# ---- block 1 ----
Figure 1. Pin placement (block 1).
(1 px per um) Pins as bars across the die edge, other pins in gray.
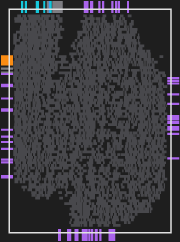
Figure 2. Clock nets (block 1).
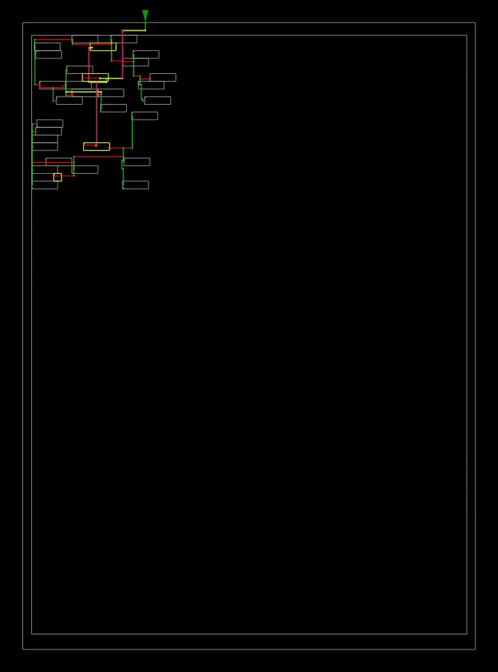
<file path="config.mk">
export PLATFORM = sky130hd
export DESIGN_NAME = compaction_offset_ctrl
export DESIGN_NICKNAME = d
export VERILOG_FILES = /design/src/rtl/compaction_offset_ctrl.sv
export SDC_FILE = /design/constraint.sdc
export NUM_CORES = 1
export LEC_CHECK = 0
export CORE_ASPECT_RATIO = 1.4
export CORE_MARGIN = 3
export CORE_UTILIZATION = 40
export DETAILED_ROUTE_END_ITERATION = 10
export PLACE_DENSITY = 0.65
export SYNTH_ARGS = -nofsm -noshare
export SYNTH_HDL_FRONTEND = slang
export SYNTH_SLANG_ARGS = --single-unit
</file>
<file path="constraint.sdc">
create_clock -name aclk -period 2.8 [get_ports aclk]
set_input_delay 0.56 -clock aclk [delete_from_list [all_inputs] [get_ports aclk]]
set_output_delay 0.56 -clock aclk [all_outputs]
set_load 0.005 [all_outputs]
</file>
<file path="src/rtl/compaction_offset_ctrl.sv">
// compaction_offset_ctrl: sequences the byte-rotate shifter for stream compaction.
// Latency: one cycle from an accepted beat descriptor to its registered command.
// Backpressure: command held stable while m_ready is low; s_ready drops until it is taken.
//
// Ports:
//   aclk, areset          clock and asynchronous active-high reset
//   s_valid/s_ready       input beat descriptor handshake
//   s_keep, s_last        tkeep and packet-end of the input beat
//   m_valid/m_ready       shifter/merge command handshake
//   m_offset, m_count     rotate amount and number of valid bytes in the beat
//   m_emit, m_wrap        output word completes / bytes spill into the next word
//   m_flush, m_last       emit partial word with no new data / packet end
//   o_err_keep            sticky flag for a non-contiguous tkeep
module compaction_offset_ctrl #(
  parameter int WIDTH        = 512,
  parameter int BYTES        = WIDTH / 8,
  parameter int OFFSET_WIDTH = $clog2(BYTES),
  parameter int CNT_WIDTH    = OFFSET_WIDTH + 1
) (
  input  logic                    aclk,
  input  logic                    areset,
  input  logic                    s_valid,
  output logic                    s_ready,
  input  logic [BYTES-1:0]        s_keep,
  input  logic                    s_last,
  output logic                    m_valid,
  input  logic                    m_ready,
  output logic [OFFSET_WIDTH-1:0] m_offset,
  output logic [CNT_WIDTH-1:0]    m_count,
  output logic                    m_emit,
  output logic                    m_wrap,
  output logic                    m_flush,
  output logic                    m_last,
  output logic                    o_err_keep
);

  typedef enum logic [1:0] {
    ST_IDLE  = 2'd0,
    ST_RUN   = 2'd1,
    ST_FLUSH = 2'd2
  } state_t;

  typedef struct packed {
    logic [OFFSET_WIDTH-1:0] off;
    logic [CNT_WIDTH-1:0]    cnt;
    logic                    emit;
    logic                    wrap;
    logic                    flush;
    logic                    last;
  } cmd_t;

  state_t                  state_q, state_d;
  logic [OFFSET_WIDTH-1:0] acc_q, acc_d;
  logic                    vld_q, vld_d;
  cmd_t                    cmd_q, cmd_d;
  logic                    err_q, err_d;

  // Beat byte count: length of the run of ones starting at bit 0.
  logic                    keep_run;
  logic [CNT_WIDTH-1:0]    keep_n;
  logic                    keep_gap;

  always_comb begin
    keep_run = 1'b1;
    keep_n   = '0;
    keep_gap = 1'b0;
    for (int i = 0; i < BYTES; i++) begin
      if (!s_keep[i]) begin
        keep_run = 1'b0;
      end else if (keep_run) begin
        keep_n = keep_n + CNT_WIDTH'(1);
      end else begin
        // a set byte after the first hole: keep is not contiguous
        keep_gap = 1'b1;
      end
    end
  end

  // Fill level after appending this beat; one extra bit so acc + BYTES never overflows.
  logic [CNT_WIDTH:0]      sum;
  logic                    sum_emit;
  logic                    sum_wrap;
  logic [OFFSET_WIDTH-1:0] sum_acc;

  assign sum      = {2'b00, acc_q} + {1'b0, keep_n};
  assign sum_emit = (sum >= (CNT_WIDTH + 1)'(BYTES));
  assign sum_wrap = (sum >  (CNT_WIDTH + 1)'(BYTES));
  assign sum_acc  = sum[OFFSET_WIDTH-1:0];   // modulo BYTES

  // The output register can take a new command when empty or being drained this cycle.
  logic out_free;
  logic accept;

  assign out_free = !vld_q || m_ready;
  assign s_ready  = (state_q == ST_RUN) && out_free;
  assign accept   = s_valid && s_ready;

  always_comb begin
    state_d = state_q;
    acc_d   = acc_q;
    vld_d   = vld_q && !m_ready;
    cmd_d   = cmd_q;
    err_d   = err_q;

    case (state_q)
      ST_IDLE: begin
        state_d = ST_RUN;
      end

      ST_RUN: begin
        if (accept) begin
          err_d = err_q | keep_gap;
          if (keep_n != '0) begin
            vld_d = 1'b1;
            cmd_d = '{off:   acc_q,
                      cnt:   keep_n,
                      emit:  sum_emit,
                      wrap:  sum_wrap,
                      flush: 1'b0,
                      last:  s_last && (sum_acc == '0)};
            acc_d = sum_acc;
            // residual bytes at packet end need a separate flush command
            if (s_last && (sum_acc != '0)) begin
              state_d = ST_FLUSH;
            end
          end else if (s_last) begin
            // empty last beat: flush a residual directly, or terminate an empty packet
            vld_d = 1'b1;
            cmd_d = '{off:   acc_q,
                      cnt:   '0,
                      emit:  1'b0,
                      wrap:  1'b0,
                      flush: (acc_q != '0),
                      last:  1'b1};
            acc_d = '0;
          end
        end
      end

      ST_FLUSH: begin
        if (out_free) begin
          vld_d   = 1'b1;
          cmd_d   = '{off:   acc_q,
                      cnt:   '0,
                      emit:  1'b0,
                      wrap:  1'b0,
                      flush: 1'b1,
                      last:  1'b1};
          acc_d   = '0;
          state_d = ST_RUN;
        end
      end

      default: begin
        state_d = ST_IDLE;
      end
    endcase
  end

  always_ff @(posedge aclk or posedge areset) begin
    if (areset) begin
      state_q <= ST_IDLE;
      acc_q   <= '0;
      vld_q   <= 1'b0;
      cmd_q   <= '0;
      err_q   <= 1'b0;
    end else begin
      state_q <= state_d;
      acc_q   <= acc_d;
      vld_q   <= vld_d;
      cmd_q   <= cmd_d;
      err_q   <= err_d;
    end
  end

  assign m_valid    = vld_q;
  assign m_offset   = cmd_q.off;
  assign m_count    = cmd_q.cnt;
  assign m_emit     = cmd_q.emit;
  assign m_wrap     = cmd_q.wrap;
  assign m_flush    = cmd_q.flush;
  assign m_last     = cmd_q.last;
  assign o_err_keep = err_q;

endmodule

</file>
==> flow_summary.json <==
{
  "outcome": "complete, but fails checks",
  "violations": "negative setup slack",
  "worstPathRequired_ps": 2960,
  "bufAreaShareNonClock": 0.3344,
  "setup_slack_ps": -21560,
  "viasPerCell": 5.630,
  "clk_pin_slew_ps": 70,
  "yosys_register_bits": 27,
  "synth.area.mux_share": 0.04464,
  "setup_viol": 27,
  "logic_gate_count": 1755,
  "htree_levels": 1,
  "clk_path_buf_depth": 2,
  "root_buffer": "clkbuf_16",
  "xor_share": 0.1870,
  "grt.busiest_layer": "met2"
}
## Picture notes: Figure 1
| port | color | pins | direction | edge |
|---|---|---|---|---|
| `m_count` | orange | 7 | output | left |
| `s_keep` | purple | 64 | input | 23 bottom, 15 right, 14 left, 12 top |
| `m_offset` | cyan | 6 | output | top |
| `s_valid` | blue | 1 | input | top |
all pins by edge: 28 top, 23 left, 23 bottom, 15 right
Die H: 222.1 um
Die Wd: 160.4 um
Port Buf Inserts: 88

## Picture notes: Figure 2
skew final: 5.527 ps
P_clk: 0.336 mW
Sink Count: 27
Clock Latency Late Sink: 270 ps

-- stage by stage --
| step | util | setup TNS (ps) | cell area [um^2] |
|---|---|---|---|
| final | 0.6669 | -557870 | 21800 |
| after global routing | 0.6669 | -592580 | 21800 |
| after CTS | 0.6483 | -560370 | 21200 |
| after detailed placement | 0.6325 | -587380 | 20680 |
| after global placement | 0.6325 | -568010 | 20680 |
| after floorplan | - | -533980 | 13620 |
-- state kept, by name, indices dropped and copies added, names as in the netlist, 2 cells and up --
signal / cells
state_q: 2
acc_q: 6
m_offset: 6
m_count: 7
-- where the power goes --
group	switching, mW	internal [mW]
registers	0.132	0.558
clock network	0.142	0.195
logic	2.14	2.48
total	2.42	3.24
-- path summary, 6_finish.rpt --
path,start,cells past startpoint,end
setup reg to reg,acc_q[0],12,state_q[0]
hold / removal,o_err_keep,1,o_err_keep
setup / recovery,s_keep[2],154,state_q[0]
min in group asynchronous,areset,3,m_offset[3]
hold reg to reg,o_err_keep,1,o_err_keep
max in group asynchronous,areset,3,m_count[0]
-- timing repair --
action,in CTS,in global routing
gates cloned,1,0
endpoints found under the setup margin,27,27
resized,50,111
endpoints found under the hold margin,0,0
buffers inserted,30,22
pin swaps,66,112

# ---- block 2 ----
==> config.mk <==
export PLATFORM = sky130hd
export DESIGN_NAME = mc_datapath_regs
export DESIGN_NICKNAME = d
export VERILOG_FILES = /design/src/rtl/mc_pkg.sv /design/src/rtl/mc_en_reg.sv /design/src/rtl/mc_datapath_regs.sv
export SDC_FILE = /design/constraint.sdc
export NUM_CORES = 1
export LEC_CHECK = 0
export CAP_MARGIN = 5
export CORE_AREA = 4 4 198 200
export CTS_CLUSTER_SIZE = 14
export DETAILED_ROUTE_END_ITERATION = 12
export DIE_AREA = 0 0 202 204
export GPL_TIMING_DRIVEN = 0
export PLACE_DENSITY = 0.6
export SLEW_MARGIN = 20
export SYNTH_ARGS = -nofsm -noshare
export SYNTH_HDL_FRONTEND = slang
export SYNTH_HIERARCHICAL = 1
export SYNTH_SLANG_ARGS = --single-unit
export TNS_END_PERCENT = 100
==> constraint.sdc <==
create_clock -name clk -period 4.7 [get_ports clk]
set_input_delay 1.175 -clock clk [delete_from_list [all_inputs] [get_ports clk]]
set_output_delay 1.175 -clock clk [all_outputs]
set_load 0.005 [all_outputs]
==> src/rtl/mc_pkg.sv <==
// Shared definitions for the multicycle MIPS datapath: next-PC select
// encodings, primary opcodes and the default datapath width.
package mc_pkg;

   localparam int WIDTH = 32;

   typedef enum logic [1:0] {
      PCSRC_ULA    = 2'b00,
      PCSRC_ULAOUT = 2'b01,
      PCSRC_JUMP   = 2'b10,
      PCSRC_HOLD   = 2'b11
   } pcsrc_t;

   localparam logic [5:0] R_TYPE = 6'b000000;
   localparam logic [5:0] LW     = 6'b100011;
   localparam logic [5:0] SW     = 6'b101011;
   localparam logic [5:0] BEQ    = 6'b000100;
   localparam logic [5:0] ADDI   = 6'b001000;
   localparam logic [5:0] J      = 6'b000010;

endpackage

==> src/rtl/mc_en_reg.sv <==
// Enabled flop with asynchronous active-low reset to a parameterised value.
// Used for the PC, the IR and the free-running operand latches.
module mc_en_reg
   import mc_pkg::*;
#(
   parameter int           W       = WIDTH,
   parameter logic [W-1:0] RST_VAL = '0
) (
   input  logic         clk,
   input  logic         rst,
   input  logic         i_en,
   input  logic [W-1:0] i_d,
   output logic [W-1:0] o_q
);

   always_ff @(posedge clk or negedge rst) begin
      if (!rst)
         o_q <= RST_VAL;
      else if (i_en)
         o_q <= i_d;
   end

endmodule

==> src/rtl/mc_datapath_regs.sv <==
// Multicycle MIPS datapath register bank: PC, IR, MDR, A/B, ULAOut, address
// mux, instruction field decode, retired-instruction counter, misaligned-PC flag.
module mc_datapath_regs
   import mc_pkg::*;
#(
   parameter int               WIDTH    = mc_pkg::WIDTH,
   parameter logic [WIDTH-1:0] RESET_PC = '0
) (
   input  logic             clk,
   input  logic             rst,
   input  logic             IRWrite,
   input  logic             PCWrite,
   input  logic             Branch,
   input  logic             IorD,
   input  logic [1:0]       PCSrc,
   input  logic             Zero,
   input  logic [WIDTH-1:0] ULAResult,
   input  logic [WIDTH-1:0] MemRData,
   input  logic [WIDTH-1:0] RD1,
   input  logic [WIDTH-1:0] RD2,
   output logic [WIDTH-1:0] PC,
   output logic [WIDTH-1:0] Instr,
   output logic [WIDTH-1:0] Data,
   output logic [WIDTH-1:0] A,
   output logic [WIDTH-1:0] B,
   output logic [WIDTH-1:0] ULAOut,
   output logic [WIDTH-1:0] MemAdr,
   output logic [5:0]       Op,
   output logic [5:0]       Funct,
   output logic [4:0]       Rs,
   output logic [4:0]       Rt,
   output logic [4:0]       Rd,
   output logic [WIDTH-1:0] SignImm,
   output logic [WIDTH-1:0] SignImmSh,
   output logic [WIDTH-1:0] JumpTarget,
   output logic [31:0]      InstRet,
   output logic             PCMisaligned
);

   localparam int N_LAT = 4;

   logic                       w_pc_en;
   logic                       w_pc_load;
   logic [WIDTH-1:0]           w_pc_next;
   logic [WIDTH-1:0]           r_pc;
   logic [WIDTH-1:0]           r_instr;
   logic [N_LAT-1:0][WIDTH-1:0] w_lat_d;
   logic [N_LAT-1:0][WIDTH-1:0] w_lat_q;
   logic [31:0]                r_instret;
   logic                       r_pc_mis;

   assign w_pc_en = PCWrite | (Branch & Zero);

   always_comb begin
      w_pc_next = r_pc;
      case (pcsrc_t'(PCSrc))
         PCSRC_ULA:    w_pc_next = ULAResult;
         PCSRC_ULAOUT: w_pc_next = w_lat_q[3];
         PCSRC_JUMP:   w_pc_next = JumpTarget;
         default:      w_pc_next = r_pc;
      endcase
   end

   // HOLD is a true no-op: it must not count as a retired PC update.
   assign w_pc_load = w_pc_en & (pcsrc_t'(PCSrc) != PCSRC_HOLD);

   mc_en_reg #(.W(WIDTH), .RST_VAL(RESET_PC)) u_pc (
      .clk  (clk),
      .rst  (rst),
      .i_en (w_pc_load),
      .i_d  (w_pc_next),
      .o_q  (r_pc)
   );

   mc_en_reg #(.W(WIDTH), .RST_VAL('0)) u_ir (
      .clk  (clk),
      .rst  (rst),
      .i_en (IRWrite),
      .i_d  (MemRData),
      .o_q  (r_instr)
   );

   // Slots: 0 = Data, 1 = A, 2 = B, 3 = ULAOut.
   assign w_lat_d = {ULAResult, RD2, RD1, MemRData};

   generate
      for (genvar gi = 0; gi < N_LAT; gi++) begin : g_lat
         mc_en_reg #(.W(WIDTH), .RST_VAL('0)) u_lat (
            .clk  (clk),
            .rst  (rst),
            .i_en (1'b1),
            .i_d  (w_lat_d[gi]),
            .o_q  (w_lat_q[gi])
         );
      end
   endgenerate

   always_ff @(posedge clk or negedge rst) begin
      if (!rst) begin
         r_instret <= '0;
         r_pc_mis  <= 1'b0;
      end else if (w_pc_load) begin
         r_instret <= r_instret + 32'd1;
         r_pc_mis  <= r_pc_mis | (|w_pc_next[1:0]);
      end
   end

   assign PC           = r_pc;
   assign Instr        = r_instr;
   assign Data         = w_lat_q[0];
   assign A            = w_lat_q[1];
   assign B            = w_lat_q[2];
   assign ULAOut       = w_lat_q[3];
   assign MemAdr       = IorD ? w_lat_q[3] : r_pc;
   assign Op           = r_instr[31:26];
   assign Rs           = r_instr[25:21];
   assign Rt           = r_instr[20:16];
   assign Rd           = r_instr[15:11];
   assign Funct        = r_instr[5:0];
   assign SignImm      = {{(WIDTH-16){r_instr[15]}}, r_instr[15:0]};
   assign SignImmSh    = {SignImm[WIDTH-3:0], 2'b00};
   assign JumpTarget   = {r_pc[31:28], r_instr[25:0], 2'b00};
   assign InstRet      = r_instret;
   assign PCMisaligned = r_pc_mis;

endmodule

==> flow_summary.json <==
{
  "cp_max_fo": 10,
  "clk_path_buf_depth": 3,
  "die_x_um": 202,
  "setup_viol": 0,
  "aoi_share": 0.004264,
  "critPathBufInv": 3,
  "power_frac_seq": 0.380,
  "hold_path_class": "reg -> reg",
  "tapCellCount": 511,
  "chip_area_um2": 41210,
  "cp_cell_sequence": "clkbuf_1 -> buf_1 -> mux2_2 -> clkdlybuf4s50_1",
  "power_frac_clock": 0.319,
  "seq_share": 0.3056,
  "irDropWorstVdd_mv": 0.2442,
  "outcome": "finished clean",
  "adder_share": 0.001066,
  "fin_skew_ps": 11.15,
  "period_used_share": 0.9050,
  "max_freq_mhz": 235.1,
  "cts_sinks": 225,
  "post-route-min-period_ps": 4254,
  "grt_max_degree": 89,
  "rsz0062_at_grt": "no",
  "final_layout_top_logic_cells": "clkdlybuf4s50_1, dfrtp_1, mux2_4, buf_4, mux2_2",
  "rows": 71,
  "largest-register": "g_lat.u_lat/o_q",
  "p_int_mw": 4.738
}
[stage by stage]
step | total power, mW | cell area (um^2)
2_1_floorplan | 3.221 | 11760
3_3_place_gp | 4.413 | 17490
3_5_place_dp | 4.430 | 17550
4_1_cts | 6.535 | 18430
5_1_grt | 6.744 | 18430
6_report | 6.431 | 18430
[layer usage]
layer / GRT usage / routed length (um) / vias to the layer above
met5: 0 / 27 / -
met4: 0.03101 / 649 / 4
met3: 0.04871 / 2462 / 41
met2: 0.3126 / 19510 / 289
met1: 0.2211 / 15490 / 3938
li1: - / - / 3682
[cell usage after synthesis, types with 6 or more instances]
library cell  count
nand4_1          16
mux2_2           47
mux4_2           26
mux2_4          180
buf_12           18
buf_4           124
nand2_1          11
buf_2             9
nand3_1          12
xnor2_1          18
nor2_1            6
dfrtp_1         225
and3_1            8
xor2_1           13
buf_6             6
[power by group through the flow]
stage | logic, mW | clock network [mW] | registers (mW)
finish | 1.94 | 2.05 | 2.44
global route | 2.06 | 2.19 | 2.49
CTS | 1.97 | 2.12 | 2.45
detailed placement | 1.96 | 0 | 2.47
global placement | 1.94 | 0 | 2.47
floorplan | 0.806 | 0 | 2.42
Figure 3. Metal 2 (block 2).
(2 px per um)
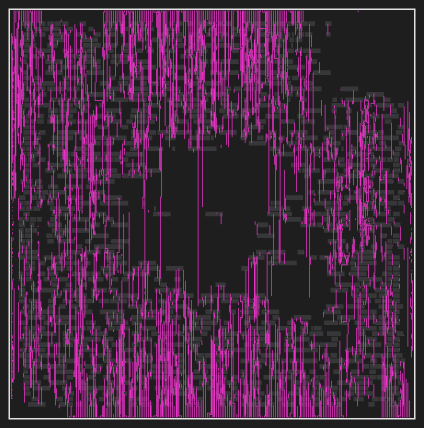
wire length on this layer: 19500 um
main direction: vertical
nets with wire on the layer: 1300
vias: 7954
GR Layer Usage met2: 0.3126
drt total wl: 38140 um

Figure 4. Clock network drawn from the DEF (block 2).
(3 px per um)
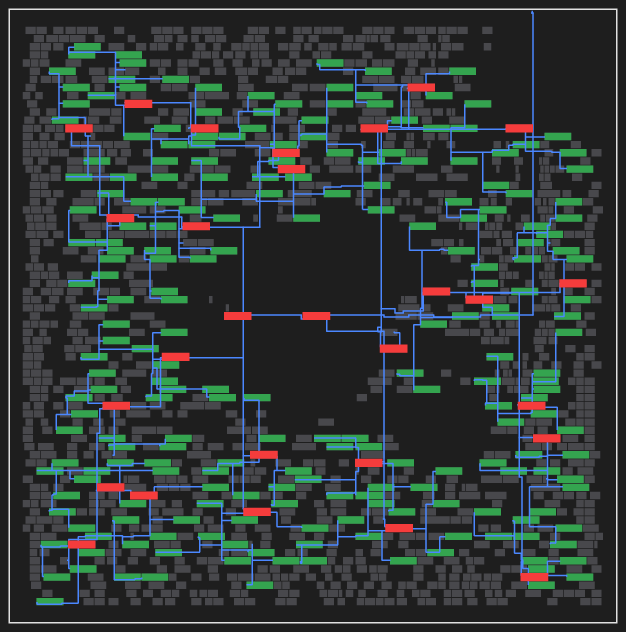
[flip-flops] green | count: 225
[clock wires] blue | length: 3440 um
[clock-net drivers] red | count: 28
routed clock nets: 29
flops lie: widely spread


# ---- block 3 ----
Figure 5. Pin placement (block 3).
Pins as bars across the die edge, other pins in gray.
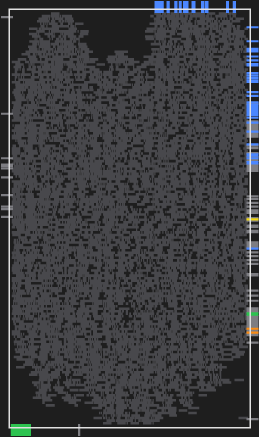
--- config.mk ---
export PLATFORM = sky130hd
export DESIGN_NAME = ber_checker_mc
export DESIGN_NICKNAME = d
export VERILOG_FILES = /design/src/rtl/ber_checker_pkg.sv /design/src/rtl/ber_lane.sv /design/src/rtl/ber_checker_mc.sv
export SDC_FILE = /design/constraint.sdc
export NUM_CORES = 2
export LEC_CHECK = 0
export CORE_ASPECT_RATIO = 1.75
export CORE_MARGIN = 1.5
export CORE_UTILIZATION = 62
export DETAILED_ROUTE_END_ITERATION = 6
export GPL_TIMING_DRIVEN = 0
export PLACE_DENSITY = 0.8
export SYNTH_ARGS = -nofsm -noshare
export SYNTH_HDL_FRONTEND = slang
export SYNTH_SLANG_ARGS = --single-unit
--- constraint.sdc ---
create_clock -name clk -period 7.54 [get_ports clk]
set_input_delay 1.131 -clock clk [delete_from_list [all_inputs] [get_ports clk]]
set_output_delay 1.131 -clock clk [all_outputs]
set_load 0.02 [all_outputs]
--- src/rtl/ber_checker_pkg.sv ---
// ber_checker_pkg: lane FSM states, window length and saturating counter helper shared by the BER checker
package ber_checker_pkg;
  typedef enum logic [1:0] {IDLE, SEARCH, LOCK} state_t;
  function automatic int win_len(input int nb_win);
    return (1 << nb_win) - 1;
  endfunction
  function automatic logic [63:0] sat_inc(input logic [63:0] v, input logic [63:0] max);
    return (v == max) ? v : v + 64'd1;
  endfunction
endpackage

--- src/rtl/ber_lane.sv ---
// ber_lane: one lane's reference delay line, search/lock FSM and saturating sample/error counters
// BER_CHECKER_INVERT_DETECT_EN: an all-error search window also locks, with the decided bit inverted
module ber_lane
  import ber_checker_pkg::*;
#(
  parameter int NB_DELAY = 9,
  parameter int NB_WIN   = 9,
  parameter int LOL_THR  = 16,
  parameter int NB_CNT   = 64
) (
  input  logic                clk,
  input  logic                i_rst,
  input  logic                i_msb,
  input  logic                i_ref_bit,
  input  logic                i_valid,
  input  logic                i_enb,
  input  logic                i_clr,
  output logic                o_bit,
  output logic                o_lock,
  output logic [NB_DELAY-1:0] o_delay,
  output logic [NB_CNT-1:0]   o_smp_cnt,
  output logic [NB_CNT-1:0]   o_err_cnt
);
  localparam int NTAP = 2 ** NB_DELAY;
  localparam logic [NB_WIN-1:0] WIN_LAST = NB_WIN'(win_len(NB_WIN) - 1);
  localparam logic [63:0] CNT_MAX = 64'({NB_CNT{1'b1}});
  state_t state_q, state_d;
  logic [NTAP-2:0] line_q, line_d;
  logic [NTAP-1:0] taps;
  logic [NB_DELAY-1:0] delay_q, delay_d;
  logic [NB_WIN-1:0] win_q, win_d, ew_q, ew_d, ew_nxt;
  logic [NB_CNT-1:0] smp_q, smp_d, err_q, err_d;
  logic lock_q, lock_d, inv_q, inv_d, bit_q, bit_d;
  logic step, dec, mis, win_end;
  // tap 0 is the current reference bit, tap k the bit from k symbols ago
  assign taps    = {line_q, i_ref_bit};
  assign step    = i_valid & i_enb;
  assign dec     = i_msb ^ inv_q;
  assign mis     = dec ^ taps[delay_q];
  assign win_end = win_q == WIN_LAST;
  assign ew_nxt  = ew_q + NB_WIN'(mis);
  // next-state: delay search, lock supervision, counters; clear overrides counting
  always_comb begin
    state_d = state_q;
    line_d  = step ? taps[NTAP-2:0] : line_q;
    delay_d = delay_q;
    win_d   = win_q;
    ew_d    = ew_q;
    lock_d  = lock_q;
    inv_d   = inv_q;
    bit_d   = i_valid ? dec : bit_q;
    smp_d   = smp_q;
    err_d   = err_q;
    if (step && state_q == IDLE) state_d = SEARCH;
    if (step && state_q != IDLE) begin
      win_d = win_end ? '0 : win_q + 1'b1;
      ew_d  = win_end ? '0 : ew_nxt;
    end
    if (step && state_q == LOCK) begin
      smp_d = NB_CNT'(sat_inc(64'(smp_q), CNT_MAX));
      err_d = mis ? NB_CNT'(sat_inc(64'(err_q), CNT_MAX)) : err_q;
    end
    if (step && win_end && state_q == SEARCH) begin
      if (ew_nxt == '0) begin
        state_d = LOCK;
        lock_d  = 1'b1;
      end
`ifdef BER_CHECKER_INVERT_DETECT_EN
      else if (ew_nxt == NB_WIN'(win_len(NB_WIN))) begin
        state_d = LOCK;
        lock_d  = 1'b1;
        inv_d   = 1'b1;
      end
`endif
      else delay_d = delay_q + 1'b1;
    end
    if (step && win_end && state_q == LOCK && ew_nxt > NB_WIN'(LOL_THR)) begin
      state_d = SEARCH;
      lock_d  = 1'b0;
      inv_d   = 1'b0;
      delay_d = delay_q + 1'b1;
    end
    if (!(state_q inside {IDLE, SEARCH, LOCK})) state_d = IDLE;
    if (i_clr) begin
      smp_d = '0;
      err_d = '0;
    end
  end
  // lane FSM with its registered lock/bit outputs, delay line and counters
  always_ff @(posedge clk or negedge i_rst) begin
    if (!i_rst) begin
      state_q <= IDLE;
      line_q  <= '0;
      delay_q <= '0;
      win_q   <= '0;
      ew_q    <= '0;
      lock_q  <= 1'b0;
      inv_q   <= 1'b0;
      bit_q   <= 1'b0;
      smp_q   <= '0;
      err_q   <= '0;
    end else begin
      state_q <= state_d;
      line_q  <= line_d;
      delay_q <= delay_d;
      win_q   <= win_d;
      ew_q    <= ew_d;
      lock_q  <= lock_d;
      inv_q   <= inv_d;
      bit_q   <= bit_d;
      smp_q   <= smp_d;
      err_q   <= err_d;
    end
  end
  assign o_bit     = bit_q;
  assign o_lock    = lock_q;
  assign o_delay   = delay_q;
  assign o_smp_cnt = smp_q;
  assign o_err_cnt = err_q;
endmodule

--- src/rtl/ber_checker_mc.sv ---
// ber_checker_mc: multi-lane PRBS BER checker with per-lane delay search, lock and a lane snapshot port
// BER_CHECKER_INVERT_DETECT_EN: every lane may also lock on an inverted stream
module ber_checker_mc
  import ber_checker_pkg::*;
#(
  parameter int N_CH     = 2,
  parameter int NB_DATA  = 12,
  parameter int NB_DELAY = 9,
  parameter int NB_WIN   = 9,
  parameter int LOL_THR  = 16,
  parameter int NB_CNT   = 64,
  parameter int NB_SEL   = 1
) (
  input  logic                    clk,
  input  logic                    i_rst,
  input  logic [N_CH*NB_DATA-1:0] i_data,
  input  logic [N_CH-1:0]         i_ref_bit,
  input  logic                    i_valid,
  input  logic                    i_enb,
  input  logic                    i_clr,
  input  logic                    i_latch,
  input  logic [NB_SEL-1:0]       i_ch_sel,
  output logic [N_CH-1:0]         o_bit,
  output logic [N_CH-1:0]         o_lock,
  output logic [NB_DELAY-1:0]     o_delay,
  output logic [NB_CNT-1:0]       o_smp_cnt,
  output logic [NB_CNT-1:0]       o_err_cnt
);
  logic [NB_DELAY-1:0] dly [N_CH];
  logic [NB_CNT-1:0] smp [N_CH];
  logic [NB_CNT-1:0] err [N_CH];
  logic [NB_DELAY-1:0] delay_q, delay_d;
  logic [NB_CNT-1:0] smp_q, smp_d, err_q, err_d;
  logic unused_lsbs;
  assign unused_lsbs = ^i_data;
  for (genvar k = 0; k < N_CH; k++) begin : g_lane
    ber_lane #(
      .NB_DELAY(NB_DELAY),
      .NB_WIN  (NB_WIN),
      .LOL_THR (LOL_THR),
      .NB_CNT  (NB_CNT)
    ) u_lane (
      .clk      (clk),
      .i_rst    (i_rst),
      .i_msb    (i_data[k*NB_DATA+NB_DATA-1]),
      .i_ref_bit(i_ref_bit[k]),
      .i_valid  (i_valid),
      .i_enb    (i_enb),
      .i_clr    (i_clr),
      .o_bit    (o_bit[k]),
      .o_lock   (o_lock[k]),
      .o_delay  (dly[k]),
      .o_smp_cnt(smp[k]),
      .o_err_cnt(err[k])
    );
  end
  // lane select for the live delay and the snapshot; unknown lanes read as zero
  always_comb begin
    delay_d = '0;
    smp_d   = i_latch ? '0 : smp_q;
    err_d   = i_latch ? '0 : err_q;
    for (int i = 0; i < N_CH; i++)
      if (i_ch_sel == NB_SEL'(i)) begin
        delay_d = dly[i];
        smp_d   = i_latch ? smp[i] : smp_q;
        err_d   = i_latch ? err[i] : err_q;
      end
  end
  // registered delay view and snapshot; lane counters are still pre-clear in a clear cycle
  always_ff @(posedge clk or negedge i_rst) begin
    if (!i_rst) begin
      delay_q <= '0;
      smp_q   <= '0;
      err_q   <= '0;
    end else begin
      delay_q <= delay_d;
      smp_q   <= smp_d;
      err_q   <= err_d;
    end
  end
  assign o_delay   = delay_q;
  assign o_smp_cnt = smp_q;
  assign o_err_cnt = err_q;
endmodule
==> flow_summary.json <==
{
  "outcome": "complete, but fails checks",
  "violations": "design-rule violations",
  "cts_sinks": 1477,
  "grt_max_degree": 187,
  "timing.critical_path.mode_cell": "buf_2",
  "largest_area_cell": "dfrtp_1",
  "p_comb_frac": 0.056,
  "ff_type": "dfrtp_1",
  "hold_path_class": "in -> async",
  "tool_warnings": 79,
  "synthDistinctLibCells": 85,
  "drc_errors": 1,
  "dpl.hpwl_um": 141500,
  "async_flop_share": 1.000,
  "cp_max_fo": 19,
  "dr.pass1.iters": 7
}
## Picture notes: Figure 5
| port | color | pins | direction | edge |
|---|---|---|---|---|
| `o_bit` | orange | 2 | output | right |
| `i_ch_sel` | yellow | 1 | input | right |
| `i_data` | green | 24 | input | 22 bottom, 2 right |
| `o_smp_cnt` | blue | 64 | output | 36 right, 28 top |
all pins by edge: 112 right, 28 top, 23 bottom, 11 left
Die H: 445.8 um
Die Wd: 256.0 um
Port Buf Inserts: 148

## Yosys cell counts (37+ instances only)
cell type	count
nand2_1	3285
and3_1	48
clkbuf_1	336
nor3_1	54
a21oi_1	244
o31ai_1	48
inv_1	46
mux2_2	38
or3_1	37
nand4_1	71
o21ai_0	93
buf_2	39
nor2_1	396
xnor2_1	79
xor2_1	85
mux4_2	208
mux2i_1	228
nand3_1	116
dfrtp_1	1477
## per-layer routing
metal  up-vias  GRT usage
met1     27630     0.3669
met3       950    0.06294
met4         2     0.3283
met2      2374     0.6092
met5         -          0
li1      25280          -
## area by class of cell
class	count	area, um^2
sequential	1477	36960
fill	8139	33390
multi-input combinational	5462	30380
clock buffer	207	4220
buffer	446	2047
tap	1476	1847
timing repair buffer	161	1789
clock inverter	40	454.2
inverter	48	180.2
antenna	3	7.507
## power groups by stage
stage / Combinational (mW) / Clock, mW / Sequential [mW]
after floorplan: 0.410 / 0 / 8.35
after global placement: 0.877 / 0 / 8.36
after detailed placement: 0.914 / 0 / 8.31
after CTS: 0.919 / 7.32 / 8.17
after global routing: 1.01 / 7.61 / 8.18
final: 0.913 / 7.27 / 8.17

# ---- block 4 ----
Figure 6. Cells colored by class (block 4).
(1.5 px per um) Fill, decap, tap and diode cells in gray.
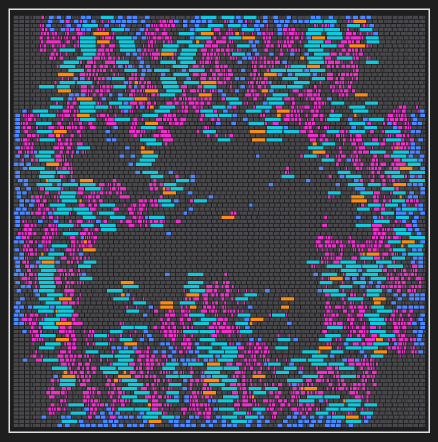
Figure 7. Metal 2 (block 4).
(1.5 px per um)
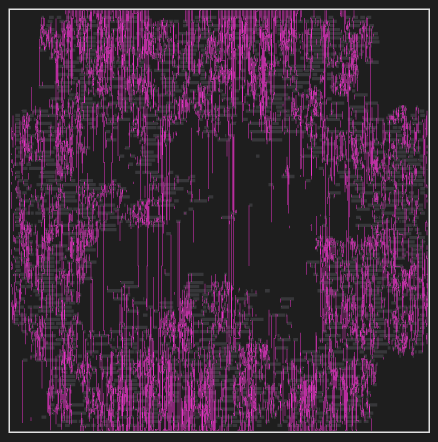
Figure 8. Pin placement (block 4).
(1 px per um) Pins as bars across the die edge, other pins in gray.
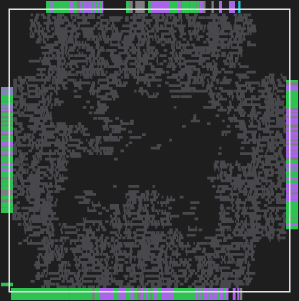
==> config.mk <==
export PLATFORM = sky130hd
export DESIGN_NAME = residual_add_requant_flat
export DESIGN_NICKNAME = d
export VERILOG_FILES = /design/src/rtl/residual_pkg.sv /design/src/rtl/residual_add_requant_if.sv /design/src/rtl/sat_round_shift.sv /design/src/rtl/residual_add_requant.sv /design/src/flat_wrapper.sv
export SDC_FILE = /design/constraint.sdc
export NUM_CORES = 1
export LEC_CHECK = 0
export CAP_MARGIN = 20
export CORE_AREA = 2 2 277 279
export CTS_CLUSTER_SIZE = 28
export DETAILED_ROUTE_END_ITERATION = 16
export DIE_AREA = 0 0 279 281
export PLACE_DENSITY = 0.65
export SYNTH_ARGS = -nofsm -noshare
export SYNTH_HDL_FRONTEND = slang
export SYNTH_SLANG_ARGS = --single-unit
==> constraint.sdc <==
create_clock -name clk -period 6.6 [get_ports clk]
set_input_delay 1.32 -clock clk [delete_from_list [all_inputs] [get_ports clk]]
set_output_delay 1.32 -clock clk [all_outputs]
set_load 0.005 [all_outputs]
==> src/rtl/residual_pkg.sv <==
// Shared widths, Q-format and saturation helpers for the residual add/requant stage.
package residual_pkg;

   localparam int DATA_WIDTH_DEF = 8;
   localparam int ACC_WIDTH_DEF  = 20;
   localparam int Q_FRAC_BITS    = 7;

   function automatic int sat_max(input int width);
      return (1 << (width - 1)) - 1;
   endfunction

   function automatic int sat_min(input int width);
      return -(1 << (width - 1));
   endfunction

endpackage

==> src/rtl/residual_add_requant_if.sv <==
// Conv, skip and result streams of the residual add/requant stage.
interface residual_add_requant_if
   import residual_pkg::*;
#(
   parameter int DATA_WIDTH   = DATA_WIDTH_DEF,
   parameter int ACC_WIDTH    = ACC_WIDTH_DEF,
   parameter int NUM_ELEMENTS = 16
);

   logic [NUM_ELEMENTS*ACC_WIDTH-1:0]  conv_data;
   logic                               conv_valid;
   logic                               conv_ready;
   logic [NUM_ELEMENTS*DATA_WIDTH-1:0] skip_data;
   logic                               skip_valid;
   logic                               skip_ready;
   logic [NUM_ELEMENTS*DATA_WIDTH-1:0] out_data;
   logic                               out_valid;
   logic                               out_ready;
   logic                               out_last;

   modport slave (
      input  conv_data, conv_valid, skip_data, skip_valid, out_ready,
      output conv_ready, skip_ready, out_data, out_valid, out_last
   );

   modport master (
      output conv_data, conv_valid, skip_data, skip_valid, out_ready,
      input  conv_ready, skip_ready, out_data, out_valid, out_last
   );

endinterface

==> src/rtl/sat_round_shift.sv <==
// Per-element requant: round-half-up arithmetic right shift, then clamp to OUT_WIDTH signed bits.
module sat_round_shift
   import residual_pkg::*;
#(
   parameter int ACC_WIDTH = ACC_WIDTH_DEF,
   parameter int OUT_WIDTH = DATA_WIDTH_DEF + 1,
   parameter int SHIFT     = Q_FRAC_BITS
) (
   input  logic signed [ACC_WIDTH-1:0] acc_i,
   output logic signed [OUT_WIDTH-1:0] r_o,
   output logic                        sat_o
);

   // One extra bit so adding the half-LSB never wraps.
   localparam logic signed [ACC_WIDTH:0] HALF =
      (SHIFT == 0) ? '0 : (ACC_WIDTH+1)'(2 ** ((SHIFT == 0) ? 0 : SHIFT - 1));
   localparam logic signed [ACC_WIDTH:0] R_MAX = (ACC_WIDTH+1)'(sat_max(OUT_WIDTH));
   localparam logic signed [ACC_WIDTH:0] R_MIN = (ACC_WIDTH+1)'(sat_min(OUT_WIDTH));

   function automatic logic signed [ACC_WIDTH:0] round_shift(input logic signed [ACC_WIDTH-1:0] a);
      logic signed [ACC_WIDTH:0] ext;
      ext = $signed({a[ACC_WIDTH-1], a});
      return (ext + HALF) >>> SHIFT;
   endfunction

   logic signed [ACC_WIDTH:0] rs;

   always_comb begin
      rs    = round_shift(acc_i);
      sat_o = 1'b0;
      r_o   = rs[OUT_WIDTH-1:0];
      if (rs > R_MAX) begin
         sat_o = 1'b1;
         r_o   = R_MAX[OUT_WIDTH-1:0];
      end else if (rs < R_MIN) begin
         sat_o = 1'b1;
         r_o   = R_MIN[OUT_WIDTH-1:0];
      end
   end

endmodule

==> src/rtl/residual_add_requant.sv <==
// Joins conv accumulators with the skip path: requant, add, saturate, frame beats into tensors.
module residual_add_requant
   import residual_pkg::*;
#(
   parameter int DATA_WIDTH   = DATA_WIDTH_DEF,
   parameter int ACC_WIDTH    = ACC_WIDTH_DEF,
   parameter int NUM_ELEMENTS = 16,
   parameter int SHIFT        = Q_FRAC_BITS,
   parameter int TENSOR_BEATS = 4
) (
   input  logic                  clk,
   input  logic                  rst_n,
   residual_add_requant_if.slave bus,
   input  logic                  sat_clear,
   output logic                  sat_flag
);

   localparam int RW    = DATA_WIDTH + 1;
   localparam int SUMW  = DATA_WIDTH + 2;
   localparam int CNT_W = (TENSOR_BEATS > 1) ? $clog2(TENSOR_BEATS) : 1;
   localparam logic [CNT_W-1:0]       LAST_CNT = CNT_W'(TENSOR_BEATS - 1);
   localparam logic signed [SUMW-1:0] OUT_MAX  = SUMW'(sat_max(DATA_WIDTH));
   localparam logic signed [SUMW-1:0] OUT_MIN  = SUMW'(sat_min(DATA_WIDTH));

   function automatic logic signed [DATA_WIDTH-1:0] add_sat(
      input  logic signed [RW-1:0]         r,
      input  logic signed [DATA_WIDTH-1:0] skip,
      output logic                         sat
   );
      logic signed [SUMW-1:0] sum;
      sum = $signed({r[RW-1], r}) + $signed({{2{skip[DATA_WIDTH-1]}}, skip});
      sat = 1'b1;
      if (sum > OUT_MAX) return OUT_MAX[DATA_WIDTH-1:0];
      if (sum < OUT_MIN) return OUT_MIN[DATA_WIDTH-1:0];
      sat = 1'b0;
      return sum[DATA_WIDTH-1:0];
   endfunction

   logic                               s1_valid_q, s2_valid_q;
   logic                               s1_sat_q, s2_sat_q, sat_flag_q;
   logic signed [RW-1:0]               s1_r_q [NUM_ELEMENTS];
   logic [NUM_ELEMENTS*DATA_WIDTH-1:0] s1_skip_q, out_data_q, out_data_d;
   logic [CNT_W-1:0]                   cnt_q;
   logic signed [RW-1:0]               r_d [NUM_ELEMENTS];
   logic [NUM_ELEMENTS-1:0]            rq_sat, add_sat_vec;
   logic                               s1_adv, s2_adv, fire, out_hs;

   assign s2_adv = !s2_valid_q | bus.out_ready;
   assign s1_adv = !s1_valid_q | s2_adv;
   assign fire   = bus.conv_valid & bus.skip_valid & s1_adv;
   assign out_hs = s2_valid_q & bus.out_ready;

   assign bus.conv_ready = bus.skip_valid & s1_adv;
   assign bus.skip_ready = bus.conv_valid & s1_adv;
   assign bus.out_data   = out_data_q;
   assign bus.out_valid  = s2_valid_q;
   assign bus.out_last   = s2_valid_q & (cnt_q == LAST_CNT);
   assign sat_flag       = sat_flag_q;

   // Stage 1: requantize accumulators
   for (genvar g = 0; g < NUM_ELEMENTS; g++) begin : g_rq
      sat_round_shift #(
         .ACC_WIDTH (ACC_WIDTH),
         .OUT_WIDTH (RW),
         .SHIFT     (SHIFT)
      ) u_rq (
         .acc_i (bus.conv_data[g*ACC_WIDTH +: ACC_WIDTH]),
         .r_o   (r_d[g]),
         .sat_o (rq_sat[g])
      );
   end

   always_ff @(posedge clk) begin
      if (fire) begin
         s1_r_q    <= r_d;
         s1_skip_q <= bus.skip_data;
         s1_sat_q  <= |rq_sat;
      end
   end

   // Stage 2: add skip and saturate to the output format
   always_comb begin
      out_data_d  = '0;
      add_sat_vec = '0;
      for (int i = 0; i < NUM_ELEMENTS; i++) begin
         out_data_d[i*DATA_WIDTH +: DATA_WIDTH] =
            add_sat(s1_r_q[i], s1_skip_q[i*DATA_WIDTH +: DATA_WIDTH], add_sat_vec[i]);
      end
   end

   always_ff @(posedge clk or negedge rst_n) begin
      if (!rst_n) begin
         s1_valid_q <= 1'b0;
         s2_valid_q <= 1'b0;
         s2_sat_q   <= 1'b0;
         out_data_q <= '0;
         cnt_q      <= '0;
         sat_flag_q <= 1'b0;
      end else begin
         if (s1_adv) s1_valid_q <= fire;
         if (s2_adv) begin
            s2_valid_q <= s1_valid_q;
            if (s1_valid_q) begin
               out_data_q <= out_data_d;
               s2_sat_q   <= s1_sat_q | (|add_sat_vec);
            end
         end
         if (out_hs) cnt_q <= (cnt_q == LAST_CNT) ? '0 : cnt_q + CNT_W'(1);
         // A saturating handshake outranks a coincident clear.
         if (out_hs && s2_sat_q) sat_flag_q <= 1'b1;
         else if (sat_clear)     sat_flag_q <= 1'b0;
      end
   end

endmodule

==> src/flat_wrapper.sv <==
// flat-port wrapper written by rule: the top's interface ports become plain ports
module residual_add_requant_flat import residual_pkg::*;
#(
   parameter int DATA_WIDTH   = DATA_WIDTH_DEF,
   parameter int ACC_WIDTH    = ACC_WIDTH_DEF,
   parameter int NUM_ELEMENTS = 16,
   parameter int SHIFT        = Q_FRAC_BITS,
   parameter int TENSOR_BEATS = 4
)
  (clk, rst_n, sat_clear, sat_flag, bus_conv_data, bus_conv_valid, bus_skip_data, bus_skip_valid, bus_out_ready, bus_conv_ready, bus_skip_ready, bus_out_data, bus_out_valid, bus_out_last);
  residual_add_requant_if #(.DATA_WIDTH(DATA_WIDTH), .ACC_WIDTH(ACC_WIDTH), .NUM_ELEMENTS(NUM_ELEMENTS)) bus_i ();
  input  logic clk;
  input  logic rst_n;
  input  logic sat_clear;
  output logic sat_flag;
  input wire logic [$bits(bus_i.conv_data)-1:0] bus_conv_data;
  input wire logic [$bits(bus_i.conv_valid)-1:0] bus_conv_valid;
  input wire logic [$bits(bus_i.skip_data)-1:0] bus_skip_data;
  input wire logic [$bits(bus_i.skip_valid)-1:0] bus_skip_valid;
  input wire logic [$bits(bus_i.out_ready)-1:0] bus_out_ready;
  output wire logic [$bits(bus_i.conv_ready)-1:0] bus_conv_ready;
  output wire logic [$bits(bus_i.skip_ready)-1:0] bus_skip_ready;
  output wire logic [$bits(bus_i.out_data)-1:0] bus_out_data;
  output wire logic [$bits(bus_i.out_valid)-1:0] bus_out_valid;
  output wire logic [$bits(bus_i.out_last)-1:0] bus_out_last;
  assign bus_i.conv_data = bus_conv_data;
  assign bus_i.conv_valid = bus_conv_valid;
  assign bus_i.skip_data = bus_skip_data;
  assign bus_i.skip_valid = bus_skip_valid;
  assign bus_i.out_ready = bus_out_ready;
  assign bus_conv_ready = bus_i.conv_ready;
  assign bus_skip_ready = bus_i.skip_ready;
  assign bus_out_data = bus_i.out_data;
  assign bus_out_valid = bus_i.out_valid;
  assign bus_out_last = bus_i.out_last;
  residual_add_requant #(.DATA_WIDTH(DATA_WIDTH), .ACC_WIDTH(ACC_WIDTH), .NUM_ELEMENTS(NUM_ELEMENTS), .SHIFT(SHIFT), .TENSOR_BEATS(TENSOR_BEATS)) u_core (.clk(clk), .rst_n(rst_n), .bus(bus_i), .sat_clear(sat_clear), .sat_flag(sat_flag));
endmodule
==> flow_summary.json <==
{
  "outcome": "finished clean",
  "hold_buffers": 0,
  "synth_chip_area_um2": 25430,
  "hold_depth": 2,
  "place.gp.congestion": 0.8775,
  "met1_usage": 0.2457,
  "hold_path_class": "reg -> reg",
  "logic_gate_count": 2000,
  "endpoint": "u_core.s1_sat_q",
  "place_area_um2": 31560,
  "drt_wl_total_um": 76590,
  "grtUsageMet2": 0.3101,
  "grt_pass1_vias": 20210,
  "critPathBufInv": 1,
  "crit_path_start_kind": "primary input",
  "cp_top_family": "simple AND/OR/NAND/NOR gates",
  "root_buffer": "clkbuf_16",
  "synthDistinctLibCells": 101,
  "final_cells": 4064,
  "rsz0062_at_grt": "no"
}
Notes on Figure 6 above:
| class | color | cells |
|---|---|---|
| clock drivers and dummy loads | orange | 96 |
| remaining buffers and delay cells | blue | 508 |
| remaining logic cells | magenta | 2070 |
| sequential cells | cyan | 407 |
Util after Layout: 0.4427
FP Rows: 101
flop share of the area: 0.3458

Notes on Figure 7 above:
wire length on this layer: 35.5 mm
longest straight run: 175 um
share of all routed wire: 46%
nets with wire on the layer: 2993

Notes on Figure 8 above:
| port | color | pins | direction | edge |
|---|---|---|---|---|
| `bus_out_data` | purple | 128 | output | 45 bottom, 37 top, 35 right, 11 left |
| `rst_n` | cyan | 1 | input | top |
| `bus_conv_data` | green | 320 | input | 158 bottom, 69 top, 51 left, 42 right |
all pins by edge: 239 bottom, 145 top, 109 right, 94 left
Die Wd: 279 um
Port Buf Inserts: 490
Die H: 281 um

[sequential cells by signal (all words and copies together) (netlist names)]
signal and count:
u_core.s1_r_q 144, u_core.bus.out_valid 1, u_core.sat_flag 1, u_core.s2_sat_q 1, u_core.s1_valid_q 1, u_core.s1_sat_q 1, u_core.cnt_q 2, u_core.bus.out_data 128
u_core.s1_skip_q 128
[where the power goes]
group	internal, mW	leakage [nW]	switching, mW
sequential	3.08	4.10	0.173
clock	1.85	0.877	1.16
combinational	1.07	7.41	1.07
total	6.00	12.4	2.40
[metrics by stage]
stage | worst slack [ps] | hold WS, ps
2_1_floorplan | 348.9 | 469.8
3_3_place_gp | 1553 | 461.5
3_5_place_dp | 1501 | 468.8
4_1_cts | 2144 | 481.2
5_1_grt | 1924 | 496.8
6_report | 2135 | 475.5
[routing by layer]
metal,up-vias,share of wire
met3,124,0.061
met2,470,0.46
met5,-,0.0014
met1,9923,0.45
met4,18,0.028
li1,10620,-

# ---- block 5 ----
Figure 9. Metal 2 (block 5).
(1 px per um)
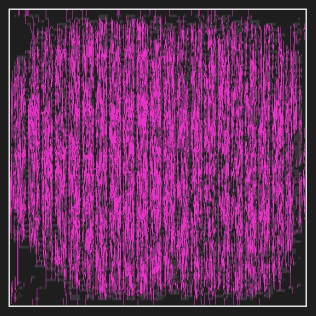
Figure 10. Cells colored by class (block 5).
(1 px per um) Fill, decap, tap and diode cells in gray.
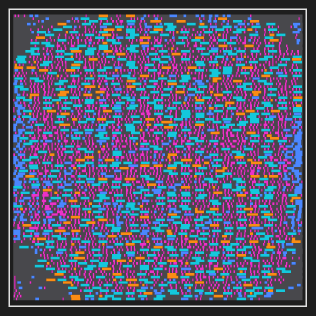
<file path="src/rtl/mat_vec_loader.sv">
// Job loader for the 8x8 matrix-vector MAC: fetches eight matrix rows plus the
// vector over Avalon-MM, then streams them column-wise into the A/B FIFOs.
module mat_vec_loader #(
   parameter int          DATA_WIDTH = 8,
   parameter int          DEPTH      = 8,
   parameter int          ADDR_WIDTH = 32,
   parameter int unsigned BASE_ADDR  = 0
) (
   input  logic                        clk,
   input  logic                        rst_n,
   input  logic                        start,
   output logic                        busy,
   output logic                        done,
   output logic                        mac_clr,
   output logic [ADDR_WIDTH-1:0]       mem_address,
   output logic                        mem_read,
   input  logic                        mem_waitrequest,
   input  logic [DATA_WIDTH*DEPTH-1:0] mem_readdata,
   input  logic                        mem_readdatavalid,
   output logic                        a_wren,
   output logic [DATA_WIDTH-1:0]       a_fifo_in [DEPTH-1:0],
   output logic                        b_wren,
   output logic [DATA_WIDTH-1:0]       b_fifo_in
);

   localparam int WORD_W = DATA_WIDTH * DEPTH;
   localparam int IW     = $clog2(DEPTH + 1);
   localparam int CW     = $clog2(DEPTH);
   localparam logic [ADDR_WIDTH-1:0] BASE = ADDR_WIDTH'(BASE_ADDR);

   localparam logic [1:0] S_IDLE = 2'd0;
   localparam logic [1:0] S_READ = 2'd1;
   localparam logic [1:0] S_WAIT = 2'd2;
   localparam logic [1:0] S_PUSH = 2'd3;

   logic [1:0]        state_reg, state_next;
   logic [IW-1:0]     word_idx_reg, word_idx_next;
   logic [CW-1:0]     col_reg, col_next;
   logic              done_reg, done_next;
   logic              mac_clr_reg, mac_clr_next;
   logic              capture;
   logic [WORD_W-1:0] buf_reg [DEPTH:0];

   always_comb begin
      state_next    = state_reg;
      word_idx_next = word_idx_reg;
      col_next      = col_reg;
      done_next     = done_reg;
      mac_clr_next  = 1'b0;
      capture       = 1'b0;
      case (state_reg)
         S_IDLE: begin
            if (start) begin
               state_next    = S_READ;
               word_idx_next = '0;
               mac_clr_next  = 1'b1;
               done_next     = 1'b0;
            end
         end
         S_READ: begin
            if (!mem_waitrequest) state_next = S_WAIT;
         end
         S_WAIT: begin
            if (mem_readdatavalid) begin
               capture = 1'b1;
               if (word_idx_reg == IW'(DEPTH)) begin
                  state_next = S_PUSH;
                  col_next   = '0;
               end else begin
                  word_idx_next = word_idx_reg + 1'b1;
                  state_next    = S_READ;
               end
            end
         end
         S_PUSH: begin
            if (col_reg == CW'(DEPTH - 1)) begin
               state_next = S_IDLE;
               done_next  = 1'b1;
            end else begin
               col_next = col_reg + 1'b1;
            end
         end
         default: state_next = S_IDLE;
      endcase
   end

   always_ff @(posedge clk or negedge rst_n) begin
      if (!rst_n) begin
         state_reg    <= S_IDLE;
         word_idx_reg <= '0;
         col_reg      <= '0;
         done_reg     <= 1'b0;
         mac_clr_reg  <= 1'b0;
      end else begin
         state_reg    <= state_next;
         word_idx_reg <= word_idx_next;
         col_reg      <= col_next;
         done_reg     <= done_next;
         mac_clr_reg  <= mac_clr_next;
      end
   end

   // Entries 0..DEPTH-1 hold matrix rows, entry DEPTH holds the vector.
   generate
      for (genvar gi = 0; gi <= DEPTH; gi++) begin : g_buf
         always_ff @(posedge clk or negedge rst_n) begin
            if (!rst_n)
               buf_reg[gi] <= '0;
            else if (capture && word_idx_reg == IW'(gi))
               buf_reg[gi] <= mem_readdata;
         end
      end
   endgenerate

   assign busy        = (state_reg != S_IDLE);
   assign done        = done_reg;
   assign mac_clr     = mac_clr_reg;
   assign mem_read    = (state_reg == S_READ);
   assign mem_address = BASE + ADDR_WIDTH'(word_idx_reg);
   assign a_wren      = (state_reg == S_PUSH);
   assign b_wren      = (state_reg == S_PUSH);

   generate
      for (genvar gi = 0; gi < DEPTH; gi++) begin : g_lane
         assign a_fifo_in[gi] = a_wren ? buf_reg[gi][col_reg*DATA_WIDTH +: DATA_WIDTH] : '0;
      end
   endgenerate

   assign b_fifo_in = b_wren ? buf_reg[DEPTH][col_reg*DATA_WIDTH +: DATA_WIDTH] : '0;

endmodule

</file>
<file path="config.mk">
export PLATFORM = sky130hd
export DESIGN_NAME = mat_vec_loader
export DESIGN_NICKNAME = d
export VERILOG_FILES = /design/src/rtl/mat_vec_loader.sv
export SDC_FILE = /design/constraint.sdc
export NUM_CORES = 1
export LEC_CHECK = 0
export ABC_AREA = 1
export CAP_MARGIN = 40
export CELL_PAD_IN_SITES_DETAIL_PLACEMENT = 2
export CELL_PAD_IN_SITES_GLOBAL_PLACEMENT = 2
export CORE_MARGIN = 3
export CORE_UTILIZATION = 35
export CTS_CLUSTER_DIAMETER = 40
export DETAILED_ROUTE_END_ITERATION = 7
export PLACE_DENSITY_LB_ADDON = 0.25
export SKIP_LAST_GASP = 1
export SYNTH_ARGS = -nofsm -noshare
export SYNTH_HDL_FRONTEND = slang
export SYNTH_SLANG_ARGS = --single-unit
</file>
<file path="constraint.sdc">
create_clock -name clk -period 1.7 [get_ports clk]
set_input_delay 0.34 -clock clk [delete_from_list [all_inputs] [get_ports clk]]
set_output_delay 0.34 -clock clk [all_outputs]
set_load 0.05 [all_outputs]
</file>
==> flow_summary.json <==
{
  "root_buffer": "clkbuf_16",
  "grt_pass1_vias": 34060,
  "p_comb_frac": 0.418,
  "hold_buffers": 1,
  "place_area_um2": 35130,
  "ys_seq_share": 0.5003,
  "setup_viol": 646,
  "drc_errors": 0,
  "placedCellCount": 5238,
  "topCellsByArea": "dfrtp_1, nand2_1, o21ai_1",
  "outcome": "complete, but fails checks",
  "antenna_found_initial": 2,
  "violations": "negative setup slack",
  "num_vias": 29740,
  "final_cells": 5480,
  "io_pins": 179,
  "setup_slack_ps": -1240,
  "wirelength_met1_um": 59860,
  "cp_top_family": "simple AND/OR/NAND/NOR gates"
}
Notes on Figure 9 above:
main direction: vertical
nets with wire on the layer: 4082
longest straight run: 92.1 um

Notes on Figure 10 above:
| class | color | cells |
|---|---|---|
| remaining logic cells | magenta | 3123 |
| remaining buffers and delay cells | blue | 473 |
| sequential cells | cyan | 587 |
| clock drivers and dummy loads | orange | 227 |

-- kinds of logic (layout without fill, tap and decap cells) --
family,after synthesis,after routing
fa+ha+maj,6,6
compound gates,587,587
buf+inv,927,1354
simple gates,1846,1846
xor+xnor,2,2
flops,587,587
other cells,1,28
-- layer usage --
layer	GRT usage	up-vias
li1	-	12810
met1	0.4126	15440
met2	0.5847	1062
met3	0.06306	424
met4	0.1782	0
met5	0	-
-- final cells by class --
| type | count | area [um^2] |
|---|---|---|
| Fill cell | 8886 | 42080 |
| Sequential cell | 587 | 14700 |
| Multi-Input combinational cell | 2469 | 11850 |
| Timing Repair Buffer | 473 | 5874 |
| Clock buffer | 150 | 3326 |
| Inverter | 653 | 2470 |
| Tap cell | 1070 | 1339 |
| Clock inverter | 77 | 979.7 |
| Timing Repair inverter | 1 | 8.758 |
-- synth_stat cells, types with 2 or more instances --
cell	count
buf_6	56
dfrtp_1	587
buf_4	38
a21oi_1	2
ha_1	6
nor2_1	148
inv_1	651
nand3_2	8
buf_1	37
o21ai_0	9
nand3_1	363
nor2_2	3
nand2_1	1321
inv_2	2
buf_2	105
o21ai_1	576
clkbuf_1	38

# ---- block 6 ----
Figure 11. Metal 2 (block 6).
(3 px per um)
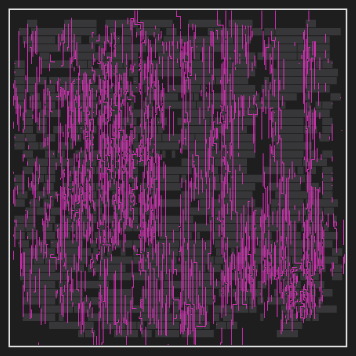
==> src/rtl/pcm_capture_ctrl_pkg.sv <==
// pcm_capture_ctrl_pkg: shared defaults and FSM state encoding for the PCM capture path
package pcm_capture_ctrl_pkg;
    localparam int CIC_W          = 22;
    localparam int PCM_OW         = 16;
    localparam int FIFO_DEPTH     = 4;
    localparam int WARMUP_STROBES = 8;
    typedef enum logic [1:0] {
        ST_OFF    = 2'd0,
        ST_WARMUP = 2'd1,
        ST_RUN    = 2'd2,
        ST_DRAIN  = 2'd3
    } state_t;
endpackage

==> src/rtl/pcm_capture_ctrl_fifo.sv <==
// audio_frame_fifo: stereo frame FIFO; push and pop together on full are both honoured
module audio_frame_fifo #(
    parameter int WIDTH = 32,
    parameter int DEPTH = 4
) (
    input  logic             clk,
    input  logic             rst,
    input  logic             push,
    input  logic             pop,
    input  logic [WIDTH-1:0] din,
    output logic             full,
    output logic             empty,
    output logic [WIDTH-1:0] head
);
    localparam int AW = $clog2(DEPTH);
    logic [WIDTH-1:0] mem [DEPTH];
    logic [AW:0] wr_ptr, rd_ptr;
    logic wr_en, rd_en;
    assign empty = wr_ptr == rd_ptr;
    assign full  = (wr_ptr[AW] != rd_ptr[AW]) && (wr_ptr[AW-1:0] == rd_ptr[AW-1:0]);
    assign rd_en = pop && !empty;
    assign wr_en = push && (!full || rd_en);
    assign head  = empty ? '0 : mem[rd_ptr[AW-1:0]];
    // storage is not reset; the pointers alone decide what is visible
    always_ff @(posedge clk) begin
        if (wr_en) mem[wr_ptr[AW-1:0]] <= din;
    end
    // pointer advance; the extra msb distinguishes full from empty
    always_ff @(posedge clk) begin
        if (rst) begin
            wr_ptr <= '0;
            rd_ptr <= '0;
        end else begin
            if (wr_en) wr_ptr <= wr_ptr + (AW+1)'(1);
            if (rd_en) rd_ptr <= rd_ptr + (AW+1)'(1);
        end
    end
endmodule

==> src/rtl/pcm_capture_ctrl.sv <==
// pcm_capture_ctrl: gates the mic, skips CIC warmup, scales/saturates and buffers stereo PCM (PCM_OVF_COUNT_EN adds ovf_cnt)
module pcm_capture_ctrl
    import pcm_capture_ctrl_pkg::*;
#(
    parameter int W      = CIC_W,
    parameter int OW     = PCM_OW,
    parameter int DEPTH  = FIFO_DEPTH,
    parameter int WARMUP = WARMUP_STROBES
) (
    input  logic                clk,
    input  logic                rst,
    input  logic                enable,
    input  logic [2:0]          shift,
    input  logic                en_pcm,
    input  logic signed [W-1:0] pcm_left,
    input  logic signed [W-1:0] pcm_right,
    output logic                mic_run,
    output logic                out_valid,
    input  logic                out_ready,
    output logic [OW-1:0]       out_left,
    output logic [OW-1:0]       out_right,
    output logic                ovf,
`ifdef PCM_OVF_COUNT_EN
    output logic [15:0]         ovf_cnt,
`endif
    output logic                busy
);
    localparam int WCW = $clog2(WARMUP + 1);
    localparam logic signed [W-1:0] MAXV = W'((1 << (OW-1)) - 1);
    localparam logic signed [W-1:0] MINV = ~MAXV;
    function automatic logic [OW-1:0] sat(input logic signed [W-1:0] v);
        return (v > MAXV) ? {1'b0, {(OW-1){1'b1}}} : (v < MINV) ? {1'b1, {(OW-1){1'b0}}} : v[OW-1:0];
    endfunction
    state_t state;
    logic [WCW-1:0] warm_cnt;
    logic push, pop, full, empty, drop;
    logic signed [W-1:0] sl, sr;
    logic [2*OW-1:0] head;
    assign sl        = pcm_left >>> shift;
    assign sr        = pcm_right >>> shift;
    assign push      = (state == ST_RUN) && en_pcm;
    assign out_valid = !empty;
    assign pop       = out_valid && out_ready;
    assign drop      = push && full && !pop;
    assign out_left  = head[2*OW-1:OW];
    assign out_right = head[OW-1:0];
    audio_frame_fifo #(.WIDTH(2*OW), .DEPTH(DEPTH)) u_fifo (
        .clk   (clk),
        .rst   (rst),
        .push  (push),
        .pop   (pop),
        .din   ({sat(sl), sat(sr)}),
        .full  (full),
        .empty (empty),
        .head  (head)
    );
    // capture sequencing with registered mic_run/busy and sticky overflow flag
    always_ff @(posedge clk) begin
        if (rst) begin
            state    <= ST_OFF;
            warm_cnt <= '0;
            mic_run  <= 1'b0;
            busy     <= 1'b0;
            ovf      <= 1'b0;
        end else begin
            case (state)
                ST_OFF: if (enable) begin
                    state    <= ST_WARMUP;
                    warm_cnt <= '0;
                    mic_run  <= 1'b1;
                    busy     <= 1'b1;
                    ovf      <= 1'b0;
                end
                ST_WARMUP: if (!enable) begin
                    state   <= ST_DRAIN;
                    mic_run <= 1'b0;
                end else if (en_pcm) begin
                    if (warm_cnt == WCW'(WARMUP - 1)) begin
                        state    <= ST_RUN;
                        warm_cnt <= '0;
                    end else begin
                        warm_cnt <= warm_cnt + WCW'(1);
                    end
                end
                ST_RUN: if (!enable) begin
                    state   <= ST_DRAIN;
                    mic_run <= 1'b0;
                end
                default: if (empty) begin
                    state <= ST_OFF;
                    busy  <= 1'b0;
                end
            endcase
            if (drop) ovf <= 1'b1;
        end
    end
`ifdef PCM_OVF_COUNT_EN
    // dropped-frame counter, saturating, cleared together with ovf
    always_ff @(posedge clk) begin
        if (rst || (state == ST_OFF && enable)) ovf_cnt <= '0;
        else if (drop && ovf_cnt != 16'hFFFF) ovf_cnt <= ovf_cnt + 16'd1;
    end
`endif
endmodule

==> config.mk <==
export PLATFORM = sky130hd
export DESIGN_NAME = pcm_capture_ctrl
export DESIGN_NICKNAME = d
export VERILOG_FILES = /design/src/rtl/pcm_capture_ctrl_pkg.sv /design/src/rtl/pcm_capture_ctrl_fifo.sv /design/src/rtl/pcm_capture_ctrl.sv
export SDC_FILE = /design/constraint.sdc
export NUM_CORES = 1
export LEC_CHECK = 0
export CAP_MARGIN = 20
export CORE_UTILIZATION = 63
export CTS_BUF_LIST = sky130_fd_sc_hd__clkbuf_2
export DETAILED_ROUTE_END_ITERATION = 8
export GPL_TIMING_DRIVEN = 0
export PLACE_DENSITY_LB_ADDON = 0.3
export RECOVER_POWER = 50
export SETUP_SLACK_MARGIN = 0.3
export SYNTH_ARGS = -nofsm -noshare
export SYNTH_HDL_FRONTEND = slang
export SYNTH_SLANG_ARGS = --single-unit
==> constraint.sdc <==
create_clock -name clk -period 5 [get_ports clk]
set_clock_uncertainty 0.1 [all_clocks]
set_input_delay 0.75 -clock clk [delete_from_list [all_inputs] [get_ports clk]]
set_output_delay 0.75 -clock clk [all_outputs]
set_load 0.05 [all_outputs]
==> flow_summary.json <==
{
  "outcome": "complete, but fails checks",
  "violations": "design-rule violations, max-capacitance violations, max-slew violations",
  "cts_tree": "yes",
  "seq_area_um2": 4184,
  "endpoint": "out_left[4]",
  "drt_wl_total_um": 16210,
  "drv_cap": 3,
  "post-route-min-period_ps": 4068,
  "worstPathRequired_ps": 4150,
  "hold_buffers": 0,
  "ys.warnings.count": 0,
  "drc_errors": 3,
  "finalHoldViolCount": 0,
  "area_growth_syn_to_layout_pct": 15.89,
  "slew_violations": 99
}
## Picture notes: Figure 11
nets with wire on the layer: 622
wire length on this layer: 7810 um

## where the power goes
| group | internal [mW] | switching, mW |
|---|---|---|
| Sequential | 1.41 | 0.0283 |
| Combinational | 0.448 | 0.695 |
| Clock | 0.284 | 0.435 |
| Total | 2.14 | 1.16 |
## metal layers
| metal | global-route usage | share of wire | vias to the layer above |
|---|---|---|---|
| met5 | 0 | 0 | - |
| met4 | 0.08178 | 0.012 | 0 |
| met3 | 0.06424 | 0.081 | 17 |
| met2 | 0.4422 | 0.48 | 282 |
| met1 | 0.3762 | 0.42 | 2525 |
| li1 | - | - | 2291 |
## per-stage QoR
stage                     hold WS, ps  power (mW)    util
after floorplan                 365.8       2.270       -
after global placement          375.4       2.575  0.7418
after detailed placement        386.3       2.611  0.7422
after CTS                       262.7       3.321  0.7651
after global routing            245.7       3.446  0.7599
final                           318.7       3.304  0.7599
## cells by family after synthesis
family,count (synthesis),synth area share
buffers and inverters,54,0.03845
and+or+nand+nor,121,0.08035
DFF,145,0.5495
adders and majority gates,10,0.01643
xor gates and xnor gates,8,0.009202
muxes,104,0.2225
AOI/OAI and AO/OA,93,0.08364

# ---- block 7 ----
Figure 12. Cells colored by class (block 7).
(4 px per um) Fill, decap, tap and diode cells in gray.
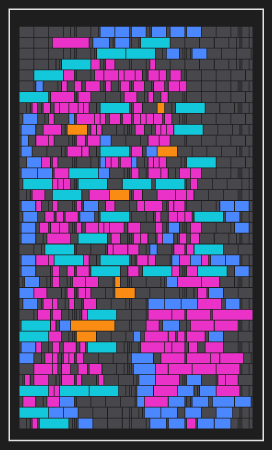
Figure 13. Clock network drawn from the DEF (block 7).
(6 px per um)
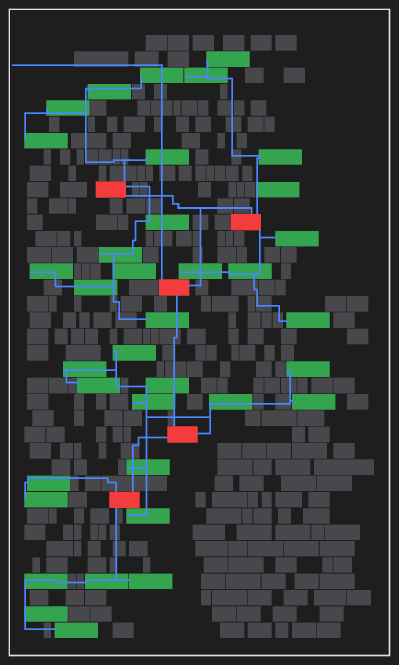
<file path="src/rtl/pipeline_hazard_ctrl.sv">
// pipeline_hazard_ctrl
// Hazard and flush controller for a 3-stage IF / ID / EX-WB pipeline.
// It stalls the PC and the IF/ID buffer on read-after-write hazards.
// It squashes wrong-path work after a branch that resolves taken in WB.
// It also keeps saturating stall and flush performance counters.
//
// Optional build macro: HAZ_WB_BYPASS_EN.
// When it is defined, the register file is write-before-read, so a WB-stage
// match does not stall. Only EX-stage matches stall.
//
// state    | meaning
// ---------+------------------------------------------------------------
// RESET(0) | reset held; everything flushed, PC frozen
// RUN(1)   | normal issue; RAW hazards stall, a taken branch flushes
// FLUSH(2) | post-branch bubbles while instruction memory catches up
//
// FLUSH_CYCLES has a legal range of 1..3, which fits the 2-bit flush counter.

module pipeline_hazard_ctrl #(
   parameter int CNT_W        = 16,
   parameter int FLUSH_CYCLES = 1
) (
   input  logic             clock,
   input  logic             reset_n,
   input  logic [5:0]       rs_id,
   input  logic [5:0]       rt_id,
   input  logic             rs_used_id,
   input  logic             rt_used_id,
   input  logic [5:0]       rd_ex,
   input  logic             regWrt_ex,
   input  logic [5:0]       rd_wb,
   input  logic             regWrt_wb,
   input  logic             branch_taken_wb,
   output logic             pc_write,
   output logic             ifid_write,
   output logic             ifid_flush,
   output logic             idex_flush,
   output logic             exwb_flush,
   output logic [1:0]       state,
   output logic [CNT_W-1:0] stall_count,
   output logic [CNT_W-1:0] flush_count
);

   typedef enum logic [1:0] {
      ST_RESET = 2'd0,
      ST_RUN   = 2'd1,
      ST_FLUSH = 2'd2
   } state_t;

   localparam logic [1:0] FLUSH_LOAD = 2'(FLUSH_CYCLES - 1);

   state_t           state_q, state_d;
   logic [1:0]       flush_cnt_q, flush_cnt_d;
   logic [CNT_W-1:0] stall_count_q, stall_count_d;
   logic [CNT_W-1:0] flush_count_q, flush_count_d;

   logic hz_ex, hz_wb, stall;
   logic stall_inc, flush_inc;

   // RAW detection: an ID source operand matches a pending destination.
   // Register 0 is an ordinary register here.
   always_comb begin
      hz_ex = regWrt_ex & ((rs_used_id & (rs_id == rd_ex)) |
                           (rt_used_id & (rt_id == rd_ex)));
      hz_wb = regWrt_wb & ((rs_used_id & (rs_id == rd_wb)) |
                           (rt_used_id & (rt_id == rd_wb)));
`ifdef HAZ_WB_BYPASS_EN
      stall = hz_ex;
`else
      stall = hz_ex | hz_wb;
`endif
   end

   // Next-state and pipeline control outputs; a taken branch outranks a stall.
   always_comb begin
      state_d     = state_q;
      flush_cnt_d = flush_cnt_q;
      pc_write    = 1'b0;
      ifid_write  = 1'b0;
      ifid_flush  = 1'b1;
      idex_flush  = 1'b1;
      exwb_flush  = 1'b1;
      stall_inc   = 1'b0;
      flush_inc   = 1'b0;
      unique case (state_q)
         ST_RUN: begin
            if (branch_taken_wb) begin
               pc_write    = 1'b1;
               ifid_write  = 1'b1;
               flush_inc   = 1'b1;
               state_d     = ST_FLUSH;
               flush_cnt_d = FLUSH_LOAD;
            end else if (stall) begin
               ifid_flush  = 1'b0;
               exwb_flush  = 1'b0;
               stall_inc   = 1'b1;
            end else begin
               pc_write    = 1'b1;
               ifid_write  = 1'b1;
               ifid_flush  = 1'b0;
               idex_flush  = 1'b0;
               exwb_flush  = 1'b0;
            end
         end
         ST_FLUSH: begin
            // Only bubbles are in flight, so a branch arriving here is ignored.
            pc_write   = 1'b1;
            ifid_write = 1'b1;
            exwb_flush = 1'b0;
            if (flush_cnt_q != 2'd0) begin
               flush_cnt_d = flush_cnt_q - 2'd1;
            end else begin
               state_d = ST_RUN;
            end
         end
         default: begin
            // RESET, and the unused encoding 3, both leave for RUN.
            state_d = ST_RUN;
         end
      endcase
   end

   // The performance counters stick at all-ones rather than wrapping.
   always_comb begin
      stall_count_d = stall_count_q;
      flush_count_d = flush_count_q;
      if (stall_inc && !(&stall_count_q)) begin
         stall_count_d = stall_count_q + 1'b1;
      end
      if (flush_inc && !(&flush_count_q)) begin
         flush_count_d = flush_count_q + 1'b1;
      end
   end

   // State, flush counter and performance counters, with synchronous reset.
   always_ff @(posedge clock) begin
      if (!reset_n) begin
         state_q       <= ST_RESET;
         flush_cnt_q   <= 2'd0;
         stall_count_q <= '0;
         flush_count_q <= '0;
      end else begin
         state_q       <= state_d;
         flush_cnt_q   <= flush_cnt_d;
         stall_count_q <= stall_count_d;
         flush_count_q <= flush_count_d;
      end
   end

   // Drive the outputs directly from the registers.
   always_comb begin
      state       = state_q;
      stall_count = stall_count_q;
      flush_count = flush_count_q;
   end

endmodule

</file>
<file path="config.mk">
export PLATFORM = sky130hd
export DESIGN_NAME = pipeline_hazard_ctrl
export DESIGN_NICKNAME = d
export VERILOG_FILES = /design/src/rtl/pipeline_hazard_ctrl.sv
export SDC_FILE = /design/constraint.sdc
export NUM_CORES = 1
export LEC_CHECK = 0
export ABC_AREA = 0
export CAP_MARGIN = 20
export CORE_ASPECT_RATIO = 1.75
export CORE_MARGIN = 2
export CORE_UTILIZATION = 35
export DETAILED_ROUTE_END_ITERATION = 10
export GPL_ROUTABILITY_DRIVEN = 1
export GPL_TIMING_DRIVEN = 0
export PLACE_DENSITY = 0.67
export SLEW_MARGIN = 20
export SYNTH_ARGS = -nofsm -noshare
export SYNTH_HDL_FRONTEND = slang
export SYNTH_SLANG_ARGS = --single-unit
</file>
<file path="constraint.sdc">
create_clock -name clock -period 2.67 [get_ports clock]
set_input_delay 0.801 -clock clock [delete_from_list [all_inputs] [get_ports clock]]
set_output_delay 0.801 -clock clock [all_outputs]
set_load 0.01 [all_outputs]
</file>
==> flow_summary.json <==
{
  "outcome": "complete, but fails checks",
  "violations": "negative setup slack",
  "endpoint_kind": "output port",
  "setup_slack_ps": -215.3,
  "setup_viol": 3,
  "mostFrequentLayoutCell": "clkdlybuf4s50_1",
  "drv_cap": 0,
  "largest_area_cell": "dfxtp_1",
  "crit_cells": 9,
  "final_cells": 417,
  "final_layout_top_logic_cells": "clkdlybuf4s50_1, dfxtp_1, nor2_1, nand3_1, buf_6",
  "endpoint": "pc_write",
  "ys.warnings.count": 0,
  "chip_area_um2": 6783,
  "yosysTopAreaCellShare": 0.3366,
  "startpoint": "rd_wb[1]"
}
About Figure 12:
| class | color | cells |
|---|---|---|
| clock drivers and dummy loads | orange | 8 |
| sequential cells | cyan | 36 |
| remaining buffers and delay cells | blue | 83 |
| remaining logic cells | magenta | 212 |
flop share of the area: 0.2193
Util after Layout: 0.5591
Placeable Area: 5879 um^2
Final Cell Area: 3287 um^2
FP Rows: 37

About Figure 13:
[clock wires] blue | length: 514 um
[flip-flops] green | count: 36
[clock-net drivers] red | count: 5
routed clock nets: 6
P_clk: 0.477 mW
skew final: 9.270 ps
Clock Latency Late Sink: 290 ps

-- worst min-delay path by stage --
stage / from / end / slack [ps]
after floorplan: stall_count[15] / stall_count[15] / 500
after global placement: stall_count[15] / stall_count[15] / 480
after detailed placement: stall_count[15] / stall_count[15] / 490
after CTS: stall_count[15] / stall_count[15] / 510
after global routing: stall_count[15] / stall_count[15] / 530
final: stall_count[15] / stall_count[15] / 500
-- power breakdown --
group	internal [mW]	switching, mW
sequential	0.541	0.00530
clock	0.277	0.200
combinational	0.132	0.106
total	0.950	0.311
-- final cells by class --
cell class | instances | area (um^2)
Timing Repair Buffer | 76 | 763.2
Sequential cell | 36 | 720.7
Clock buffer | 6 | 72.57
Inverter | 10 | 37.54
Buffer | 7 | 36.28
Clock inverter | 2 | 35.03
Fill cell | 544 | 2592
Multi-Input combinational cell | 202 | 1524
Tap cell | 78 | 97.59
-- through the flow --
stage                     power, mW  worst slack (ps)  TNS [ps]
after floorplan              0.6499            -72.72    -72.72
after global placement       0.7503             -1178     -5468
after global routing          1.322            -255.4    -611.8
after detailed placement     0.7511             -1150     -5424
final                         1.261            -215.3    -500.8
after CTS                     1.251            -212.0    -492.6

# ---- block 8 ----
Figure 14. Pin placement (block 8).
(2 px per um) Pins as bars across the die edge, other pins in gray.
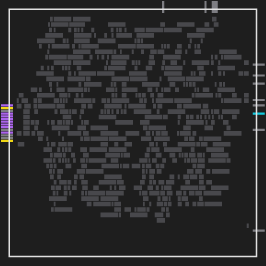
File: config.mk
export PLATFORM = sky130hd
export DESIGN_NAME = exp_normalizer
export DESIGN_NICKNAME = d
export VERILOG_FILES = /design/src/rtl/exp_normalizer_pkg.sv /design/src/rtl/exp_normalizer_div.sv /design/src/rtl/exp_normalizer.sv
export SDC_FILE = /design/constraint.sdc
export NUM_CORES = 1
export LEC_CHECK = 0
export CORE_MARGIN = 3
export CORE_UTILIZATION = 35
export CTS_CLUSTER_SIZE = 30
export DETAILED_ROUTE_END_ITERATION = 6
export PLACE_DENSITY = 0.56
export SLEW_MARGIN = 20
export SYNTH_ARGS = -nofsm -noshare
export SYNTH_HDL_FRONTEND = slang
export SYNTH_HIERARCHICAL = 1
export SYNTH_SLANG_ARGS = --single-unit
File: constraint.sdc
create_clock -name clk -period 3.1 [get_ports clk]
set_input_delay 0.465 -clock clk [delete_from_list [all_inputs] [get_ports clk]]
set_output_delay 0.465 -clock clk [all_outputs]
set_load 0.1 [all_outputs]
File: src/rtl/exp_normalizer_pkg.sv
// Fixed-point format, sum-width helper and FSM encodings shared by the exp normaliser.
// The macros stand in for fixed_point_params.vh so every later file in the bundle sees them.
`ifndef FIXED_POINT_PARAMS_VH
`define FIXED_POINT_PARAMS_VH
`define TOTAL_WIDTH 8
`define FRAC_WIDTH 4
`define SUM_WIDTH(w, n) ((w) - 1 + $clog2(n))
`define EXPN_ST_LOAD 2'd0
`define EXPN_ST_DIV 2'd1
`define EXPN_ST_OUT 2'd2
`endif

package exp_normalizer_pkg;
  localparam int TOTAL_W = `TOTAL_WIDTH;
  localparam int FRAC_W = `FRAC_WIDTH;

  localparam logic [1:0] ST_LOAD = `EXPN_ST_LOAD;
  localparam logic [1:0] ST_DIV = `EXPN_ST_DIV;
  localparam logic [1:0] ST_OUT = `EXPN_ST_OUT;

  typedef logic [1:0] state_t;
endpackage

File: src/rtl/exp_normalizer_div.sv
// Unsigned restoring divider, one quotient bit per cycle; the first bit is resolved on the start edge.
// Denominator zero is not handled here.
module fxp_restoring_div #(
  parameter int NW = 11,
  parameter int DW = 9
) (
  input  logic          clk,
  input  logic          rst_n,
  input  logic          start,
  input  logic [NW-1:0] num,
  input  logic [DW-1:0] den,
  output logic [NW-1:0] quo,
  output logic          done
);
  localparam int CNTW = $clog2(NW + 1);

  logic [DW-1:0]   rem_q, rem_d;
  logic [NW-1:0]   q_q, q_d;
  logic [DW-1:0]   den_q;
  logic [CNTW-1:0] cnt_q;
  logic            run_q;
  logic            done_q;

  logic [DW-1:0] rem_src, den_src, diff;
  logic [NW-1:0] q_src;
  logic [DW:0]   trial;
  logic          ge;

  // On start the step works directly on the incoming operands.
  always_comb begin
    rem_src = start ? '0 : rem_q;
    q_src   = start ? num : q_q;
    den_src = start ? den : den_q;
    trial   = {rem_src, q_src[NW-1]};
    ge      = (trial >= {1'b0, den_src});
    diff    = trial[DW-1:0] - den_src;
    rem_d   = ge ? diff : trial[DW-1:0];
    q_d     = {q_src[NW-2:0], ge};
  end

  always_ff @(posedge clk or negedge rst_n) begin
    if (!rst_n) begin
      rem_q  <= '0;
      q_q    <= '0;
      den_q  <= '0;
      cnt_q  <= '0;
      run_q  <= 1'b0;
      done_q <= 1'b0;
    end else begin
      done_q <= 1'b0;
      if (start) begin
        rem_q <= rem_d;
        q_q   <= q_d;
        den_q <= den;
        cnt_q <= CNTW'(NW - 1);
        run_q <= 1'b1;
      end else if (run_q) begin
        rem_q <= rem_d;
        q_q   <= q_d;
        cnt_q <= cnt_q - 1'b1;
        if (cnt_q == CNTW'(1)) begin
          run_q  <= 1'b0;
          done_q <= 1'b1;
        end
      end
    end
  end

  assign quo  = q_q;
  assign done = done_q;
endmodule

File: src/rtl/exp_normalizer.sv
// Softmax-style normaliser: buffers N clamped exp values, sums them, then streams e_k*2^F/sum.
// Handshake: a beat transfers on a rising edge where valid && ready; valid holds its data until then.
module exp_normalizer
  import exp_normalizer_pkg::*;
#(
  parameter int N = 4,
  parameter int W = TOTAL_W,
  parameter int F = FRAC_W
) (
  input  logic         clk,
  input  logic         rst_n,
  input  logic         in_valid,
  output logic         in_ready,
  input  logic [W-1:0] in_data,
  output logic         out_valid,
  input  logic         out_ready,
  output logic [W-1:0] out_data,
  output logic         out_last,
  output logic         out_zero_sum,
  output logic         busy,
  output logic [1:0]   dbg_state
);
  localparam int SW = `SUM_WIDTH(W, N);
  localparam int CW = (N > 1) ? $clog2(N) : 1;
  localparam int NW = W - 1 + F;

  state_t        state_q, state_d;
  logic [CW-1:0] cnt_q, cnt_d;
  logic [CW-1:0] idx_q, idx_d;
  logic [SW-1:0] sum_q, sum_d;
  logic          start_q, start_d;
  logic          ov_q, ov_d;
  logic [W-1:0]  od_q, od_d;
  logic          ol_q, ol_d;
  logic          oz_q, oz_d;
  logic [W-2:0]  buf_q [N];

  logic [W-2:0]  in_clamped;
  logic [NW-1:0] div_num, div_quo;
  logic [W-2:0]  quo_sat;
  logic          div_done;
  logic          accept;

  assign in_ready   = (state_q == ST_LOAD);
  assign accept     = in_valid && in_ready;
  assign in_clamped = in_data[W-1] ? '0 : in_data[W-2:0];
  assign div_num    = {buf_q[idx_q], {F{1'b0}}};
  assign quo_sat    = (|div_quo[NW-1:W-1]) ? '1 : div_quo[W-2:0];

  fxp_restoring_div #(
    .NW(NW),
    .DW(SW)
  ) u_div (
    .clk  (clk),
    .rst_n(rst_n),
    .start(start_q),
    .num  (div_num),
    .den  (sum_q),
    .quo  (div_quo),
    .done (div_done)
  );

  always_comb begin
    state_d = state_q;
    cnt_d   = cnt_q;
    idx_d   = idx_q;
    sum_d   = sum_q;
    start_d = 1'b0;
    ov_d    = ov_q;
    od_d    = od_q;
    ol_d    = ol_q;
    oz_d    = oz_q;
    case (state_q)
      ST_LOAD: begin
        if (accept) begin
          sum_d = sum_q + SW'(in_clamped);
          cnt_d = cnt_q + 1'b1;
          if (cnt_q == CW'(N - 1)) begin
            state_d = ST_DIV;
            cnt_d   = '0;
            idx_d   = '0;
            start_d = (sum_d != '0);
          end
        end
      end
      ST_DIV: begin
        // A zero sum bypasses the divider and emits a flagged zero beat.
        if (sum_q == '0) begin
          state_d = ST_OUT;
          ov_d    = 1'b1;
          od_d    = '0;
          ol_d    = (idx_q == CW'(N - 1));
          oz_d    = 1'b1;
        end else if (div_done) begin
          state_d = ST_OUT;
          ov_d    = 1'b1;
          od_d    = {1'b0, quo_sat};
          ol_d    = (idx_q == CW'(N - 1));
          oz_d    = 1'b0;
        end
      end
      ST_OUT: begin
        if (out_ready) begin
          ov_d = 1'b0;
          if (idx_q == CW'(N - 1)) begin
            state_d = ST_LOAD;
            sum_d   = '0;
            cnt_d   = '0;
          end else begin
            state_d = ST_DIV;
            idx_d   = idx_q + 1'b1;
            start_d = (sum_q != '0);
          end
        end
      end
      default: state_d = ST_LOAD;
    endcase
  end

  always_ff @(posedge clk or negedge rst_n) begin
    if (!rst_n) begin
      state_q <= ST_LOAD;
      cnt_q   <= '0;
      idx_q   <= '0;
      sum_q   <= '0;
      start_q <= 1'b0;
      ov_q    <= 1'b0;
      od_q    <= '0;
      ol_q    <= 1'b0;
      oz_q    <= 1'b0;
      for (int i = 0; i < N; i++) buf_q[i] <= '0;
    end else begin
      state_q <= state_d;
      cnt_q   <= cnt_d;
      idx_q   <= idx_d;
      sum_q   <= sum_d;
      start_q <= start_d;
      ov_q    <= ov_d;
      od_q    <= od_d;
      ol_q    <= ol_d;
      oz_q    <= oz_d;
      if (accept) buf_q[cnt_q] <= in_clamped;
    end
  end

  assign out_valid    = ov_q;
  assign out_data     = od_q;
  assign out_last     = ol_q;
  assign out_zero_sum = oz_q;
  assign busy         = (state_q != ST_LOAD);
  assign dbg_state    = state_q;
endmodule

==> flow_summary.json <==
{
  "grtUsageMet2": 0.2313,
  "adder_share": 0.06859,
  "xor_share": 0.02382,
  "max_freq_mhz": 320.5,
  "bufAreaShareNonClock": 0.07056,
  "setup_slack_ps": -19.67,
  "outcome": "complete, but fails checks",
  "relSlewSlack": 0.4115,
  "tapCellCount": 176,
  "post_drt_wl_per_cell_um": 15.20,
  "n_clock_buffer": 9,
  "num-nets-final": 559,
  "worstPathRequired_ps": 3340,
  "place.gp.congestion": 0.8611,
  "grt_pass1_wl_um": 17640,
  "placedCellCount": 683,
  "n_antenna_cell": 0,
  "critPathBufInv": 2,
  "period_used_share": 1.006,
  "drc_errors": 0,
  "violations": "negative setup slack",
  "hold_path_class": "in -> async",
  "edf_count": 0,
  "setup_viol": 1,
  "rsz0062_at_grt": "yes",
  "syn-instance-count": 480
}
About Figure 14:
| port | color | pins | direction | edge |
|---|---|---|---|---|
| `in_data` | purple | 8 | input | left |
| `out_zero_sum` | cyan | 1 | output | right |
| `dbg_state` | yellow | 2 | output | left |
all pins by edge: 14 left, 8 right, 5 top

[per-layer routing]
layer	up-vias	wire length [um]
met5	-	0
met4	0	197
met3	16	371
met2	74	4846
met1	1732	5269
li1	1770	-
[stage by stage]
stage | hold slack [ps] | setup WS (ps) | instance area, um^2
final | 137.1 | -19.67 | 5639
after global routing | 183.9 | -99.49 | 5639
after CTS | 165.9 | -8.718 | 5612
after detailed placement | 469.2 | -12.47 | 5294
after global placement | 456.0 | 22.03 | 5294
after floorplan | 169.4 | -11.25 | 4813
[cells in the final DEF, fill, tap and decap left out, types with 13 or more instances in the layout]
| cell type | instances |
|---|---|
| o21ai_0 | 59 |
| mux2i_1 | 18 |
| inv_1 | 29 |
| nand2_1 | 62 |
| dfrtp_1 | 89 |
| ha_1 | 22 |
| buf_4 | 34 |
| nand2b_1 | 15 |
| nor2_1 | 23 |
| a21oi_1 | 13 |
[state kept, by name (all words and copies together), names as in the netlist, 4 cells and up]
register	count
buf_q	28
u_div/quo	11
sum_q	9
u_div/den_q	9
u_div/rem_q	9
out_data	7
u_div/cnt_q	4

# ---- block 9 ----
Figure 15. Pin placement (block 9).
(4 px per um) Pins as bars across the die edge, other pins in gray.
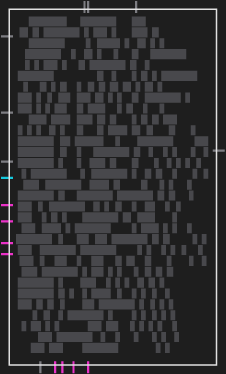
Figure 16. Cells colored by class (block 9).
(6 px per um) Fill, decap, tap and diode cells in gray.
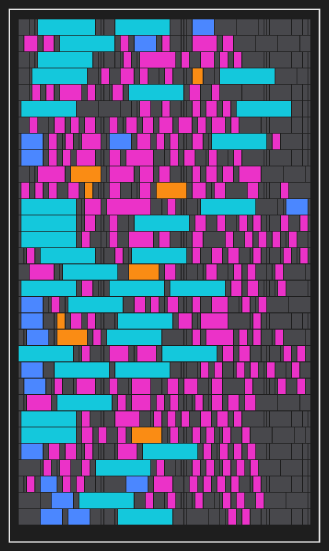
Figure 17. Metal 2 (block 9).
(6 px per um)
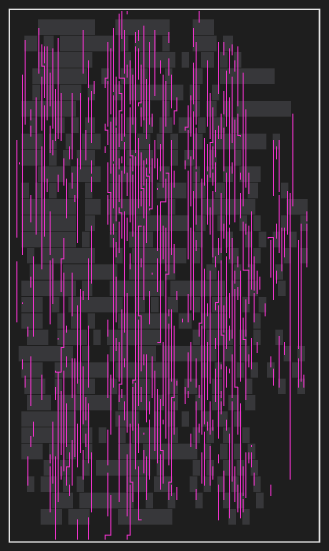
**config.mk**
```make
export PLATFORM = sky130hd
export DESIGN_NAME = nfc_env_seq
export DESIGN_NICKNAME = d
export VERILOG_FILES = /design/src/rtl/nfc_pkg.sv /design/src/rtl/nfc_half_bit_timer.sv /design/src/rtl/nfc_env_seq.sv
export SDC_FILE = /design/constraint.sdc
export NUM_CORES = 1
export LEC_CHECK = 0
export ABC_AREA = 1
export CELL_PAD_IN_SITES_DETAIL_PLACEMENT = 1
export CELL_PAD_IN_SITES_GLOBAL_PLACEMENT = 1
export CORE_ASPECT_RATIO = 1.75
export CORE_UTILIZATION = 46
export CTS_CLUSTER_DIAMETER = 150
export DETAILED_ROUTE_END_ITERATION = 16
export PLACE_DENSITY = 0.89
export SYNTH_ARGS = -nofsm -noshare
export SYNTH_HDL_FRONTEND = slang
export SYNTH_SLANG_ARGS = --single-unit
```
**constraint.sdc**
```tcl
create_clock -name clk -period 2.6 [get_ports clk]
set_clock_uncertainty 0.05 [all_clocks]
set_input_delay 0.52 -clock clk [delete_from_list [all_inputs] [get_ports clk]]
set_output_delay 0.52 -clock clk [all_outputs]
set_load 0.005 [all_outputs]
```
**src/rtl/nfc_pkg.sv**
```systemverilog
// Shared types and symbol patterns for the NFC envelope sequencer.
// Patterns are two half-bits ordered {1st,2nd}; a 1 selects the high envelope level.
// Pure declarations, no logic.
package nfc_pkg;

  typedef enum logic [2:0] {
    IDLE   = 3'd0,
    SOF    = 3'd1,
    DATA   = 3'd2,
    PARITY = 3'd3,
    EOF    = 3'd4
  } nfc_tx_state_t;

  // Frame delimiters: SOF is (lo, hi), EOF is (lo, lo)
  localparam logic [1:0] SOF_PAT = 2'b01;
  localparam logic [1:0] EOF_PAT = 2'b00;

  // Manchester symbol for one bit: 1 -> (hi, lo), 0 -> (lo, hi)
  function automatic logic [1:0] manchester(input logic b);
    return b ? 2'b10 : 2'b01;
  endfunction

endpackage

```
**src/rtl/nfc_half_bit_timer.sv**
```systemverilog
// Half-bit timer: counts 0..HALF_BIT_CYCLES-1 while run is high, held at 0 otherwise.
// Latency: tc is high during the final count of each half-bit.
// No backpressure; run is the only control.
module nfc_half_bit_timer #(
  parameter int HALF_BIT_CYCLES = 64,
  parameter int CNT_W           = $clog2(HALF_BIT_CYCLES)
) (
  input  logic clk,
  input  logic rst,
  input  logic run,
  output logic tc
);

  localparam logic [CNT_W-1:0] LAST = CNT_W'(HALF_BIT_CYCLES - 1);

  logic [CNT_W-1:0] count;

  assign tc = run && (count == LAST);

  // Free-running counter while the sequencer is busy, parked at 0 when idle
  always_ff @(posedge clk or posedge rst) begin
    if (rst) begin
      count <= '0;
    end else if (!run || count == LAST) begin
      count <= '0;
    end else begin
      count <= count + 1'b1;
    end
  end

endmodule

```
**src/rtl/nfc_env_seq.sv**
```systemverilog
// Envelope sequencer: frames bytes as SOF, 8 data bits LSB-first, odd parity, EOF, Manchester-coded on env_hi.
// Latency: first SOF half-bit appears on env_hi the cycle after an idle load; env_hi changes only on half-bit boundaries.
// Backpressure: one-entry holding register, tx_ready = !hold_valid; a missing byte at a parity end ends the frame with underrun.
module nfc_env_seq
  import nfc_pkg::*;
#(
  parameter int HALF_BIT_CYCLES = 64,
  parameter int CNT_W           = $clog2(HALF_BIT_CYCLES)
) (
  input  logic       clk,
  input  logic       rst,
  input  logic [7:0] tx_data,
  input  logic       tx_valid,
  input  logic       tx_last,
  output logic       tx_ready,
  output logic       env_hi,
  output logic       busy,
  output logic       frame_done,
  output logic       underrun
);

  nfc_tx_state_t state, state_n;

  logic       hold_valid;
  logic [7:0] hold_data;
  logic       hold_last;

  logic [7:0] shreg, shreg_n;
  logic       last_flag, last_n;
  logic [2:0] bit_idx, bit_idx_n;
  logic       half, half_n;
  logic       env_n, done_n, underrun_n, consume;
  logic [1:0] cur_pat, nxt_pat;
  logic       tc;

  assign tx_ready = !hold_valid;
  assign busy     = (state != IDLE);

  nfc_half_bit_timer #(
    .HALF_BIT_CYCLES(HALF_BIT_CYCLES),
    .CNT_W          (CNT_W)
  ) u_timer (
    .clk(clk),
    .rst(rst),
    .run(busy),
    .tc (tc)
  );

  // Holding register: accept when empty, emptied when the FSM consumes it
  always_ff @(posedge clk or posedge rst) begin
    if (rst) begin
      hold_valid <= 1'b0;
      hold_data  <= '0;
      hold_last  <= 1'b0;
    end else if (consume) begin
      hold_valid <= 1'b0;
    end else if (tx_valid && !hold_valid) begin
      hold_valid <= 1'b1;
      hold_data  <= tx_data;
      hold_last  <= tx_last;
    end
  end

  // Next-state, next-symbol and pulse decode
  always_comb begin
    state_n    = state;
    shreg_n    = shreg;
    last_n     = last_flag;
    bit_idx_n  = bit_idx;
    half_n     = half;
    env_n      = env_hi;
    done_n     = 1'b0;
    underrun_n = 1'b0;
    consume    = 1'b0;
    nxt_pat    = EOF_PAT;

    // Symbol currently on the line, used for its second half
    case (state)
      SOF:     cur_pat = SOF_PAT;
      DATA:    cur_pat = manchester(shreg[bit_idx]);
      PARITY:  cur_pat = manchester(~^shreg);
      default: cur_pat = EOF_PAT;
    endcase

    case (state)
      IDLE: begin
        env_n  = 1'b1;
        half_n = 1'b0;
        if (hold_valid) begin
          consume = 1'b1;
          shreg_n = hold_data;
          last_n  = hold_last;
          state_n = SOF;
          env_n   = SOF_PAT[1];
        end
      end
      SOF, DATA, PARITY, EOF: begin
        if (tc && !half) begin
          half_n = 1'b1;
          env_n  = cur_pat[0];
        end else if (tc) begin
          half_n = 1'b0;
          case (state)
            SOF: begin
              state_n   = DATA;
              bit_idx_n = 3'd0;
              nxt_pat   = manchester(shreg[0]);
            end
            DATA: begin
              if (bit_idx == 3'd7) begin
                state_n = PARITY;
                nxt_pat = manchester(~^shreg);
              end else begin
                bit_idx_n = bit_idx + 3'd1;
                nxt_pat   = manchester(shreg[bit_idx_n]);
              end
            end
            PARITY: begin
              if (last_flag) begin
                state_n = EOF;
              end else if (hold_valid) begin
                consume   = 1'b1;
                shreg_n   = hold_data;
                last_n    = hold_last;
                bit_idx_n = 3'd0;
                state_n   = DATA;
                nxt_pat   = manchester(hold_data[0]);
              end else begin
                underrun_n = 1'b1;
                state_n    = EOF;
              end
            end
            default: begin
              state_n = IDLE;
              done_n  = 1'b1;
            end
          endcase
          env_n = (state == EOF) ? 1'b1 : nxt_pat[1];
        end
      end
      default: begin
        state_n = IDLE;
        env_n   = 1'b1;
      end
    endcase
  end

  // Sequencer state, datapath and registered outputs
  always_ff @(posedge clk or posedge rst) begin
    if (rst) begin
      state      <= IDLE;
      shreg      <= '0;
      last_flag  <= 1'b0;
      bit_idx    <= '0;
      half       <= 1'b0;
      env_hi     <= 1'b1;
      frame_done <= 1'b0;
      underrun   <= 1'b0;
    end else begin
      state      <= state_n;
      shreg      <= shreg_n;
      last_flag  <= last_n;
      bit_idx    <= bit_idx_n;
      half       <= half_n;
      env_hi     <= env_n;
      frame_done <= done_n;
      underrun   <= underrun_n;
    end
  end

endmodule
```
==> flow_summary.json <==
{
  "outcome": "finished clean",
  "die_x_um": 51.46,
  "power_frac_clock": 0.147,
  "cp_top_family": "simple AND/OR/NAND/NOR gates",
  "drtIter0Drc": 32,
  "aoi_share": 0.1188,
  "viasPerCell": 5.420,
  "mostFrequentLayoutCell": "nand2_1",
  "cp_slowest_stage_delay_ps": 450,
  "hold_buffers": 0,
  "cts_tree": "yes",
  "cp_slowest_cell": "nand4_2",
  "grt.busiest_layer": "met2",
  "final_cells": 324,
  "antenna_found_initial": 0,
  "worst_pin_slew_ps": 538.6,
  "synth_nets": 269,
  "clock_net_power_mw": 0.378,
  "die_y_um": 88.56,
  "fillers": 544,
  "yosys_register_bits": 35,
  "slew_violations": 0,
  "io_pins": 17,
  "dpl.hpwl_um": 3856,
  "adder_share": 0.01906,
  "hold_depth": 1,
  "met1_usage": 0.2704,
  "placedCellCount": 316,
  "power-top-group": "combinational logic"
}
Notes on Figure 15 above:
| port | color | pins | direction | edge |
|---|---|---|---|---|
| `tx_data` | magenta | 8 | input | 4 left, 4 bottom |
| `tx_valid` | cyan | 1 | input | left |

Notes on Figure 16 above:
| class | color | cells |
|---|---|---|
| remaining buffers and delay cells | blue | 17 |
| remaining logic cells | magenta | 215 |
| clock drivers and dummy loads | orange | 8 |
| sequential cells | cyan | 35 |

Notes on Figure 17 above:
wire length on this layer: 2900 um
main direction: vertical
longest straight run: 47.6 um
drt total wl: 5051 um
GR Layer Usage met2: 0.4829
vias: 1756

state kept, by name (all words and copies together) (netlist names):
| register | cells |
|---|---|
| shreg | 8 |
| half | 1 |
| hold_valid | 1 |
| env_hi | 1 |
| bit_idx | 3 |
| hold_data | 8 |
| frame_done | 1 |
| hold_last | 1 |
| last_flag | 1 |
| state | 3 |
| underrun | 1 |
| u_timer.count | 6 |
cell type report:
| class | count | area [um^2] | area share |
|---|---|---|---|
| Inverter | 34 | 127.6 | 0.05657 |
| Timing Repair Buffer | 17 | 167.7 | 0.07432 |
| Sequential cell | 35 | 877.1 | 0.3888 |
| Tap cell | 49 | 61.31 | 0.02718 |
| Multi-Input combinational cell | 181 | 940.9 | 0.4171 |
| Clock inverter | 1 | 5.005 | 0.002219 |
| Clock buffer | 7 | 76.32 | 0.03383 |
per-layer routing:
metal | share of wire | wire length [um]
met1 | 0.38 | 1902
met2 | 0.57 | 2896
met3 | 0.024 | 121
met4 | 0.026 | 131
met5 | 0 | 0
stage by stage:
step	cell area, um^2	hold slack, ps
floorplan	1969	382.2
global placement	2175	393.3
detailed placement	2175	408.2
CTS	2256	416.1
global route	2256	434.4
finish	2256	411.6

# ---- block 10 ----
Figure 18. Clock nets (block 10).
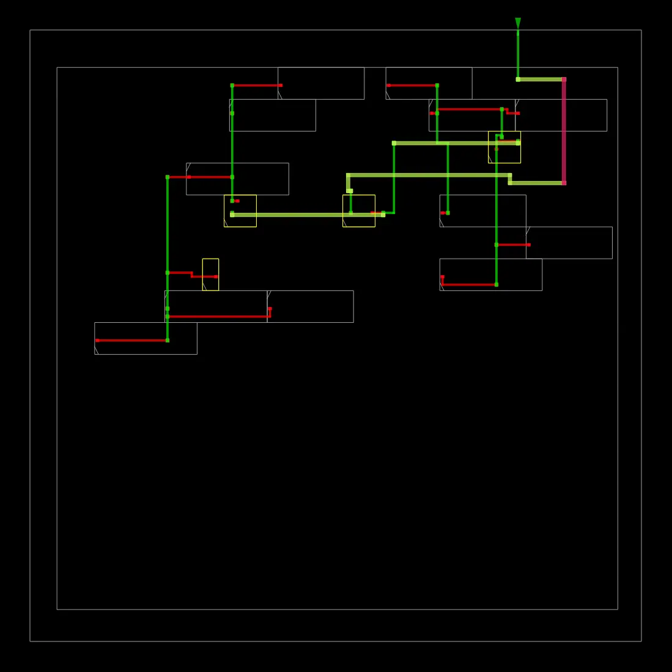
Figure 19. Metal 2 (block 10).
(8 px per um)
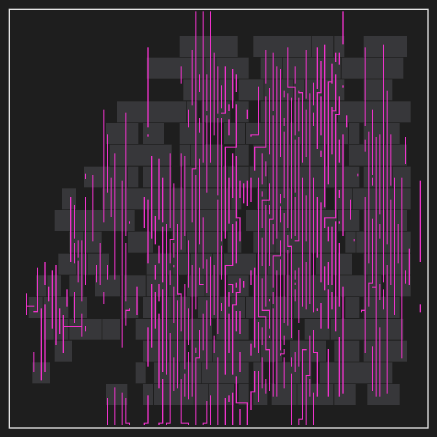
[src/rtl/mainctrl_fsm_pkg.sv]
// rtl/mainctrl_fsm_pkg.sv - opcodes, mux codes, state encodings and decode helpers for the RV32 main controller
package mainctrl_fsm_pkg;

  localparam int XLEN    = 32;
  localparam int STATE_W = 4;

  localparam logic [6:0] OP_LOAD   = 7'b0000011;
  localparam logic [6:0] OP_STORE  = 7'b0100011;
  localparam logic [6:0] OP_RTYPE  = 7'b0110011;
  localparam logic [6:0] OP_ITYPE  = 7'b0010011;
  localparam logic [6:0] OP_BRANCH = 7'b1100011;
  localparam logic [6:0] OP_JAL    = 7'b1101111;
  localparam logic [6:0] OP_AUIPC  = 7'b0010111;

  localparam logic [6:0] F7_BASE   = 7'b0000000;
  localparam logic [6:0] F7_ALT    = 7'b0100000;
  localparam logic [6:0] F7_MULDIV = 7'b0000001;

  localparam logic [STATE_W-1:0] S_FETCH   = 4'd0;
  localparam logic [STATE_W-1:0] S_DECODE  = 4'd1;
  localparam logic [STATE_W-1:0] S_MEMADR  = 4'd2;
  localparam logic [STATE_W-1:0] S_MEMRD   = 4'd3;
  localparam logic [STATE_W-1:0] S_MEMWB   = 4'd4;
  localparam logic [STATE_W-1:0] S_MEMWR   = 4'd5;
  localparam logic [STATE_W-1:0] S_EXECR   = 4'd6;
  localparam logic [STATE_W-1:0] S_MDUWAIT = 4'd7;
  localparam logic [STATE_W-1:0] S_EXECI   = 4'd8;
  localparam logic [STATE_W-1:0] S_ALUWB   = 4'd9;
  localparam logic [STATE_W-1:0] S_BRANCH  = 4'd10;
  localparam logic [STATE_W-1:0] S_JAL     = 4'd11;
  localparam logic [STATE_W-1:0] S_AUIPC   = 4'd12;
  localparam logic [STATE_W-1:0] S_ILLEGAL = 4'd13;

  typedef enum logic [1:0] {ALUOP_ADD, ALUOP_SUB, ALUOP_SLT, ALUOP_RTYPE} aluop_e;
  typedef enum logic [1:0] {SRCA_PC, SRCA_OLDPC, SRCA_RS1} srca_e;
  typedef enum logic [1:0] {SRCB_RS2, SRCB_IMM, SRCB_FOUR} srcb_e;
  typedef enum logic [1:0] {RES_ALUOUT, RES_MDR, RES_ALU} result_e;

  typedef struct packed {
    aluop_e  aluop;
    srca_e   alusrca;
    srcb_e   alusrcb;
    result_e resultsrc;
    logic    adrsrc;
    logic    irwrite;
    logic    pc_en;
    logic    memwrite;
    logic    regwrite;
    logic    mdu_start;
  } ctrl_t;

  function automatic logic is_mdu_op(input logic [6:0] f7, input logic [2:0] f3);
    return (f7 == F7_MULDIV) && ((f3 == 3'b000) || (f3 == 3'b100));
  endfunction

  function automatic logic is_base_rtype(input logic [6:0] f7, input logic [2:0] f3);
    return ((f7 == F7_BASE) &&
            ((f3 == 3'b000) || (f3 == 3'b111) || (f3 == 3'b110) || (f3 == 3'b010))) ||
           ((f7 == F7_ALT) && (f3 == 3'b000));
  endfunction

endpackage

[src/rtl/mainctrl_fsm_if.sv]
// rtl/mainctrl_fsm_if.sv - instruction fields, status inputs and control outputs between controller and datapath
interface mainctrl_fsm_if;
  import mainctrl_fsm_pkg::*;

  logic [6:0]         opcode;
  logic [2:0]         funct3;
  logic [6:0]         funct7;
  logic               mem_ready;
  logic               alu_zero;
  logic               mdu_done;
  logic [1:0]         aluop;
  logic [1:0]         alusrca;
  logic [1:0]         alusrcb;
  logic [1:0]         resultsrc;
  logic               adrsrc;
  logic               irwrite;
  logic               pc_en;
  logic               memwrite;
  logic               regwrite;
  logic               mdu_start;
  logic               illegal;
  logic [STATE_W-1:0] state;

  modport master (
    input  opcode, funct3, funct7, mem_ready, alu_zero, mdu_done,
    output aluop, alusrca, alusrcb, resultsrc, adrsrc, irwrite, pc_en,
           memwrite, regwrite, mdu_start, illegal, state
  );

  modport slave (
    output opcode, funct3, funct7, mem_ready, alu_zero, mdu_done,
    input  aluop, alusrca, alusrcb, resultsrc, adrsrc, irwrite, pc_en,
           memwrite, regwrite, mdu_start, illegal, state
  );

endinterface

[src/rtl/mainctrl_outdec.sv]
// rtl/mainctrl_outdec.sv - state to control-output decode; enables are gated off while reset is asserted
module mainctrl_outdec
  import mainctrl_fsm_pkg::*;
(
  input  logic [STATE_W-1:0] state,
  input  logic               reset_,
  input  logic [2:0]         funct3,
  input  logic [6:0]         funct7,
  input  logic               mem_ready,
  input  logic               alu_zero,
  output ctrl_t              ctrl
);

  always_comb begin
    ctrl = '0;
    case (state)
      S_FETCH: begin
        ctrl.alusrcb   = SRCB_FOUR;
        ctrl.resultsrc = RES_ALU;
        ctrl.irwrite   = mem_ready;
        ctrl.pc_en     = mem_ready;
      end
      S_DECODE: begin
        ctrl.alusrca = SRCA_OLDPC;
        ctrl.alusrcb = SRCB_IMM;
      end
      S_MEMADR, S_EXECI: begin
        ctrl.alusrca = SRCA_RS1;
        ctrl.alusrcb = SRCB_IMM;
      end
      S_MEMRD: ctrl.adrsrc = 1'b1;
      S_MEMWB: begin
        ctrl.resultsrc = RES_MDR;
        ctrl.regwrite  = 1'b1;
      end
      S_MEMWR: begin
        ctrl.adrsrc   = 1'b1;
        ctrl.memwrite = 1'b1;
      end
      S_EXECR: begin
        ctrl.alusrca   = SRCA_RS1;
        ctrl.aluop     = ALUOP_RTYPE;
        ctrl.mdu_start = is_mdu_op(funct7, funct3);
      end
      S_MDUWAIT: begin
        ctrl.alusrca = SRCA_RS1;
        ctrl.aluop   = ALUOP_RTYPE;
      end
      S_ALUWB: ctrl.regwrite = 1'b1;
      S_BRANCH: begin
        ctrl.alusrca = SRCA_RS1;
        if (funct3 == 3'b000) begin
          ctrl.aluop = ALUOP_SUB;
          ctrl.pc_en = alu_zero;
        end else if (funct3 == 3'b100) begin
          ctrl.aluop = ALUOP_SLT;
          ctrl.pc_en = ~alu_zero;
        end
      end
      S_JAL: begin
        ctrl.alusrca = SRCA_OLDPC;
        ctrl.alusrcb = SRCB_FOUR;
        ctrl.pc_en   = 1'b1;
      end
      S_AUIPC: begin
        ctrl.alusrca = SRCA_OLDPC;
        ctrl.alusrcb = SRCB_IMM;
      end
      default: ;
    endcase

    if (!reset_) begin
      ctrl.irwrite   = 1'b0;
      ctrl.pc_en     = 1'b0;
      ctrl.memwrite  = 1'b0;
      ctrl.regwrite  = 1'b0;
      ctrl.mdu_start = 1'b0;
    end
  end

endmodule

[src/rtl/mainctrl_fsm.sv]
// rtl/mainctrl_fsm.sv - multicycle RV32 main controller: next-state logic, MDU watchdog and sticky illegal flag
module mainctrl_fsm
  import mainctrl_fsm_pkg::*;
#(
  parameter int MDU_TIMEOUT = 64
) (
  input  logic          clock,
  input  logic          reset_,
  mainctrl_fsm_if.master bus
);

  localparam int CNT_W = $clog2(MDU_TIMEOUT + 1);
  localparam logic [CNT_W-1:0] CNT_LAST = CNT_W'(MDU_TIMEOUT - 1);

  logic [STATE_W-1:0] state_q, state_next;
  logic [CNT_W-1:0]   mdu_cnt;
  logic               illegal_q;
  ctrl_t              ctrl;

  always_comb begin
    state_next = state_q;
    case (state_q)
      S_FETCH:  if (bus.mem_ready) state_next = S_DECODE;
      S_DECODE: begin
        case (bus.opcode)
          OP_LOAD, OP_STORE: state_next = S_MEMADR;
          OP_RTYPE:          state_next = S_EXECR;
          OP_ITYPE:          state_next = S_EXECI;
          OP_BRANCH:         state_next = S_BRANCH;
          OP_JAL:            state_next = S_JAL;
          OP_AUIPC:          state_next = S_AUIPC;
          default:           state_next = S_ILLEGAL;
        endcase
      end
      S_MEMADR: state_next = (bus.opcode == OP_LOAD) ? S_MEMRD : S_MEMWR;
      S_MEMRD:  if (bus.mem_ready) state_next = S_MEMWB;
      S_MEMWR:  if (bus.mem_ready) state_next = S_FETCH;
      S_MEMWB, S_ALUWB: state_next = S_FETCH;
      S_EXECR: begin
        if (is_mdu_op(bus.funct7, bus.funct3))          state_next = S_MDUWAIT;
        else if (is_base_rtype(bus.funct7, bus.funct3)) state_next = S_ALUWB;
        else                                            state_next = S_ILLEGAL;
      end
      S_MDUWAIT: begin
        if (bus.mdu_done)            state_next = S_ALUWB;
        else if (mdu_cnt == CNT_LAST) state_next = S_ILLEGAL;
      end
      S_EXECI:  state_next = (bus.funct3 == 3'b000) ? S_ALUWB : S_ILLEGAL;
      S_BRANCH: state_next = ((bus.funct3 == 3'b000) || (bus.funct3 == 3'b100)) ? S_FETCH : S_ILLEGAL;
      S_JAL, S_AUIPC: state_next = S_ALUWB;
      S_ILLEGAL: state_next = S_ILLEGAL;
      default:   state_next = S_ILLEGAL;
    endcase
  end

  // Counter restarts from zero on every entry to MDUWAIT: it only runs while waiting.
  always_ff @(posedge clock) begin
    if (!reset_) begin
      state_q   <= S_FETCH;
      illegal_q <= 1'b0;
      mdu_cnt   <= '0;
    end else begin
      state_q <= state_next;
      if (state_q == S_ILLEGAL) illegal_q <= 1'b1;
      if ((state_q == S_MDUWAIT) && !bus.mdu_done) mdu_cnt <= mdu_cnt + 1'b1;
      else                                         mdu_cnt <= '0;
    end
  end

  mainctrl_outdec u_outdec (
    .state     (state_q),
    .reset_    (reset_),
    .funct3    (bus.funct3),
    .funct7    (bus.funct7),
    .mem_ready (bus.mem_ready),
    .alu_zero  (bus.alu_zero),
    .ctrl      (ctrl)
  );

  assign bus.aluop     = ctrl.aluop;
  assign bus.alusrca   = ctrl.alusrca;
  assign bus.alusrcb   = ctrl.alusrcb;
  assign bus.resultsrc = ctrl.resultsrc;
  assign bus.adrsrc    = ctrl.adrsrc;
  assign bus.irwrite   = ctrl.irwrite;
  assign bus.pc_en     = ctrl.pc_en;
  assign bus.memwrite  = ctrl.memwrite;
  assign bus.regwrite  = ctrl.regwrite;
  assign bus.mdu_start = ctrl.mdu_start;
  assign bus.illegal   = illegal_q;
  assign bus.state     = state_q;

endmodule

[src/flat_wrapper.sv]
// flat-port wrapper written by rule: the top's interface ports become plain ports
module mainctrl_fsm_flat import mainctrl_fsm_pkg::*;
#(
  parameter int MDU_TIMEOUT = 64
)
  (clock, reset_, bus_opcode, bus_funct3, bus_funct7, bus_mem_ready, bus_alu_zero, bus_mdu_done, bus_aluop, bus_alusrca, bus_alusrcb, bus_resultsrc, bus_adrsrc, bus_irwrite, bus_pc_en, bus_memwrite, bus_regwrite, bus_mdu_start, bus_illegal, bus_state);
  mainctrl_fsm_if bus_i ();
  input  logic clock;
  input  logic reset_;
  input wire logic [$bits(bus_i.opcode)-1:0] bus_opcode;
  input wire logic [$bits(bus_i.funct3)-1:0] bus_funct3;
  input wire logic [$bits(bus_i.funct7)-1:0] bus_funct7;
  input wire logic [$bits(bus_i.mem_ready)-1:0] bus_mem_ready;
  input wire logic [$bits(bus_i.alu_zero)-1:0] bus_alu_zero;
  input wire logic [$bits(bus_i.mdu_done)-1:0] bus_mdu_done;
  output wire logic [$bits(bus_i.aluop)-1:0] bus_aluop;
  output wire logic [$bits(bus_i.alusrca)-1:0] bus_alusrca;
  output wire logic [$bits(bus_i.alusrcb)-1:0] bus_alusrcb;
  output wire logic [$bits(bus_i.resultsrc)-1:0] bus_resultsrc;
  output wire logic [$bits(bus_i.adrsrc)-1:0] bus_adrsrc;
  output wire logic [$bits(bus_i.irwrite)-1:0] bus_irwrite;
  output wire logic [$bits(bus_i.pc_en)-1:0] bus_pc_en;
  output wire logic [$bits(bus_i.memwrite)-1:0] bus_memwrite;
  output wire logic [$bits(bus_i.regwrite)-1:0] bus_regwrite;
  output wire logic [$bits(bus_i.mdu_start)-1:0] bus_mdu_start;
  output wire logic [$bits(bus_i.illegal)-1:0] bus_illegal;
  output wire logic [$bits(bus_i.state)-1:0] bus_state;
  assign bus_i.opcode = bus_opcode;
  assign bus_i.funct3 = bus_funct3;
  assign bus_i.funct7 = bus_funct7;
  assign bus_i.mem_ready = bus_mem_ready;
  assign bus_i.alu_zero = bus_alu_zero;
  assign bus_i.mdu_done = bus_mdu_done;
  assign bus_aluop = bus_i.aluop;
  assign bus_alusrca = bus_i.alusrca;
  assign bus_alusrcb = bus_i.alusrcb;
  assign bus_resultsrc = bus_i.resultsrc;
  assign bus_adrsrc = bus_i.adrsrc;
  assign bus_irwrite = bus_i.irwrite;
  assign bus_pc_en = bus_i.pc_en;
  assign bus_memwrite = bus_i.memwrite;
  assign bus_regwrite = bus_i.regwrite;
  assign bus_mdu_start = bus_i.mdu_start;
  assign bus_illegal = bus_i.illegal;
  assign bus_state = bus_i.state;
  mainctrl_fsm #(.MDU_TIMEOUT(MDU_TIMEOUT)) u_core (.clock(clock), .reset_(reset_), .bus(bus_i));
endmodule
[config.mk]
export PLATFORM = sky130hd
export DESIGN_NAME = mainctrl_fsm_flat
export DESIGN_NICKNAME = d
export VERILOG_FILES = /design/src/rtl/mainctrl_fsm_pkg.sv /design/src/rtl/mainctrl_fsm_if.sv /design/src/rtl/mainctrl_outdec.sv /design/src/rtl/mainctrl_fsm.sv /design/src/flat_wrapper.sv
export SDC_FILE = /design/constraint.sdc
export NUM_CORES = 1
export LEC_CHECK = 0
export CORE_MARGIN = 2
export CORE_UTILIZATION = 45
export DETAILED_ROUTE_END_ITERATION = 8
export DONT_BUFFER_PORTS = 1
export GPL_ROUTABILITY_DRIVEN = 0
export GPL_TIMING_DRIVEN = 0
export PLACE_DENSITY = 0.67
export SLEW_MARGIN = 15
export SYNTH_ARGS = -nofsm -noshare
export SYNTH_HDL_FRONTEND = slang
export SYNTH_SLANG_ARGS = --single-unit
[constraint.sdc]
create_clock -name clock -period 1.7 [get_ports clock]
set_clock_uncertainty 0.15 [all_clocks]
set_input_delay 0.17 -clock clock [delete_from_list [all_inputs] [get_ports clock]]
set_output_delay 0.17 -clock clock [all_outputs]
set_load 0.02 [all_outputs]
==> flow_summary.json <==
{
  "synth.area.mux_share": 0.01079,
  "common_cells": "a21oi_1, nand2_1, nor2_1",
  "grt-ovfl-total": 0,
  "grt_pass1_wl_um": 5071,
  "track_usage": 0.2482,
  "layout-drive-gt1-share": 0.4678,
  "grt_max_degree": 11,
  "crit_path_start_kind": "flop",
  "setup_slack_ps": -212.0,
  "ff_type": "dfxtp_1",
  "buffers_excl_clock": 31,
  "outcome": "complete, but fails checks",
  "die_y_um": 52.16,
  "die_x_um": 52.16,
  "drtIter0Drc": 41,
  "fin_area_um2": 1619,
  "violations": "negative setup slack",
  "drv_cap": 0,
  "setup_viol": 15,
  "rows": 17,
  "worst_pin_slew_ps": 637.1,
  "largest_area_cell": "dfxtp_1",
  "aoi_share": 0.2698,
  "period_used_share": 1.125,
  "n_antenna_cell": 0
}
About Figure 18:
Sink Count: 12
Clock Latency Late Sink: 270 ps

About Figure 19:
nets with wire on the layer: 179
wire length on this layer: 1890 um
vias: 1219
drt total wl: 3596 um
GR Layer Usage met2: 0.4515

==> power by group <==
| part | internal, mW | leakage [nW] | total, mW | switching, mW |
|---|---|---|---|---|
| clock | 0.0909 | 0.0150 | 0.185 | 0.0945 |
| combinational | 0.462 | 0.479 | 1.01 | 0.551 |
| sequential | 0.308 | 0.101 | 0.352 | 0.0441 |
| total | 0.861 | 0.595 | 1.55 | 0.690 |
==> repair_timing <==
item	in CTS	in global routing
pin swaps	9	11
gates resized	50	18
setup buffers	12	7
setup endpoints to repair	24	23
hold endpoints to repair	8	4
hold buffers	2	1
==> per-stage QoR <==
step	setup TNS [ps]	setup slack [ps]
6_report	-2158	-212.0
5_1_grt	-2858	-262.0
4_1_cts	-1830	-176.6
3_5_place_dp	-2929	-198.6
3_3_place_gp	-2229	-169.4
2_1_floorplan	-30.62	-19.23
==> worst paths after layout <==
kind | from | to
setup / recovery | u_core.bus.state[1] | bus_pc_en
setup reg to reg | u_core.bus.state[1] | u_core.bus.state[2]
hold / removal | reset_ | u_core.bus.state[1]
hold reg to reg | u_core.mdu_cnt[0] | u_core.mdu_cnt[0]

# ---- block 11 ----
Figure 20. Clock network drawn from the DEF (block 11).
(6 px per um)
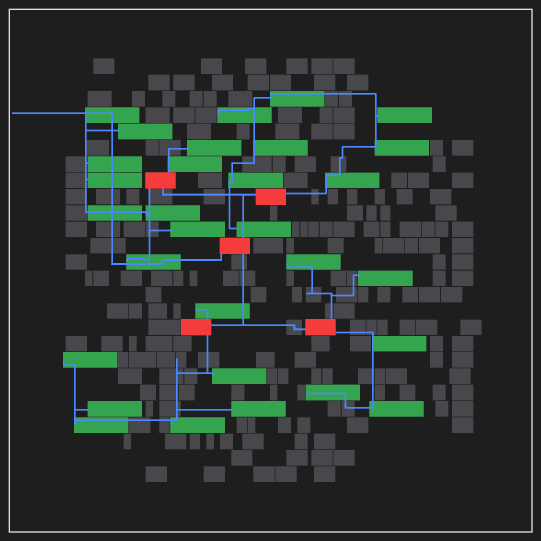
Figure 21. Pin placement (block 11).
(3 px per um) Pins as bars across the die edge, other pins in gray.
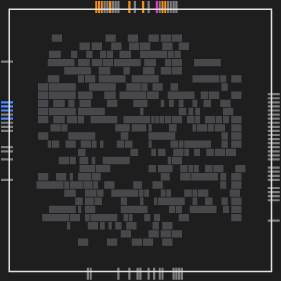
**src/rtl/cc_alu_sequencer.sv**
```systemverilog
// rtl/cc_alu_sequencer.sv - command sequencer in front of the combinational 8-bit ALU
//
// Purpose: accepts an ALU command (op, A, B, repeat count) on a valid/ready
// handshake, runs it Repeat+1 times on the external ALU, and feeds each result
// back as operand A. It then returns the final result and active-high flags on
// a second valid/ready handshake.
//
// Ports:
//   CC_ALUSEQ_CLOCK_50, CC_ALUSEQ_RESET_InHigh      clock, async active-high reset
//   CC_ALUSEQ_Cmd*                                  command channel (valid/ready, op, A, B, repeat)
//   CC_ALUSEQ_ALUDataBUSA/B_Out, ALUSelection_Out   operands and op code to the ALU
//   CC_ALUSEQ_ALUDataBUS_In, ALU*_InLow             ALU result and active-low flags
//   CC_ALUSEQ_Rsp*                                  response channel (valid/ready, data, {N,Z,V,C})
module cc_alu_sequencer #(
  parameter int DATAWIDTH_BUS           = 8,
  parameter int DATAWIDTH_ALU_SELECTION = 4,
  parameter int DATAWIDTH_REPEAT        = 4
) (
  input  logic                               CC_ALUSEQ_CLOCK_50,
  input  logic                               CC_ALUSEQ_RESET_InHigh,
  input  logic                               CC_ALUSEQ_CmdValid_InHigh,
  output logic                               CC_ALUSEQ_CmdReady_OutHigh,
  input  logic [DATAWIDTH_ALU_SELECTION-1:0] CC_ALUSEQ_CmdOp_In,
  input  logic [DATAWIDTH_BUS-1:0]           CC_ALUSEQ_CmdA_In,
  input  logic [DATAWIDTH_BUS-1:0]           CC_ALUSEQ_CmdB_In,
  input  logic [DATAWIDTH_REPEAT-1:0]        CC_ALUSEQ_CmdRepeat_In,
  output logic [DATAWIDTH_BUS-1:0]           CC_ALUSEQ_ALUDataBUSA_Out,
  output logic [DATAWIDTH_BUS-1:0]           CC_ALUSEQ_ALUDataBUSB_Out,
  output logic [DATAWIDTH_ALU_SELECTION-1:0] CC_ALUSEQ_ALUSelection_Out,
  input  logic [DATAWIDTH_BUS-1:0]           CC_ALUSEQ_ALUDataBUS_In,
  input  logic                               CC_ALUSEQ_ALUOverflow_InLow,
  input  logic                               CC_ALUSEQ_ALUCarry_InLow,
  input  logic                               CC_ALUSEQ_ALUNegative_InLow,
  input  logic                               CC_ALUSEQ_ALUZero_InLow,
  output logic                               CC_ALUSEQ_RspValid_OutHigh,
  input  logic                               CC_ALUSEQ_RspReady_InHigh,
  output logic [DATAWIDTH_BUS-1:0]           CC_ALUSEQ_RspData_Out,
  output logic [3:0]                         CC_ALUSEQ_RspFlags_Out
);

  typedef enum logic [1:0] {IDLE, ISSUE, RESP} state_t;

  localparam logic [DATAWIDTH_REPEAT-1:0] COUNT_ONE = {{(DATAWIDTH_REPEAT-1){1'b0}}, 1'b1};

  state_t                             state_q, state_d;
  logic [DATAWIDTH_ALU_SELECTION-1:0] op_q, op_d;
  logic [DATAWIDTH_BUS-1:0]           a_q, a_d;   // working A; holds the final result in RESP
  logic [DATAWIDTH_BUS-1:0]           b_q, b_d;
  logic [DATAWIDTH_REPEAT-1:0]        count_q, count_d;
  logic                               n_q, n_d, z_q, z_d;
  logic                               c_q, c_d, v_q, v_d;   // sticky across iterations

  always_ff @(posedge CC_ALUSEQ_CLOCK_50 or posedge CC_ALUSEQ_RESET_InHigh) begin
    if (CC_ALUSEQ_RESET_InHigh) begin
      state_q <= IDLE;
      op_q    <= '0;
      a_q     <= '0;
      b_q     <= '0;
      count_q <= '0;
      n_q     <= 1'b0;
      z_q     <= 1'b0;
      c_q     <= 1'b0;
      v_q     <= 1'b0;
    end else begin
      state_q <= state_d;
      op_q    <= op_d;
      a_q     <= a_d;
      b_q     <= b_d;
      count_q <= count_d;
      n_q     <= n_d;
      z_q     <= z_d;
      c_q     <= c_d;
      v_q     <= v_d;
    end
  end

  always_comb begin
    state_d = state_q;
    op_d    = op_q;
    a_d     = a_q;
    b_d     = b_q;
    count_d = count_q;
    n_d     = n_q;
    z_d     = z_q;
    c_d     = c_q;
    v_d     = v_q;
    case (state_q)
      IDLE: begin
        if (CC_ALUSEQ_CmdValid_InHigh) begin
          op_d    = CC_ALUSEQ_CmdOp_In;
          a_d     = CC_ALUSEQ_CmdA_In;
          b_d     = CC_ALUSEQ_CmdB_In;
          count_d = CC_ALUSEQ_CmdRepeat_In;
          c_d     = 1'b0;
          v_d     = 1'b0;
          state_d = ISSUE;
        end
      end
      ISSUE: begin
        // ALU is combinational on the registered operands, so its result is
        // valid by the end of this same cycle.
        a_d = CC_ALUSEQ_ALUDataBUS_In;
        n_d = ~CC_ALUSEQ_ALUNegative_InLow;
        z_d = ~CC_ALUSEQ_ALUZero_InLow;
        c_d = c_q | ~CC_ALUSEQ_ALUCarry_InLow;
        v_d = v_q | ~CC_ALUSEQ_ALUOverflow_InLow;
        if (count_q == '0) begin
          state_d = RESP;
        end else begin
          count_d = count_q - COUNT_ONE;
        end
      end
      RESP: begin
        if (CC_ALUSEQ_RspReady_InHigh) begin
          state_d = IDLE;
        end
      end
      default: state_d = IDLE;
    endcase
  end

  // Outputs depend only on state and registers, so an async reset drives them
  // to idle values without waiting for a clock edge.
  always_comb begin
    CC_ALUSEQ_CmdReady_OutHigh = (state_q == IDLE);
    CC_ALUSEQ_RspValid_OutHigh = (state_q == RESP);
    CC_ALUSEQ_ALUDataBUSA_Out  = '0;
    CC_ALUSEQ_ALUDataBUSB_Out  = '0;
    CC_ALUSEQ_ALUSelection_Out = '1;   // all-ones is the ALU's do-nothing code
    CC_ALUSEQ_RspData_Out      = '0;
    CC_ALUSEQ_RspFlags_Out     = 4'b0000;
    if (state_q == ISSUE) begin
      CC_ALUSEQ_ALUDataBUSA_Out  = a_q;
      CC_ALUSEQ_ALUDataBUSB_Out  = b_q;
      CC_ALUSEQ_ALUSelection_Out = op_q;
    end
    if (state_q == RESP) begin
      CC_ALUSEQ_RspData_Out  = a_q;
      CC_ALUSEQ_RspFlags_Out = {n_q, z_q, v_q, c_q};
    end
  end

endmodule

```
**config.mk**
```make
export PLATFORM = sky130hd
export DESIGN_NAME = cc_alu_sequencer
export DESIGN_NICKNAME = d
export VERILOG_FILES = /design/src/rtl/cc_alu_sequencer.sv
export SDC_FILE = /design/constraint.sdc
export NUM_CORES = 1
export LEC_CHECK = 0
export CAP_MARGIN = 20
export CELL_PAD_IN_SITES_DETAIL_PLACEMENT = 0
export CELL_PAD_IN_SITES_GLOBAL_PLACEMENT = 1
export CORE_MARGIN = 8
export CORE_UTILIZATION = 33
export DETAILED_ROUTE_END_ITERATION = 8
export PLACE_DENSITY_LB_ADDON = 0.2
export SLEW_MARGIN = 20
export SYNTH_ARGS = -nofsm -noshare
export SYNTH_HDL_FRONTEND = slang
export SYNTH_SLANG_ARGS = --single-unit
```
**constraint.sdc**
```tcl
create_clock -name CC_ALUSEQ_CLOCK_50 -period 4.4 [get_ports CC_ALUSEQ_CLOCK_50]
set_clock_uncertainty 0.05 [all_clocks]
set_input_delay 0.88 -clock CC_ALUSEQ_CLOCK_50 [delete_from_list [all_inputs] [get_ports CC_ALUSEQ_CLOCK_50]]
set_output_delay 0.88 -clock CC_ALUSEQ_CLOCK_50 [all_outputs]
set_load 0.01 [all_outputs]
```
==> flow_summary.json <==
{
  "seq_cell_count": 30,
  "ys_seq_share": 0.4528,
  "antenna_found_initial": 0,
  "setup_viol": 0,
  "place.gp.congestion": 0.7281,
  "buffers_excl_clock": 76,
  "startpoint": "state_q[1]",
  "logic_area_um2": 835.8,
  "tool_warnings": 26,
  "synth_area_um2": 1658,
  "aoi_share": 0.1442,
  "tapCellCount": 70,
  "cp_max_fo": 31,
  "place_area_um2": 2442,
  "post-route-min-period_ps": 3178,
  "inv_count": 4,
  "async_flop_share": 1.000,
  "leakagePower_nw": 1.058,
  "grt-ovfl-total": 0,
  "drv_cap": 0,
  "outcome": "finished clean",
  "simple_gate_area_frac": 0.2528,
  "relSlewSlack": 0.3465,
  "floorplan.core_util": 0.3331,
  "synth.area.mux_share": 0.09962,
  "seq_area_um2": 750.7,
  "grt_pass1_vias": 1453
}
## Picture notes: Figure 20
[flip-flops] green | count: 30
[clock wires] blue | length: 413 um
[clock-net drivers] red | count: 5
routed clock nets: 6
P_clk: 0.229 mW
clock share of power: 0.145

## Picture notes: Figure 21
| port | color | pins | direction | edge |
|---|---|---|---|---|
| `CC_ALUSEQ_CmdB_In` | orange | 8 | input | top |
| `CC_ALUSEQ_CmdOp_In` | blue | 4 | input | left |
| `CC_ALUSEQ_ALUOverflow_InLow` | magenta | 1 | input | top |
Die H: 86.88 um
Port Buf Inserts: 73
Die Wd: 86.88 um

==> through the flow <==
step	power [mW]	utilization	instances	hold WS, ps
2_1_floorplan	0.9929	-	163	391.8
3_3_place_gp	1.375	0.4907	299	408.7
3_5_place_dp	1.379	0.4907	299	412.5
4_1_cts	1.616	0.5098	307	427.6
5_1_grt	1.717	0.5098	307	445.0
6_report	1.582	0.5098	307	422.0
==> cells in the mapped netlist (3+ instances only) <==
master	n	area, um^2
a22oi_1	6	45.04
dfrtp_1	30	750.7
nand2b_1	5	31.28
nor2_1	4	15.01
nand2_1	10	37.54
a21oi_1	10	50.05
mux2i_1	3	30.03
buf_2	5	25.02
and2_1	28	175.2
o21ai_0	12	60.06
inv_1	4	15.01
and2b_1	8	60.06
mux2_2	12	135.1
==> worst max-delay path, stage by stage (launching register included) <==
cell,delay (ps)
dfrtp_1,370
and2b_1,820
and2_1,240
clkdlybuf4s50_1,540
==> routing by layer <==
metal,global-route usage,part of all wire
met5,0,0
met4,0.04538,0.0098
met3,0.04906,0.079
met2,0.1888,0.46
met1,0.1456,0.46
==> registers in the layout, summed over array words and instances, names as in the netlist <==
register	cells
a_q	8
b_q	8
c_q	1
count_q	4
n_q	1
op_q	4
state_q	2
v_q	1
z_q	1

# ---- block 12 ----
Figure 22. Metal 2 (block 12).
(4 px per um)
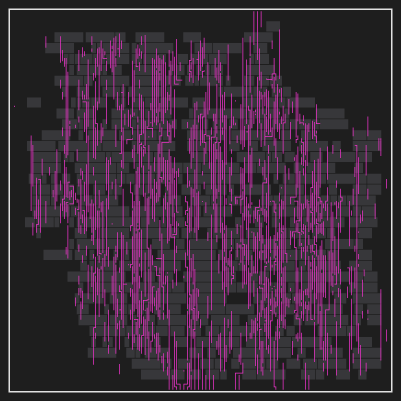
File: src/rtl/tetris_pkg.sv
// -----------------------------------------------------------------------------
// tetris_pkg
// Shared constants for the keycode-to-command front end: HID keycodes that map
// to game commands, the command encoding seen on cmd_code, pending-set bit
// positions, repeat FSM state type and small decode/priority helpers.
// -----------------------------------------------------------------------------
package tetris_pkg;

   // HID usage IDs (letter keys plus arrow-key aliases)
   localparam logic [7:0] KEY_LEFT_A  = 8'h04;  // 'A'
   localparam logic [7:0] KEY_LEFT_B  = 8'h50;  // left arrow
   localparam logic [7:0] KEY_RIGHT_A = 8'h07;  // 'D'
   localparam logic [7:0] KEY_RIGHT_B = 8'h4F;  // right arrow
   localparam logic [7:0] KEY_DOWN_A  = 8'h16;  // 'S'
   localparam logic [7:0] KEY_DOWN_B  = 8'h51;  // down arrow
   localparam logic [7:0] KEY_ROT_A   = 8'h1A;  // 'W'
   localparam logic [7:0] KEY_ROT_B   = 8'h52;  // up arrow
   localparam logic [7:0] KEY_HARD    = 8'h2C;  // space
   localparam logic [7:0] KEY_PAUSE   = 8'h13;  // 'P'

   // Keyboard reports this in every slot when too many keys are down
   localparam logic [31:0] KEYCODE_ROLLOVER = 32'h0101_0101;

   // Command encoding on cmd_code
   localparam logic [2:0] CMD_NONE      = 3'd0;
   localparam logic [2:0] CMD_LEFT      = 3'd1;
   localparam logic [2:0] CMD_RIGHT     = 3'd2;
   localparam logic [2:0] CMD_DOWN      = 3'd3;
   localparam logic [2:0] CMD_ROTATE    = 3'd4;
   localparam logic [2:0] CMD_HARD_DROP = 3'd5;
   localparam logic [2:0] CMD_PAUSE     = 3'd6;

   // Pending-set / key-flag bit index is (command code - 1)
   localparam int unsigned B_LEFT   = 0;
   localparam int unsigned B_RIGHT  = 1;
   localparam int unsigned B_DOWN   = 2;
   localparam int unsigned B_ROTATE = 3;
   localparam int unsigned B_HARD   = 4;
   localparam int unsigned B_PAUSE  = 5;
   localparam int unsigned NUM_CMDS = 6;

   typedef enum logic [1:0] {
      StIdle,
      StDas,
      StRepeat
   } rep_state_e;

   // True if any of the four keycode bytes equals k
   function automatic logic key_hit(input logic [31:0] kc, input logic [7:0] k);
      return (kc[7:0] == k) || (kc[15:8] == k) || (kc[23:16] == k) || (kc[31:24] == k);
   endfunction

   // Highest-priority set bit: PAUSE > HARD_DROP > ROTATE > LEFT > RIGHT > DOWN
   function automatic logic [2:0] prio_code(input logic [NUM_CMDS-1:0] pend);
      logic [2:0] code;
      code = CMD_NONE;
      if      (pend[B_PAUSE])  code = CMD_PAUSE;
      else if (pend[B_HARD])   code = CMD_HARD_DROP;
      else if (pend[B_ROTATE]) code = CMD_ROTATE;
      else if (pend[B_LEFT])   code = CMD_LEFT;
      else if (pend[B_RIGHT])  code = CMD_RIGHT;
      else if (pend[B_DOWN])   code = CMD_DOWN;
      return code;
   endfunction

   // One-hot pending-set mask for a command code (zero for CMD_NONE)
   function automatic logic [NUM_CMDS-1:0] code_mask(input logic [2:0] code);
      logic [NUM_CMDS-1:0] m;
      m = '0;
      unique case (code)
         CMD_LEFT:      m[B_LEFT]   = 1'b1;
         CMD_RIGHT:     m[B_RIGHT]  = 1'b1;
         CMD_DOWN:      m[B_DOWN]   = 1'b1;
         CMD_ROTATE:    m[B_ROTATE] = 1'b1;
         CMD_HARD_DROP: m[B_HARD]   = 1'b1;
         CMD_PAUSE:     m[B_PAUSE]  = 1'b1;
         default:       m = '0;
      endcase
      return m;
   endfunction

endpackage

File: src/rtl/key_repeat.sv
// -----------------------------------------------------------------------------
// key_repeat
// Per-key DAS/ARR auto-repeat. Fires one event on the press, a second after
// DAS_MS ms of continuous hold, then one every ARR_MS ms until release.
// Ports:
//   i_clk       system clock
//   i_rst       synchronous active-high reset
//   i_key_down  debounced/qualified key-down flag
//   i_ms_tick   1-cycle pulse every millisecond
//   o_event     1-cycle command event (combinational from state and inputs)
// -----------------------------------------------------------------------------
module key_repeat
   import tetris_pkg::*;
#(
   parameter int unsigned DAS_MS = 170,
   parameter int unsigned ARR_MS = 50,
   parameter int unsigned CNT_W  = 8
) (
   input  logic i_clk,
   input  logic i_rst,
   input  logic i_key_down,
   input  logic i_ms_tick,
   output logic o_event
);

   rep_state_e       r_state;
   logic [CNT_W-1:0] r_cnt;

   logic w_das_done;
   logic w_arr_done;

   assign w_das_done = i_ms_tick && (r_cnt == CNT_W'(DAS_MS - 1));
   assign w_arr_done = i_ms_tick && (r_cnt == CNT_W'(ARR_MS - 1));

   // Event is Mealy so the press reaches the pending set one edge after the
   // keycode is sampled. A low key suppresses any same-cycle expiry.
   always_comb begin
      o_event = 1'b0;
      if (i_key_down) begin
         unique case (r_state)
            StIdle:   o_event = 1'b1;
            StDas:    o_event = w_das_done;
            StRepeat: o_event = w_arr_done;
            default:  o_event = 1'b0;
         endcase
      end
   end

   always_ff @(posedge i_clk) begin
      if (i_rst) begin
         r_state <= StIdle;
         r_cnt   <= '0;
      end else if (!i_key_down) begin
         r_state <= StIdle;
         r_cnt   <= '0;
      end else begin
         unique case (r_state)
            StIdle: begin
               r_state <= StDas;
               r_cnt   <= '0;
            end
            StDas: begin
               if (w_das_done) begin
                  r_state <= StRepeat;
                  r_cnt   <= '0;
               end else if (i_ms_tick) begin
                  r_cnt <= r_cnt + CNT_W'(1);
               end
            end
            StRepeat: begin
               if (w_arr_done) begin
                  r_cnt <= '0;
               end else if (i_ms_tick) begin
                  r_cnt <= r_cnt + CNT_W'(1);
               end
            end
            default: begin
               r_state <= StIdle;
               r_cnt   <= '0;
            end
         endcase
      end
   end

endmodule

File: src/rtl/tetris_key_cmd.sv
// -----------------------------------------------------------------------------
// tetris_key_cmd
// Turns the 4-byte HID keycode word into discrete Tetris commands with DAS/ARR
// auto-repeat for LEFT/RIGHT/DOWN and single-shot ROTATE/HARD_DROP/PAUSE.
// Commands are queued in a 6-bit pending set and presented one at a time,
// highest priority first, on a valid/ready handshake.
// Ports:
//   clk_100MHz   system clock
//   reset_rtl_0  synchronous active-high reset
//   keycode_0    four HID keycode bytes, 0x00 = empty slot
//   cmd_valid    command presented (registered)
//   cmd_ready    game logic accepts the presented command
//   cmd_code     command code, 0 when cmd_valid is low (registered)
//   ms_tick      1-cycle pulse every millisecond (registered)
// -----------------------------------------------------------------------------
module tetris_key_cmd
   import tetris_pkg::*;
#(
   parameter int unsigned CLK_HZ = 100_000_000,
   parameter int unsigned DAS_MS = 170,
   parameter int unsigned ARR_MS = 50
) (
   input  logic        clk_100MHz,
   input  logic        reset_rtl_0,
   input  logic [31:0] keycode_0,
   output logic        cmd_valid,
   input  logic        cmd_ready,
   output logic [2:0]  cmd_code,
   output logic        ms_tick
);

   localparam int unsigned PRESC_N = CLK_HZ / 1000;
   localparam int unsigned PRESC_W = (PRESC_N > 1) ? $clog2(PRESC_N) : 1;
   localparam int unsigned MAX_MS  = (DAS_MS > ARR_MS) ? DAS_MS : ARR_MS;
   localparam int unsigned CNT_W   = (MAX_MS > 1) ? $clog2(MAX_MS) : 1;

   // ---------------------------------------------------------------- prescaler
   logic [PRESC_W-1:0] r_presc;
   logic               r_ms_tick;

   always_ff @(posedge clk_100MHz) begin
      if (reset_rtl_0) begin
         r_presc   <= '0;
         r_ms_tick <= 1'b0;
      end else if (r_presc == PRESC_W'(PRESC_N - 1)) begin
         r_presc   <= '0;
         r_ms_tick <= 1'b1;
      end else begin
         r_presc   <= r_presc + PRESC_W'(1);
         r_ms_tick <= 1'b0;
      end
   end

   // -------------------------------------------------------------- input stage
   logic [31:0]         r_keycode;
   logic [NUM_CMDS-1:0] r_key_state;   // key-down flags seen last cycle
   logic [NUM_CMDS-1:0] w_raw;
   logic [NUM_CMDS-1:0] w_flags;
   logic                w_rollover;

   always_comb begin
      w_raw           = '0;
      w_raw[B_LEFT]   = key_hit(r_keycode, KEY_LEFT_A)  || key_hit(r_keycode, KEY_LEFT_B);
      w_raw[B_RIGHT]  = key_hit(r_keycode, KEY_RIGHT_A) || key_hit(r_keycode, KEY_RIGHT_B);
      w_raw[B_DOWN]   = key_hit(r_keycode, KEY_DOWN_A)  || key_hit(r_keycode, KEY_DOWN_B);
      w_raw[B_ROTATE] = key_hit(r_keycode, KEY_ROT_A)   || key_hit(r_keycode, KEY_ROT_B);
      w_raw[B_HARD]   = key_hit(r_keycode, KEY_HARD);
      w_raw[B_PAUSE]  = key_hit(r_keycode, KEY_PAUSE);
   end

   // A rollover report carries no key information: freeze the flags so no
   // spurious release/press edges are seen.
   assign w_rollover = (r_keycode == KEYCODE_ROLLOVER);
   assign w_flags    = w_rollover ? r_key_state : w_raw;

   always_ff @(posedge clk_100MHz) begin
      if (reset_rtl_0) begin
         r_keycode   <= '0;
         r_key_state <= '0;
      end else begin
         r_keycode   <= keycode_0;
         r_key_state <= w_flags;
      end
   end

   // ------------------------------------------------------------ event sources
   // Opposing horizontal keys cancel: both look released to the repeat FSMs.
   logic       w_left_down;
   logic       w_right_down;
   logic       w_left_ev;
   logic       w_right_ev;
   logic       w_down_ev;
   logic [2:0] w_once_rise;

   assign w_left_down  = w_flags[B_LEFT] && !w_flags[B_RIGHT];
   assign w_right_down = w_flags[B_RIGHT] && !w_flags[B_LEFT];
   assign w_once_rise  = w_flags[B_PAUSE:B_ROTATE] & ~r_key_state[B_PAUSE:B_ROTATE];

   key_repeat #(
      .DAS_MS (DAS_MS),
      .ARR_MS (ARR_MS),
      .CNT_W  (CNT_W)
   ) u_rep_left (
      .i_clk      (clk_100MHz),
      .i_rst      (reset_rtl_0),
      .i_key_down (w_left_down),
      .i_ms_tick  (r_ms_tick),
      .o_event    (w_left_ev)
   );

   key_repeat #(
      .DAS_MS (DAS_MS),
      .ARR_MS (ARR_MS),
      .CNT_W  (CNT_W)
   ) u_rep_right (
      .i_clk      (clk_100MHz),
      .i_rst      (reset_rtl_0),
      .i_key_down (w_right_down),
      .i_ms_tick  (r_ms_tick),
      .o_event    (w_right_ev)
   );

   key_repeat #(
      .DAS_MS (DAS_MS),
      .ARR_MS (ARR_MS),
      .CNT_W  (CNT_W)
   ) u_rep_down (
      .i_clk      (clk_100MHz),
      .i_rst      (reset_rtl_0),
      .i_key_down (w_flags[B_DOWN]),
      .i_ms_tick  (r_ms_tick),
      .o_event    (w_down_ev)
   );

   // ------------------------------------------------------ pending set / output
   logic [NUM_CMDS-1:0] r_pending;
   logic [NUM_CMDS-1:0] w_events;
   logic [NUM_CMDS-1:0] w_accept_mask;
   logic [NUM_CMDS-1:0] w_pend_clr;
   logic                r_cmd_valid;
   logic [2:0]          r_cmd_code;

   assign w_events      = {w_once_rise, w_down_ev, w_right_ev, w_left_ev};
   assign w_accept_mask = (r_cmd_valid && cmd_ready) ? code_mask(r_cmd_code) : '0;
   // Pending set minus the command leaving this cycle; new events are OR'd in
   // afterwards so a same-cycle re-event keeps the bit set.
   assign w_pend_clr    = r_pending & ~w_accept_mask;

   // Output is derived from w_pend_clr (not r_pending) so an accepted command
   // is never presented twice; fresh events appear one cycle after entering.
   always_ff @(posedge clk_100MHz) begin
      if (reset_rtl_0) begin
         r_pending   <= '0;
         r_cmd_valid <= 1'b0;
         r_cmd_code  <= CMD_NONE;
      end else begin
         r_pending   <= w_pend_clr | w_events;
         r_cmd_valid <= |w_pend_clr;
         r_cmd_code  <= prio_code(w_pend_clr);
      end
   end

   assign cmd_valid = r_cmd_valid;
   assign cmd_code  = r_cmd_code;
   assign ms_tick   = r_ms_tick;

endmodule

File: config.mk
export PLATFORM = sky130hd
export DESIGN_NAME = tetris_key_cmd
export DESIGN_NICKNAME = d
export VERILOG_FILES = /design/src/rtl/tetris_pkg.sv /design/src/rtl/key_repeat.sv /design/src/rtl/tetris_key_cmd.sv
export SDC_FILE = /design/constraint.sdc
export NUM_CORES = 1
export LEC_CHECK = 0
export CAP_MARGIN = 20
export CORE_MARGIN = 2
export CORE_UTILIZATION = 55
export DETAILED_ROUTE_END_ITERATION = 10
export PLACE_DENSITY = 0.88
export SYNTH_ARGS = -nofsm -noshare
export SYNTH_HDL_FRONTEND = slang
export SYNTH_SLANG_ARGS = --single-unit
File: constraint.sdc
create_clock -name clk_100MHz -period 4.2 [get_ports clk_100MHz]
set_input_delay 0.84 -clock clk_100MHz [delete_from_list [all_inputs] [get_ports clk_100MHz]]
set_output_delay 0.84 -clock clk_100MHz [all_outputs]
set_load 0.02 [all_outputs]
==> flow_summary.json <==
{
  "outcome": "finished clean",
  "root_buffer": "clkbuf_8",
  "simple_gate_area_frac": 0.3231,
  "route.met3.wl_um": 456,
  "grt_max_degree": 53,
  "hold_buffers": 0,
  "syn_area_per_cell_um2": 8.887,
  "r2r-end": "r_pending[1]",
  "clock_net_power_mw": 0.678,
  "largest_area_cell": "dfxtp_1",
  "power_mw": 1.775,
  "grt_pass1_wl_um": 16390,
  "post-route-min-period_ps": 2662,
  "final_layout_top_logic_cells": "dfxtp_1, nor2_1, nand2_1, clkdlybuf4s50_1, nor2b_1",
  "final-clk-cell-share": 0.04352,
  "cts_tree": "yes",
  "adder_share": 0.05467,
  "tool_warnings": 39,
  "max_freq_mhz": 375.6,
  "largest_class": "multi-input combinational cells",
  "ys.warnings.count": 0
}
Notes on Figure 22 above:
share of all routed wire: 51%
nets with wire on the layer: 515
longest straight run: 49.0 um
GR Layer Usage met2: 0.4014
drt total wl: 9524 um
vias: 3771

==> how the worst min path moves through the flow <==
stage,slack [ps],start,depth (start not counted),to
after floorplan,420,r_presc[0],1,r_presc[0]
after global placement,430,r_presc[0],1,r_presc[0]
after detailed placement,450,r_presc[0],1,r_presc[0]
after CTS,460,r_presc[0],1,r_presc[0]
after global routing,490,r_presc[0],1,r_presc[0]
final,450,r_presc[0],1,r_presc[0]
==> metrics by stage <==
step / hold slack [ps] / util
detailed placement: 446.3 / 0.6221
global placement: 426.6 / 0.6221
floorplan: 417.5 / -
CTS: 459.9 / 0.6504
global route: 486.5 / 0.6504
finish: 454.5 / 0.6504
==> state kept, by name (all words and copies together) (netlist names) <==
register             cells
r_keycode               32
r_presc                 17
u_rep_down.r_cnt         8
u_rep_left.r_cnt         8
u_rep_right.r_cnt        8
r_key_state              6
r_pending                6
cmd_code                 3
u_rep_down.r_state       2
u_rep_left.r_state       2
u_rep_right.r_state      2
cmd_valid                1
ms_tick                  1
==> critical path: stages, from the launching register on <==
cell       delay (ps)
dfxtp_1           360
or4b_1            570
nand4b_4          200
or3_1             510
a21o_2            270
a2111oi_0         460
a22o_1            230

# ---- block 13 ----
Figure 23. Cells colored by class (block 13).
(3 px per um) Fill, decap, tap and diode cells in gray.
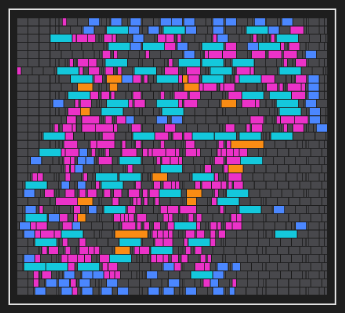
### config.mk
export PLATFORM = sky130hd
export DESIGN_NAME = ramb4_s16_burst_reader
export DESIGN_NICKNAME = d
export VERILOG_FILES = /design/src/rtl/ramb4_s16_burst_reader.sv
export SDC_FILE = /design/constraint.sdc
export NUM_CORES = 1
export LEC_CHECK = 0
export CORE_ASPECT_RATIO = 0.9
export CORE_MARGIN = 2
export CORE_UTILIZATION = 33
export DETAILED_ROUTE_END_ITERATION = 12
export PLACE_DENSITY = 0.54
export SYNTH_ARGS = -nofsm -noshare
export SYNTH_HDL_FRONTEND = slang
export SYNTH_SLANG_ARGS = --single-unit
### constraint.sdc
create_clock -name CLK -period 4.7 [get_ports CLK]
set_input_delay 1.175 -clock CLK [delete_from_list [all_inputs] [get_ports CLK]]
set_output_delay 1.175 -clock CLK [all_outputs]
set_load 0.005 [all_outputs]
### src/rtl/ramb4_s16_burst_reader.sv
// Burst read engine for the 16-bit port B of the dual-port block RAM.
// It issues one read per cycle and hides the registered-read latency behind a 2-entry skid buffer.
module ramb4_s16_burst_reader #(
  parameter int ADDR_WIDTH = 8,
  parameter int DATA_WIDTH = 16,
  parameter int LEN_WIDTH  = 9
) (
  input  logic                  CLK,
  input  logic                  RST,
  input  logic                  START,
  input  logic [ADDR_WIDTH-1:0] START_ADDR,
  input  logic [LEN_WIDTH-1:0]  LEN,
  output logic                  BUSY,
  output logic                  DONE,
  output logic [ADDR_WIDTH-1:0] ADDRB,
  output logic                  ENB,
  output logic                  WEB,
  output logic                  RSTB,
  input  logic [DATA_WIDTH-1:0] DOB,
  output logic [DATA_WIDTH-1:0] DOUT,
  output logic                  DOUT_VALID,
  input  logic                  DOUT_READY,
  output logic                  DOUT_LAST
);

  typedef enum logic [0:0] {S_IDLE = 1'b0, S_RUN = 1'b1} state_t;

  localparam logic [LEN_WIDTH-1:0] MAX_LEN = LEN_WIDTH'(2 ** ADDR_WIDTH);

  state_t                  state_r;
  state_t                  state_s;
  logic [ADDR_WIDTH-1:0]   addr_r;
  logic [LEN_WIDTH-1:0]    issue_cnt_r;
  logic [LEN_WIDTH-1:0]    out_cnt_r;
  logic                    inflight_r;
  logic                    done_r;
  logic [1:0]              occ_r;
  logic [DATA_WIDTH-1:0]   data0_r;
  logic [DATA_WIDTH-1:0]   data1_r;

  logic [LEN_WIDTH-1:0]    len_eff_s;
  logic                    accept_s;
  logic                    pop_s;
  logic                    last_s;
  logic                    finish_s;
  logic [2:0]              level_s;
  logic                    enb_s;

  assign len_eff_s = (LEN > MAX_LEN) ? MAX_LEN : LEN;
  assign accept_s  = (state_r == S_IDLE) && START;
  assign pop_s     = (occ_r != 2'd0) && DOUT_READY;
  assign last_s    = (occ_r != 2'd0) && (out_cnt_r == LEN_WIDTH'(1));
  assign finish_s  = pop_s && last_s;
  // Buffered words plus the read in flight, less the word leaving this cycle.
  assign level_s   = {1'b0, occ_r} + {2'b00, inflight_r} - {2'b00, pop_s};

  // State register
  always_ff @(posedge CLK) begin
    if (RST) state_r <= S_IDLE;
    else     state_r <= state_s;
  end

  // Next-state logic
  always_comb begin
    state_s = state_r;
    case (state_r)
      S_IDLE:  if (START && (len_eff_s != '0)) state_s = S_RUN;
               else                            state_s = S_IDLE;
      S_RUN:   if (finish_s) state_s = S_IDLE;
               else          state_s = S_RUN;
      default: state_s = S_IDLE;
    endcase
  end

  // Read-issue decision
  always_comb begin
    enb_s = 1'b0;
    if ((state_r == S_RUN) && (issue_cnt_r != '0) && (level_s < 3'd2)) enb_s = 1'b1;
    else                                                                enb_s = 1'b0;
  end

  // Address, counters, in-flight tracking and done pulse
  always_ff @(posedge CLK) begin
    if (RST) begin
      addr_r      <= '0;
      issue_cnt_r <= '0;
      out_cnt_r   <= '0;
      inflight_r  <= 1'b0;
      done_r      <= 1'b0;
    end else begin
      inflight_r <= enb_s;
      done_r     <= (accept_s && (len_eff_s == '0)) || finish_s;
      if (accept_s) begin
        addr_r      <= START_ADDR;
        issue_cnt_r <= len_eff_s;
        out_cnt_r   <= len_eff_s;
      end else begin
        if (enb_s) begin
          addr_r      <= addr_r + ADDR_WIDTH'(1);
          issue_cnt_r <= issue_cnt_r - LEN_WIDTH'(1);
        end
        if (pop_s) out_cnt_r <= out_cnt_r - LEN_WIDTH'(1);
      end
    end
  end

  // Two-entry skid buffer; entry 0 is the head
  always_ff @(posedge CLK) begin
    if (RST) begin
      occ_r   <= 2'd0;
      data0_r <= '0;
      data1_r <= '0;
    end else begin
      case ({inflight_r, pop_s})
        2'b10: begin
          if (occ_r == 2'd0) data0_r <= DOB;
          else               data1_r <= DOB;
          occ_r <= occ_r + 2'd1;
        end
        2'b01: begin
          data0_r <= data1_r;
          occ_r   <= occ_r - 2'd1;
        end
        2'b11: begin
          if (occ_r == 2'd1) begin
            data0_r <= DOB;
          end else begin
            data0_r <= data1_r;
            data1_r <= DOB;
          end
        end
        default: occ_r <= occ_r;
      endcase
    end
  end

  assign BUSY       = (state_r == S_RUN);
  assign DONE       = done_r;
  assign ADDRB      = addr_r;
  assign ENB        = enb_s;
  assign WEB        = 1'b0;
  assign RSTB       = 1'b0;
  assign DOUT       = data0_r;
  assign DOUT_VALID = (occ_r != 2'd0);
  assign DOUT_LAST  = last_s;

endmodule

==> flow_summary.json <==
{
  "outcome": "finished clean",
  "ys.warnings.count": 0,
  "power_density_nw_per_um2": 514.5,
  "r2r_setup_slack_ps": 1800,
  "placedCellCount": 530,
  "largest_area_cell": "dfxtp_1",
  "clk_pin_slew_ps": 70,
  "place.gp.congestion": 0.7994,
  "edf_count": 0,
  "ff2ff_path_depth": 14,
  "insertion_delay_ps": 340,
  "logic_gate_count": 253,
  "yosysTopAreaCellShare": 0.3908,
  "place_area_um2": 3988,
  "syn-instance-count": 349,
  "p_comb_frac": 0.418
}
## Picture notes: Figure 23
| class | color | cells |
|---|---|---|
| remaining buffers and delay cells | blue | 76 |
| sequential cells | cyan | 63 |
| clock drivers and dummy loads | orange | 16 |
| remaining logic cells | magenta | 265 |
Placeable Area: 9572 um^2
FP Rows: 34
Final Cell Area: 4212 um^2

-- how the worst max path moves through the flow --
stage	from	to	cells after the start
floorplan	DOUT_READY	ENB	9
global placement	DOUT_READY	ENB	12
detailed placement	DOUT_READY	ENB	12
CTS	DOUT_READY	ENB	12
global route	DOUT_READY	ENB	12
finish	DOUT_READY	ENB	12
-- critical path, delay by kind of cell --
family	cells	cell delay [ps]
buffers and inverters	5	1150
AND/OR/NAND/NOR	4	390
XOR/XNOR	1	170
AND-OR/OR-AND	1	100
adder cells (fa/ha/maj)	1	400
-- logic make-up after synthesis --
family,synth area share
buffers and inverters,0.05738
other,0.001162
and+or+nand+nor,0.1873
adders and majority gates,0.03723
muxes,0.05273
xor gates and xnor gates,0.04886
DFF,0.3908
AOI/OAI and AO/OA,0.2245
-- sequential cells by signal, summed over array words and instances (netlist names) --
register,cells
ADDRB,8
DOUT,16
BUSY,1
out_cnt_r,9
data1_r,16
issue_cnt_r,9
DONE,1
occ_r,2
inflight_r,1
-- what timing repair did --
item                       in CTS  in global routing
resized                         0                  1
setup endpoints to repair       0                  1
hold endpoints to repair        0                  0

# ---- block 14 ----
[src/rtl/usb_data_buffer.sv]
// usb_data_buffer
// 64-byte shared byte FIFO between the AHB-Lite slave and the USB RX/TX
// packet engines. Either side may push or pop; both pop strobes consume the
// same head byte, and both head outputs show that byte with no read latency.
//
// Optional build macro: USB_BUFFER_ERR_EN
//   When defined, sticky 'overflow' and 'underflow' status outputs are added.
//   When undefined, dropped pushes and ignored pops are silent.

module usb_data_buffer #(
    parameter int DEPTH  = 64,
    parameter int ADDR_W = 6
) (
    input  logic       clk,
    input  logic       rst,
    input  logic       clear,
    input  logic       flush,
    input  logic       store_tx_data,
    input  logic [7:0] tx_data,
    input  logic       get_rx_data,
    output logic [7:0] rx_data,
    input  logic       store_rx_packet_data,
    input  logic [7:0] rx_packet_data,
    input  logic       get_tx_packet_data,
    output logic [7:0] tx_packet_data,
    output logic [6:0] buffer_occ
`ifdef USB_BUFFER_ERR_EN
    ,
    output logic       overflow,
    output logic       underflow
`endif
);

    // Count value that means every slot holds a byte.
    localparam logic [6:0]        FULL_COUNT = 7'(DEPTH);
    localparam logic [ADDR_W-1:0] PTR_ONE    = ADDR_W'(1);

    logic [7:0]        mem [DEPTH];
    logic [ADDR_W-1:0] wptr;
    logic [ADDR_W-1:0] rptr;
    logic [6:0]        occ;

    logic       kill;
    logic       push_req;
    logic       pop_req;
    logic [7:0] push_data;
    logic       pop_eff;
    logic       push_eff;
    logic       is_empty;
    logic       is_full;

    // Decide which push and pop requests actually take effect this cycle.
    always_comb begin
        kill      = 1'b0;
        push_req  = 1'b0;
        pop_req   = 1'b0;
        push_data = 8'h00;
        pop_eff   = 1'b0;
        push_eff  = 1'b0;
        is_empty  = 1'b0;
        is_full   = 1'b0;

        kill      = clear | flush;
        is_empty  = (occ == 7'd0);
        is_full   = (occ == FULL_COUNT);
        push_req  = store_tx_data | store_rx_packet_data;
        pop_req   = get_rx_data | get_tx_packet_data;
        // The AHB byte wins a collision; the RX byte is the one dropped.
        push_data = store_tx_data ? tx_data : rx_packet_data;
        // A pop on an empty buffer has nothing to consume.
        pop_eff   = pop_req && !is_empty && !kill;
        // When full, a same-cycle pop frees the slot the push needs.
        push_eff  = push_req && !kill && (!is_full || pop_eff);
    end

    // Pointer and occupancy registers; clear/flush override any transfer.
    always_ff @(posedge clk or posedge rst) begin
        if (rst) begin
            wptr <= '0;
            rptr <= '0;
            occ  <= 7'd0;
        end else if (kill) begin
            wptr <= '0;
            rptr <= '0;
            occ  <= 7'd0;
        end else begin
            if (push_eff) begin
                wptr <= wptr + PTR_ONE;
            end
            if (pop_eff) begin
                rptr <= rptr + PTR_ONE;
            end
            if (push_eff && !pop_eff) begin
                occ <= occ + 7'd1;
            end else if (pop_eff && !push_eff) begin
                occ <= occ - 7'd1;
            end
        end
    end

    // Byte storage; contents survive clear/flush and are hidden while empty.
    always_ff @(posedge clk) begin
        if (push_eff) begin
            mem[wptr] <= push_data;
        end
    end

    // First-word fall-through head byte, forced to zero when empty.
    always_comb begin
        rx_data        = 8'h00;
        tx_packet_data = 8'h00;
        if (!is_empty) begin
            rx_data        = mem[rptr];
            tx_packet_data = mem[rptr];
        end
    end

    assign buffer_occ = occ;

`ifdef USB_BUFFER_ERR_EN
    logic drop_push;
    logic empty_pop;

    // Classify lost operations that the status flags must record.
    always_comb begin
        drop_push = 1'b0;
        empty_pop = 1'b0;
        drop_push = (push_req && !push_eff) ||
                    (store_tx_data && store_rx_packet_data);
        empty_pop = pop_req && is_empty && !push_req;
    end

    // Sticky error flags, released only by clear, flush or reset.
    always_ff @(posedge clk or posedge rst) begin
        if (rst) begin
            overflow  <= 1'b0;
            underflow <= 1'b0;
        end else if (kill) begin
            overflow  <= 1'b0;
            underflow <= 1'b0;
        end else begin
            overflow  <= overflow | drop_push;
            underflow <= underflow | empty_pop;
        end
    end
`endif

endmodule

[config.mk]
export PLATFORM = sky130hd
export DESIGN_NAME = usb_data_buffer
export DESIGN_NICKNAME = d
export VERILOG_FILES = /design/src/rtl/usb_data_buffer.sv
export SDC_FILE = /design/constraint.sdc
export NUM_CORES = 1
export LEC_CHECK = 0
export CAP_MARGIN = 20
export CORE_MARGIN = 10
export CORE_UTILIZATION = 49
export CTS_BUF_LIST = sky130_fd_sc_hd__clkbuf_4 sky130_fd_sc_hd__clkbuf_8
export DETAILED_ROUTE_END_ITERATION = 12
export GPL_ROUTABILITY_DRIVEN = 0
export GPL_TIMING_DRIVEN = 1
export MAX_ROUTING_LAYER = met4
export PLACE_DENSITY = 0.74
export SYNTH_ARGS = -nofsm -noshare
export SYNTH_HDL_FRONTEND = slang
export SYNTH_SLANG_ARGS = --single-unit
[constraint.sdc]
create_clock -name clk -period 3.7 [get_ports clk]
set_clock_uncertainty 0.05 [all_clocks]
set_input_delay 0.74 -clock clk [delete_from_list [all_inputs] [get_ports clk]]
set_output_delay 0.74 -clock clk [all_outputs]
set_load 0.01 [all_outputs]
Figure 24. Clock nets (block 14).
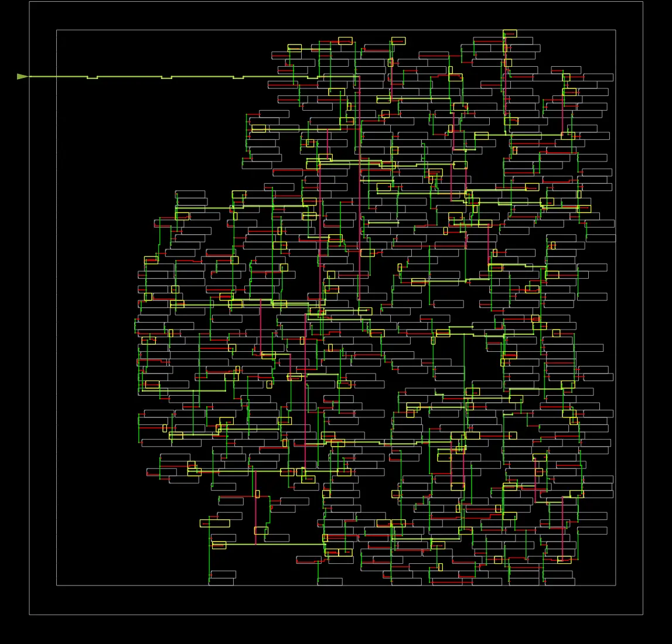
clock buf count: 107
Sink Count: 531
total CTS buffers: 81
P_clk: 4.60 mW
Clock Latency Late Sink: 640 ps

Figure 25. Metal 2 (block 14).
(1.5 px per um)
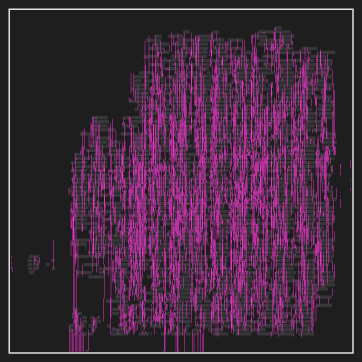
main direction: vertical
nets with wire on the layer: 1167
wire length on this layer: 24.3 mm
share of all routed wire: 49%
longest straight run: 74.8 um
vias: 11440
GR Layer Usage met2: 0.3053
drt total wl: 49950 um

Figure 26. Clock network drawn from the DEF (block 14).
(2 px per um)
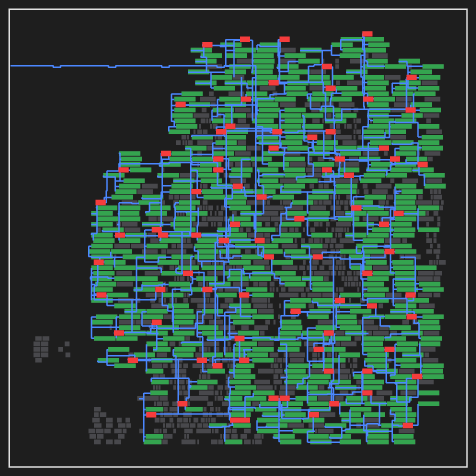
[flip-flops] green | count: 531
[clock-net drivers] red | count: 81
[clock wires] blue | length: 6110 um
routed clock nets: 82
clock share of power: 0.359

==> flow_summary.json <==
{
  "relSlewSlack": 0.4564,
  "final_layout_top_logic_cells": "edfxtp_1, buf_4, mux4_2, nor2_1, clkbuf_8",
  "post-route-min-period_ps": 3701,
  "power_density_nw_per_um2": 504.9,
  "common_cells": "edfxtp_1, mux4_2, nor2_1",
  "rsz0062_at_grt": "yes",
  "grt_pass1_vias": 11800,
  "track_usage": 0.1982,
  "p_int_mw": 9.800,
  "setup_viol": 1,
  "yosys_register_bits": 531,
  "setup_slack_ps": -1.397,
  "max_freq_mhz": 270.2,
  "violations": "negative setup slack",
  "postRouteAntennaNets": 0,
  "n_antenna_cell": 0,
  "outcome": "complete, but fails checks",
  "worstSetupPathType": "reg -> out",
  "layout-drive-gt1-share": 0.3727,
  "placedCellCount": 1761,
  "viasPerCell": 5.919,
  "fillers": 3018
}
layer usage:
| metal | GRT usage | vias to the layer above | routed length (um) |
|---|---|---|---|
| met3 | 0.04108 | 104 | 4504 |
| met5 | - | - | 0 |
| met2 | 0.3053 | 603 | 24340 |
| met1 | 0.2555 | 5879 | 19400 |
| li1 | - | 4850 | - |
| met4 | 0.08040 | 0 | 1700 |
worst max-delay path, cell delays in order, from the launching register on:
cell	delay (ps)
dfrtp_4	530
buf_12	170
buf_4	110
mux4_2	500
o31ai_2	270
nor2_1	160
o21ai_2	190
o31ai_4	110
clkdlybuf4s15_1	260
worst min-delay path by stage:
stage / start / endpoint
after floorplan: rptr[5] / rptr[5]
after global placement: rptr[5] / rptr[5]
after detailed placement: buffer_occ[4] / buffer_occ[4]
after CTS: rst / wptr[3]
after global routing: buffer_occ[4] / buffer_occ[4]
final: rst / wptr[3]
flip-flops by register name, indices dropped and copies added (netlist names):
| name | count |
|---|---|
| mem | 512 |
| buffer_occ | 7 |
| rptr | 6 |
| wptr | 6 |

# ---- block 15 ----
--- src/rtl/demux_stream_1_n_if.sv ---
// demux_stream_1_n_if: stream bus for the 1-to-N demux; in_bcast exists only with DEMUX_BCAST_EN.
interface demux_stream_1_n_if #(
    parameter int WIDTH    = 8,
    parameter int CHANNELS = 4
);
    localparam int SEL_W = (CHANNELS > 2) ? $clog2(CHANNELS) : 1;
    logic [WIDTH-1:0]          in_data;
    logic [SEL_W-1:0]          in_sel;
    logic                      in_valid;
    logic                      in_ready;
    logic [CHANNELS*WIDTH-1:0] out_data;
    logic [CHANNELS-1:0]       out_valid;
    logic [CHANNELS-1:0]       out_ready;
    logic [7:0]                err_cnt;
`ifdef DEMUX_BCAST_EN
    logic                      in_bcast;
    modport master (output in_data, in_sel, in_valid, in_bcast, out_ready,
                    input  in_ready, out_data, out_valid, err_cnt);
    modport slave  (input  in_data, in_sel, in_valid, in_bcast, out_ready,
                    output in_ready, out_data, out_valid, err_cnt);
`else
    modport master (output in_data, in_sel, in_valid, out_ready,
                    input  in_ready, out_data, out_valid, err_cnt);
    modport slave  (input  in_data, in_sel, in_valid, out_ready,
                    output in_ready, out_data, out_valid, err_cnt);
`endif
endinterface

--- src/rtl/demux_stream_1_n.sv ---
// demux_stream_1_n: registered 1-to-N valid/ready demux with saturating drop counter.
// Optional broadcast to all channels when DEMUX_BCAST_EN is defined.
module demux_stream_1_n #(
    parameter int WIDTH    = 8,
    parameter int CHANNELS = 4
) (
    input logic              clk,
    input logic              rst,
    demux_stream_1_n_if.slave dmx
);
    localparam int SEL_W = (CHANNELS > 2) ? $clog2(CHANNELS) : 1;
    localparam logic [SEL_W:0] NCH = (SEL_W+1)'(CHANNELS);

    logic [CHANNELS*WIDTH-1:0] out_data_q, out_data_d;
    logic [CHANNELS-1:0]       out_valid_q, out_valid_d;
    logic [7:0]                err_cnt_q, err_cnt_d;
    logic [CHANNELS-1:0]       free, uni_load, load;
    logic                      in_range, uni_ready, accept, drop;

    assign free      = ~out_valid_q | dmx.out_ready;
    assign in_range  = {1'b0, dmx.in_sel} < NCH;
    assign uni_ready = in_range ? free[dmx.in_sel] : 1'b1;
    assign uni_load  = in_range ? {{(CHANNELS-1){1'b0}}, 1'b1} << dmx.in_sel : '0;
    assign accept    = dmx.in_valid && dmx.in_ready;
`ifdef DEMUX_BCAST_EN
    // broadcast waits until every channel can take the beat
    assign dmx.in_ready = dmx.in_bcast ? &free : uni_ready;
    assign load         = !accept ? '0 : dmx.in_bcast ? '1 : uni_load;
    assign drop         = accept && !dmx.in_bcast && !in_range;
`else
    assign dmx.in_ready = uni_ready;
    assign load         = accept ? uni_load : '0;
    assign drop         = accept && !in_range;
`endif

    always_comb begin
        out_data_d  = out_data_q;
        out_valid_d = load | (out_valid_q & ~dmx.out_ready);
        for (int k = 0; k < CHANNELS; k++)
            out_data_d[k*WIDTH +: WIDTH] = load[k] ? dmx.in_data : out_data_q[k*WIDTH +: WIDTH];
        err_cnt_d = (drop && err_cnt_q != 8'hff) ? err_cnt_q + 8'd1 : err_cnt_q;
    end

    always_ff @(posedge clk) begin
        if (rst) begin
            out_data_q  <= '0;
            out_valid_q <= '0;
            err_cnt_q   <= '0;
        end else begin
            out_data_q  <= out_data_d;
            out_valid_q <= out_valid_d;
            err_cnt_q   <= err_cnt_d;
        end
    end

    assign dmx.out_data  = out_data_q;
    assign dmx.out_valid = out_valid_q;
    assign dmx.err_cnt   = err_cnt_q;
endmodule

--- src/flat_wrapper.sv ---
// flat-port wrapper written by rule: the top's interface ports become plain ports
module demux_stream_1_n_flat 
#(
    parameter int WIDTH    = 8,
    parameter int CHANNELS = 4
)
  (clk, rst, dmx_in_data, dmx_in_sel, dmx_in_valid, dmx_out_ready, dmx_in_ready, dmx_out_data, dmx_out_valid, dmx_err_cnt);
  demux_stream_1_n_if #(.WIDTH(WIDTH), .CHANNELS(CHANNELS)) dmx_i ();
  input logic clk;
  input logic rst;
  input wire logic [$bits(dmx_i.in_data)-1:0] dmx_in_data;
  input wire logic [$bits(dmx_i.in_sel)-1:0] dmx_in_sel;
  input wire logic [$bits(dmx_i.in_valid)-1:0] dmx_in_valid;
  input wire logic [$bits(dmx_i.out_ready)-1:0] dmx_out_ready;
  output wire logic [$bits(dmx_i.in_ready)-1:0] dmx_in_ready;
  output wire logic [$bits(dmx_i.out_data)-1:0] dmx_out_data;
  output wire logic [$bits(dmx_i.out_valid)-1:0] dmx_out_valid;
  output wire logic [$bits(dmx_i.err_cnt)-1:0] dmx_err_cnt;
  assign dmx_i.in_data = dmx_in_data;
  assign dmx_i.in_sel = dmx_in_sel;
  assign dmx_i.in_valid = dmx_in_valid;
  assign dmx_i.out_ready = dmx_out_ready;
  assign dmx_in_ready = dmx_i.in_ready;
  assign dmx_out_data = dmx_i.out_data;
  assign dmx_out_valid = dmx_i.out_valid;
  assign dmx_err_cnt = dmx_i.err_cnt;
  demux_stream_1_n #(.WIDTH(WIDTH), .CHANNELS(CHANNELS)) u_core (.clk(clk), .rst(rst), .dmx(dmx_i));
endmodule
--- config.mk ---
export PLATFORM = sky130hd
export DESIGN_NAME = demux_stream_1_n_flat
export DESIGN_NICKNAME = d
export VERILOG_FILES = /design/src/rtl/demux_stream_1_n_if.sv /design/src/rtl/demux_stream_1_n.sv /design/src/flat_wrapper.sv
export SDC_FILE = /design/constraint.sdc
export NUM_CORES = 1
export LEC_CHECK = 0
export CAP_MARGIN = 20
export CORE_MARGIN = 1.5
export CORE_UTILIZATION = 40
export CTS_BUF_LIST = sky130_fd_sc_hd__clkbuf_8
export CTS_CLUSTER_DIAMETER = 60
export DETAILED_ROUTE_END_ITERATION = 6
export PLACE_DENSITY = 0.74
export SYNTH_ARGS = -nofsm -noshare
export SYNTH_HDL_FRONTEND = slang
export SYNTH_SLANG_ARGS = --single-unit
export TNS_END_PERCENT = 50
--- constraint.sdc ---
create_clock -name clk -period 1.3 [get_ports clk]
set_clock_uncertainty 0.15 [all_clocks]
set_input_delay 0.13 -clock clk [delete_from_list [all_inputs] [get_ports clk]]
set_output_delay 0.13 -clock clk [all_outputs]
set_load 0.01 [all_outputs]
Figure 27. Clock nets (block 15).
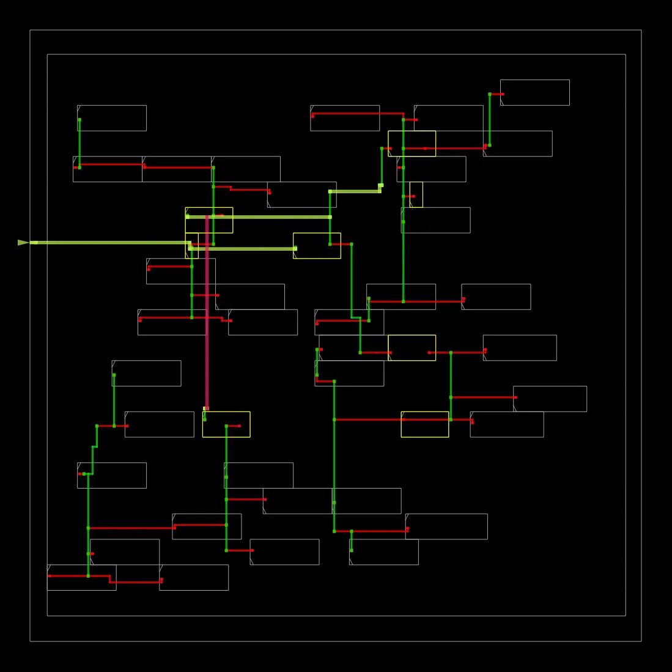
Sink Count: 36
Seq cells: 36
total CTS buffers: 5
P_clk: 0.772 mW
Clock Latency Late Sink: 280 ps

==> flow_summary.json <==
{
  "outcome": "complete, but fails checks",
  "violations": "negative setup slack",
  "rsz0062_at_grt": "yes",
  "placedCellCount": 253,
  "grt_pass1_wl_um": 5754,
  "cts_tree": "yes",
  "synthDistinctLibCells": 17,
  "cp_slowest_cell": "mux4_2",
  "chip_area_um2": 4245,
  "setup_slack_ps": -276.4,
  "power_mw": 2.276,
  "hold_buffers": 0,
  "die_y_um": 65.16,
  "hold_path_class": "in -> reg",
  "logic_gate_count": 99,
  "setup_viol": 15,
  "largest_class": "multi-input combinational cells",
  "synth_dominant_cell_count": "nand2b_1",
  "p_seq_mw": 1.16,
  "root_buffer": "clkbuf_8",
  "p_int_mw": 1.750,
  "n_clock_buffer": 6,
  "htree_levels": 2,
  "inv_count": 0,
  "core_area_um2": 3689,
  "postCtsSetupBuffers": 0,
  "p_comb_frac": 0.149,
  "final_layout_top_logic_cells": "nand2b_1, dlygate4sd2_1, dfxtp_1, mux2i_1, clkdlybuf4s50_1",
  "powerComb_mw": 0.340
}
Figure 28. Metal 2 (block 15).
(6 px per um)
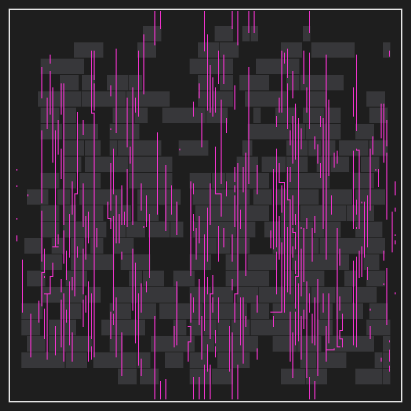
wire length on this layer: 1780 um
share of all routed wire: 49%
main direction: vertical
nets with wire on the layer: 209
longest straight run: 40.6 um
vias: 1211
drt total wl: 3612 um
GR Layer Usage met2: 0.3093

## state kept, by name, indices dropped and copies added, names as in the netlist
| signal | count |
|---|---|
| u_core.dmx.out_data | 32 |
| u_core.dmx.out_valid | 4 |
## routing by layer
metal  vias up  wire length, um  GRT usage
li1        592                -          -
met1       565             1599     0.2067
met2        52             1776     0.3093
met3         2              215    0.05137
met4         0               20    0.04688
met5         -                0          0
## worst max-delay path, delay by kind of cell
family / cells / cell delay [ps]
AND/OR/NAND/NOR: 1 / 160
buffers and inverters: 2 / 550
multiplexers: 1 / 460
## kinds of logic after synthesis
| group | count (synthesis) | synth area share |
|---|---|---|
| other cells | 1 | 0.002427 |
| simple gates | 54 | 0.2243 |
| compound gates | 4 | 0.01296 |
| mux | 33 | 0.2243 |
| buf+inv | 16 | 0.06963 |
| flops | 36 | 0.4664 |
## final timing paths
check                                        startpoint                       to  slack, ps  cells after the start
worst min-delay path                   dmx_out_ready[1]  u_core.dmx.out_valid[1]        100                      3
worst max register to register  u_core.dmx.out_valid[0]   u_core.dmx.out_data[6]       -160                      4
worst max-delay path                   dmx_out_ready[2]             dmx_in_ready       -280                      4
worst min register to register  u_core.dmx.out_data[12]  u_core.dmx.out_data[12]        320                      2

# ---- block 16 ----
Figure 29. Clock network drawn from the DEF (block 16).
(6 px per um)
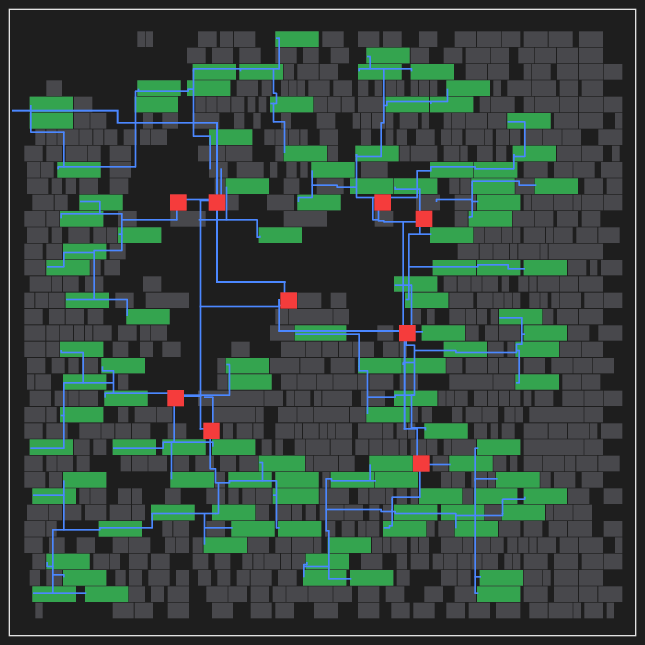
Figure 30. Cells colored by class (block 16).
(4 px per um) Fill, decap, tap and diode cells in gray.
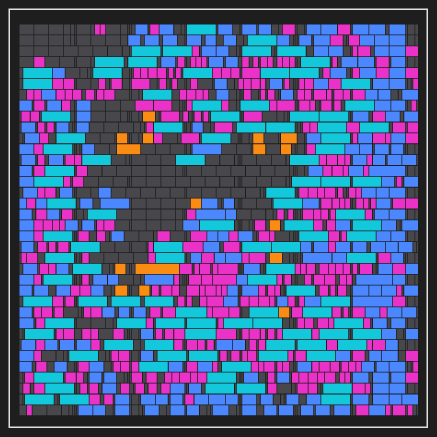
Figure 31. Metal 2 (block 16).
(4 px per um)
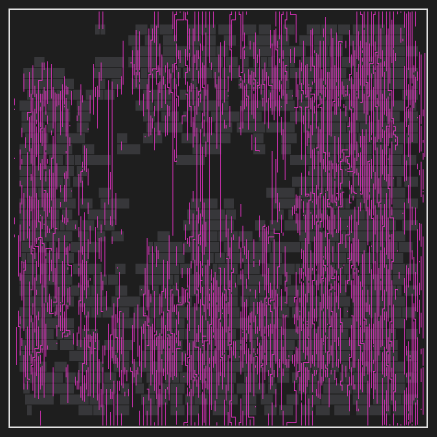
## src/rtl/mfp_ahb_master_pkg.sv

```systemverilog
// Shared AHB-lite encodings, FSM state type and the size/alignment rule for mfp_ahb_master.
package mfp_ahb_master_pkg;

  localparam logic [1:0] HTRANS_IDLE   = 2'b00;
  localparam logic [1:0] HTRANS_NONSEQ = 2'b10;
  localparam logic [2:0] HBURST_SINGLE = 3'b000;
  localparam logic [2:0] HSIZE_8       = 3'b000;
  localparam logic [2:0] HSIZE_16      = 3'b001;
  localparam logic [2:0] HSIZE_32      = 3'b010;
  localparam logic       HRESP_OKAY    = 1'b0;
  localparam logic       HRESP_ERROR   = 1'b1;
  localparam logic [3:0] HPROT_DATA    = 4'b0011;

  typedef enum logic {StRun, StErr2} state_e;

  function automatic logic size_addr_legal(input logic [1:0] size, input logic [1:0] addr_lo);
    logic legal;
    case ({1'b0, size})
      HSIZE_8:  legal = 1'b1;
      HSIZE_16: legal = ~addr_lo[0];
      HSIZE_32: legal = (addr_lo == 2'b00);
      default:  legal = 1'b0;
    endcase
    return legal;
  endfunction

endpackage

```

## src/rtl/mfp_ahb_master_if.sv

```systemverilog
// Command/response stream plus AHB-lite master signals; master modport is the initiator's view.
interface mfp_ahb_master_if #(
  parameter int unsigned ADDR_W = 32,
  parameter int unsigned DATA_W = 32
) ();

  logic              cmd_valid;
  logic              cmd_ready;
  logic              cmd_write;
  logic [ADDR_W-1:0] cmd_addr;
  logic [1:0]        cmd_size;
  logic [DATA_W-1:0] cmd_wdata;

  logic              rsp_valid;
  logic [DATA_W-1:0] rsp_rdata;
  logic              rsp_err;
  logic              rsp_abort;

  logic [ADDR_W-1:0] HADDR;
  logic [2:0]        HBURST;
  logic              HMASTLOCK;
  logic [3:0]        HPROT;
  logic [2:0]        HSIZE;
  logic [1:0]        HTRANS;
  logic              HWRITE;
  logic [DATA_W-1:0] HWDATA;
  logic [DATA_W-1:0] HRDATA;
  logic              HREADY;
  logic              HRESP;

  modport master (
    input  cmd_valid, cmd_write, cmd_addr, cmd_size, cmd_wdata,
    output cmd_ready,
    output rsp_valid, rsp_rdata, rsp_err, rsp_abort,
    output HADDR, HBURST, HMASTLOCK, HPROT, HSIZE, HTRANS, HWRITE, HWDATA,
    input  HRDATA, HREADY, HRESP
  );

  modport slave (
    output cmd_valid, cmd_write, cmd_addr, cmd_size, cmd_wdata,
    input  cmd_ready,
    input  rsp_valid, rsp_rdata, rsp_err, rsp_abort,
    input  HADDR, HBURST, HMASTLOCK, HPROT, HSIZE, HTRANS, HWRITE, HWDATA,
    output HRDATA, HREADY, HRESP
  );

endinterface

```

## src/rtl/mfp_ahb_master_align.sv

```systemverilog
// Flags commands whose size/address combination cannot be issued on the bus.
module mfp_ahb_master_align
  import mfp_ahb_master_pkg::*;
(
  input  logic [1:0] i_size,
  input  logic [1:0] i_addr_lo,
  output logic       o_legal
);

  assign o_legal = size_addr_legal(i_size, i_addr_lo);

endmodule

```

## src/rtl/mfp_ahb_master.sv

```systemverilog
// AHB-lite initiator: pipelined address (AP) and data (DP) phase registers, in-order responses.
module mfp_ahb_master
  import mfp_ahb_master_pkg::*;
#(
  parameter int unsigned ADDR_W = 32,
  parameter int unsigned DATA_W = 32
) (
  input  logic             HCLK,
  input  logic             HRESET,
  mfp_ahb_master_if.master bus
);

  state_e            r_state;
  logic              r_ap_valid;
  logic              r_ap_write;
  logic              r_ap_legal;
  logic [ADDR_W-1:0] r_ap_addr;
  logic [1:0]        r_ap_size;
  logic [DATA_W-1:0] r_ap_wdata;
  logic              r_dp_valid;
  logic              r_dp_write;
  logic              r_dp_phantom;
  logic [DATA_W-1:0] r_dp_wdata;
  logic [1:0]        r_htrans;

  logic              w_cmd_legal;
  logic              w_cmd_ready;
  logic              w_accept;
  logic              w_dp_real;
  logic              w_err_first;
  state_e            w_state_d;
  logic              w_ap_valid_d;
  logic              w_ap_legal_d;
  logic              w_dp_valid_d;
  logic              w_dp_phantom_d;
  logic              w_dp_load;
  logic [1:0]        w_htrans_d;
  logic              w_rsp_valid;
  logic              w_rsp_err;
  logic              w_rsp_abort;
  logic [DATA_W-1:0] w_rsp_rdata;

  mfp_ahb_master_align u_align (
    .i_size    (bus.cmd_size),
    .i_addr_lo (bus.cmd_addr[1:0]),
    .o_legal   (w_cmd_legal)
  );

  assign w_cmd_ready = !HRESET && (r_state == StRun) && (!r_ap_valid || bus.HREADY);
  assign w_accept    = bus.cmd_valid && w_cmd_ready;
  // A phantom DP entry never had a bus data phase: it is a rejected or cancelled command
  // queued behind earlier ones so that its response keeps acceptance order.
  assign w_dp_real   = r_dp_valid && !r_dp_phantom;
  assign w_err_first = (r_state == StRun) && w_dp_real && (bus.HRESP == HRESP_ERROR) &&
                       !bus.HREADY;

  always_comb begin
    w_state_d      = r_state;
    w_ap_valid_d   = r_ap_valid;
    w_ap_legal_d   = r_ap_legal;
    w_dp_valid_d   = r_dp_valid;
    w_dp_phantom_d = r_dp_phantom;
    w_dp_load      = 1'b0;
    if (r_state == StRun) begin
      if (bus.HREADY) begin
        w_dp_load      = r_ap_valid;
        w_dp_valid_d   = r_ap_valid;
        w_dp_phantom_d = !r_ap_legal;
        w_ap_valid_d   = 1'b0;
      end else if (r_dp_phantom) begin
        w_dp_valid_d = 1'b0;
      end
      if (w_err_first) begin
        w_state_d = StErr2;
      end
      if (w_accept) begin
        w_ap_valid_d = 1'b1;
        w_ap_legal_d = w_cmd_legal;
      end
    end else if (bus.HREADY) begin
      // Error completes: the pending address-phase command is cancelled, reported next cycle.
      w_dp_load      = r_ap_valid;
      w_dp_valid_d   = r_ap_valid;
      w_dp_phantom_d = 1'b1;
      w_ap_valid_d   = 1'b0;
      w_state_d      = StRun;
    end
    w_htrans_d = (w_state_d == StRun && w_ap_valid_d && w_ap_legal_d) ? HTRANS_NONSEQ
                                                                     : HTRANS_IDLE;
  end

  always_ff @(posedge HCLK) begin
    if (HRESET) begin
      r_state      <= StRun;
      r_ap_valid   <= 1'b0;
      r_ap_write   <= 1'b0;
      r_ap_legal   <= 1'b0;
      r_ap_addr    <= '0;
      r_ap_size    <= 2'b00;
      r_ap_wdata   <= '0;
      r_dp_valid   <= 1'b0;
      r_dp_write   <= 1'b0;
      r_dp_phantom <= 1'b0;
      r_dp_wdata   <= '0;
      r_htrans     <= HTRANS_IDLE;
    end else begin
      r_state      <= w_state_d;
      r_ap_valid   <= w_ap_valid_d;
      r_ap_legal   <= w_ap_legal_d;
      r_dp_valid   <= w_dp_valid_d;
      r_dp_phantom <= w_dp_phantom_d;
      r_htrans     <= w_htrans_d;
      if (w_accept) begin
        r_ap_write <= bus.cmd_write;
        r_ap_addr  <= bus.cmd_addr;
        r_ap_size  <= bus.cmd_size;
        r_ap_wdata <= bus.cmd_wdata;
      end
      if (w_dp_load) begin
        r_dp_write <= r_ap_write;
        r_dp_wdata <= r_ap_wdata;
      end
    end
  end

  always_comb begin
    w_rsp_valid = 1'b0;
    w_rsp_err   = 1'b0;
    w_rsp_abort = 1'b0;
    w_rsp_rdata = '0;
    if (!HRESET && r_dp_valid) begin
      if (r_dp_phantom) begin
        w_rsp_valid = 1'b1;
        w_rsp_err   = 1'b1;
        w_rsp_abort = 1'b1;
      end else if (bus.HREADY) begin
        w_rsp_valid = 1'b1;
        w_rsp_err   = (bus.HRESP == HRESP_ERROR) || (r_state == StErr2);
        if (!w_rsp_err && !r_dp_write && (bus.HRESP == HRESP_OKAY)) begin
          w_rsp_rdata = bus.HRDATA;
        end
      end
    end
  end

  assign bus.cmd_ready = w_cmd_ready;
  assign bus.rsp_valid = w_rsp_valid;
  assign bus.rsp_err   = w_rsp_err;
  assign bus.rsp_abort = w_rsp_abort;
  assign bus.rsp_rdata = w_rsp_rdata;
  assign bus.HADDR     = r_ap_addr;
  assign bus.HBURST    = HBURST_SINGLE;
  assign bus.HMASTLOCK = 1'b0;
  assign bus.HPROT     = HPROT_DATA;
  assign bus.HSIZE     = {1'b0, r_ap_size};
  assign bus.HTRANS    = r_htrans;
  assign bus.HWRITE    = r_ap_write;
  assign bus.HWDATA    = r_dp_wdata;

endmodule

```

## src/flat_wrapper.sv

```systemverilog
// flat-port wrapper written by rule: the top's interface ports become plain ports
module mfp_ahb_master_flat import mfp_ahb_master_pkg::*;
#(
  parameter int unsigned ADDR_W = 32,
  parameter int unsigned DATA_W = 32
)
  (HCLK, HRESET, bus_cmd_valid, bus_cmd_write, bus_cmd_addr, bus_cmd_size, bus_cmd_wdata, bus_cmd_ready, bus_rsp_valid, bus_rsp_rdata, bus_rsp_err, bus_rsp_abort, bus_HADDR, bus_HBURST, bus_HMASTLOCK, bus_HPROT, bus_HSIZE, bus_HTRANS, bus_HWRITE, bus_HWDATA, bus_HRDATA, bus_HREADY, bus_HRESP);
  mfp_ahb_master_if #(.ADDR_W(ADDR_W), .DATA_W(DATA_W)) bus_i ();
  input  logic HCLK;
  input  logic HRESET;
  input wire logic [$bits(bus_i.cmd_valid)-1:0] bus_cmd_valid;
  input wire logic [$bits(bus_i.cmd_write)-1:0] bus_cmd_write;
  input wire logic [$bits(bus_i.cmd_addr)-1:0] bus_cmd_addr;
  input wire logic [$bits(bus_i.cmd_size)-1:0] bus_cmd_size;
  input wire logic [$bits(bus_i.cmd_wdata)-1:0] bus_cmd_wdata;
  output wire logic [$bits(bus_i.cmd_ready)-1:0] bus_cmd_ready;
  output wire logic [$bits(bus_i.rsp_valid)-1:0] bus_rsp_valid;
  output wire logic [$bits(bus_i.rsp_rdata)-1:0] bus_rsp_rdata;
  output wire logic [$bits(bus_i.rsp_err)-1:0] bus_rsp_err;
  output wire logic [$bits(bus_i.rsp_abort)-1:0] bus_rsp_abort;
  output wire logic [$bits(bus_i.HADDR)-1:0] bus_HADDR;
  output wire logic [$bits(bus_i.HBURST)-1:0] bus_HBURST;
  output wire logic [$bits(bus_i.HMASTLOCK)-1:0] bus_HMASTLOCK;
  output wire logic [$bits(bus_i.HPROT)-1:0] bus_HPROT;
  output wire logic [$bits(bus_i.HSIZE)-1:0] bus_HSIZE;
  output wire logic [$bits(bus_i.HTRANS)-1:0] bus_HTRANS;
  output wire logic [$bits(bus_i.HWRITE)-1:0] bus_HWRITE;
  output wire logic [$bits(bus_i.HWDATA)-1:0] bus_HWDATA;
  input wire logic [$bits(bus_i.HRDATA)-1:0] bus_HRDATA;
  input wire logic [$bits(bus_i.HREADY)-1:0] bus_HREADY;
  input wire logic [$bits(bus_i.HRESP)-1:0] bus_HRESP;
  assign bus_i.cmd_valid = bus_cmd_valid;
  assign bus_i.cmd_write = bus_cmd_write;
  assign bus_i.cmd_addr = bus_cmd_addr;
  assign bus_i.cmd_size = bus_cmd_size;
  assign bus_i.cmd_wdata = bus_cmd_wdata;
  assign bus_cmd_ready = bus_i.cmd_ready;
  assign bus_rsp_valid = bus_i.rsp_valid;
  assign bus_rsp_rdata = bus_i.rsp_rdata;
  assign bus_rsp_err = bus_i.rsp_err;
  assign bus_rsp_abort = bus_i.rsp_abort;
  assign bus_HADDR = bus_i.HADDR;
  assign bus_HBURST = bus_i.HBURST;
  assign bus_HMASTLOCK = bus_i.HMASTLOCK;
  assign bus_HPROT = bus_i.HPROT;
  assign bus_HSIZE = bus_i.HSIZE;
  assign bus_HTRANS = bus_i.HTRANS;
  assign bus_HWRITE = bus_i.HWRITE;
  assign bus_HWDATA = bus_i.HWDATA;
  assign bus_i.HRDATA = bus_HRDATA;
  assign bus_i.HREADY = bus_HREADY;
  assign bus_i.HRESP = bus_HRESP;
  mfp_ahb_master #(.ADDR_W(ADDR_W), .DATA_W(DATA_W)) u_core (.HCLK(HCLK), .HRESET(HRESET), .bus(bus_i));
endmodule
```

## config.mk

```make
export PLATFORM = sky130hd
export DESIGN_NAME = mfp_ahb_master_flat
export DESIGN_NICKNAME = d
export VERILOG_FILES = /design/src/rtl/mfp_ahb_master_pkg.sv /design/src/rtl/mfp_ahb_master_if.sv /design/src/rtl/mfp_ahb_master_align.sv /design/src/rtl/mfp_ahb_master.sv /design/src/flat_wrapper.sv
export SDC_FILE = /design/constraint.sdc
export NUM_CORES = 1
export LEC_CHECK = 0
export CAP_MARGIN = 20
export CORE_MARGIN = 2
export CORE_UTILIZATION = 46
export CTS_BUF_LIST = sky130_fd_sc_hd__clkbuf_4
export CTS_CLUSTER_SIZE = 16
export DETAILED_ROUTE_END_ITERATION = 12
export PLACE_DENSITY = 0.95
export SETUP_SLACK_MARGIN = 0.4
export SLEW_MARGIN = 0
export SYNTH_ARGS = -nofsm -noshare
export SYNTH_HDL_FRONTEND = slang
export SYNTH_SLANG_ARGS = --single-unit
```

## constraint.sdc

```tcl
create_clock -name HCLK -period 2.2 [get_ports HCLK]
set_input_delay 0.44 -clock HCLK [delete_from_list [all_inputs] [get_ports HCLK]]
set_output_delay 0.44 -clock HCLK [all_outputs]
set_load 0.02 [all_outputs]
```

==> flow_summary.json <==
{
  "outcome": "finished clean",
  "synth_area_um2": 4614,
  "place.gp.congestion": 0.8814,
  "n_antenna_cell": 0,
  "top_logic_kind": "AND-OR/OR-AND gates",
  "dpl.hpwl_um": 10710,
  "synth_dominant_cell_count": "dfxtp_1",
  "critPathBufInv": 3,
  "async_flop_share": 0,
  "cts_buffers": 9,
  "syn-instance-count": 553,
  "die_y_um": 104.2,
  "post_drt_wl_per_cell_um": 20.11,
  "synth_chip_area_um2": 4614,
  "chip_area_um2": 10850,
  "common_cells": "dfxtp_1, a21oi_1, nand2_1",
  "clk_path_buf_depth": 2,
  "finish.utilization": 0.7298,
  "syn_area_per_cell_um2": 8.344,
  "cp_max_fo": 8,
  "antenna_found_initial": 0,
  "simple_gate_area_frac": 0.2085,
  "place_ws_ps": -472.4,
  "final_layout_top_logic_cells": "a21oi_1, dfxtp_1, clkdlybuf4s50_1, dlygate4sd2_1, nand2_1"
}
## Picture notes: Figure 29
[clock-net drivers] red | count: 9
[flip-flops] green | count: 106
[clock wires] blue | length: 1060 um
routed clock nets: 10
Clock Latency Late Sink: 450 ps
clock share of power: 0.285
P_clk: 1.07 mW
skew final: 20.37 ps

## Picture notes: Figure 30
| class | color | cells |
|---|---|---|
| sequential cells | cyan | 106 |
| remaining buffers and delay cells | blue | 236 |
| clock drivers and dummy loads | orange | 16 |
| remaining logic cells | magenta | 376 |

## Picture notes: Figure 31
main direction: vertical
share of all routed wire: 50%
longest straight run: 53.7 um
wire length on this layer: 8750 um
nets with wire on the layer: 759

==> layer usage <==
metal  vias up  track usage  wire (um)
met2       319       0.5038       8747
met1      2437       0.3034       6196
met5         -            0          0
li1       2340            -          -
met3        71      0.07832       1581
met4         0       0.1216        907
==> registers in the layout, summed over array words and instances (netlist names) <==
register and count:
u_core.r_dp_valid 1, u_core.bus.HTRANS 1, u_core.bus.HWDATA 32, u_core.r_ap_legal 1
u_core.r_dp_phantom 1, u_core.r_ap_wdata 32, u_core.bus.HWRITE 1, u_core.bus.HADDR 32
u_core.r_ap_size 2, u_core.r_state 1, u_core.r_ap_valid 1, u_core.r_dp_write 1
==> final cells by class <==
cell class | instances | area [um^2]
Fill cell | 692 | 2641
Timing Repair Buffer | 236 | 2384
Multi-Input combinational cell | 372 | 2280
Sequential cell | 106 | 2128
Tap cell | 133 | 166.4
Clock inverter | 7 | 92.59
Clock buffer | 9 | 67.56
Inverter | 4 | 15.01
==> report_power, final <==
group	internal (mW)	leakage [nW]	switching (mW)
Sequential	1.99	0.864	0.0390
Combinational	0.297	1.96	0.351
Clock	0.380	0.0862	0.686
Total	2.66	2.91	1.08

# ---- block 17 ----
==> config.mk <==
export PLATFORM = sky130hd
export DESIGN_NAME = pc_sequencer
export DESIGN_NICKNAME = d
export VERILOG_FILES = /design/src/rtl/pc_seq_pkg.sv /design/src/rtl/pc_sequencer_pc_next_mux.sv /design/src/rtl/pc_sequencer.sv
export SDC_FILE = /design/constraint.sdc
export NUM_CORES = 1
export LEC_CHECK = 0
export CORE_MARGIN = 4
export CORE_UTILIZATION = 30
export CTS_CLUSTER_SIZE = 25
export DETAILED_ROUTE_END_ITERATION = 8
export GPL_ROUTABILITY_DRIVEN = 0
export MAX_ROUTING_LAYER = met4
export PLACE_DENSITY = 0.51
export SYNTH_ARGS = -nofsm -noshare
export SYNTH_HDL_FRONTEND = slang
export SYNTH_SLANG_ARGS = --single-unit
==> constraint.sdc <==
create_clock -name clk -period 5.3 [get_ports clk]
set_clock_uncertainty 0.1 [all_clocks]
set_input_delay 1.59 -clock clk [delete_from_list [all_inputs] [get_ports clk]]
set_output_delay 1.59 -clock clk [all_outputs]
set_load 0.05 [all_outputs]
==> src/rtl/pc_seq_pkg.sv <==
// pc_seq_pkg: shared state encoding and constants for the PC sequencer
package pc_seq_pkg;
    typedef enum logic [2:0] {BOOT, RUN, FETCH_WAIT, MEM_WAIT, HALT} state_t;
    localparam int INSTR_BYTES = 4;
    localparam logic [31:0] DEFAULT_RESET_VECTOR = 32'h0000_0000;
endpackage

==> src/rtl/pc_sequencer_pc_next_mux.sv <==
// pc_next_mux: jump/branch/sequential target select with alignment check
module pc_next_mux
    import pc_seq_pkg::*;
#(
    parameter int N = 32
) (
    input  logic [N-1:0] pc_cur,
    input  logic         branch_taken,
    input  logic [N-1:0] branch_target,
    input  logic         jump,
    input  logic [N-1:0] jump_target,
    output logic [N-1:0] seq_target,
    output logic         misaligned
);
    logic [N-1:0] redirect;
    // jump outranks branch; redirect targets are forced word-aligned
    always_comb begin
        redirect   = jump ? jump_target : branch_target;
        misaligned = (jump || branch_taken) && redirect[1:0] != 2'b00;
        seq_target = (jump || branch_taken) ? {redirect[N-1:2], 2'b00} : pc_cur + N'(INSTR_BYTES);
    end
endmodule

==> src/rtl/pc_sequencer.sv <==
// pc_sequencer: next-PC control with fetch/data stalls, halt and wait watchdog
module pc_sequencer
    import pc_seq_pkg::*;
#(
    parameter int          N            = 32,
    parameter logic [N-1:0] RESET_VECTOR = N'(DEFAULT_RESET_VECTOR),
    parameter int          TIMEOUT      = 256
) (
    input  logic         clk,
    input  logic         reset,
    input  logic [N-1:0] pc_cur,
    input  logic         branch_taken,
    input  logic [N-1:0] branch_target,
    input  logic         jump,
    input  logic [N-1:0] jump_target,
    input  logic         mem_access,
    input  logic         imem_ready,
    input  logic         dmem_ready,
    input  logic         halt_req,
    input  logic         resume,
    output logic [N-1:0] pc_next,
    output logic         wait_until_next_cycle_flag,
    output logic         instr_commit,
    output logic         halted,
    output logic         misalign_err,
    output logic         timeout_err,
    output logic [15:0]  stall_count
);
    state_t       state;
    logic [N-1:0] target_q;
    logic [31:0]  wait_cnt;
    logic [N-1:0] seq_target;
    logic         misaligned;
    logic         waiting;
    logic         ready;
    logic         trip;
    logic         run_go;
    logic         run_commit;
    logic         mem_commit;

    pc_next_mux #(.N(N)) u_mux (
        .pc_cur        (pc_cur),
        .branch_taken  (branch_taken),
        .branch_target (branch_target),
        .jump          (jump),
        .jump_target   (jump_target),
        .seq_target    (seq_target),
        .misaligned    (misaligned)
    );

    // commit/hold decode and next-PC select, sampled by the PC register at the same edge
    always_comb begin
        waiting      = state == FETCH_WAIT || state == MEM_WAIT;
        ready        = state == MEM_WAIT ? dmem_ready : imem_ready;
        trip         = waiting && !ready && TIMEOUT != 0 && wait_cnt == 32'(TIMEOUT - 1);
        run_go       = state == RUN && !halt_req && imem_ready;
        run_commit   = run_go && !(mem_access && !dmem_ready);
        mem_commit   = state == MEM_WAIT && dmem_ready;
        instr_commit = run_commit || mem_commit;
        wait_until_next_cycle_flag = state != BOOT && !instr_commit;
        pc_next      = state == BOOT ? RESET_VECTOR : run_commit ? seq_target : mem_commit ? target_q : pc_cur;
        halted       = state == HALT;
    end

    // state machine, latched redirect, wait watchdog, stall counter and sticky errors
    always_ff @(posedge clk or posedge reset) begin
        if (reset) begin
            state        <= BOOT;
            target_q     <= '0;
            wait_cnt     <= '0;
            stall_count  <= '0;
            misalign_err <= 1'b0;
            timeout_err  <= 1'b0;
        end else begin
            wait_cnt <= waiting ? wait_cnt + 32'd1 : 32'd0;
            if (wait_until_next_cycle_flag && state != HALT && stall_count != 16'hFFFF)
                stall_count <= stall_count + 16'd1;
            if (run_go && misaligned)
                misalign_err <= 1'b1;
            if (trip)
                timeout_err <= 1'b1;
            case (state)
                BOOT: state <= RUN;
                RUN: begin
                    if (halt_req)
                        state <= HALT;
                    else if (!imem_ready)
                        state <= FETCH_WAIT;
                    else if (mem_access && !dmem_ready) begin
                        target_q <= seq_target;
                        state    <= MEM_WAIT;
                    end
                end
                FETCH_WAIT, MEM_WAIT: state <= ready ? RUN : trip ? HALT : state;
                HALT: state <= resume ? RUN : HALT;
                default: state <= BOOT;
            endcase
        end
    end
endmodule

Figure 32. Metal 2 (block 17).
(2 px per um)
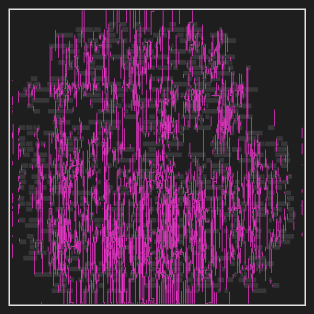
share of all routed wire: 49%
longest straight run: 59.2 um
wire length on this layer: 10900 um
drt total wl: 22220 um
GR Layer Usage met2: 0.3403

Figure 33. Pin placement (block 17).
(2 px per um) Pins as bars across the die edge, other pins in gray.
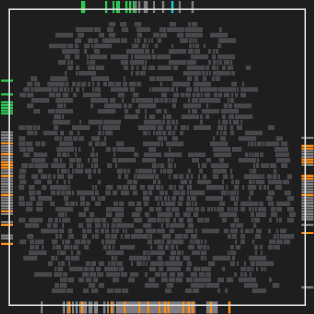
| port | color | pins | direction | edge |
|---|---|---|---|---|
| `halted` | cyan | 1 | output | top |
| `stall_count` | green | 16 | output | 9 top, 7 left |
| `pc_next` | orange | 32 | output | 14 bottom, 10 left, 8 right |
all pins by edge: 68 bottom, 43 left, 29 right, 18 top
Port Buf Inserts: 157
Die H: 147.2 um

Figure 34. Clock network drawn from the DEF (block 17).
(4 px per um)
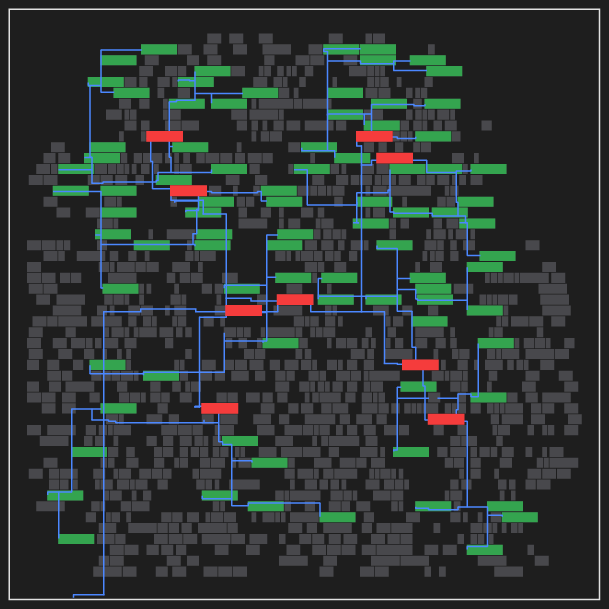
[clock-net drivers] red | count: 9
[flip-flops] green | count: 85
[clock wires] blue | length: 1330 um
flops lie: widely spread

## layout make-up
class / count / area, um^2 / area share
inverter: 12 / 46.29 / 0.004937
timing repair buffer: 269 / 2806 / 0.2993
sequential: 85 / 2127 / 0.2268
clock inverter: 6 / 68.82 / 0.007338
antenna: 2 / 5.005 / 0.0005337
tap: 260 / 325.3 / 0.03469
multi-input combinational: 573 / 3760 / 0.4009
clock buffer: 10 / 239.0 / 0.02548
## routing by layer
metal,share of wire,wire (um)
met4,0.017,386
met3,0.045,1004
met1,0.45,9906
met2,0.49,10920
met5,0,0
## flip-flops by register name, summed over array words and instances (netlist names)
register and count:
misalign_err 1, timeout_err 1, target_q 32, wait_cnt 32, stall_count 16, state 3
## cells by family (layout without fill, tap and decap cells)
| logic type | count (synthesis) | count (layout) |
|---|---|---|
| buffers and inverters | 58 | 297 |
| and+or+nand+nor | 323 | 323 |
| DFF | 85 | 85 |
| muxes | 17 | 17 |
| adders and majority gates | 3 | 3 |
| AOI/OAI and AO/OA | 182 | 182 |
| xor gates and xnor gates | 48 | 48 |
| other | 0 | 2 |
==> flow_summary.json <==
{
  "outcome": "finished clean",
  "layout-drive-gt1-share": 0.2670,
  "grt-ovfl-total": 0,
  "startpoint": "pc_cur[24]",
  "synthDistinctLibCells": 61,
  "r2r-end": "state[0]",
  "yosysTopAreaCellShare": 0.3659,
  "dpl.hpwl_um": 16010,
  "cts_sinks": 85,
  "p_seq_mw": 0.934,
  "period_used_share": 0.9927,
  "mostFrequentLayoutCell": "nand2_1",
  "topCellsByArea": "dfrtp_1, nand2_1, xor2_1",
  "grt_pass1_wl_um": 35180,
  "hold_path_startpoint": "misalign_err",
  "aoi_share": 0.2116,
  "worstSetupPathType": "in -> out",
  "area_growth_syn_to_layout_pct": 61.32,
  "cp_slowest_stage_delay_ps": 620,
  "power_frac_clock": 0.182,
  "antenna_found_initial": 3,
  "synth_nets": 824,
  "met1_usage": 0.2659,
  "grt.busiest_layer": "met2",
  "cp_slowest_cell": "or4_4",
  "floorplan.core_util": 0.3077,
  "hold_buffers": 0,
  "yosys_cells": 716,
  "yosys_register_bits": 85
}

# ---- block 18 ----
### config.mk
export PLATFORM = sky130hd
export DESIGN_NAME = controlador_estabelecidos
export DESIGN_NICKNAME = d
export VERILOG_FILES = /design/src/rtl/controlador_estabelecidos_pkg.sv /design/src/rtl/controlador_estabelecidos_seletor_prioridade.sv /design/src/rtl/controlador_estabelecidos.sv
export SDC_FILE = /design/constraint.sdc
export NUM_CORES = 1
export LEC_CHECK = 0
export ABC_CLOCK_PERIOD_IN_PS = 2000
export CAP_MARGIN = 30
export CELL_PAD_IN_SITES_DETAIL_PLACEMENT = 0
export CELL_PAD_IN_SITES_GLOBAL_PLACEMENT = 1
export CORE_AREA = 2 2 112 157
export CTS_CLUSTER_SIZE = 12
export DETAILED_ROUTE_END_ITERATION = 10
export DIE_AREA = 0 0 114 159
export GPL_TIMING_DRIVEN = 0
export PLACE_DENSITY_LB_ADDON = 0.1
export SLEW_MARGIN = 10
export SYNTH_ARGS = -nofsm -noshare
export SYNTH_HDL_FRONTEND = slang
export SYNTH_SLANG_ARGS = --single-unit
### constraint.sdc
create_clock -name clk -period 2 [get_ports clk]
set_input_delay 0.4 -clock clk [delete_from_list [all_inputs] [get_ports clk]]
set_output_delay 0.4 -clock clk [all_outputs]
set_load 0.005 [all_outputs]
### src/rtl/controlador_estabelecidos_pkg.sv
// rtl/controlador_estabelecidos_pkg.sv - shared constants for the established-node controller
package controlador_estabelecidos_pkg;

    // Neighbour slots per request; tied to the memory's 8 neighbour read ports.
    localparam int NUM_VIZ = 8;

    typedef logic [1:0] estado_t;

    localparam estado_t ST_IDLE  = 2'd0;
    localparam estado_t ST_CHECK = 2'd1;
    localparam estado_t ST_EMIT  = 2'd2;
    localparam estado_t ST_MARK  = 2'd3;

    // Lowest bit of neighbour slot k inside the packed neighbour bus.
    function automatic int viz_lsb(input int k, input int aw);
        return k * aw;
    endfunction

endpackage

### src/rtl/controlador_estabelecidos_seletor_prioridade.sv
// rtl/controlador_estabelecidos_seletor_prioridade.sv - lowest-set-bit finder over the pending mask
module seletor_prioridade (
    input  logic [7:0] pend_i,
    output logic [2:0] idx_o,
    output logic [7:0] clr_o,
    output logic       unico_o,
    output logic       algum_o
);

    // Scan from the top so the last hit written is the lowest set bit.
    always_comb begin
        idx_o = 3'd0;
        for (int k = 7; k >= 0; k--) begin
            if (pend_i[k]) begin
                idx_o = 3'(k);
            end
        end
    end

    // Two's-complement trick isolates the lowest set bit as a one-hot mask.
    assign clr_o   = pend_i & (~pend_i + 8'd1);
    assign algum_o = |pend_i;
    // Clearing the lowest bit leaves nothing only when one bit was set.
    assign unico_o = algum_o && ((pend_i & (pend_i - 8'd1)) == 8'd0);

endmodule

### src/rtl/controlador_estabelecidos.sv
// rtl/controlador_estabelecidos.sv - filters and streams unestablished neighbours, then marks the node
module controlador_estabelecidos
    import controlador_estabelecidos_pkg::*;
#(
    parameter int ADDR_WIDTH = 8,
    parameter int NUM_VIZ    = controlador_estabelecidos_pkg::NUM_VIZ
) (
    input  logic                          clk,
    input  logic                          rst_n,
    input  logic                          req_valid_in,
    output logic                          req_ready_out,
    input  logic [ADDR_WIDTH-1:0]         no_atual_in,
    input  logic [NUM_VIZ*ADDR_WIDTH-1:0] vizinhos_in,
    input  logic [NUM_VIZ-1:0]            vizinhos_valid_in,
    output logic [ADDR_WIDTH-1:0]         read_addr0_out,
    output logic [ADDR_WIDTH-1:0]         read_addr1_out,
    output logic [ADDR_WIDTH-1:0]         read_addr2_out,
    output logic [ADDR_WIDTH-1:0]         read_addr3_out,
    output logic [ADDR_WIDTH-1:0]         read_addr4_out,
    output logic [ADDR_WIDTH-1:0]         read_addr5_out,
    output logic [ADDR_WIDTH-1:0]         read_addr6_out,
    output logic [ADDR_WIDTH-1:0]         read_addr7_out,
    output logic [ADDR_WIDTH-1:0]         read_addr8_out,
    input  logic                          read_data0_in,
    input  logic                          read_data1_in,
    input  logic                          read_data2_in,
    input  logic                          read_data3_in,
    input  logic                          read_data4_in,
    input  logic                          read_data5_in,
    input  logic                          read_data6_in,
    input  logic                          read_data7_in,
    input  logic                          read_data8_in,
    output logic                          write_en_out,
    output logic [ADDR_WIDTH-1:0]         write_addr_out,
    output logic                          write_data_out,
    output logic                          viz_valid_out,
    input  logic                          viz_ready_in,
    output logic [ADDR_WIDTH-1:0]         viz_addr_out,
    output logic                          viz_last_out,
    output logic                          done_out,
    output logic                          ja_estabelecido_out
);

    estado_t               state_q, state_d;
    logic [ADDR_WIDTH-1:0] no_atual_q;
    logic [ADDR_WIDTH-1:0] viz_q [NUM_VIZ];
    logic [NUM_VIZ-1:0]    valid_q;
    logic [NUM_VIZ-1:0]    pend_q, pend_d;
    logic                  ja_q;

    logic [NUM_VIZ-1:0]    rd_viz;
    logic [NUM_VIZ-1:0]    pend_chk;
    logic [2:0]            sel_idx;
    logic [7:0]            sel_clr;
    logic                  sel_unico;
    logic                  sel_algum;

    assign rd_viz = {read_data8_in, read_data7_in, read_data6_in, read_data5_in,
                     read_data4_in, read_data3_in, read_data2_in, read_data1_in};

    // Read ports are fed from the latches so the data is stable across CHECK.
    assign read_addr0_out = no_atual_q;
    assign read_addr1_out = viz_q[0];
    assign read_addr2_out = viz_q[1];
    assign read_addr3_out = viz_q[2];
    assign read_addr4_out = viz_q[3];
    assign read_addr5_out = viz_q[4];
    assign read_addr6_out = viz_q[5];
    assign read_addr7_out = viz_q[6];
    assign read_addr8_out = viz_q[7];

    // Only a 1 is ever written: this block only marks nodes established.
    assign write_data_out = 1'b1;
    assign write_addr_out = no_atual_q;

    // Surviving neighbours: valid, not yet established, not a self-loop.
    always_comb begin
        pend_chk = '0;
        for (int k = 0; k < NUM_VIZ; k++) begin
            pend_chk[k] = valid_q[k] & ~rd_viz[k] & (viz_q[k] != no_atual_q);
        end
    end

    seletor_prioridade u_seletor (
        .pend_i  (pend_q),
        .idx_o   (sel_idx),
        .clr_o   (sel_clr),
        .unico_o (sel_unico),
        .algum_o (sel_algum)
    );

    // State register.
    always_ff @(posedge clk or negedge rst_n) begin
        if (!rst_n) begin
            state_q <= ST_IDLE;
        end else begin
            state_q <= state_d;
        end
    end

    // Next state and next pending mask.
    always_comb begin
        state_d = state_q;
        pend_d  = pend_q;
        case (state_q)
            ST_IDLE: begin
                if (req_valid_in) begin
                    state_d = ST_CHECK;
                end
            end
            ST_CHECK: begin
                if (read_data0_in) begin
                    state_d = ST_IDLE;
                    pend_d  = '0;
                end else begin
                    pend_d  = pend_chk;
                    state_d = (|pend_chk) ? ST_EMIT : ST_MARK;
                end
            end
            ST_EMIT: begin
                if (viz_ready_in && sel_algum) begin
                    pend_d = pend_q & ~sel_clr;
                    if (sel_unico) begin
                        state_d = ST_MARK;
                    end
                end
            end
            default: begin
                state_d = ST_IDLE;
            end
        endcase
    end

    // Request latches, pending mask and the already-established pulse.
    always_ff @(posedge clk or negedge rst_n) begin
        if (!rst_n) begin
            no_atual_q <= '0;
            valid_q    <= '0;
            pend_q     <= '0;
            ja_q       <= 1'b0;
            for (int k = 0; k < NUM_VIZ; k++) begin
                viz_q[k] <= '0;
            end
        end else begin
            pend_q <= pend_d;
            ja_q   <= (state_q == ST_CHECK) && read_data0_in;
            if (state_q == ST_IDLE && req_valid_in) begin
                no_atual_q <= no_atual_in;
                valid_q    <= vizinhos_valid_in;
                for (int k = 0; k < NUM_VIZ; k++) begin
                    viz_q[k] <= vizinhos_in[viz_lsb(k, ADDR_WIDTH) +: ADDR_WIDTH];
                end
            end
        end
    end

    // Outputs decoded from the current state.
    always_comb begin
        req_ready_out       = (state_q == ST_IDLE);
        viz_valid_out       = (state_q == ST_EMIT);
        viz_last_out        = (state_q == ST_EMIT) && sel_unico;
        viz_addr_out        = (state_q == ST_EMIT) ? viz_q[sel_idx] : '0;
        write_en_out        = (state_q == ST_MARK);
        done_out            = (state_q == ST_MARK);
        ja_estabelecido_out = ja_q;
    end

endmodule

Figure 35. Cells colored by class (block 18).
(2 px per um) Fill, decap, tap and diode cells in gray.
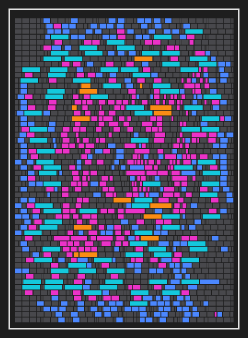
| class | color | cells |
|---|---|---|
| sequential cells | cyan | 91 |
| remaining logic cells | magenta | 309 |
| remaining buffers and delay cells | blue | 259 |
| clock drivers and dummy loads | orange | 15 |

Figure 36. Pin placement (block 18).
(1.5 px per um) Pins as bars across the die edge, other pins in gray.
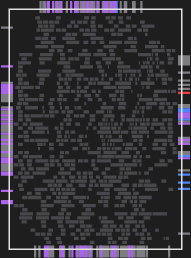
| port | color | pins | direction | edge |
|---|---|---|---|---|
| `vizinhos_in` | purple | 64 | input | 22 left, 18 top, 17 bottom, 7 right |
| `read_addr5_out` | blue | 8 | output | 7 right, 1 top |
| `viz_ready_in` | red | 1 | input | right |
all pins by edge: 60 bottom, 49 left, 46 top, 33 right

==> flow_summary.json <==
{
  "hold_path_class": "in -> async",
  "power_density_nw_per_um2": 2011,
  "hold_ws_ps": 22.20,
  "r2r_setup_slack_ps": -110,
  "powerComb_mw": 10.6,
  "bufAreaShareNonClock": 0.3029,
  "inv_count": 6,
  "outcome": "complete, but fails checks",
  "seq_cell_count": 91,
  "wl_met2_um": 9823,
  "insertion_delay_ps": 350,
  "cp.arrival_ps": 2280,
  "root_buffer": "clkbuf_16",
  "power_mw": 16.54,
  "setup_viol": 10,
  "grtUsageMet2": 0.3701,
  "final-clk-cell-share": 0.03864,
  "violations": "negative setup slack",
  "power.switching_mw": 6.644,
  "n_antenna_cell": 0,
  "tool_warnings": 29,
  "dr.pass1.iters": 4,
  "yosys_register_bits": 91,
  "cts_sinks": 91,
  "setup_slack_ps": -675.1,
  "tapCellCount": 203,
  "comb_share": 0.3474,
  "cp_max_fo": 5,
  "viasPerCell": 4.965
}
Figure 37. Metal 2 (block 18).
(2 px per um)
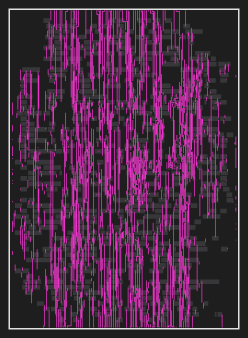
main direction: vertical
wire length on this layer: 9820 um
longest straight run: 57.5 um

[synthesized netlist by cell type, types with 3 or more instances]
library cell	count	area [um^2]
nand2_1	11	41.29
xor2_1	56	490.5
o21ai_0	17	85.08
nand2b_1	9	56.30
clkbuf_1	14	52.55
a21oi_1	11	55.05
mux2_2	80	900.9
a221oi_1	8	70.07
o211a_1	8	80.08
dfrtp_1	91	2277
buf_1	3	11.26
buf_2	8	40.04
xnor2_1	8	70.07
nor2b_1	3	18.77
nor2_1	13	48.80
buf_4	12	90.09
nand4_1	3	18.77
inv_1	6	22.52
o31ai_1	3	22.52
nor4_1	15	93.84
mux2i_1	32	320.3
[metrics by stage]
step / utilization / area [um^2] / setup slack (ps) / cells / setup TNS (ps)
after floorplan: - / 5101 / -112.9 / 437 / -860.4
after global placement: 0.4328 / 7217 / -2951 / 826 / -312240
after detailed placement: 0.4343 / 7242 / -1201 / 827 / -42220
after CTS: 0.4831 / 8056 / -719.9 / 868 / -5987
after global routing: 0.4932 / 8225 / -770.5 / 877 / -6594
final: 0.4932 / 8225 / -675.1 / 877 / -5687

# ---- block 19 ----
Figure 38. Clock nets (block 19).
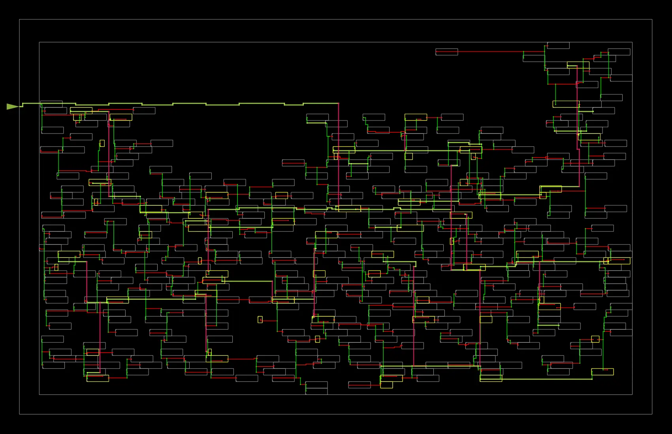
Figure 39. Cells colored by class (block 19).
(2 px per um) Fill, decap, tap and diode cells in gray.
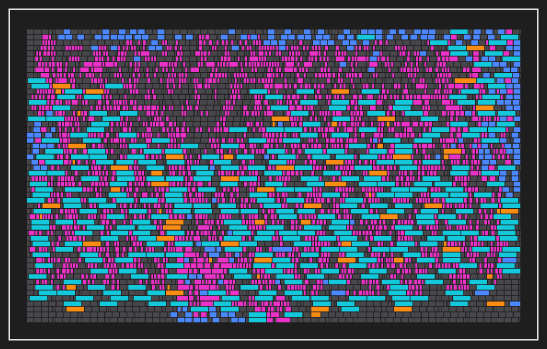
`config.mk`:
```
export PLATFORM = sky130hd
export DESIGN_NAME = stage_one_fetch
export DESIGN_NICKNAME = d
export VERILOG_FILES = /design/src/rtl/stage_one_fetch.sv
export SDC_FILE = /design/constraint.sdc
export NUM_CORES = 1
export LEC_CHECK = 0
export ABC_AREA = 1
export CORE_ASPECT_RATIO = 0.6
export CORE_MARGIN = 8
export CORE_UTILIZATION = 55
export DETAILED_ROUTE_END_ITERATION = 12
export PLACE_DENSITY = 0.8
export SLEW_MARGIN = 30
export SYNTH_ARGS = -nofsm -noshare
export SYNTH_HDL_FRONTEND = slang
export SYNTH_SLANG_ARGS = --single-unit
```
`constraint.sdc`:
```
create_clock -name clk -period 4.5 [get_ports clk]
set_input_delay 0.675 -clock clk [delete_from_list [all_inputs] [get_ports clk]]
set_output_delay 0.675 -clock clk [all_outputs]
set_load 0.005 [all_outputs]
```
`src/rtl/stage_one_fetch.sv`:
```
// Instruction-fetch stage with IF/ID register, decode-driven redirects and a
// circular hardware return-address stack.
module stage_one_fetch #(
  parameter logic [31:0] RESET_PC    = 32'h0000_0000,
  parameter int          STACK_DEPTH = 8,
  parameter logic [31:0] NOP_WORD    = 32'h0000_0000
) (
  input  logic        clk,
  input  logic        rst,
  output logic [31:0] imem_addr,
  input  logic [31:0] imem_data,
  input  logic [2:0]  pcSrc,
  input  logic        PCWrite,
  input  logic        push,
  input  logic        pop,
  input  logic [31:0] reg_target,
  output logic [31:0] instruction,
  output logic [31:0] pc_plus_one,
  output logic        valid,
  output logic        stack_overflow,
  output logic        stack_underflow
);

  localparam int AW = $clog2(STACK_DEPTH);
  localparam logic [AW:0] SP_FULL = (AW+1)'(STACK_DEPTH);

  logic [31:0] pc;
  logic [31:0] pc_inc;
  logic [31:0] next_pc;
  logic [31:0] off_ext;
  logic [31:0] top;
  logic        redirect;
  logic        empty;
  logic        full;

  logic [31:0] ras [STACK_DEPTH];
  logic [AW-1:0] head;
  logic [AW-1:0] top_idx;
  logic [AW:0]   sp;

  assign imem_addr = pc;
  assign pc_inc    = pc + 32'd1;
  assign off_ext   = {{16{instruction[15]}}, instruction[15:0]};
  assign empty     = (sp == '0);
  assign full      = (sp == SP_FULL);
  assign top_idx   = head - 1'b1;
  assign top       = empty ? 32'd0 : ras[top_idx];
  assign redirect  = (pcSrc >= 3'd1) && (pcSrc <= 3'd4);

  always_comb begin
    next_pc = pc_inc;
    case (pcSrc)
      3'd1:    next_pc = pc_plus_one + off_ext;
      3'd2:    next_pc = {pc_plus_one[31:26], instruction[25:0]};
      3'd3:    next_pc = reg_target;
      3'd4:    next_pc = top;
      default: next_pc = pc_inc;
    endcase
  end

  always_ff @(posedge clk or negedge rst) begin
    if (!rst) begin
      pc          <= RESET_PC;
      instruction <= NOP_WORD;
      pc_plus_one <= 32'd0;
      valid       <= 1'b0;
    end else if (PCWrite) begin
      pc <= next_pc;
      if (redirect) begin
        instruction <= NOP_WORD;
        pc_plus_one <= 32'd0;
        valid       <= 1'b0;
      end else begin
        instruction <= imem_data;
        pc_plus_one <= pc_inc;
        valid       <= 1'b1;
      end
    end
  end

  // head is the next write slot; when full it points at the oldest entry,
  // so a push overwrites the oldest return address.
  always_ff @(posedge clk or negedge rst) begin
    if (!rst) begin
      for (int i = 0; i < STACK_DEPTH; i++) ras[i] <= 32'd0;
      head            <= '0;
      sp              <= '0;
      stack_overflow  <= 1'b0;
      stack_underflow <= 1'b0;
    end else if (PCWrite) begin
      if (push && pop) begin
        if (empty) begin
          ras[head]       <= pc_plus_one;
          head            <= head + 1'b1;
          sp              <= (AW+1)'(1);
          stack_underflow <= 1'b1;
        end else begin
          ras[top_idx] <= pc_plus_one;
        end
      end else if (push) begin
        ras[head] <= pc_plus_one;
        head      <= head + 1'b1;
        if (full) stack_overflow <= 1'b1;
        else      sp <= sp + 1'b1;
      end else if (pop) begin
        if (empty) begin
          stack_underflow <= 1'b1;
        end else begin
          head <= top_idx;
          sp   <= sp - 1'b1;
        end
      end
    end
  end

endmodule

```
==> flow_summary.json <==
{
  "outcome": "finished clean",
  "r2r_setup_slack_ps": 1030,
  "cp.arrival_ps": 3870,
  "use_met3": 0.07465,
  "r2r_start": "head[0]",
  "worstPathRequired_ps": 4900,
  "antenna_found_initial": 0,
  "syn-instance-count": 2719,
  "rows": 54,
  "place.gp.congestion": 1.007,
  "r2r-end": "ras[66]",
  "cts-resized-gates": 0,
  "seq_area_um2": 9062,
  "insertion_delay_ps": 550,
  "power_density_nw_per_um2": 581.2,
  "yosysTopAreaCellShare": 0.4479,
  "synth_nets": 2829,
  "ys.warnings.count": 0,
  "num-nets-final": 2932,
  "die_y_um": 164.5,
  "chip_area_um2": 43360
}
Notes on Figure 38 above:
total CTS buffers: 35
Sink Count: 362
clock buf count: 50
skew final: 37.37 ps

Notes on Figure 39 above:
| class | color | cells |
|---|---|---|
| sequential cells | cyan | 362 |
| clock drivers and dummy loads | orange | 64 |
| remaining buffers and delay cells | blue | 205 |
| remaining logic cells | magenta | 2218 |

worst max path at each step:
stage,startpoint,end,slack [ps]
finish,head[0],ras[66],1030
detailed placement,pcSrc[0],imem_addr[7],820
CTS,head[0],ras[66],950
global placement,pcSrc[2],imem_addr[7],870
global route,head[0],ras[91],880
floorplan,head[0],imem_addr[6],1970
final cells by class:
cell class	instances	area share
clock buffer	50	0.04450
clock inverter	14	0.006412
inverter	213	0.03464
multi-input combinational	2005	0.4105
sequential	362	0.3902
tap	476	0.02565
timing repair buffer	205	0.08804
power by group:
part,switching (mW),internal (mW)
clock,1.33,1.73
sequential,0.911,4.42
combinational,3.33,1.77
total,5.58,7.92
through the flow:
stage	utilization	hold slack [ps]	cell area (um^2)
floorplan	-	379.4	20220
global placement	0.6054	465.2	21960
detailed placement	0.6069	469.7	22020
CTS	0.6395	218.5	23200
global route	0.6400	223.4	23220
finish	0.6400	153.7	23220
critical path, stage by stage (launching register included):
cell	delay (ps)
dfrtp_4	800
inv_4	70
ha_2	720
buf_4	610
nand3_2	140
a21oi_2	230
o21ai_4	80
buf_4	360
nand2_1	160
o21ai_1	90

# ---- block 20 ----
Figure 40. Metal 2 (block 20).
(3 px per um)
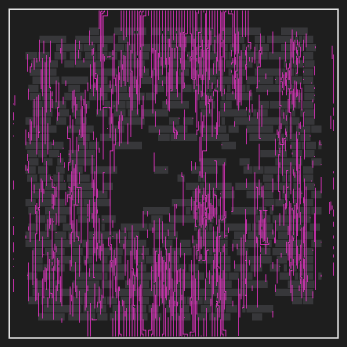
**config.mk**
```make
export PLATFORM = sky130hd
export DESIGN_NAME = jalr_resolve_flat
export DESIGN_NICKNAME = d
export VERILOG_FILES = /design/src/rtl/jalr_resolve_pkg.sv /design/src/rtl/jalr_resolve_if.sv /design/src/rtl/jalr_resolve_sat_counter32.sv /design/src/rtl/jalr_resolve.sv /design/src/flat_wrapper.sv
export SDC_FILE = /design/constraint.sdc
export NUM_CORES = 1
export LEC_CHECK = 0
export CORE_MARGIN = 5
export CORE_UTILIZATION = 44
export DETAILED_ROUTE_END_ITERATION = 8
export PLACE_DENSITY = 0.85
export SKIP_CTS_REPAIR_TIMING = 1
export SLEW_MARGIN = 30
export SYNTH_ARGS = -nofsm -noshare
export SYNTH_HDL_FRONTEND = slang
export SYNTH_SLANG_ARGS = --single-unit
```
**constraint.sdc**
```tcl
create_clock -name clk -period 6.24 [get_ports clk]
set_input_delay 1.872 -clock clk [delete_from_list [all_inputs] [get_ports clk]]
set_output_delay 1.872 -clock clk [all_outputs]
set_load 0.03 [all_outputs]
```
**src/rtl/jalr_resolve_pkg.sv**
```systemverilog
// -----------------------------------------------------------------------------
// jalr_resolve_pkg
// Shared types and constants for the JALR resolve block.
//   jalr_resolve_state_t : FSM state encoding (IDLE/WAIT/RESOLVE/FLUSH)
//   redirect_packet_t    : fetch redirect request {valid, pc}
//   JALR_TARGET_MASK     : clears bit 0 of rs1+imm to form the jump target
//   jalr_target()        : applies JALR_TARGET_MASK to a raw rs1+imm sum
// -----------------------------------------------------------------------------
package jalr_resolve_pkg;

    typedef enum logic [1:0] {
        IDLE    = 2'd0,
        WAIT    = 2'd1,
        RESOLVE = 2'd2,
        FLUSH   = 2'd3
    } jalr_resolve_state_t;

    typedef struct packed {
        logic        valid;
        logic [31:0] pc;
    } redirect_packet_t;

    localparam logic [31:0] JALR_TARGET_MASK = 32'hFFFF_FFFE;

    function automatic logic [31:0] jalr_target(input logic [31:0] raw_addr);
        return raw_addr & JALR_TARGET_MASK;
    endfunction

endpackage

```
**src/rtl/jalr_resolve_if.sv**
```systemverilog
// -----------------------------------------------------------------------------
// jalr_resolve_if
// Bundles the ROB-head / JALR-queue inputs and the commit, redirect, flush and
// predictor-update outputs of the JALR resolve block.
//   modport slave  : the resolve block (consumes ROB/queue, drives results)
//   modport master : the surrounding pipeline (drives ROB/queue, sees results)
// -----------------------------------------------------------------------------
interface jalr_resolve_if;

    // ROB head and JALR queue head
    logic        rob_head_valid;
    logic        rob_head_is_jalr;
    logic [31:0] rob_head_pc;
    logic        jalrq_head_ready;
    logic [31:0] jalr_actual_address;
    logic [31:0] jalr_taken_address;

    // Resolution results
    logic        jalrq_rd_en;
    logic        commit_ok;
    logic        redirect_valid;
    logic [31:0] redirect_pc;
    logic        flush;
    logic        pred_update_valid;
    logic [31:0] pred_update_pc;
    logic [31:0] pred_update_target;
    logic        busy;

    modport slave (
        input  rob_head_valid, rob_head_is_jalr, rob_head_pc,
        input  jalrq_head_ready, jalr_actual_address, jalr_taken_address,
        output jalrq_rd_en, commit_ok, redirect_valid, redirect_pc, flush,
        output pred_update_valid, pred_update_pc, pred_update_target, busy
    );

    modport master (
        output rob_head_valid, rob_head_is_jalr, rob_head_pc,
        output jalrq_head_ready, jalr_actual_address, jalr_taken_address,
        input  jalrq_rd_en, commit_ok, redirect_valid, redirect_pc, flush,
        input  pred_update_valid, pred_update_pc, pred_update_target, busy
    );

endinterface

```
**src/rtl/jalr_resolve_sat_counter32.sv**
```systemverilog
// -----------------------------------------------------------------------------
// sat_counter32
// 32-bit event counter that sticks at 32'hFFFF_FFFF instead of wrapping.
//   clk     : system clock
//   reset   : asynchronous, active-high reset (count returns to 0)
//   en_i    : count one event this cycle
//   count_o : current count
// -----------------------------------------------------------------------------
module sat_counter32 (
    input  logic        clk,
    input  logic        reset,
    input  logic        en_i,
    output logic [31:0] count_o
);

    logic [31:0] count_q;

    always_ff @(posedge clk or posedge reset) begin
        if (reset) begin
            count_q <= '0;
        end else if (en_i && (count_q != 32'hFFFF_FFFF)) begin
            count_q <= count_q + 32'd1;
        end
    end

    assign count_o = count_q;

endmodule

```
**src/rtl/jalr_resolve.sv**
```systemverilog
// -----------------------------------------------------------------------------
// jalr_resolve
// Resolves the JALR at the ROB head: waits for its queue entry to be ready,
// compares the computed target with the fetch-time prediction, pops the queue,
// lets the ROB retire it, updates the predictor and, on a mispredict, redirects
// fetch and holds flush for FLUSH_CYCLES cycles (RESOLVE cycle included).
// Every output is a register; nothing flows combinationally from input to
// output.
//
// Parameters
//   FLUSH_CYCLES : cycles flush stays high per mispredict (1..15)
// Ports
//   clk, reset      : clock, asynchronous active-high reset
//   bus (slave)     : ROB/queue head in, commit/redirect/flush/predictor out
//   stat_resolved   : JALRs resolved (saturating)     [JALR_RESOLVE_STATS_EN]
//   stat_mispredict : JALRs mispredicted (saturating) [JALR_RESOLVE_STATS_EN]
// Configuration macro
//   JALR_RESOLVE_STATS_EN : adds the two statistics counters and their ports
// -----------------------------------------------------------------------------
module jalr_resolve
    import jalr_resolve_pkg::*;
#(
    parameter int unsigned FLUSH_CYCLES = 2
) (
    input  logic                clk,
    input  logic                reset,
    jalr_resolve_if.slave       bus
`ifdef JALR_RESOLVE_STATS_EN
    ,
    output logic [31:0]         stat_resolved,
    output logic [31:0]         stat_mispredict
`endif
);

    localparam logic [3:0] FLUSH_CNT_INIT  = 4'(FLUSH_CYCLES - 1);
    localparam logic       HAS_FLUSH_STATE = (FLUSH_CYCLES > 1);

    jalr_resolve_state_t state_q;
    logic [3:0]          flush_cnt_q;
    logic [31:0]         target_q;
    logic [31:0]         pc_q;
    logic                mispredict_q;
    redirect_packet_t    redirect_q;
    logic                pulse_q;   // shared by rd_en, commit_ok, pred update
    logic                flush_q;
    logic                busy_q;

    logic        head_jalr;
    logic        start;
    logic [31:0] target_in;
    logic        mispredict_in;

    assign head_jalr     = bus.rob_head_valid & bus.rob_head_is_jalr;
    assign start         = head_jalr & bus.jalrq_head_ready;
    assign target_in     = jalr_target(bus.jalr_actual_address);
    assign mispredict_in = (target_in != bus.jalr_taken_address);

    // Outputs are computed for the state being entered, so they appear in the
    // same cycle as the state itself.
    // NOTE: state registers use non-blocking assignments so every register in
    // this block samples the pre-edge values, independent of statement order.
    always_ff @(posedge clk or posedge reset) begin
        if (reset) begin
            state_q      <= IDLE;
            flush_cnt_q  <= '0;
            target_q     <= '0;
            pc_q         <= '0;
            mispredict_q <= 1'b0;
            redirect_q   <= '0;
            pulse_q      <= 1'b0;
            flush_q      <= 1'b0;
            busy_q       <= 1'b0;
        end else begin
            pulse_q          <= 1'b0;
            redirect_q.valid <= 1'b0;

            unique case (state_q)
                IDLE, WAIT: begin
                    if (start) begin
                        state_q      <= RESOLVE;
                        target_q     <= target_in;
                        pc_q         <= bus.rob_head_pc;
                        mispredict_q <= mispredict_in;
                        pulse_q      <= 1'b1;
                        busy_q       <= 1'b1;
                        if (mispredict_in) begin
                            redirect_q.valid <= 1'b1;
                            redirect_q.pc    <= target_in;
                            flush_q          <= 1'b1;
                        end
                    end else if (head_jalr) begin
                        state_q <= WAIT;
                        busy_q  <= 1'b1;
                    end else begin
                        // Also covers a WAIT abort: no pop, no pulses.
                        state_q <= IDLE;
                        busy_q  <= 1'b0;
                    end
                end

                RESOLVE: begin
                    if (mispredict_q) begin
                        flush_cnt_q <= FLUSH_CNT_INIT;
                    end
                    if (mispredict_q && HAS_FLUSH_STATE) begin
                        state_q <= FLUSH;   // flush_q stays high
                    end else begin
                        state_q <= IDLE;
                        busy_q  <= 1'b0;
                        flush_q <= 1'b0;
                    end
                end

                FLUSH: begin
                    // ROB and queue inputs are deliberately ignored here.
                    flush_cnt_q <= flush_cnt_q - 4'd1;
                    if (flush_cnt_q == 4'd1) begin
                        state_q <= IDLE;
                        busy_q  <= 1'b0;
                        flush_q <= 1'b0;
                    end
                end

                default: begin
                    state_q <= IDLE;
                    busy_q  <= 1'b0;
                    flush_q <= 1'b0;
                end
            endcase
        end
    end

    assign bus.jalrq_rd_en        = pulse_q;
    assign bus.commit_ok          = pulse_q;
    assign bus.pred_update_valid  = pulse_q;
    assign bus.pred_update_pc     = pc_q;
    assign bus.pred_update_target = target_q;
    assign bus.redirect_valid     = redirect_q.valid;
    assign bus.redirect_pc        = redirect_q.pc;
    assign bus.flush              = flush_q;
    assign bus.busy               = busy_q;

`ifdef JALR_RESOLVE_STATS_EN
    // pulse_q is high exactly during RESOLVE, so each counter steps once per JALR.
    sat_counter32 u_stat_resolved (
        .clk     (clk),
        .reset   (reset),
        .en_i    (pulse_q),
        .count_o (stat_resolved)
    );

    sat_counter32 u_stat_mispredict (
        .clk     (clk),
        .reset   (reset),
        .en_i    (pulse_q & mispredict_q),
        .count_o (stat_mispredict)
    );
`else
    // Statistics counters are not built in this configuration.
`endif

endmodule

```
**src/flat_wrapper.sv**
```systemverilog
// flat-port wrapper written by rule: the top's interface ports become plain ports
module jalr_resolve_flat import jalr_resolve_pkg::*;
#(
    parameter int unsigned FLUSH_CYCLES = 2
)
  (clk, reset, bus_rob_head_valid, bus_rob_head_is_jalr, bus_rob_head_pc, bus_jalrq_head_ready, bus_jalr_actual_address, bus_jalr_taken_address, bus_jalrq_rd_en, bus_commit_ok, bus_redirect_valid, bus_redirect_pc, bus_flush, bus_pred_update_valid, bus_pred_update_pc, bus_pred_update_target, bus_busy);
  jalr_resolve_if bus_i ();
  input  logic clk;
  input  logic reset;
  input wire logic [$bits(bus_i.rob_head_valid)-1:0] bus_rob_head_valid;
  input wire logic [$bits(bus_i.rob_head_is_jalr)-1:0] bus_rob_head_is_jalr;
  input wire logic [$bits(bus_i.rob_head_pc)-1:0] bus_rob_head_pc;
  input wire logic [$bits(bus_i.jalrq_head_ready)-1:0] bus_jalrq_head_ready;
  input wire logic [$bits(bus_i.jalr_actual_address)-1:0] bus_jalr_actual_address;
  input wire logic [$bits(bus_i.jalr_taken_address)-1:0] bus_jalr_taken_address;
  output wire logic [$bits(bus_i.jalrq_rd_en)-1:0] bus_jalrq_rd_en;
  output wire logic [$bits(bus_i.commit_ok)-1:0] bus_commit_ok;
  output wire logic [$bits(bus_i.redirect_valid)-1:0] bus_redirect_valid;
  output wire logic [$bits(bus_i.redirect_pc)-1:0] bus_redirect_pc;
  output wire logic [$bits(bus_i.flush)-1:0] bus_flush;
  output wire logic [$bits(bus_i.pred_update_valid)-1:0] bus_pred_update_valid;
  output wire logic [$bits(bus_i.pred_update_pc)-1:0] bus_pred_update_pc;
  output wire logic [$bits(bus_i.pred_update_target)-1:0] bus_pred_update_target;
  output wire logic [$bits(bus_i.busy)-1:0] bus_busy;
  assign bus_i.rob_head_valid = bus_rob_head_valid;
  assign bus_i.rob_head_is_jalr = bus_rob_head_is_jalr;
  assign bus_i.rob_head_pc = bus_rob_head_pc;
  assign bus_i.jalrq_head_ready = bus_jalrq_head_ready;
  assign bus_i.jalr_actual_address = bus_jalr_actual_address;
  assign bus_i.jalr_taken_address = bus_jalr_taken_address;
  assign bus_jalrq_rd_en = bus_i.jalrq_rd_en;
  assign bus_commit_ok = bus_i.commit_ok;
  assign bus_redirect_valid = bus_i.redirect_valid;
  assign bus_redirect_pc = bus_i.redirect_pc;
  assign bus_flush = bus_i.flush;
  assign bus_pred_update_valid = bus_i.pred_update_valid;
  assign bus_pred_update_pc = bus_i.pred_update_pc;
  assign bus_pred_update_target = bus_i.pred_update_target;
  assign bus_busy = bus_i.busy;
  jalr_resolve #(.FLUSH_CYCLES(FLUSH_CYCLES)) u_core (.clk(clk), .reset(reset), .bus(bus_i));
endmodule
```
==> flow_summary.json <==
{
  "seq_area_um2": 2628,
  "r2r_start": "u_core.state_q[1]",
  "clock_net_power_mw": 0.348,
  "route.met3.wl_um": 1079,
  "area_growth_syn_to_layout_pct": 51.78,
  "insertion_delay_ps": 350,
  "fin_area_um2": 6558,
  "die_y_um": 109.1,
  "outcome": "finished clean",
  "place_area_um2": 6411,
  "power_density_nw_per_um2": 436.2,
  "period_used_share": 0.6846,
  "core_area_um2": 9684,
  "n_clock_buffer": 13,
  "final_layout_top_logic_cells": "clkdlybuf4s50_1, nand2_1, dfrtp_1, mux2_2, xor2_1"
}
About Figure 40:
longest straight run: 41.1 um
wire length on this layer: 5920 um
main direction: vertical

flip-flops by register name, indices dropped and copies added, names as in the netlist:
name	flops
u_core.flush_cnt_q	4
u_core.state_q	2
u_core.bus.flush	1
u_core.bus.redirect_valid	1
u_core.bus.redirect_pc	31
u_core.bus.pred_update_pc	32
u_core.bus.busy	1
u_core.bus.pred_update_target	31
u_core.mispredict_q	1
u_core.bus.commit_ok	1
synth_stat cells (3+ instances only):
cell and number:
buf_4 4, buf_6 3, clkbuf_1 7, dfrtp_1 105, inv_1 8, mux2_1 3, mux2_2 59, nand2_1 107
nor4_1 8, o21ai_0 7, xor2_1 31
kinds of logic (layout without fill, tap and decap cells):
logic type,count (synthesis),in the layout,share of synthesized area
simple gates,121,121,0.1118
buf+inv,25,225,0.03070
fa+ha+maj,2,2,0.005791
mux,62,62,0.1616
other cells,1,2,0.0008680
compound gates,11,11,0.01825
xor+xnor,31,31,0.06284
flops,105,105,0.6082
per-layer routing:
layer / vias to the layer above / GRT usage
met5: - / 0
met4: 0 / 0.07484
met3: 22 / 0.06276
met2: 136 / 0.3491
met1: 1581 / 0.2267
li1: 1556 / -

# ---- block 21 ----
Figure 41. Cells colored by class (block 21).
(2 px per um) Fill, decap, tap and diode cells in gray.
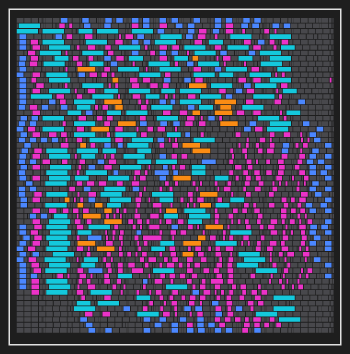
==> config.mk <==
export PLATFORM = sky130hd
export DESIGN_NAME = rf_wb_arbiter
export DESIGN_NICKNAME = d
export VERILOG_FILES = /design/src/rtl/rf_wb_arbiter.sv
export SDC_FILE = /design/constraint.sdc
export NUM_CORES = 1
export LEC_CHECK = 0
export CAP_MARGIN = 0
export CELL_PAD_IN_SITES_DETAIL_PLACEMENT = 2
export CELL_PAD_IN_SITES_GLOBAL_PLACEMENT = 2
export CORE_AREA = 3 3 162 164
export DETAILED_ROUTE_END_ITERATION = 8
export DIE_AREA = 0 0 165 167
export GPL_ROUTABILITY_DRIVEN = 0
export GPL_TIMING_DRIVEN = 1
export HOLD_SLACK_MARGIN = 0.12
export PLACE_DENSITY_LB_ADDON = 0.3
export REMOVE_ABC_BUFFERS = 1
export SLEW_MARGIN = 5
export SYNTH_ARGS = -nofsm -noshare
export SYNTH_HDL_FRONTEND = slang
export SYNTH_SLANG_ARGS = --single-unit
==> constraint.sdc <==
create_clock -name clk -period 5.5 [get_ports clk]
set_input_delay 1.1 -clock clk [delete_from_list [all_inputs] [get_ports clk]]
set_output_delay 1.1 -clock clk [all_outputs]
set_load 0.02 [all_outputs]
==> src/rtl/rf_wb_arbiter.sv <==
// rf_wb_arbiter: write-back arbiter for the register file's single write port.
// Three producers (0 = ALU, 1 = load unit, 2 = mul/div) each own one pending-write
// slot. One slot per cycle is granted round-robin into a registered output stage
// that drives RFWr/A3/WD. Same-register writes are ordered by refusing a request
// while an older, still-held write to that register exists.
// Optional feature macro: RF_WB_BYPASS_EN adds two combinational bypass lookup ports.
module rf_wb_arbiter (
    input  logic        clk,
    input  logic        rst_n,
    input  logic [2:0]  req_valid,
    output logic [2:0]  req_ready,
    input  logic [14:0] req_addr,
    input  logic [95:0] req_data,
    output logic        rf_wr,
    output logic [4:0]  rf_a3,
    output logic [31:0] rf_wd,
`ifdef RF_WB_BYPASS_EN
    input  logic [4:0]  byp_a1,
    input  logic [4:0]  byp_a2,
    output logic        byp_hit1,
    output logic        byp_hit2,
    output logic [31:0] byp_d1,
    output logic [31:0] byp_d2,
`endif
    output logic [31:0] pending
);

    localparam int NSRC = 3;

    logic [NSRC-1:0] slot_v;
    logic [4:0]      slot_a [NSRC];
    logic [31:0]     slot_d [NSRC];
    logic [1:0]      rr;

    logic [4:0]      req_a [NSRC];
    logic [31:0]     req_d [NSRC];

    logic [1:0]      scan [NSRC];
    logic            grant_valid;
    logic [1:0]      grant_idx;
    logic [4:0]      grant_a;
    logic [31:0]     grant_d;
    logic [NSRC-1:0] granted;
    logic [1:0]      rr_next;

    logic [NSRC-1:0] conflict;
    logic [NSRC-1:0] accept;

    // Unpack the flat request buses into per-source fields.
    always_comb begin
        for (int i = 0; i < NSRC; i++) begin
            req_a[i] = req_addr[5*i +: 5];
            req_d[i] = req_data[32*i +: 32];
        end
    end

    // Round-robin pick: first occupied slot scanning rr, rr+1, rr+2 (mod 3).
    always_comb begin
        case (rr)
            2'd1:    begin scan[0] = 2'd1; scan[1] = 2'd2; scan[2] = 2'd0; end
            2'd2:    begin scan[0] = 2'd2; scan[1] = 2'd0; scan[2] = 2'd1; end
            default: begin scan[0] = 2'd0; scan[1] = 2'd1; scan[2] = 2'd2; end
        endcase
        grant_valid = 1'b0;
        grant_idx   = 2'd0;
        grant_a     = 5'd0;
        grant_d     = 32'd0;
        for (int k = 0; k < NSRC; k++) begin
            for (int s = 0; s < NSRC; s++) begin
                if (!grant_valid && scan[k] == 2'(s) && slot_v[s]) begin
                    grant_valid = 1'b1;
                    grant_idx   = 2'(s);
                    grant_a     = slot_a[s];
                    grant_d     = slot_d[s];
                end
            end
        end
        granted = '0;
        if (grant_valid) begin
            granted[grant_idx] = 1'b1;
        end
        rr_next = (grant_idx == 2'd2) ? 2'd0 : grant_idx + 2'd1;
    end

    // Ready: slot free (or draining this cycle) and no older write to the same register.
    // Address 0 is a discard, so it never conflicts with anything.
    always_comb begin
        conflict = '0;
        for (int i = 0; i < NSRC; i++) begin
            for (int j = 0; j < NSRC; j++) begin
                if (req_a[i] != 5'd0 && j != i && slot_v[j] && !granted[j]
                    && slot_a[j] == req_a[i]) begin
                    conflict[i] = 1'b1;
                end
                if (req_a[i] != 5'd0 && j < i && req_valid[j] && req_a[j] == req_a[i]) begin
                    conflict[i] = 1'b1;
                end
            end
        end
        req_ready = {NSRC{rst_n}} & (~slot_v | granted) & ~conflict;
        accept    = req_valid & req_ready;
    end

    // Slots, round-robin pointer and the registered write stage.
    always_ff @(posedge clk) begin
        if (!rst_n) begin
            slot_v <= '0;
            for (int i = 0; i < NSRC; i++) begin
                slot_a[i] <= 5'd0;
                slot_d[i] <= 32'd0;
            end
            rr    <= 2'd0;
            rf_wr <= 1'b0;
            rf_a3 <= 5'd0;
            rf_wd <= 32'd0;
        end else begin
            for (int i = 0; i < NSRC; i++) begin
                if (accept[i] && req_a[i] != 5'd0) begin
                    slot_v[i] <= 1'b1;
                    slot_a[i] <= req_a[i];
                    slot_d[i] <= req_d[i];
                end else if (granted[i]) begin
                    slot_v[i] <= 1'b0;
                end
            end
            rf_wr <= grant_valid;
            if (grant_valid) begin
                rf_a3 <= grant_a;
                rf_wd <= grant_d;
                rr    <= rr_next;
            end
        end
    end

    // Pending-write mask for the issue stage's hazard check.
    always_comb begin
        pending = 32'd0;
        for (int i = 0; i < NSRC; i++) begin
            if (slot_v[i]) begin
                pending = pending | (32'd1 << slot_a[i]);
            end
        end
        if (rf_wr) begin
            pending = pending | (32'd1 << rf_a3);
        end
        pending[0] = 1'b0;
    end

`ifdef RF_WB_BYPASS_EN
    logic [4:0]  byp_addr [2];
    logic        byp_hit  [2];
    logic [31:0] byp_dat  [2];

    assign byp_addr[0] = byp_a1;
    assign byp_addr[1] = byp_a2;
    assign byp_hit1    = byp_hit[0];
    assign byp_hit2    = byp_hit[1];
    assign byp_d1      = byp_dat[0];
    assign byp_d2      = byp_dat[1];

    // Bypass lookup; a slot holds a newer value than the output stage, so it wins.
    always_comb begin
        for (int p = 0; p < 2; p++) begin
            byp_hit[p] = 1'b0;
            byp_dat[p] = 32'd0;
            if (byp_addr[p] != 5'd0) begin
                if (rf_wr && rf_a3 == byp_addr[p]) begin
                    byp_hit[p] = 1'b1;
                    byp_dat[p] = rf_wd;
                end
                for (int i = 0; i < NSRC; i++) begin
                    if (slot_v[i] && slot_a[i] == byp_addr[p]) begin
                        byp_hit[p] = 1'b1;
                        byp_dat[p] = slot_d[i];
                    end
                end
            end
        end
    end
`endif

endmodule

==> flow_summary.json <==
{
  "p_seq_mw": 1.52,
  "fin_area_um2": 11310,
  "tns_ps": 0,
  "htree_levels": 4,
  "power_frac_clock": 0.350,
  "topCellsByArea": "edfxtp_1, a21boi_2, dfxtp_1",
  "finalHoldViolCount": 0,
  "simple_gate_area_frac": 0.1119,
  "n_antenna_cell": 2,
  "cts_buffers": 17,
  "grtUsageMet2": 0.3838,
  "cp_slowest_cell": "clkdlybuf4s50_1",
  "final_cells": 1265,
  "cts_tree": "yes",
  "whs_endpoint": "rf_wd[8]",
  "outcome": "finished clean",
  "period_used_share": 0.8726,
  "tool_warnings": 26,
  "num_vias": 7189,
  "post-route-min-period_ps": 4800,
  "fillers": 2569,
  "worstSetupPathType": "in -> out",
  "inv_count": 7,
  "final-clk-cell-share": 0.05477,
  "io_pins": 189,
  "max_freq_mhz": 208.4
}
Notes on Figure 41 above:
| class | color | cells |
|---|---|---|
| remaining logic cells | magenta | 548 |
| remaining buffers and delay cells | blue | 199 |
| sequential cells | cyan | 154 |
| clock drivers and dummy loads | orange | 32 |

how the worst max path moves through the flow:
stage | start | to | depth (start not counted)
after floorplan | req_addr[10] | slot_a[0][10] | 6
after global placement | req_addr[10] | req_ready[2] | 7
after detailed placement | req_addr[10] | req_ready[2] | 7
after CTS | req_addr[10] | req_ready[2] | 7
after global routing | req_addr[10] | req_ready[2] | 7
final | req_addr[10] | req_ready[2] | 7
worst reg2reg max path: stages, from the launching register on:
cell and delay (ps):
dfxtp_1 380, inv_1 60, ha_1 330, buf_4 220, nor4b_2 370, a311oi_4 90, nor4_1 500, or4_4 240
o31a_2 560, buf_12 360, buf_4 250, a21boi_2 60
sequential cells by signal, summed over array words and instances, names as in the netlist:
name	count
slot_d	96
rf_wd	32
slot_a	15
rf_a3	5
slot_v	3
rr	2
rf_wr	1
stage by stage:
stage                     hold slack [ps]  setup WS (ps)
after floorplan                     484.7          -2672
after global placement              445.9          727.9
after detailed placement            464.6          687.1
after CTS                           471.0          685.4
after global routing                500.4          541.8
final                               471.2          700.5

# ---- block 22 ----
[src/rtl/zz_scan_arb.sv]
// Two-source block arbiter in front of a zigzag scan engine; each reordered
// output block is tagged with the ID of the source that supplied it.
module zz_scan_arb #(
   parameter int DW        = 10,
   parameter int BLK_LEN   = 64,
   parameter int GAP       = 1,
   parameter int TAG_DEPTH = 4
) (
   input  logic          clk,
   input  logic          rst_n,
   input  logic          req0,
   input  logic          req1,
   input  logic [DW-1:0] din0,
   input  logic [DW-1:0] din1,
   output logic          gnt0,
   output logic          gnt1,
   output logic          scan_vld,
   output logic [DW-1:0] scan_din,
   input  logic          scan_vld_out,
   input  logic [DW-1:0] scan_dout,
   output logic          vld_out,
   output logic [DW-1:0] dout,
   output logic          out_id,
   output logic          out_sob,
   output logic          out_eob,
   output logic          err_orphan,
   output logic          busy
);
   localparam int BW = $clog2(BLK_LEN);
   localparam int PW = $clog2(TAG_DEPTH);
   localparam int CW = PW + 1;
   localparam int GW = (GAP > 1) ? $clog2(GAP) : 1;

   typedef enum logic [1:0] {S_IDLE, S_FEED, S_GAP} state_t;

   state_t          state_q;
   logic [BW-1:0]   beat_cnt_q;
   logic [GW-1:0]   gap_cnt_q;
   logic            last_q;
   logic            gnt0_q, gnt1_q;
   logic            scan_vld_q;
   logic [DW-1:0]   scan_din_q;
   logic [PW-1:0]   wr_ptr_q, rd_ptr_q;
   logic [CW-1:0]   tag_cnt_q, tag_cnt_d;
   logic            tag_mem [TAG_DEPTH];
   logic [BW-1:0]   out_cnt_q;
   logic            vld_out_q, out_id_q, out_sob_q, out_eob_q, err_q, busy_q;
   logic [DW-1:0]   dout_q;

   logic tag_full, tag_empty, winner, push, pop, feed_last, gap_last, out_last, busy_d;

   assign tag_full  = (tag_cnt_q == CW'(TAG_DEPTH));
   assign tag_empty = (tag_cnt_q == '0);
   // Contention goes to whoever did not win last; a lone requester always wins.
   assign winner    = (req0 & req1) ? ~last_q : req1;
   assign push      = (state_q == S_IDLE) && (req0 | req1) && !tag_full;
   assign feed_last = (state_q == S_FEED) && (beat_cnt_q == BW'(BLK_LEN - 1));
   assign gap_last  = (gap_cnt_q == GW'(GAP - 1));
   assign out_last  = (out_cnt_q == BW'(BLK_LEN - 1));
   assign pop       = scan_vld_out && out_last && !tag_empty;
   assign tag_cnt_d = tag_cnt_q + CW'(push) - CW'(pop);
   assign busy_d    = push
                    || ((state_q == S_FEED) && !(feed_last && (GAP == 0)))
                    || ((state_q == S_GAP) && !gap_last)
                    || (tag_cnt_d != '0);

   always_ff @(posedge clk or negedge rst_n) begin
      if (!rst_n) begin
         state_q    <= S_IDLE;
         beat_cnt_q <= '0;
         gap_cnt_q  <= '0;
         last_q     <= 1'b1;
         gnt0_q     <= 1'b0;
         gnt1_q     <= 1'b0;
      end else begin
         case (state_q)
            S_IDLE: begin
               if (push) begin
                  gnt0_q     <= ~winner;
                  gnt1_q     <= winner;
                  last_q     <= winner;
                  beat_cnt_q <= '0;
                  state_q    <= S_FEED;
               end
            end
            S_FEED: begin
               beat_cnt_q <= beat_cnt_q + 1'b1;
               if (feed_last) begin
                  gnt0_q    <= 1'b0;
                  gnt1_q    <= 1'b0;
                  gap_cnt_q <= '0;
                  state_q   <= (GAP == 0) ? S_IDLE : S_GAP;
               end
            end
            S_GAP: begin
               gap_cnt_q <= gap_cnt_q + 1'b1;
               if (gap_last) state_q <= S_IDLE;
            end
            default: state_q <= S_IDLE;
         endcase
      end
   end

   always_ff @(posedge clk) begin
      if (push) tag_mem[wr_ptr_q] <= winner;
   end

   always_ff @(posedge clk or negedge rst_n) begin
      if (!rst_n) begin
         scan_vld_q <= 1'b0;
         scan_din_q <= '0;
         wr_ptr_q   <= '0;
         rd_ptr_q   <= '0;
         tag_cnt_q  <= '0;
         out_cnt_q  <= '0;
         vld_out_q  <= 1'b0;
         dout_q     <= '0;
         out_id_q   <= 1'b0;
         out_sob_q  <= 1'b0;
         out_eob_q  <= 1'b0;
         err_q      <= 1'b0;
         busy_q     <= 1'b0;
      end else begin
         scan_vld_q <= gnt0_q | gnt1_q;
         scan_din_q <= gnt1_q ? din1 : (gnt0_q ? din0 : '0);
         if (push) wr_ptr_q <= wr_ptr_q + 1'b1;
         if (pop)  rd_ptr_q <= rd_ptr_q + 1'b1;
         tag_cnt_q  <= tag_cnt_d;
         // Beats with no outstanding tag are still forwarded, tagged as source 0.
         vld_out_q  <= scan_vld_out;
         dout_q     <= scan_vld_out ? scan_dout : '0;
         out_id_q   <= scan_vld_out && !tag_empty && tag_mem[rd_ptr_q];
         out_sob_q  <= scan_vld_out && (out_cnt_q == '0);
         out_eob_q  <= scan_vld_out && out_last;
         if (scan_vld_out) out_cnt_q <= out_cnt_q + 1'b1;
         if (scan_vld_out && tag_empty) err_q <= 1'b1;
         busy_q     <= busy_d;
      end
   end

   assign gnt0       = gnt0_q;
   assign gnt1       = gnt1_q;
   assign scan_vld   = scan_vld_q;
   assign scan_din   = scan_din_q;
   assign vld_out    = vld_out_q;
   assign dout       = dout_q;
   assign out_id     = out_id_q;
   assign out_sob    = out_sob_q;
   assign out_eob    = out_eob_q;
   assign err_orphan = err_q;
   assign busy       = busy_q;
endmodule

[config.mk]
export PLATFORM = sky130hd
export DESIGN_NAME = zz_scan_arb
export DESIGN_NICKNAME = d
export VERILOG_FILES = /design/src/rtl/zz_scan_arb.sv
export SDC_FILE = /design/constraint.sdc
export NUM_CORES = 1
export LEC_CHECK = 0
export ABC_AREA = 1
export ABC_CLOCK_PERIOD_IN_PS = 5300
export CORE_ASPECT_RATIO = 1.2
export CORE_MARGIN = 2
export CORE_UTILIZATION = 50
export CTS_CLUSTER_DIAMETER = 150
export DETAILED_ROUTE_END_ITERATION = 6
export GPL_TIMING_DRIVEN = 0
export PLACE_DENSITY = 0.83
export SLEW_MARGIN = 20
export SYNTH_ARGS = -nofsm -noshare
export SYNTH_HDL_FRONTEND = slang
export SYNTH_SLANG_ARGS = --single-unit
[constraint.sdc]
create_clock -name clk -period 5.3 [get_ports clk]
set_clock_uncertainty 0.1 [all_clocks]
set_input_delay 1.06 -clock clk [delete_from_list [all_inputs] [get_ports clk]]
set_output_delay 1.06 -clock clk [all_outputs]
set_load 0.01 [all_outputs]
Figure 42. Clock network drawn from the DEF (block 22).
(6 px per um)
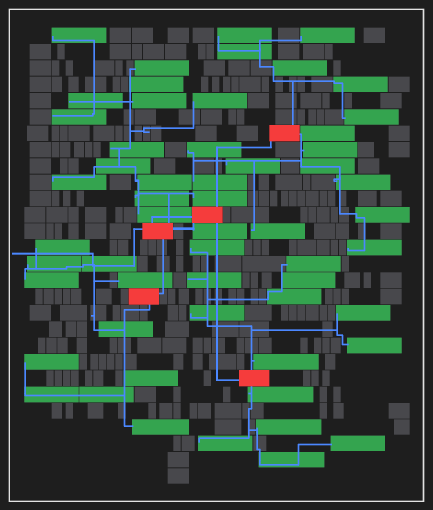
[clock-net drivers] red | count: 5
[clock wires] blue | length: 589 um
[flip-flops] green | count: 56
flops lie: widely spread
routed clock nets: 6

==> flow_summary.json <==
{
  "route.met3.wl_um": 228,
  "wl_met2_um": 2682,
  "simple_gate_area_frac": 0.2742,
  "portBuffers": 63,
  "grt.busiest_layer": "met2",
  "rsz0062_at_grt": "no",
  "met1_usage": 0.1962,
  "clk_pin_slew_ps": 90,
  "hold_path_class": "reg -> reg",
  "worstSetupPathType": "in -> reg",
  "hold_ws_ps": 365.9,
  "outcome": "finished clean",
  "relSlewSlack": 0.5780,
  "synth_chip_area_um2": 2519,
  "cp_slowest_stage_delay_ps": 480,
  "antenna_found_initial": 0,
  "whs_endpoint": "last_q",
  "setup_slack_ps": 1976
}
-- cell type report --
type / instances / area share
clock inverters: 1 / 0.002264
flip-flops and latches: 56 / 0.4291
well taps: 60 / 0.02264
clock buffers: 7 / 0.02604
repair buffers: 63 / 0.1894
multi-input cells: 168 / 0.2713
inverters: 42 / 0.04755
plain buffers: 6 / 0.01170
-- cells by family (layout without fill, tap and decap cells) --
logic type               count (synthesis)  in the layout
AND-OR/OR-AND                            7              7
XOR/XNOR                                 4              4
adder cells (fa/ha/maj)                 10             10
buffers and inverters                   48            119
flip-flops                              56             56
AND/OR/NAND/NOR                        147            147
-- power by group through the flow --
| stage | Combinational, mW | Clock, mW | Sequential (mW) |
|---|---|---|---|
| after floorplan | 0.376 | 0 | 0.685 |
| after global placement | 0.604 | 0 | 0.667 |
| after detailed placement | 0.625 | 0 | 0.674 |
| after CTS | 0.630 | 0.244 | 0.665 |
| after global routing | 0.709 | 0.265 | 0.683 |
| final | 0.625 | 0.240 | 0.665 |
-- registers in the layout, summed over array words and instances, names as in the netlist, 2 cells and up --
register and count:
dout 10, tag_cnt_q 3, state_q 2, out_cnt_q 6, scan_din 10, wr_ptr_q 2, tag_mem 4, rd_ptr_q 2
beat_cnt_q 6

# ---- block 23 ----
Figure 43. Wiring by layer (block 23).
(12 px per um) Two of the layers only.
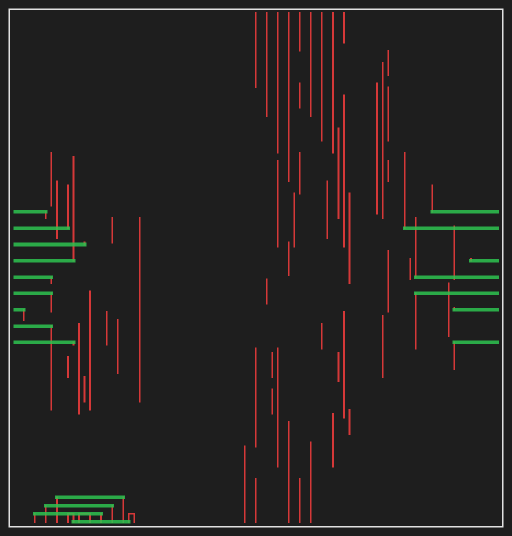
**config.mk**
```make
export PLATFORM = sky130hd
export DESIGN_NAME = crc16_byte_fold
export DESIGN_NICKNAME = d
export VERILOG_FILES = /design/src/rtl/modbus_pkg.sv /design/src/rtl/crc16_byte_fold.sv
export SDC_FILE = /design/constraint.sdc
export NUM_CORES = 1
export LEC_CHECK = 0
export CAP_MARGIN = 30
export CORE_AREA = 2 2 39 41
export DETAILED_ROUTE_END_ITERATION = 10
export DIE_AREA = 0 0 41 43
export GPL_TIMING_DRIVEN = 0
export PLACE_DENSITY = 0.77
export REMOVE_ABC_BUFFERS = 1
export SLEW_MARGIN = 20
export SYNTH_ARGS = -nofsm -noshare
export SYNTH_HDL_FRONTEND = slang
export SYNTH_SLANG_ARGS = --single-unit
```
**constraint.sdc**
```tcl
create_clock -name vclk -period 3.2
set_input_delay 0.64 -clock vclk [all_inputs]
set_output_delay 0.64 -clock vclk [all_outputs]
set_load 0.05 [all_outputs]
```
**src/rtl/modbus_pkg.sv**
```systemverilog
// Shared Modbus CRC16 definitions used by both the CRC generator and the CRC checker.
package modbus_pkg;

  localparam logic [15:0] CRC16_POLY     = 16'hA001;
  localparam logic [15:0] CRC16_INIT     = 16'hFFFF;
  localparam int unsigned MODBUS_MIN_LEN = 4;

  typedef enum logic [1:0] {
    ST_IDLE  = 2'd0,
    ST_SHIFT = 2'd1,
    ST_DONE  = 2'd2
  } crc_state_e;

  // One step of the reflected CRC16 shift register.
  function automatic logic [15:0] crc16_step(input logic [15:0] crc);
    return (crc >> 1) ^ (crc[0] ? CRC16_POLY : 16'h0000);
  endfunction

endpackage

```
**src/rtl/crc16_byte_fold.sv**
```systemverilog
// Combinational fold of one byte into a Modbus CRC16 (eight unrolled shift steps).
module crc16_byte_fold
  import modbus_pkg::*;
(
  input  logic [15:0] crc_in,
  input  logic [7:0]  data_in,
  output logic [15:0] crc_out
);

  logic [15:0] acc;

  always_comb begin
    acc = {crc_in[15:8], crc_in[7:0] ^ data_in};
    for (int i = 0; i < 8; i++) begin
      acc = crc16_step(acc);
    end
  end

  assign crc_out = acc;

endmodule

```
==> flow_summary.json <==
{
  "aoi_share": 0,
  "outcome": "finished clean",
  "dpl.hpwl_um": 580.3,
  "power_frac_seq": 0,
  "die_x_um": 41,
  "drc_errors": 0,
  "dr.pass1.iters": 1,
  "drv_cap": 0,
  "cts-resized-gates": 24,
  "period_used_share": 0.9767,
  "synth_chip_area_um2": 289.0,
  "max_freq_mhz": 320.0,
  "grt_pass1_wl_um": 1090,
  "synth_area_um2": 289.0,
  "comb_share": 0.4527,
  "grt_pass1_vias": 263,
  "ys.warnings.count": 0
}
## Picture notes: Figure 43
| layer | color | wire length |
|---|---|---|
| M2 | red | 366 um |
| M3 | green | 89.2 um |
All-Layer GR Usage: 0.08333
WL/cell: 9.786 um
drt total wl: 685 um

[worst max-delay path, cell delays in order]
cell and delay (ps):
clkdlybuf4s50_1 420, xnor2_1 430, xnor2_1 170, clkdlybuf4s50_1 820
[per-layer routing]
metal | wire (um) | part of all wire | global-route usage | vias up
li1 | - | - | - | 133
met1 | 230 | 0.34 | 0.09003 | 116
met2 | 366 | 0.53 | 0.1594 | 24
met3 | 89 | 0.13 | 0.02094 | 0
met4 | 0 | 0 | 0 | 0
met5 | 0 | 0 | 0 | -
[path summary, 6_finish.rpt]
path | from | endpoint | slack (ps) | cells after the start
hold / removal | crc_in[9] | crc_out[1] | 1280 | 0
setup / recovery | data_in[7] | crc_out[13] | 70 | 4
[cell usage after synthesis, drive strengths merged]
library cell,number,area (um^2)
xnor3,1,22.52
buf,5,37.54
xor2,4,50.05
xor3,2,48.79
xnor2,14,130.1
[cell families after synthesis]
| family | Yosys count |
|---|---|
| XOR/XNOR | 21 |
| buffers and inverters | 5 |
[placed cells by master, fill, tap and decap left out, types with 2 or more instances in the layout]
master           synthesis  layout
clkdlybuf4s50_1          0      22
xnor2_1                 13       9
xnor2_2                  1       5
dlygate4sd2_1            0       4
buf_4                    5       4
xor2_1                   2       2
xor2_2                   2       2


==> layout pictures side by side <==
Cells colored by class.
shot_01.png
(1.5 px per um) Fill, decap, tap and diode cells in gray.
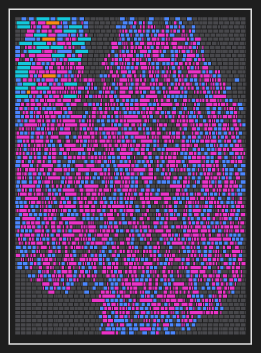
shot_02.png
(1 px per um) Fill, decap, tap and diode cells in gray.
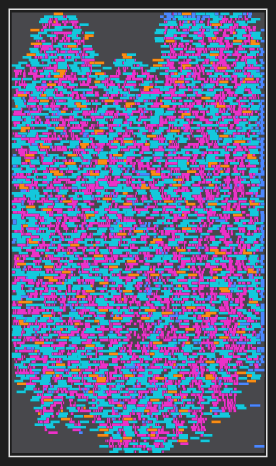
shot_03.png
(3 px per um) Fill, decap, tap and diode cells in gray.
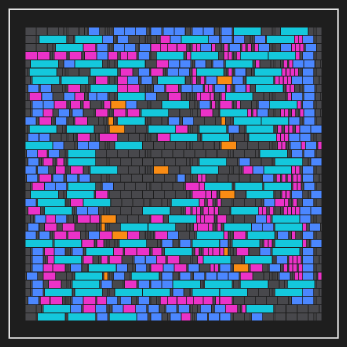
shot_04.png
(2 px per um) Fill, decap, tap and diode cells in gray.
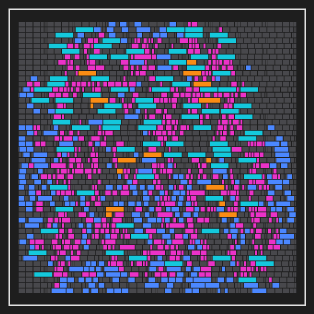
shot_05.png
(3 px per um) Fill, decap, tap and diode cells in gray.
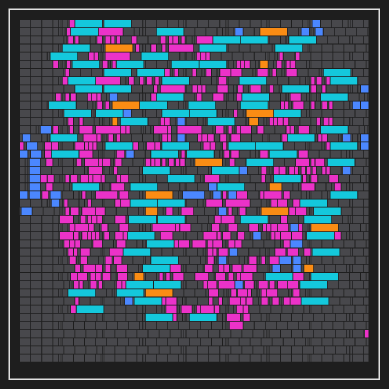
shot_06.png
(1.5 px per um) Fill, decap, tap and diode cells in gray.
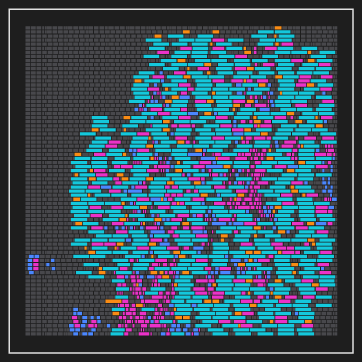
- block 8 = shot_05.png
- block 20 = shot_03.png
- block 3 = shot_02.png
- block 1 = shot_01.png
- block 14 = shot_06.png
- block 17 = shot_04.png


==> screenshots <==
Clock nets.
image #1
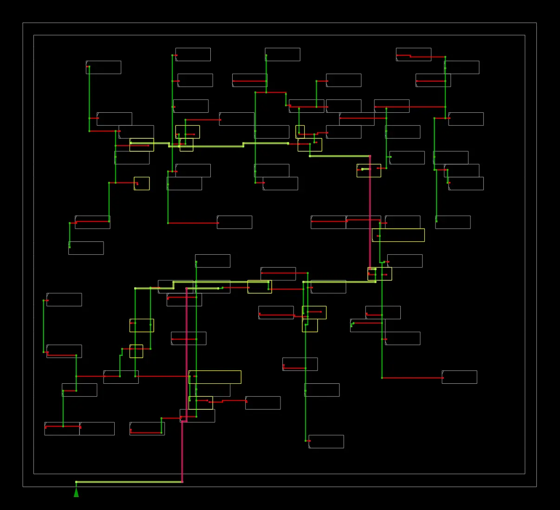
image #2
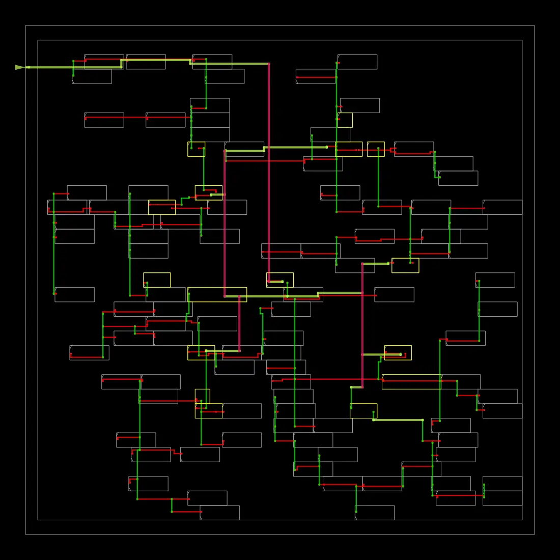
image #3
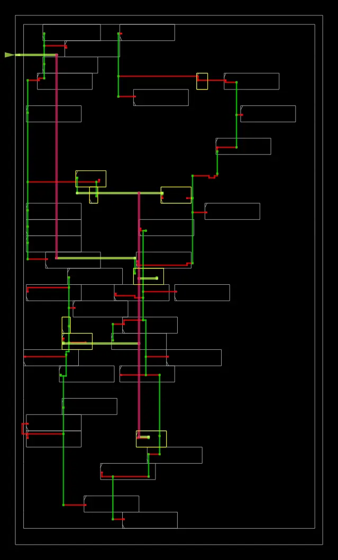
image #4
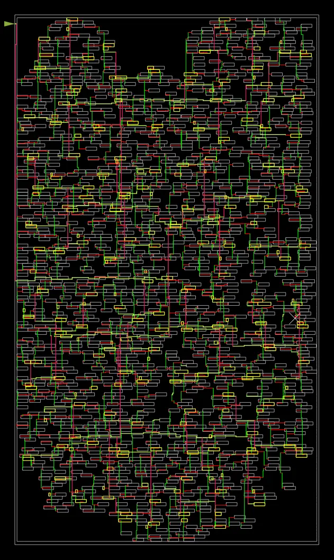
image #5
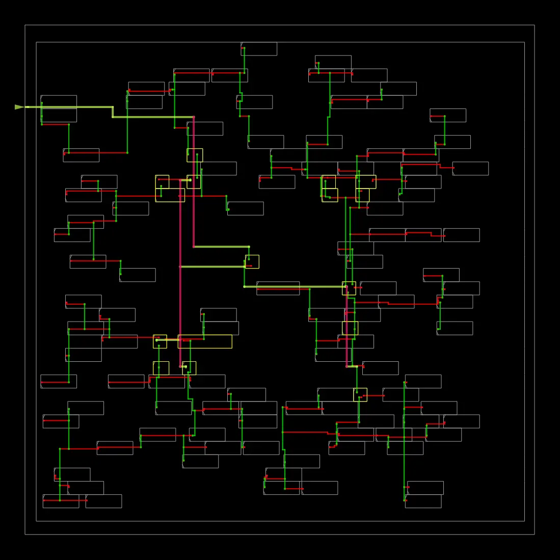
image #6
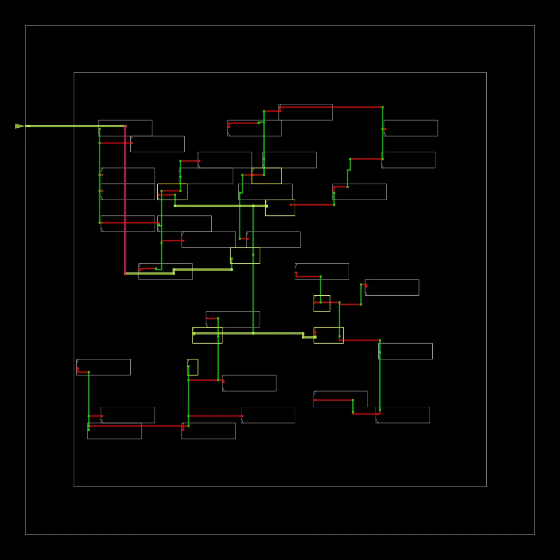
- most clock buffers: image #4
- most sequential cells: image #4
| picture | from |
|---|---|
| image #3 | block 9 |
| image #1 | block 13 |
| image #5 | block 16 |
| image #6 | block 11 |
| image #2 | block 12 |
| image #4 | block 3 |

No activity file was given, so power comes from the tool's default toggle rates.
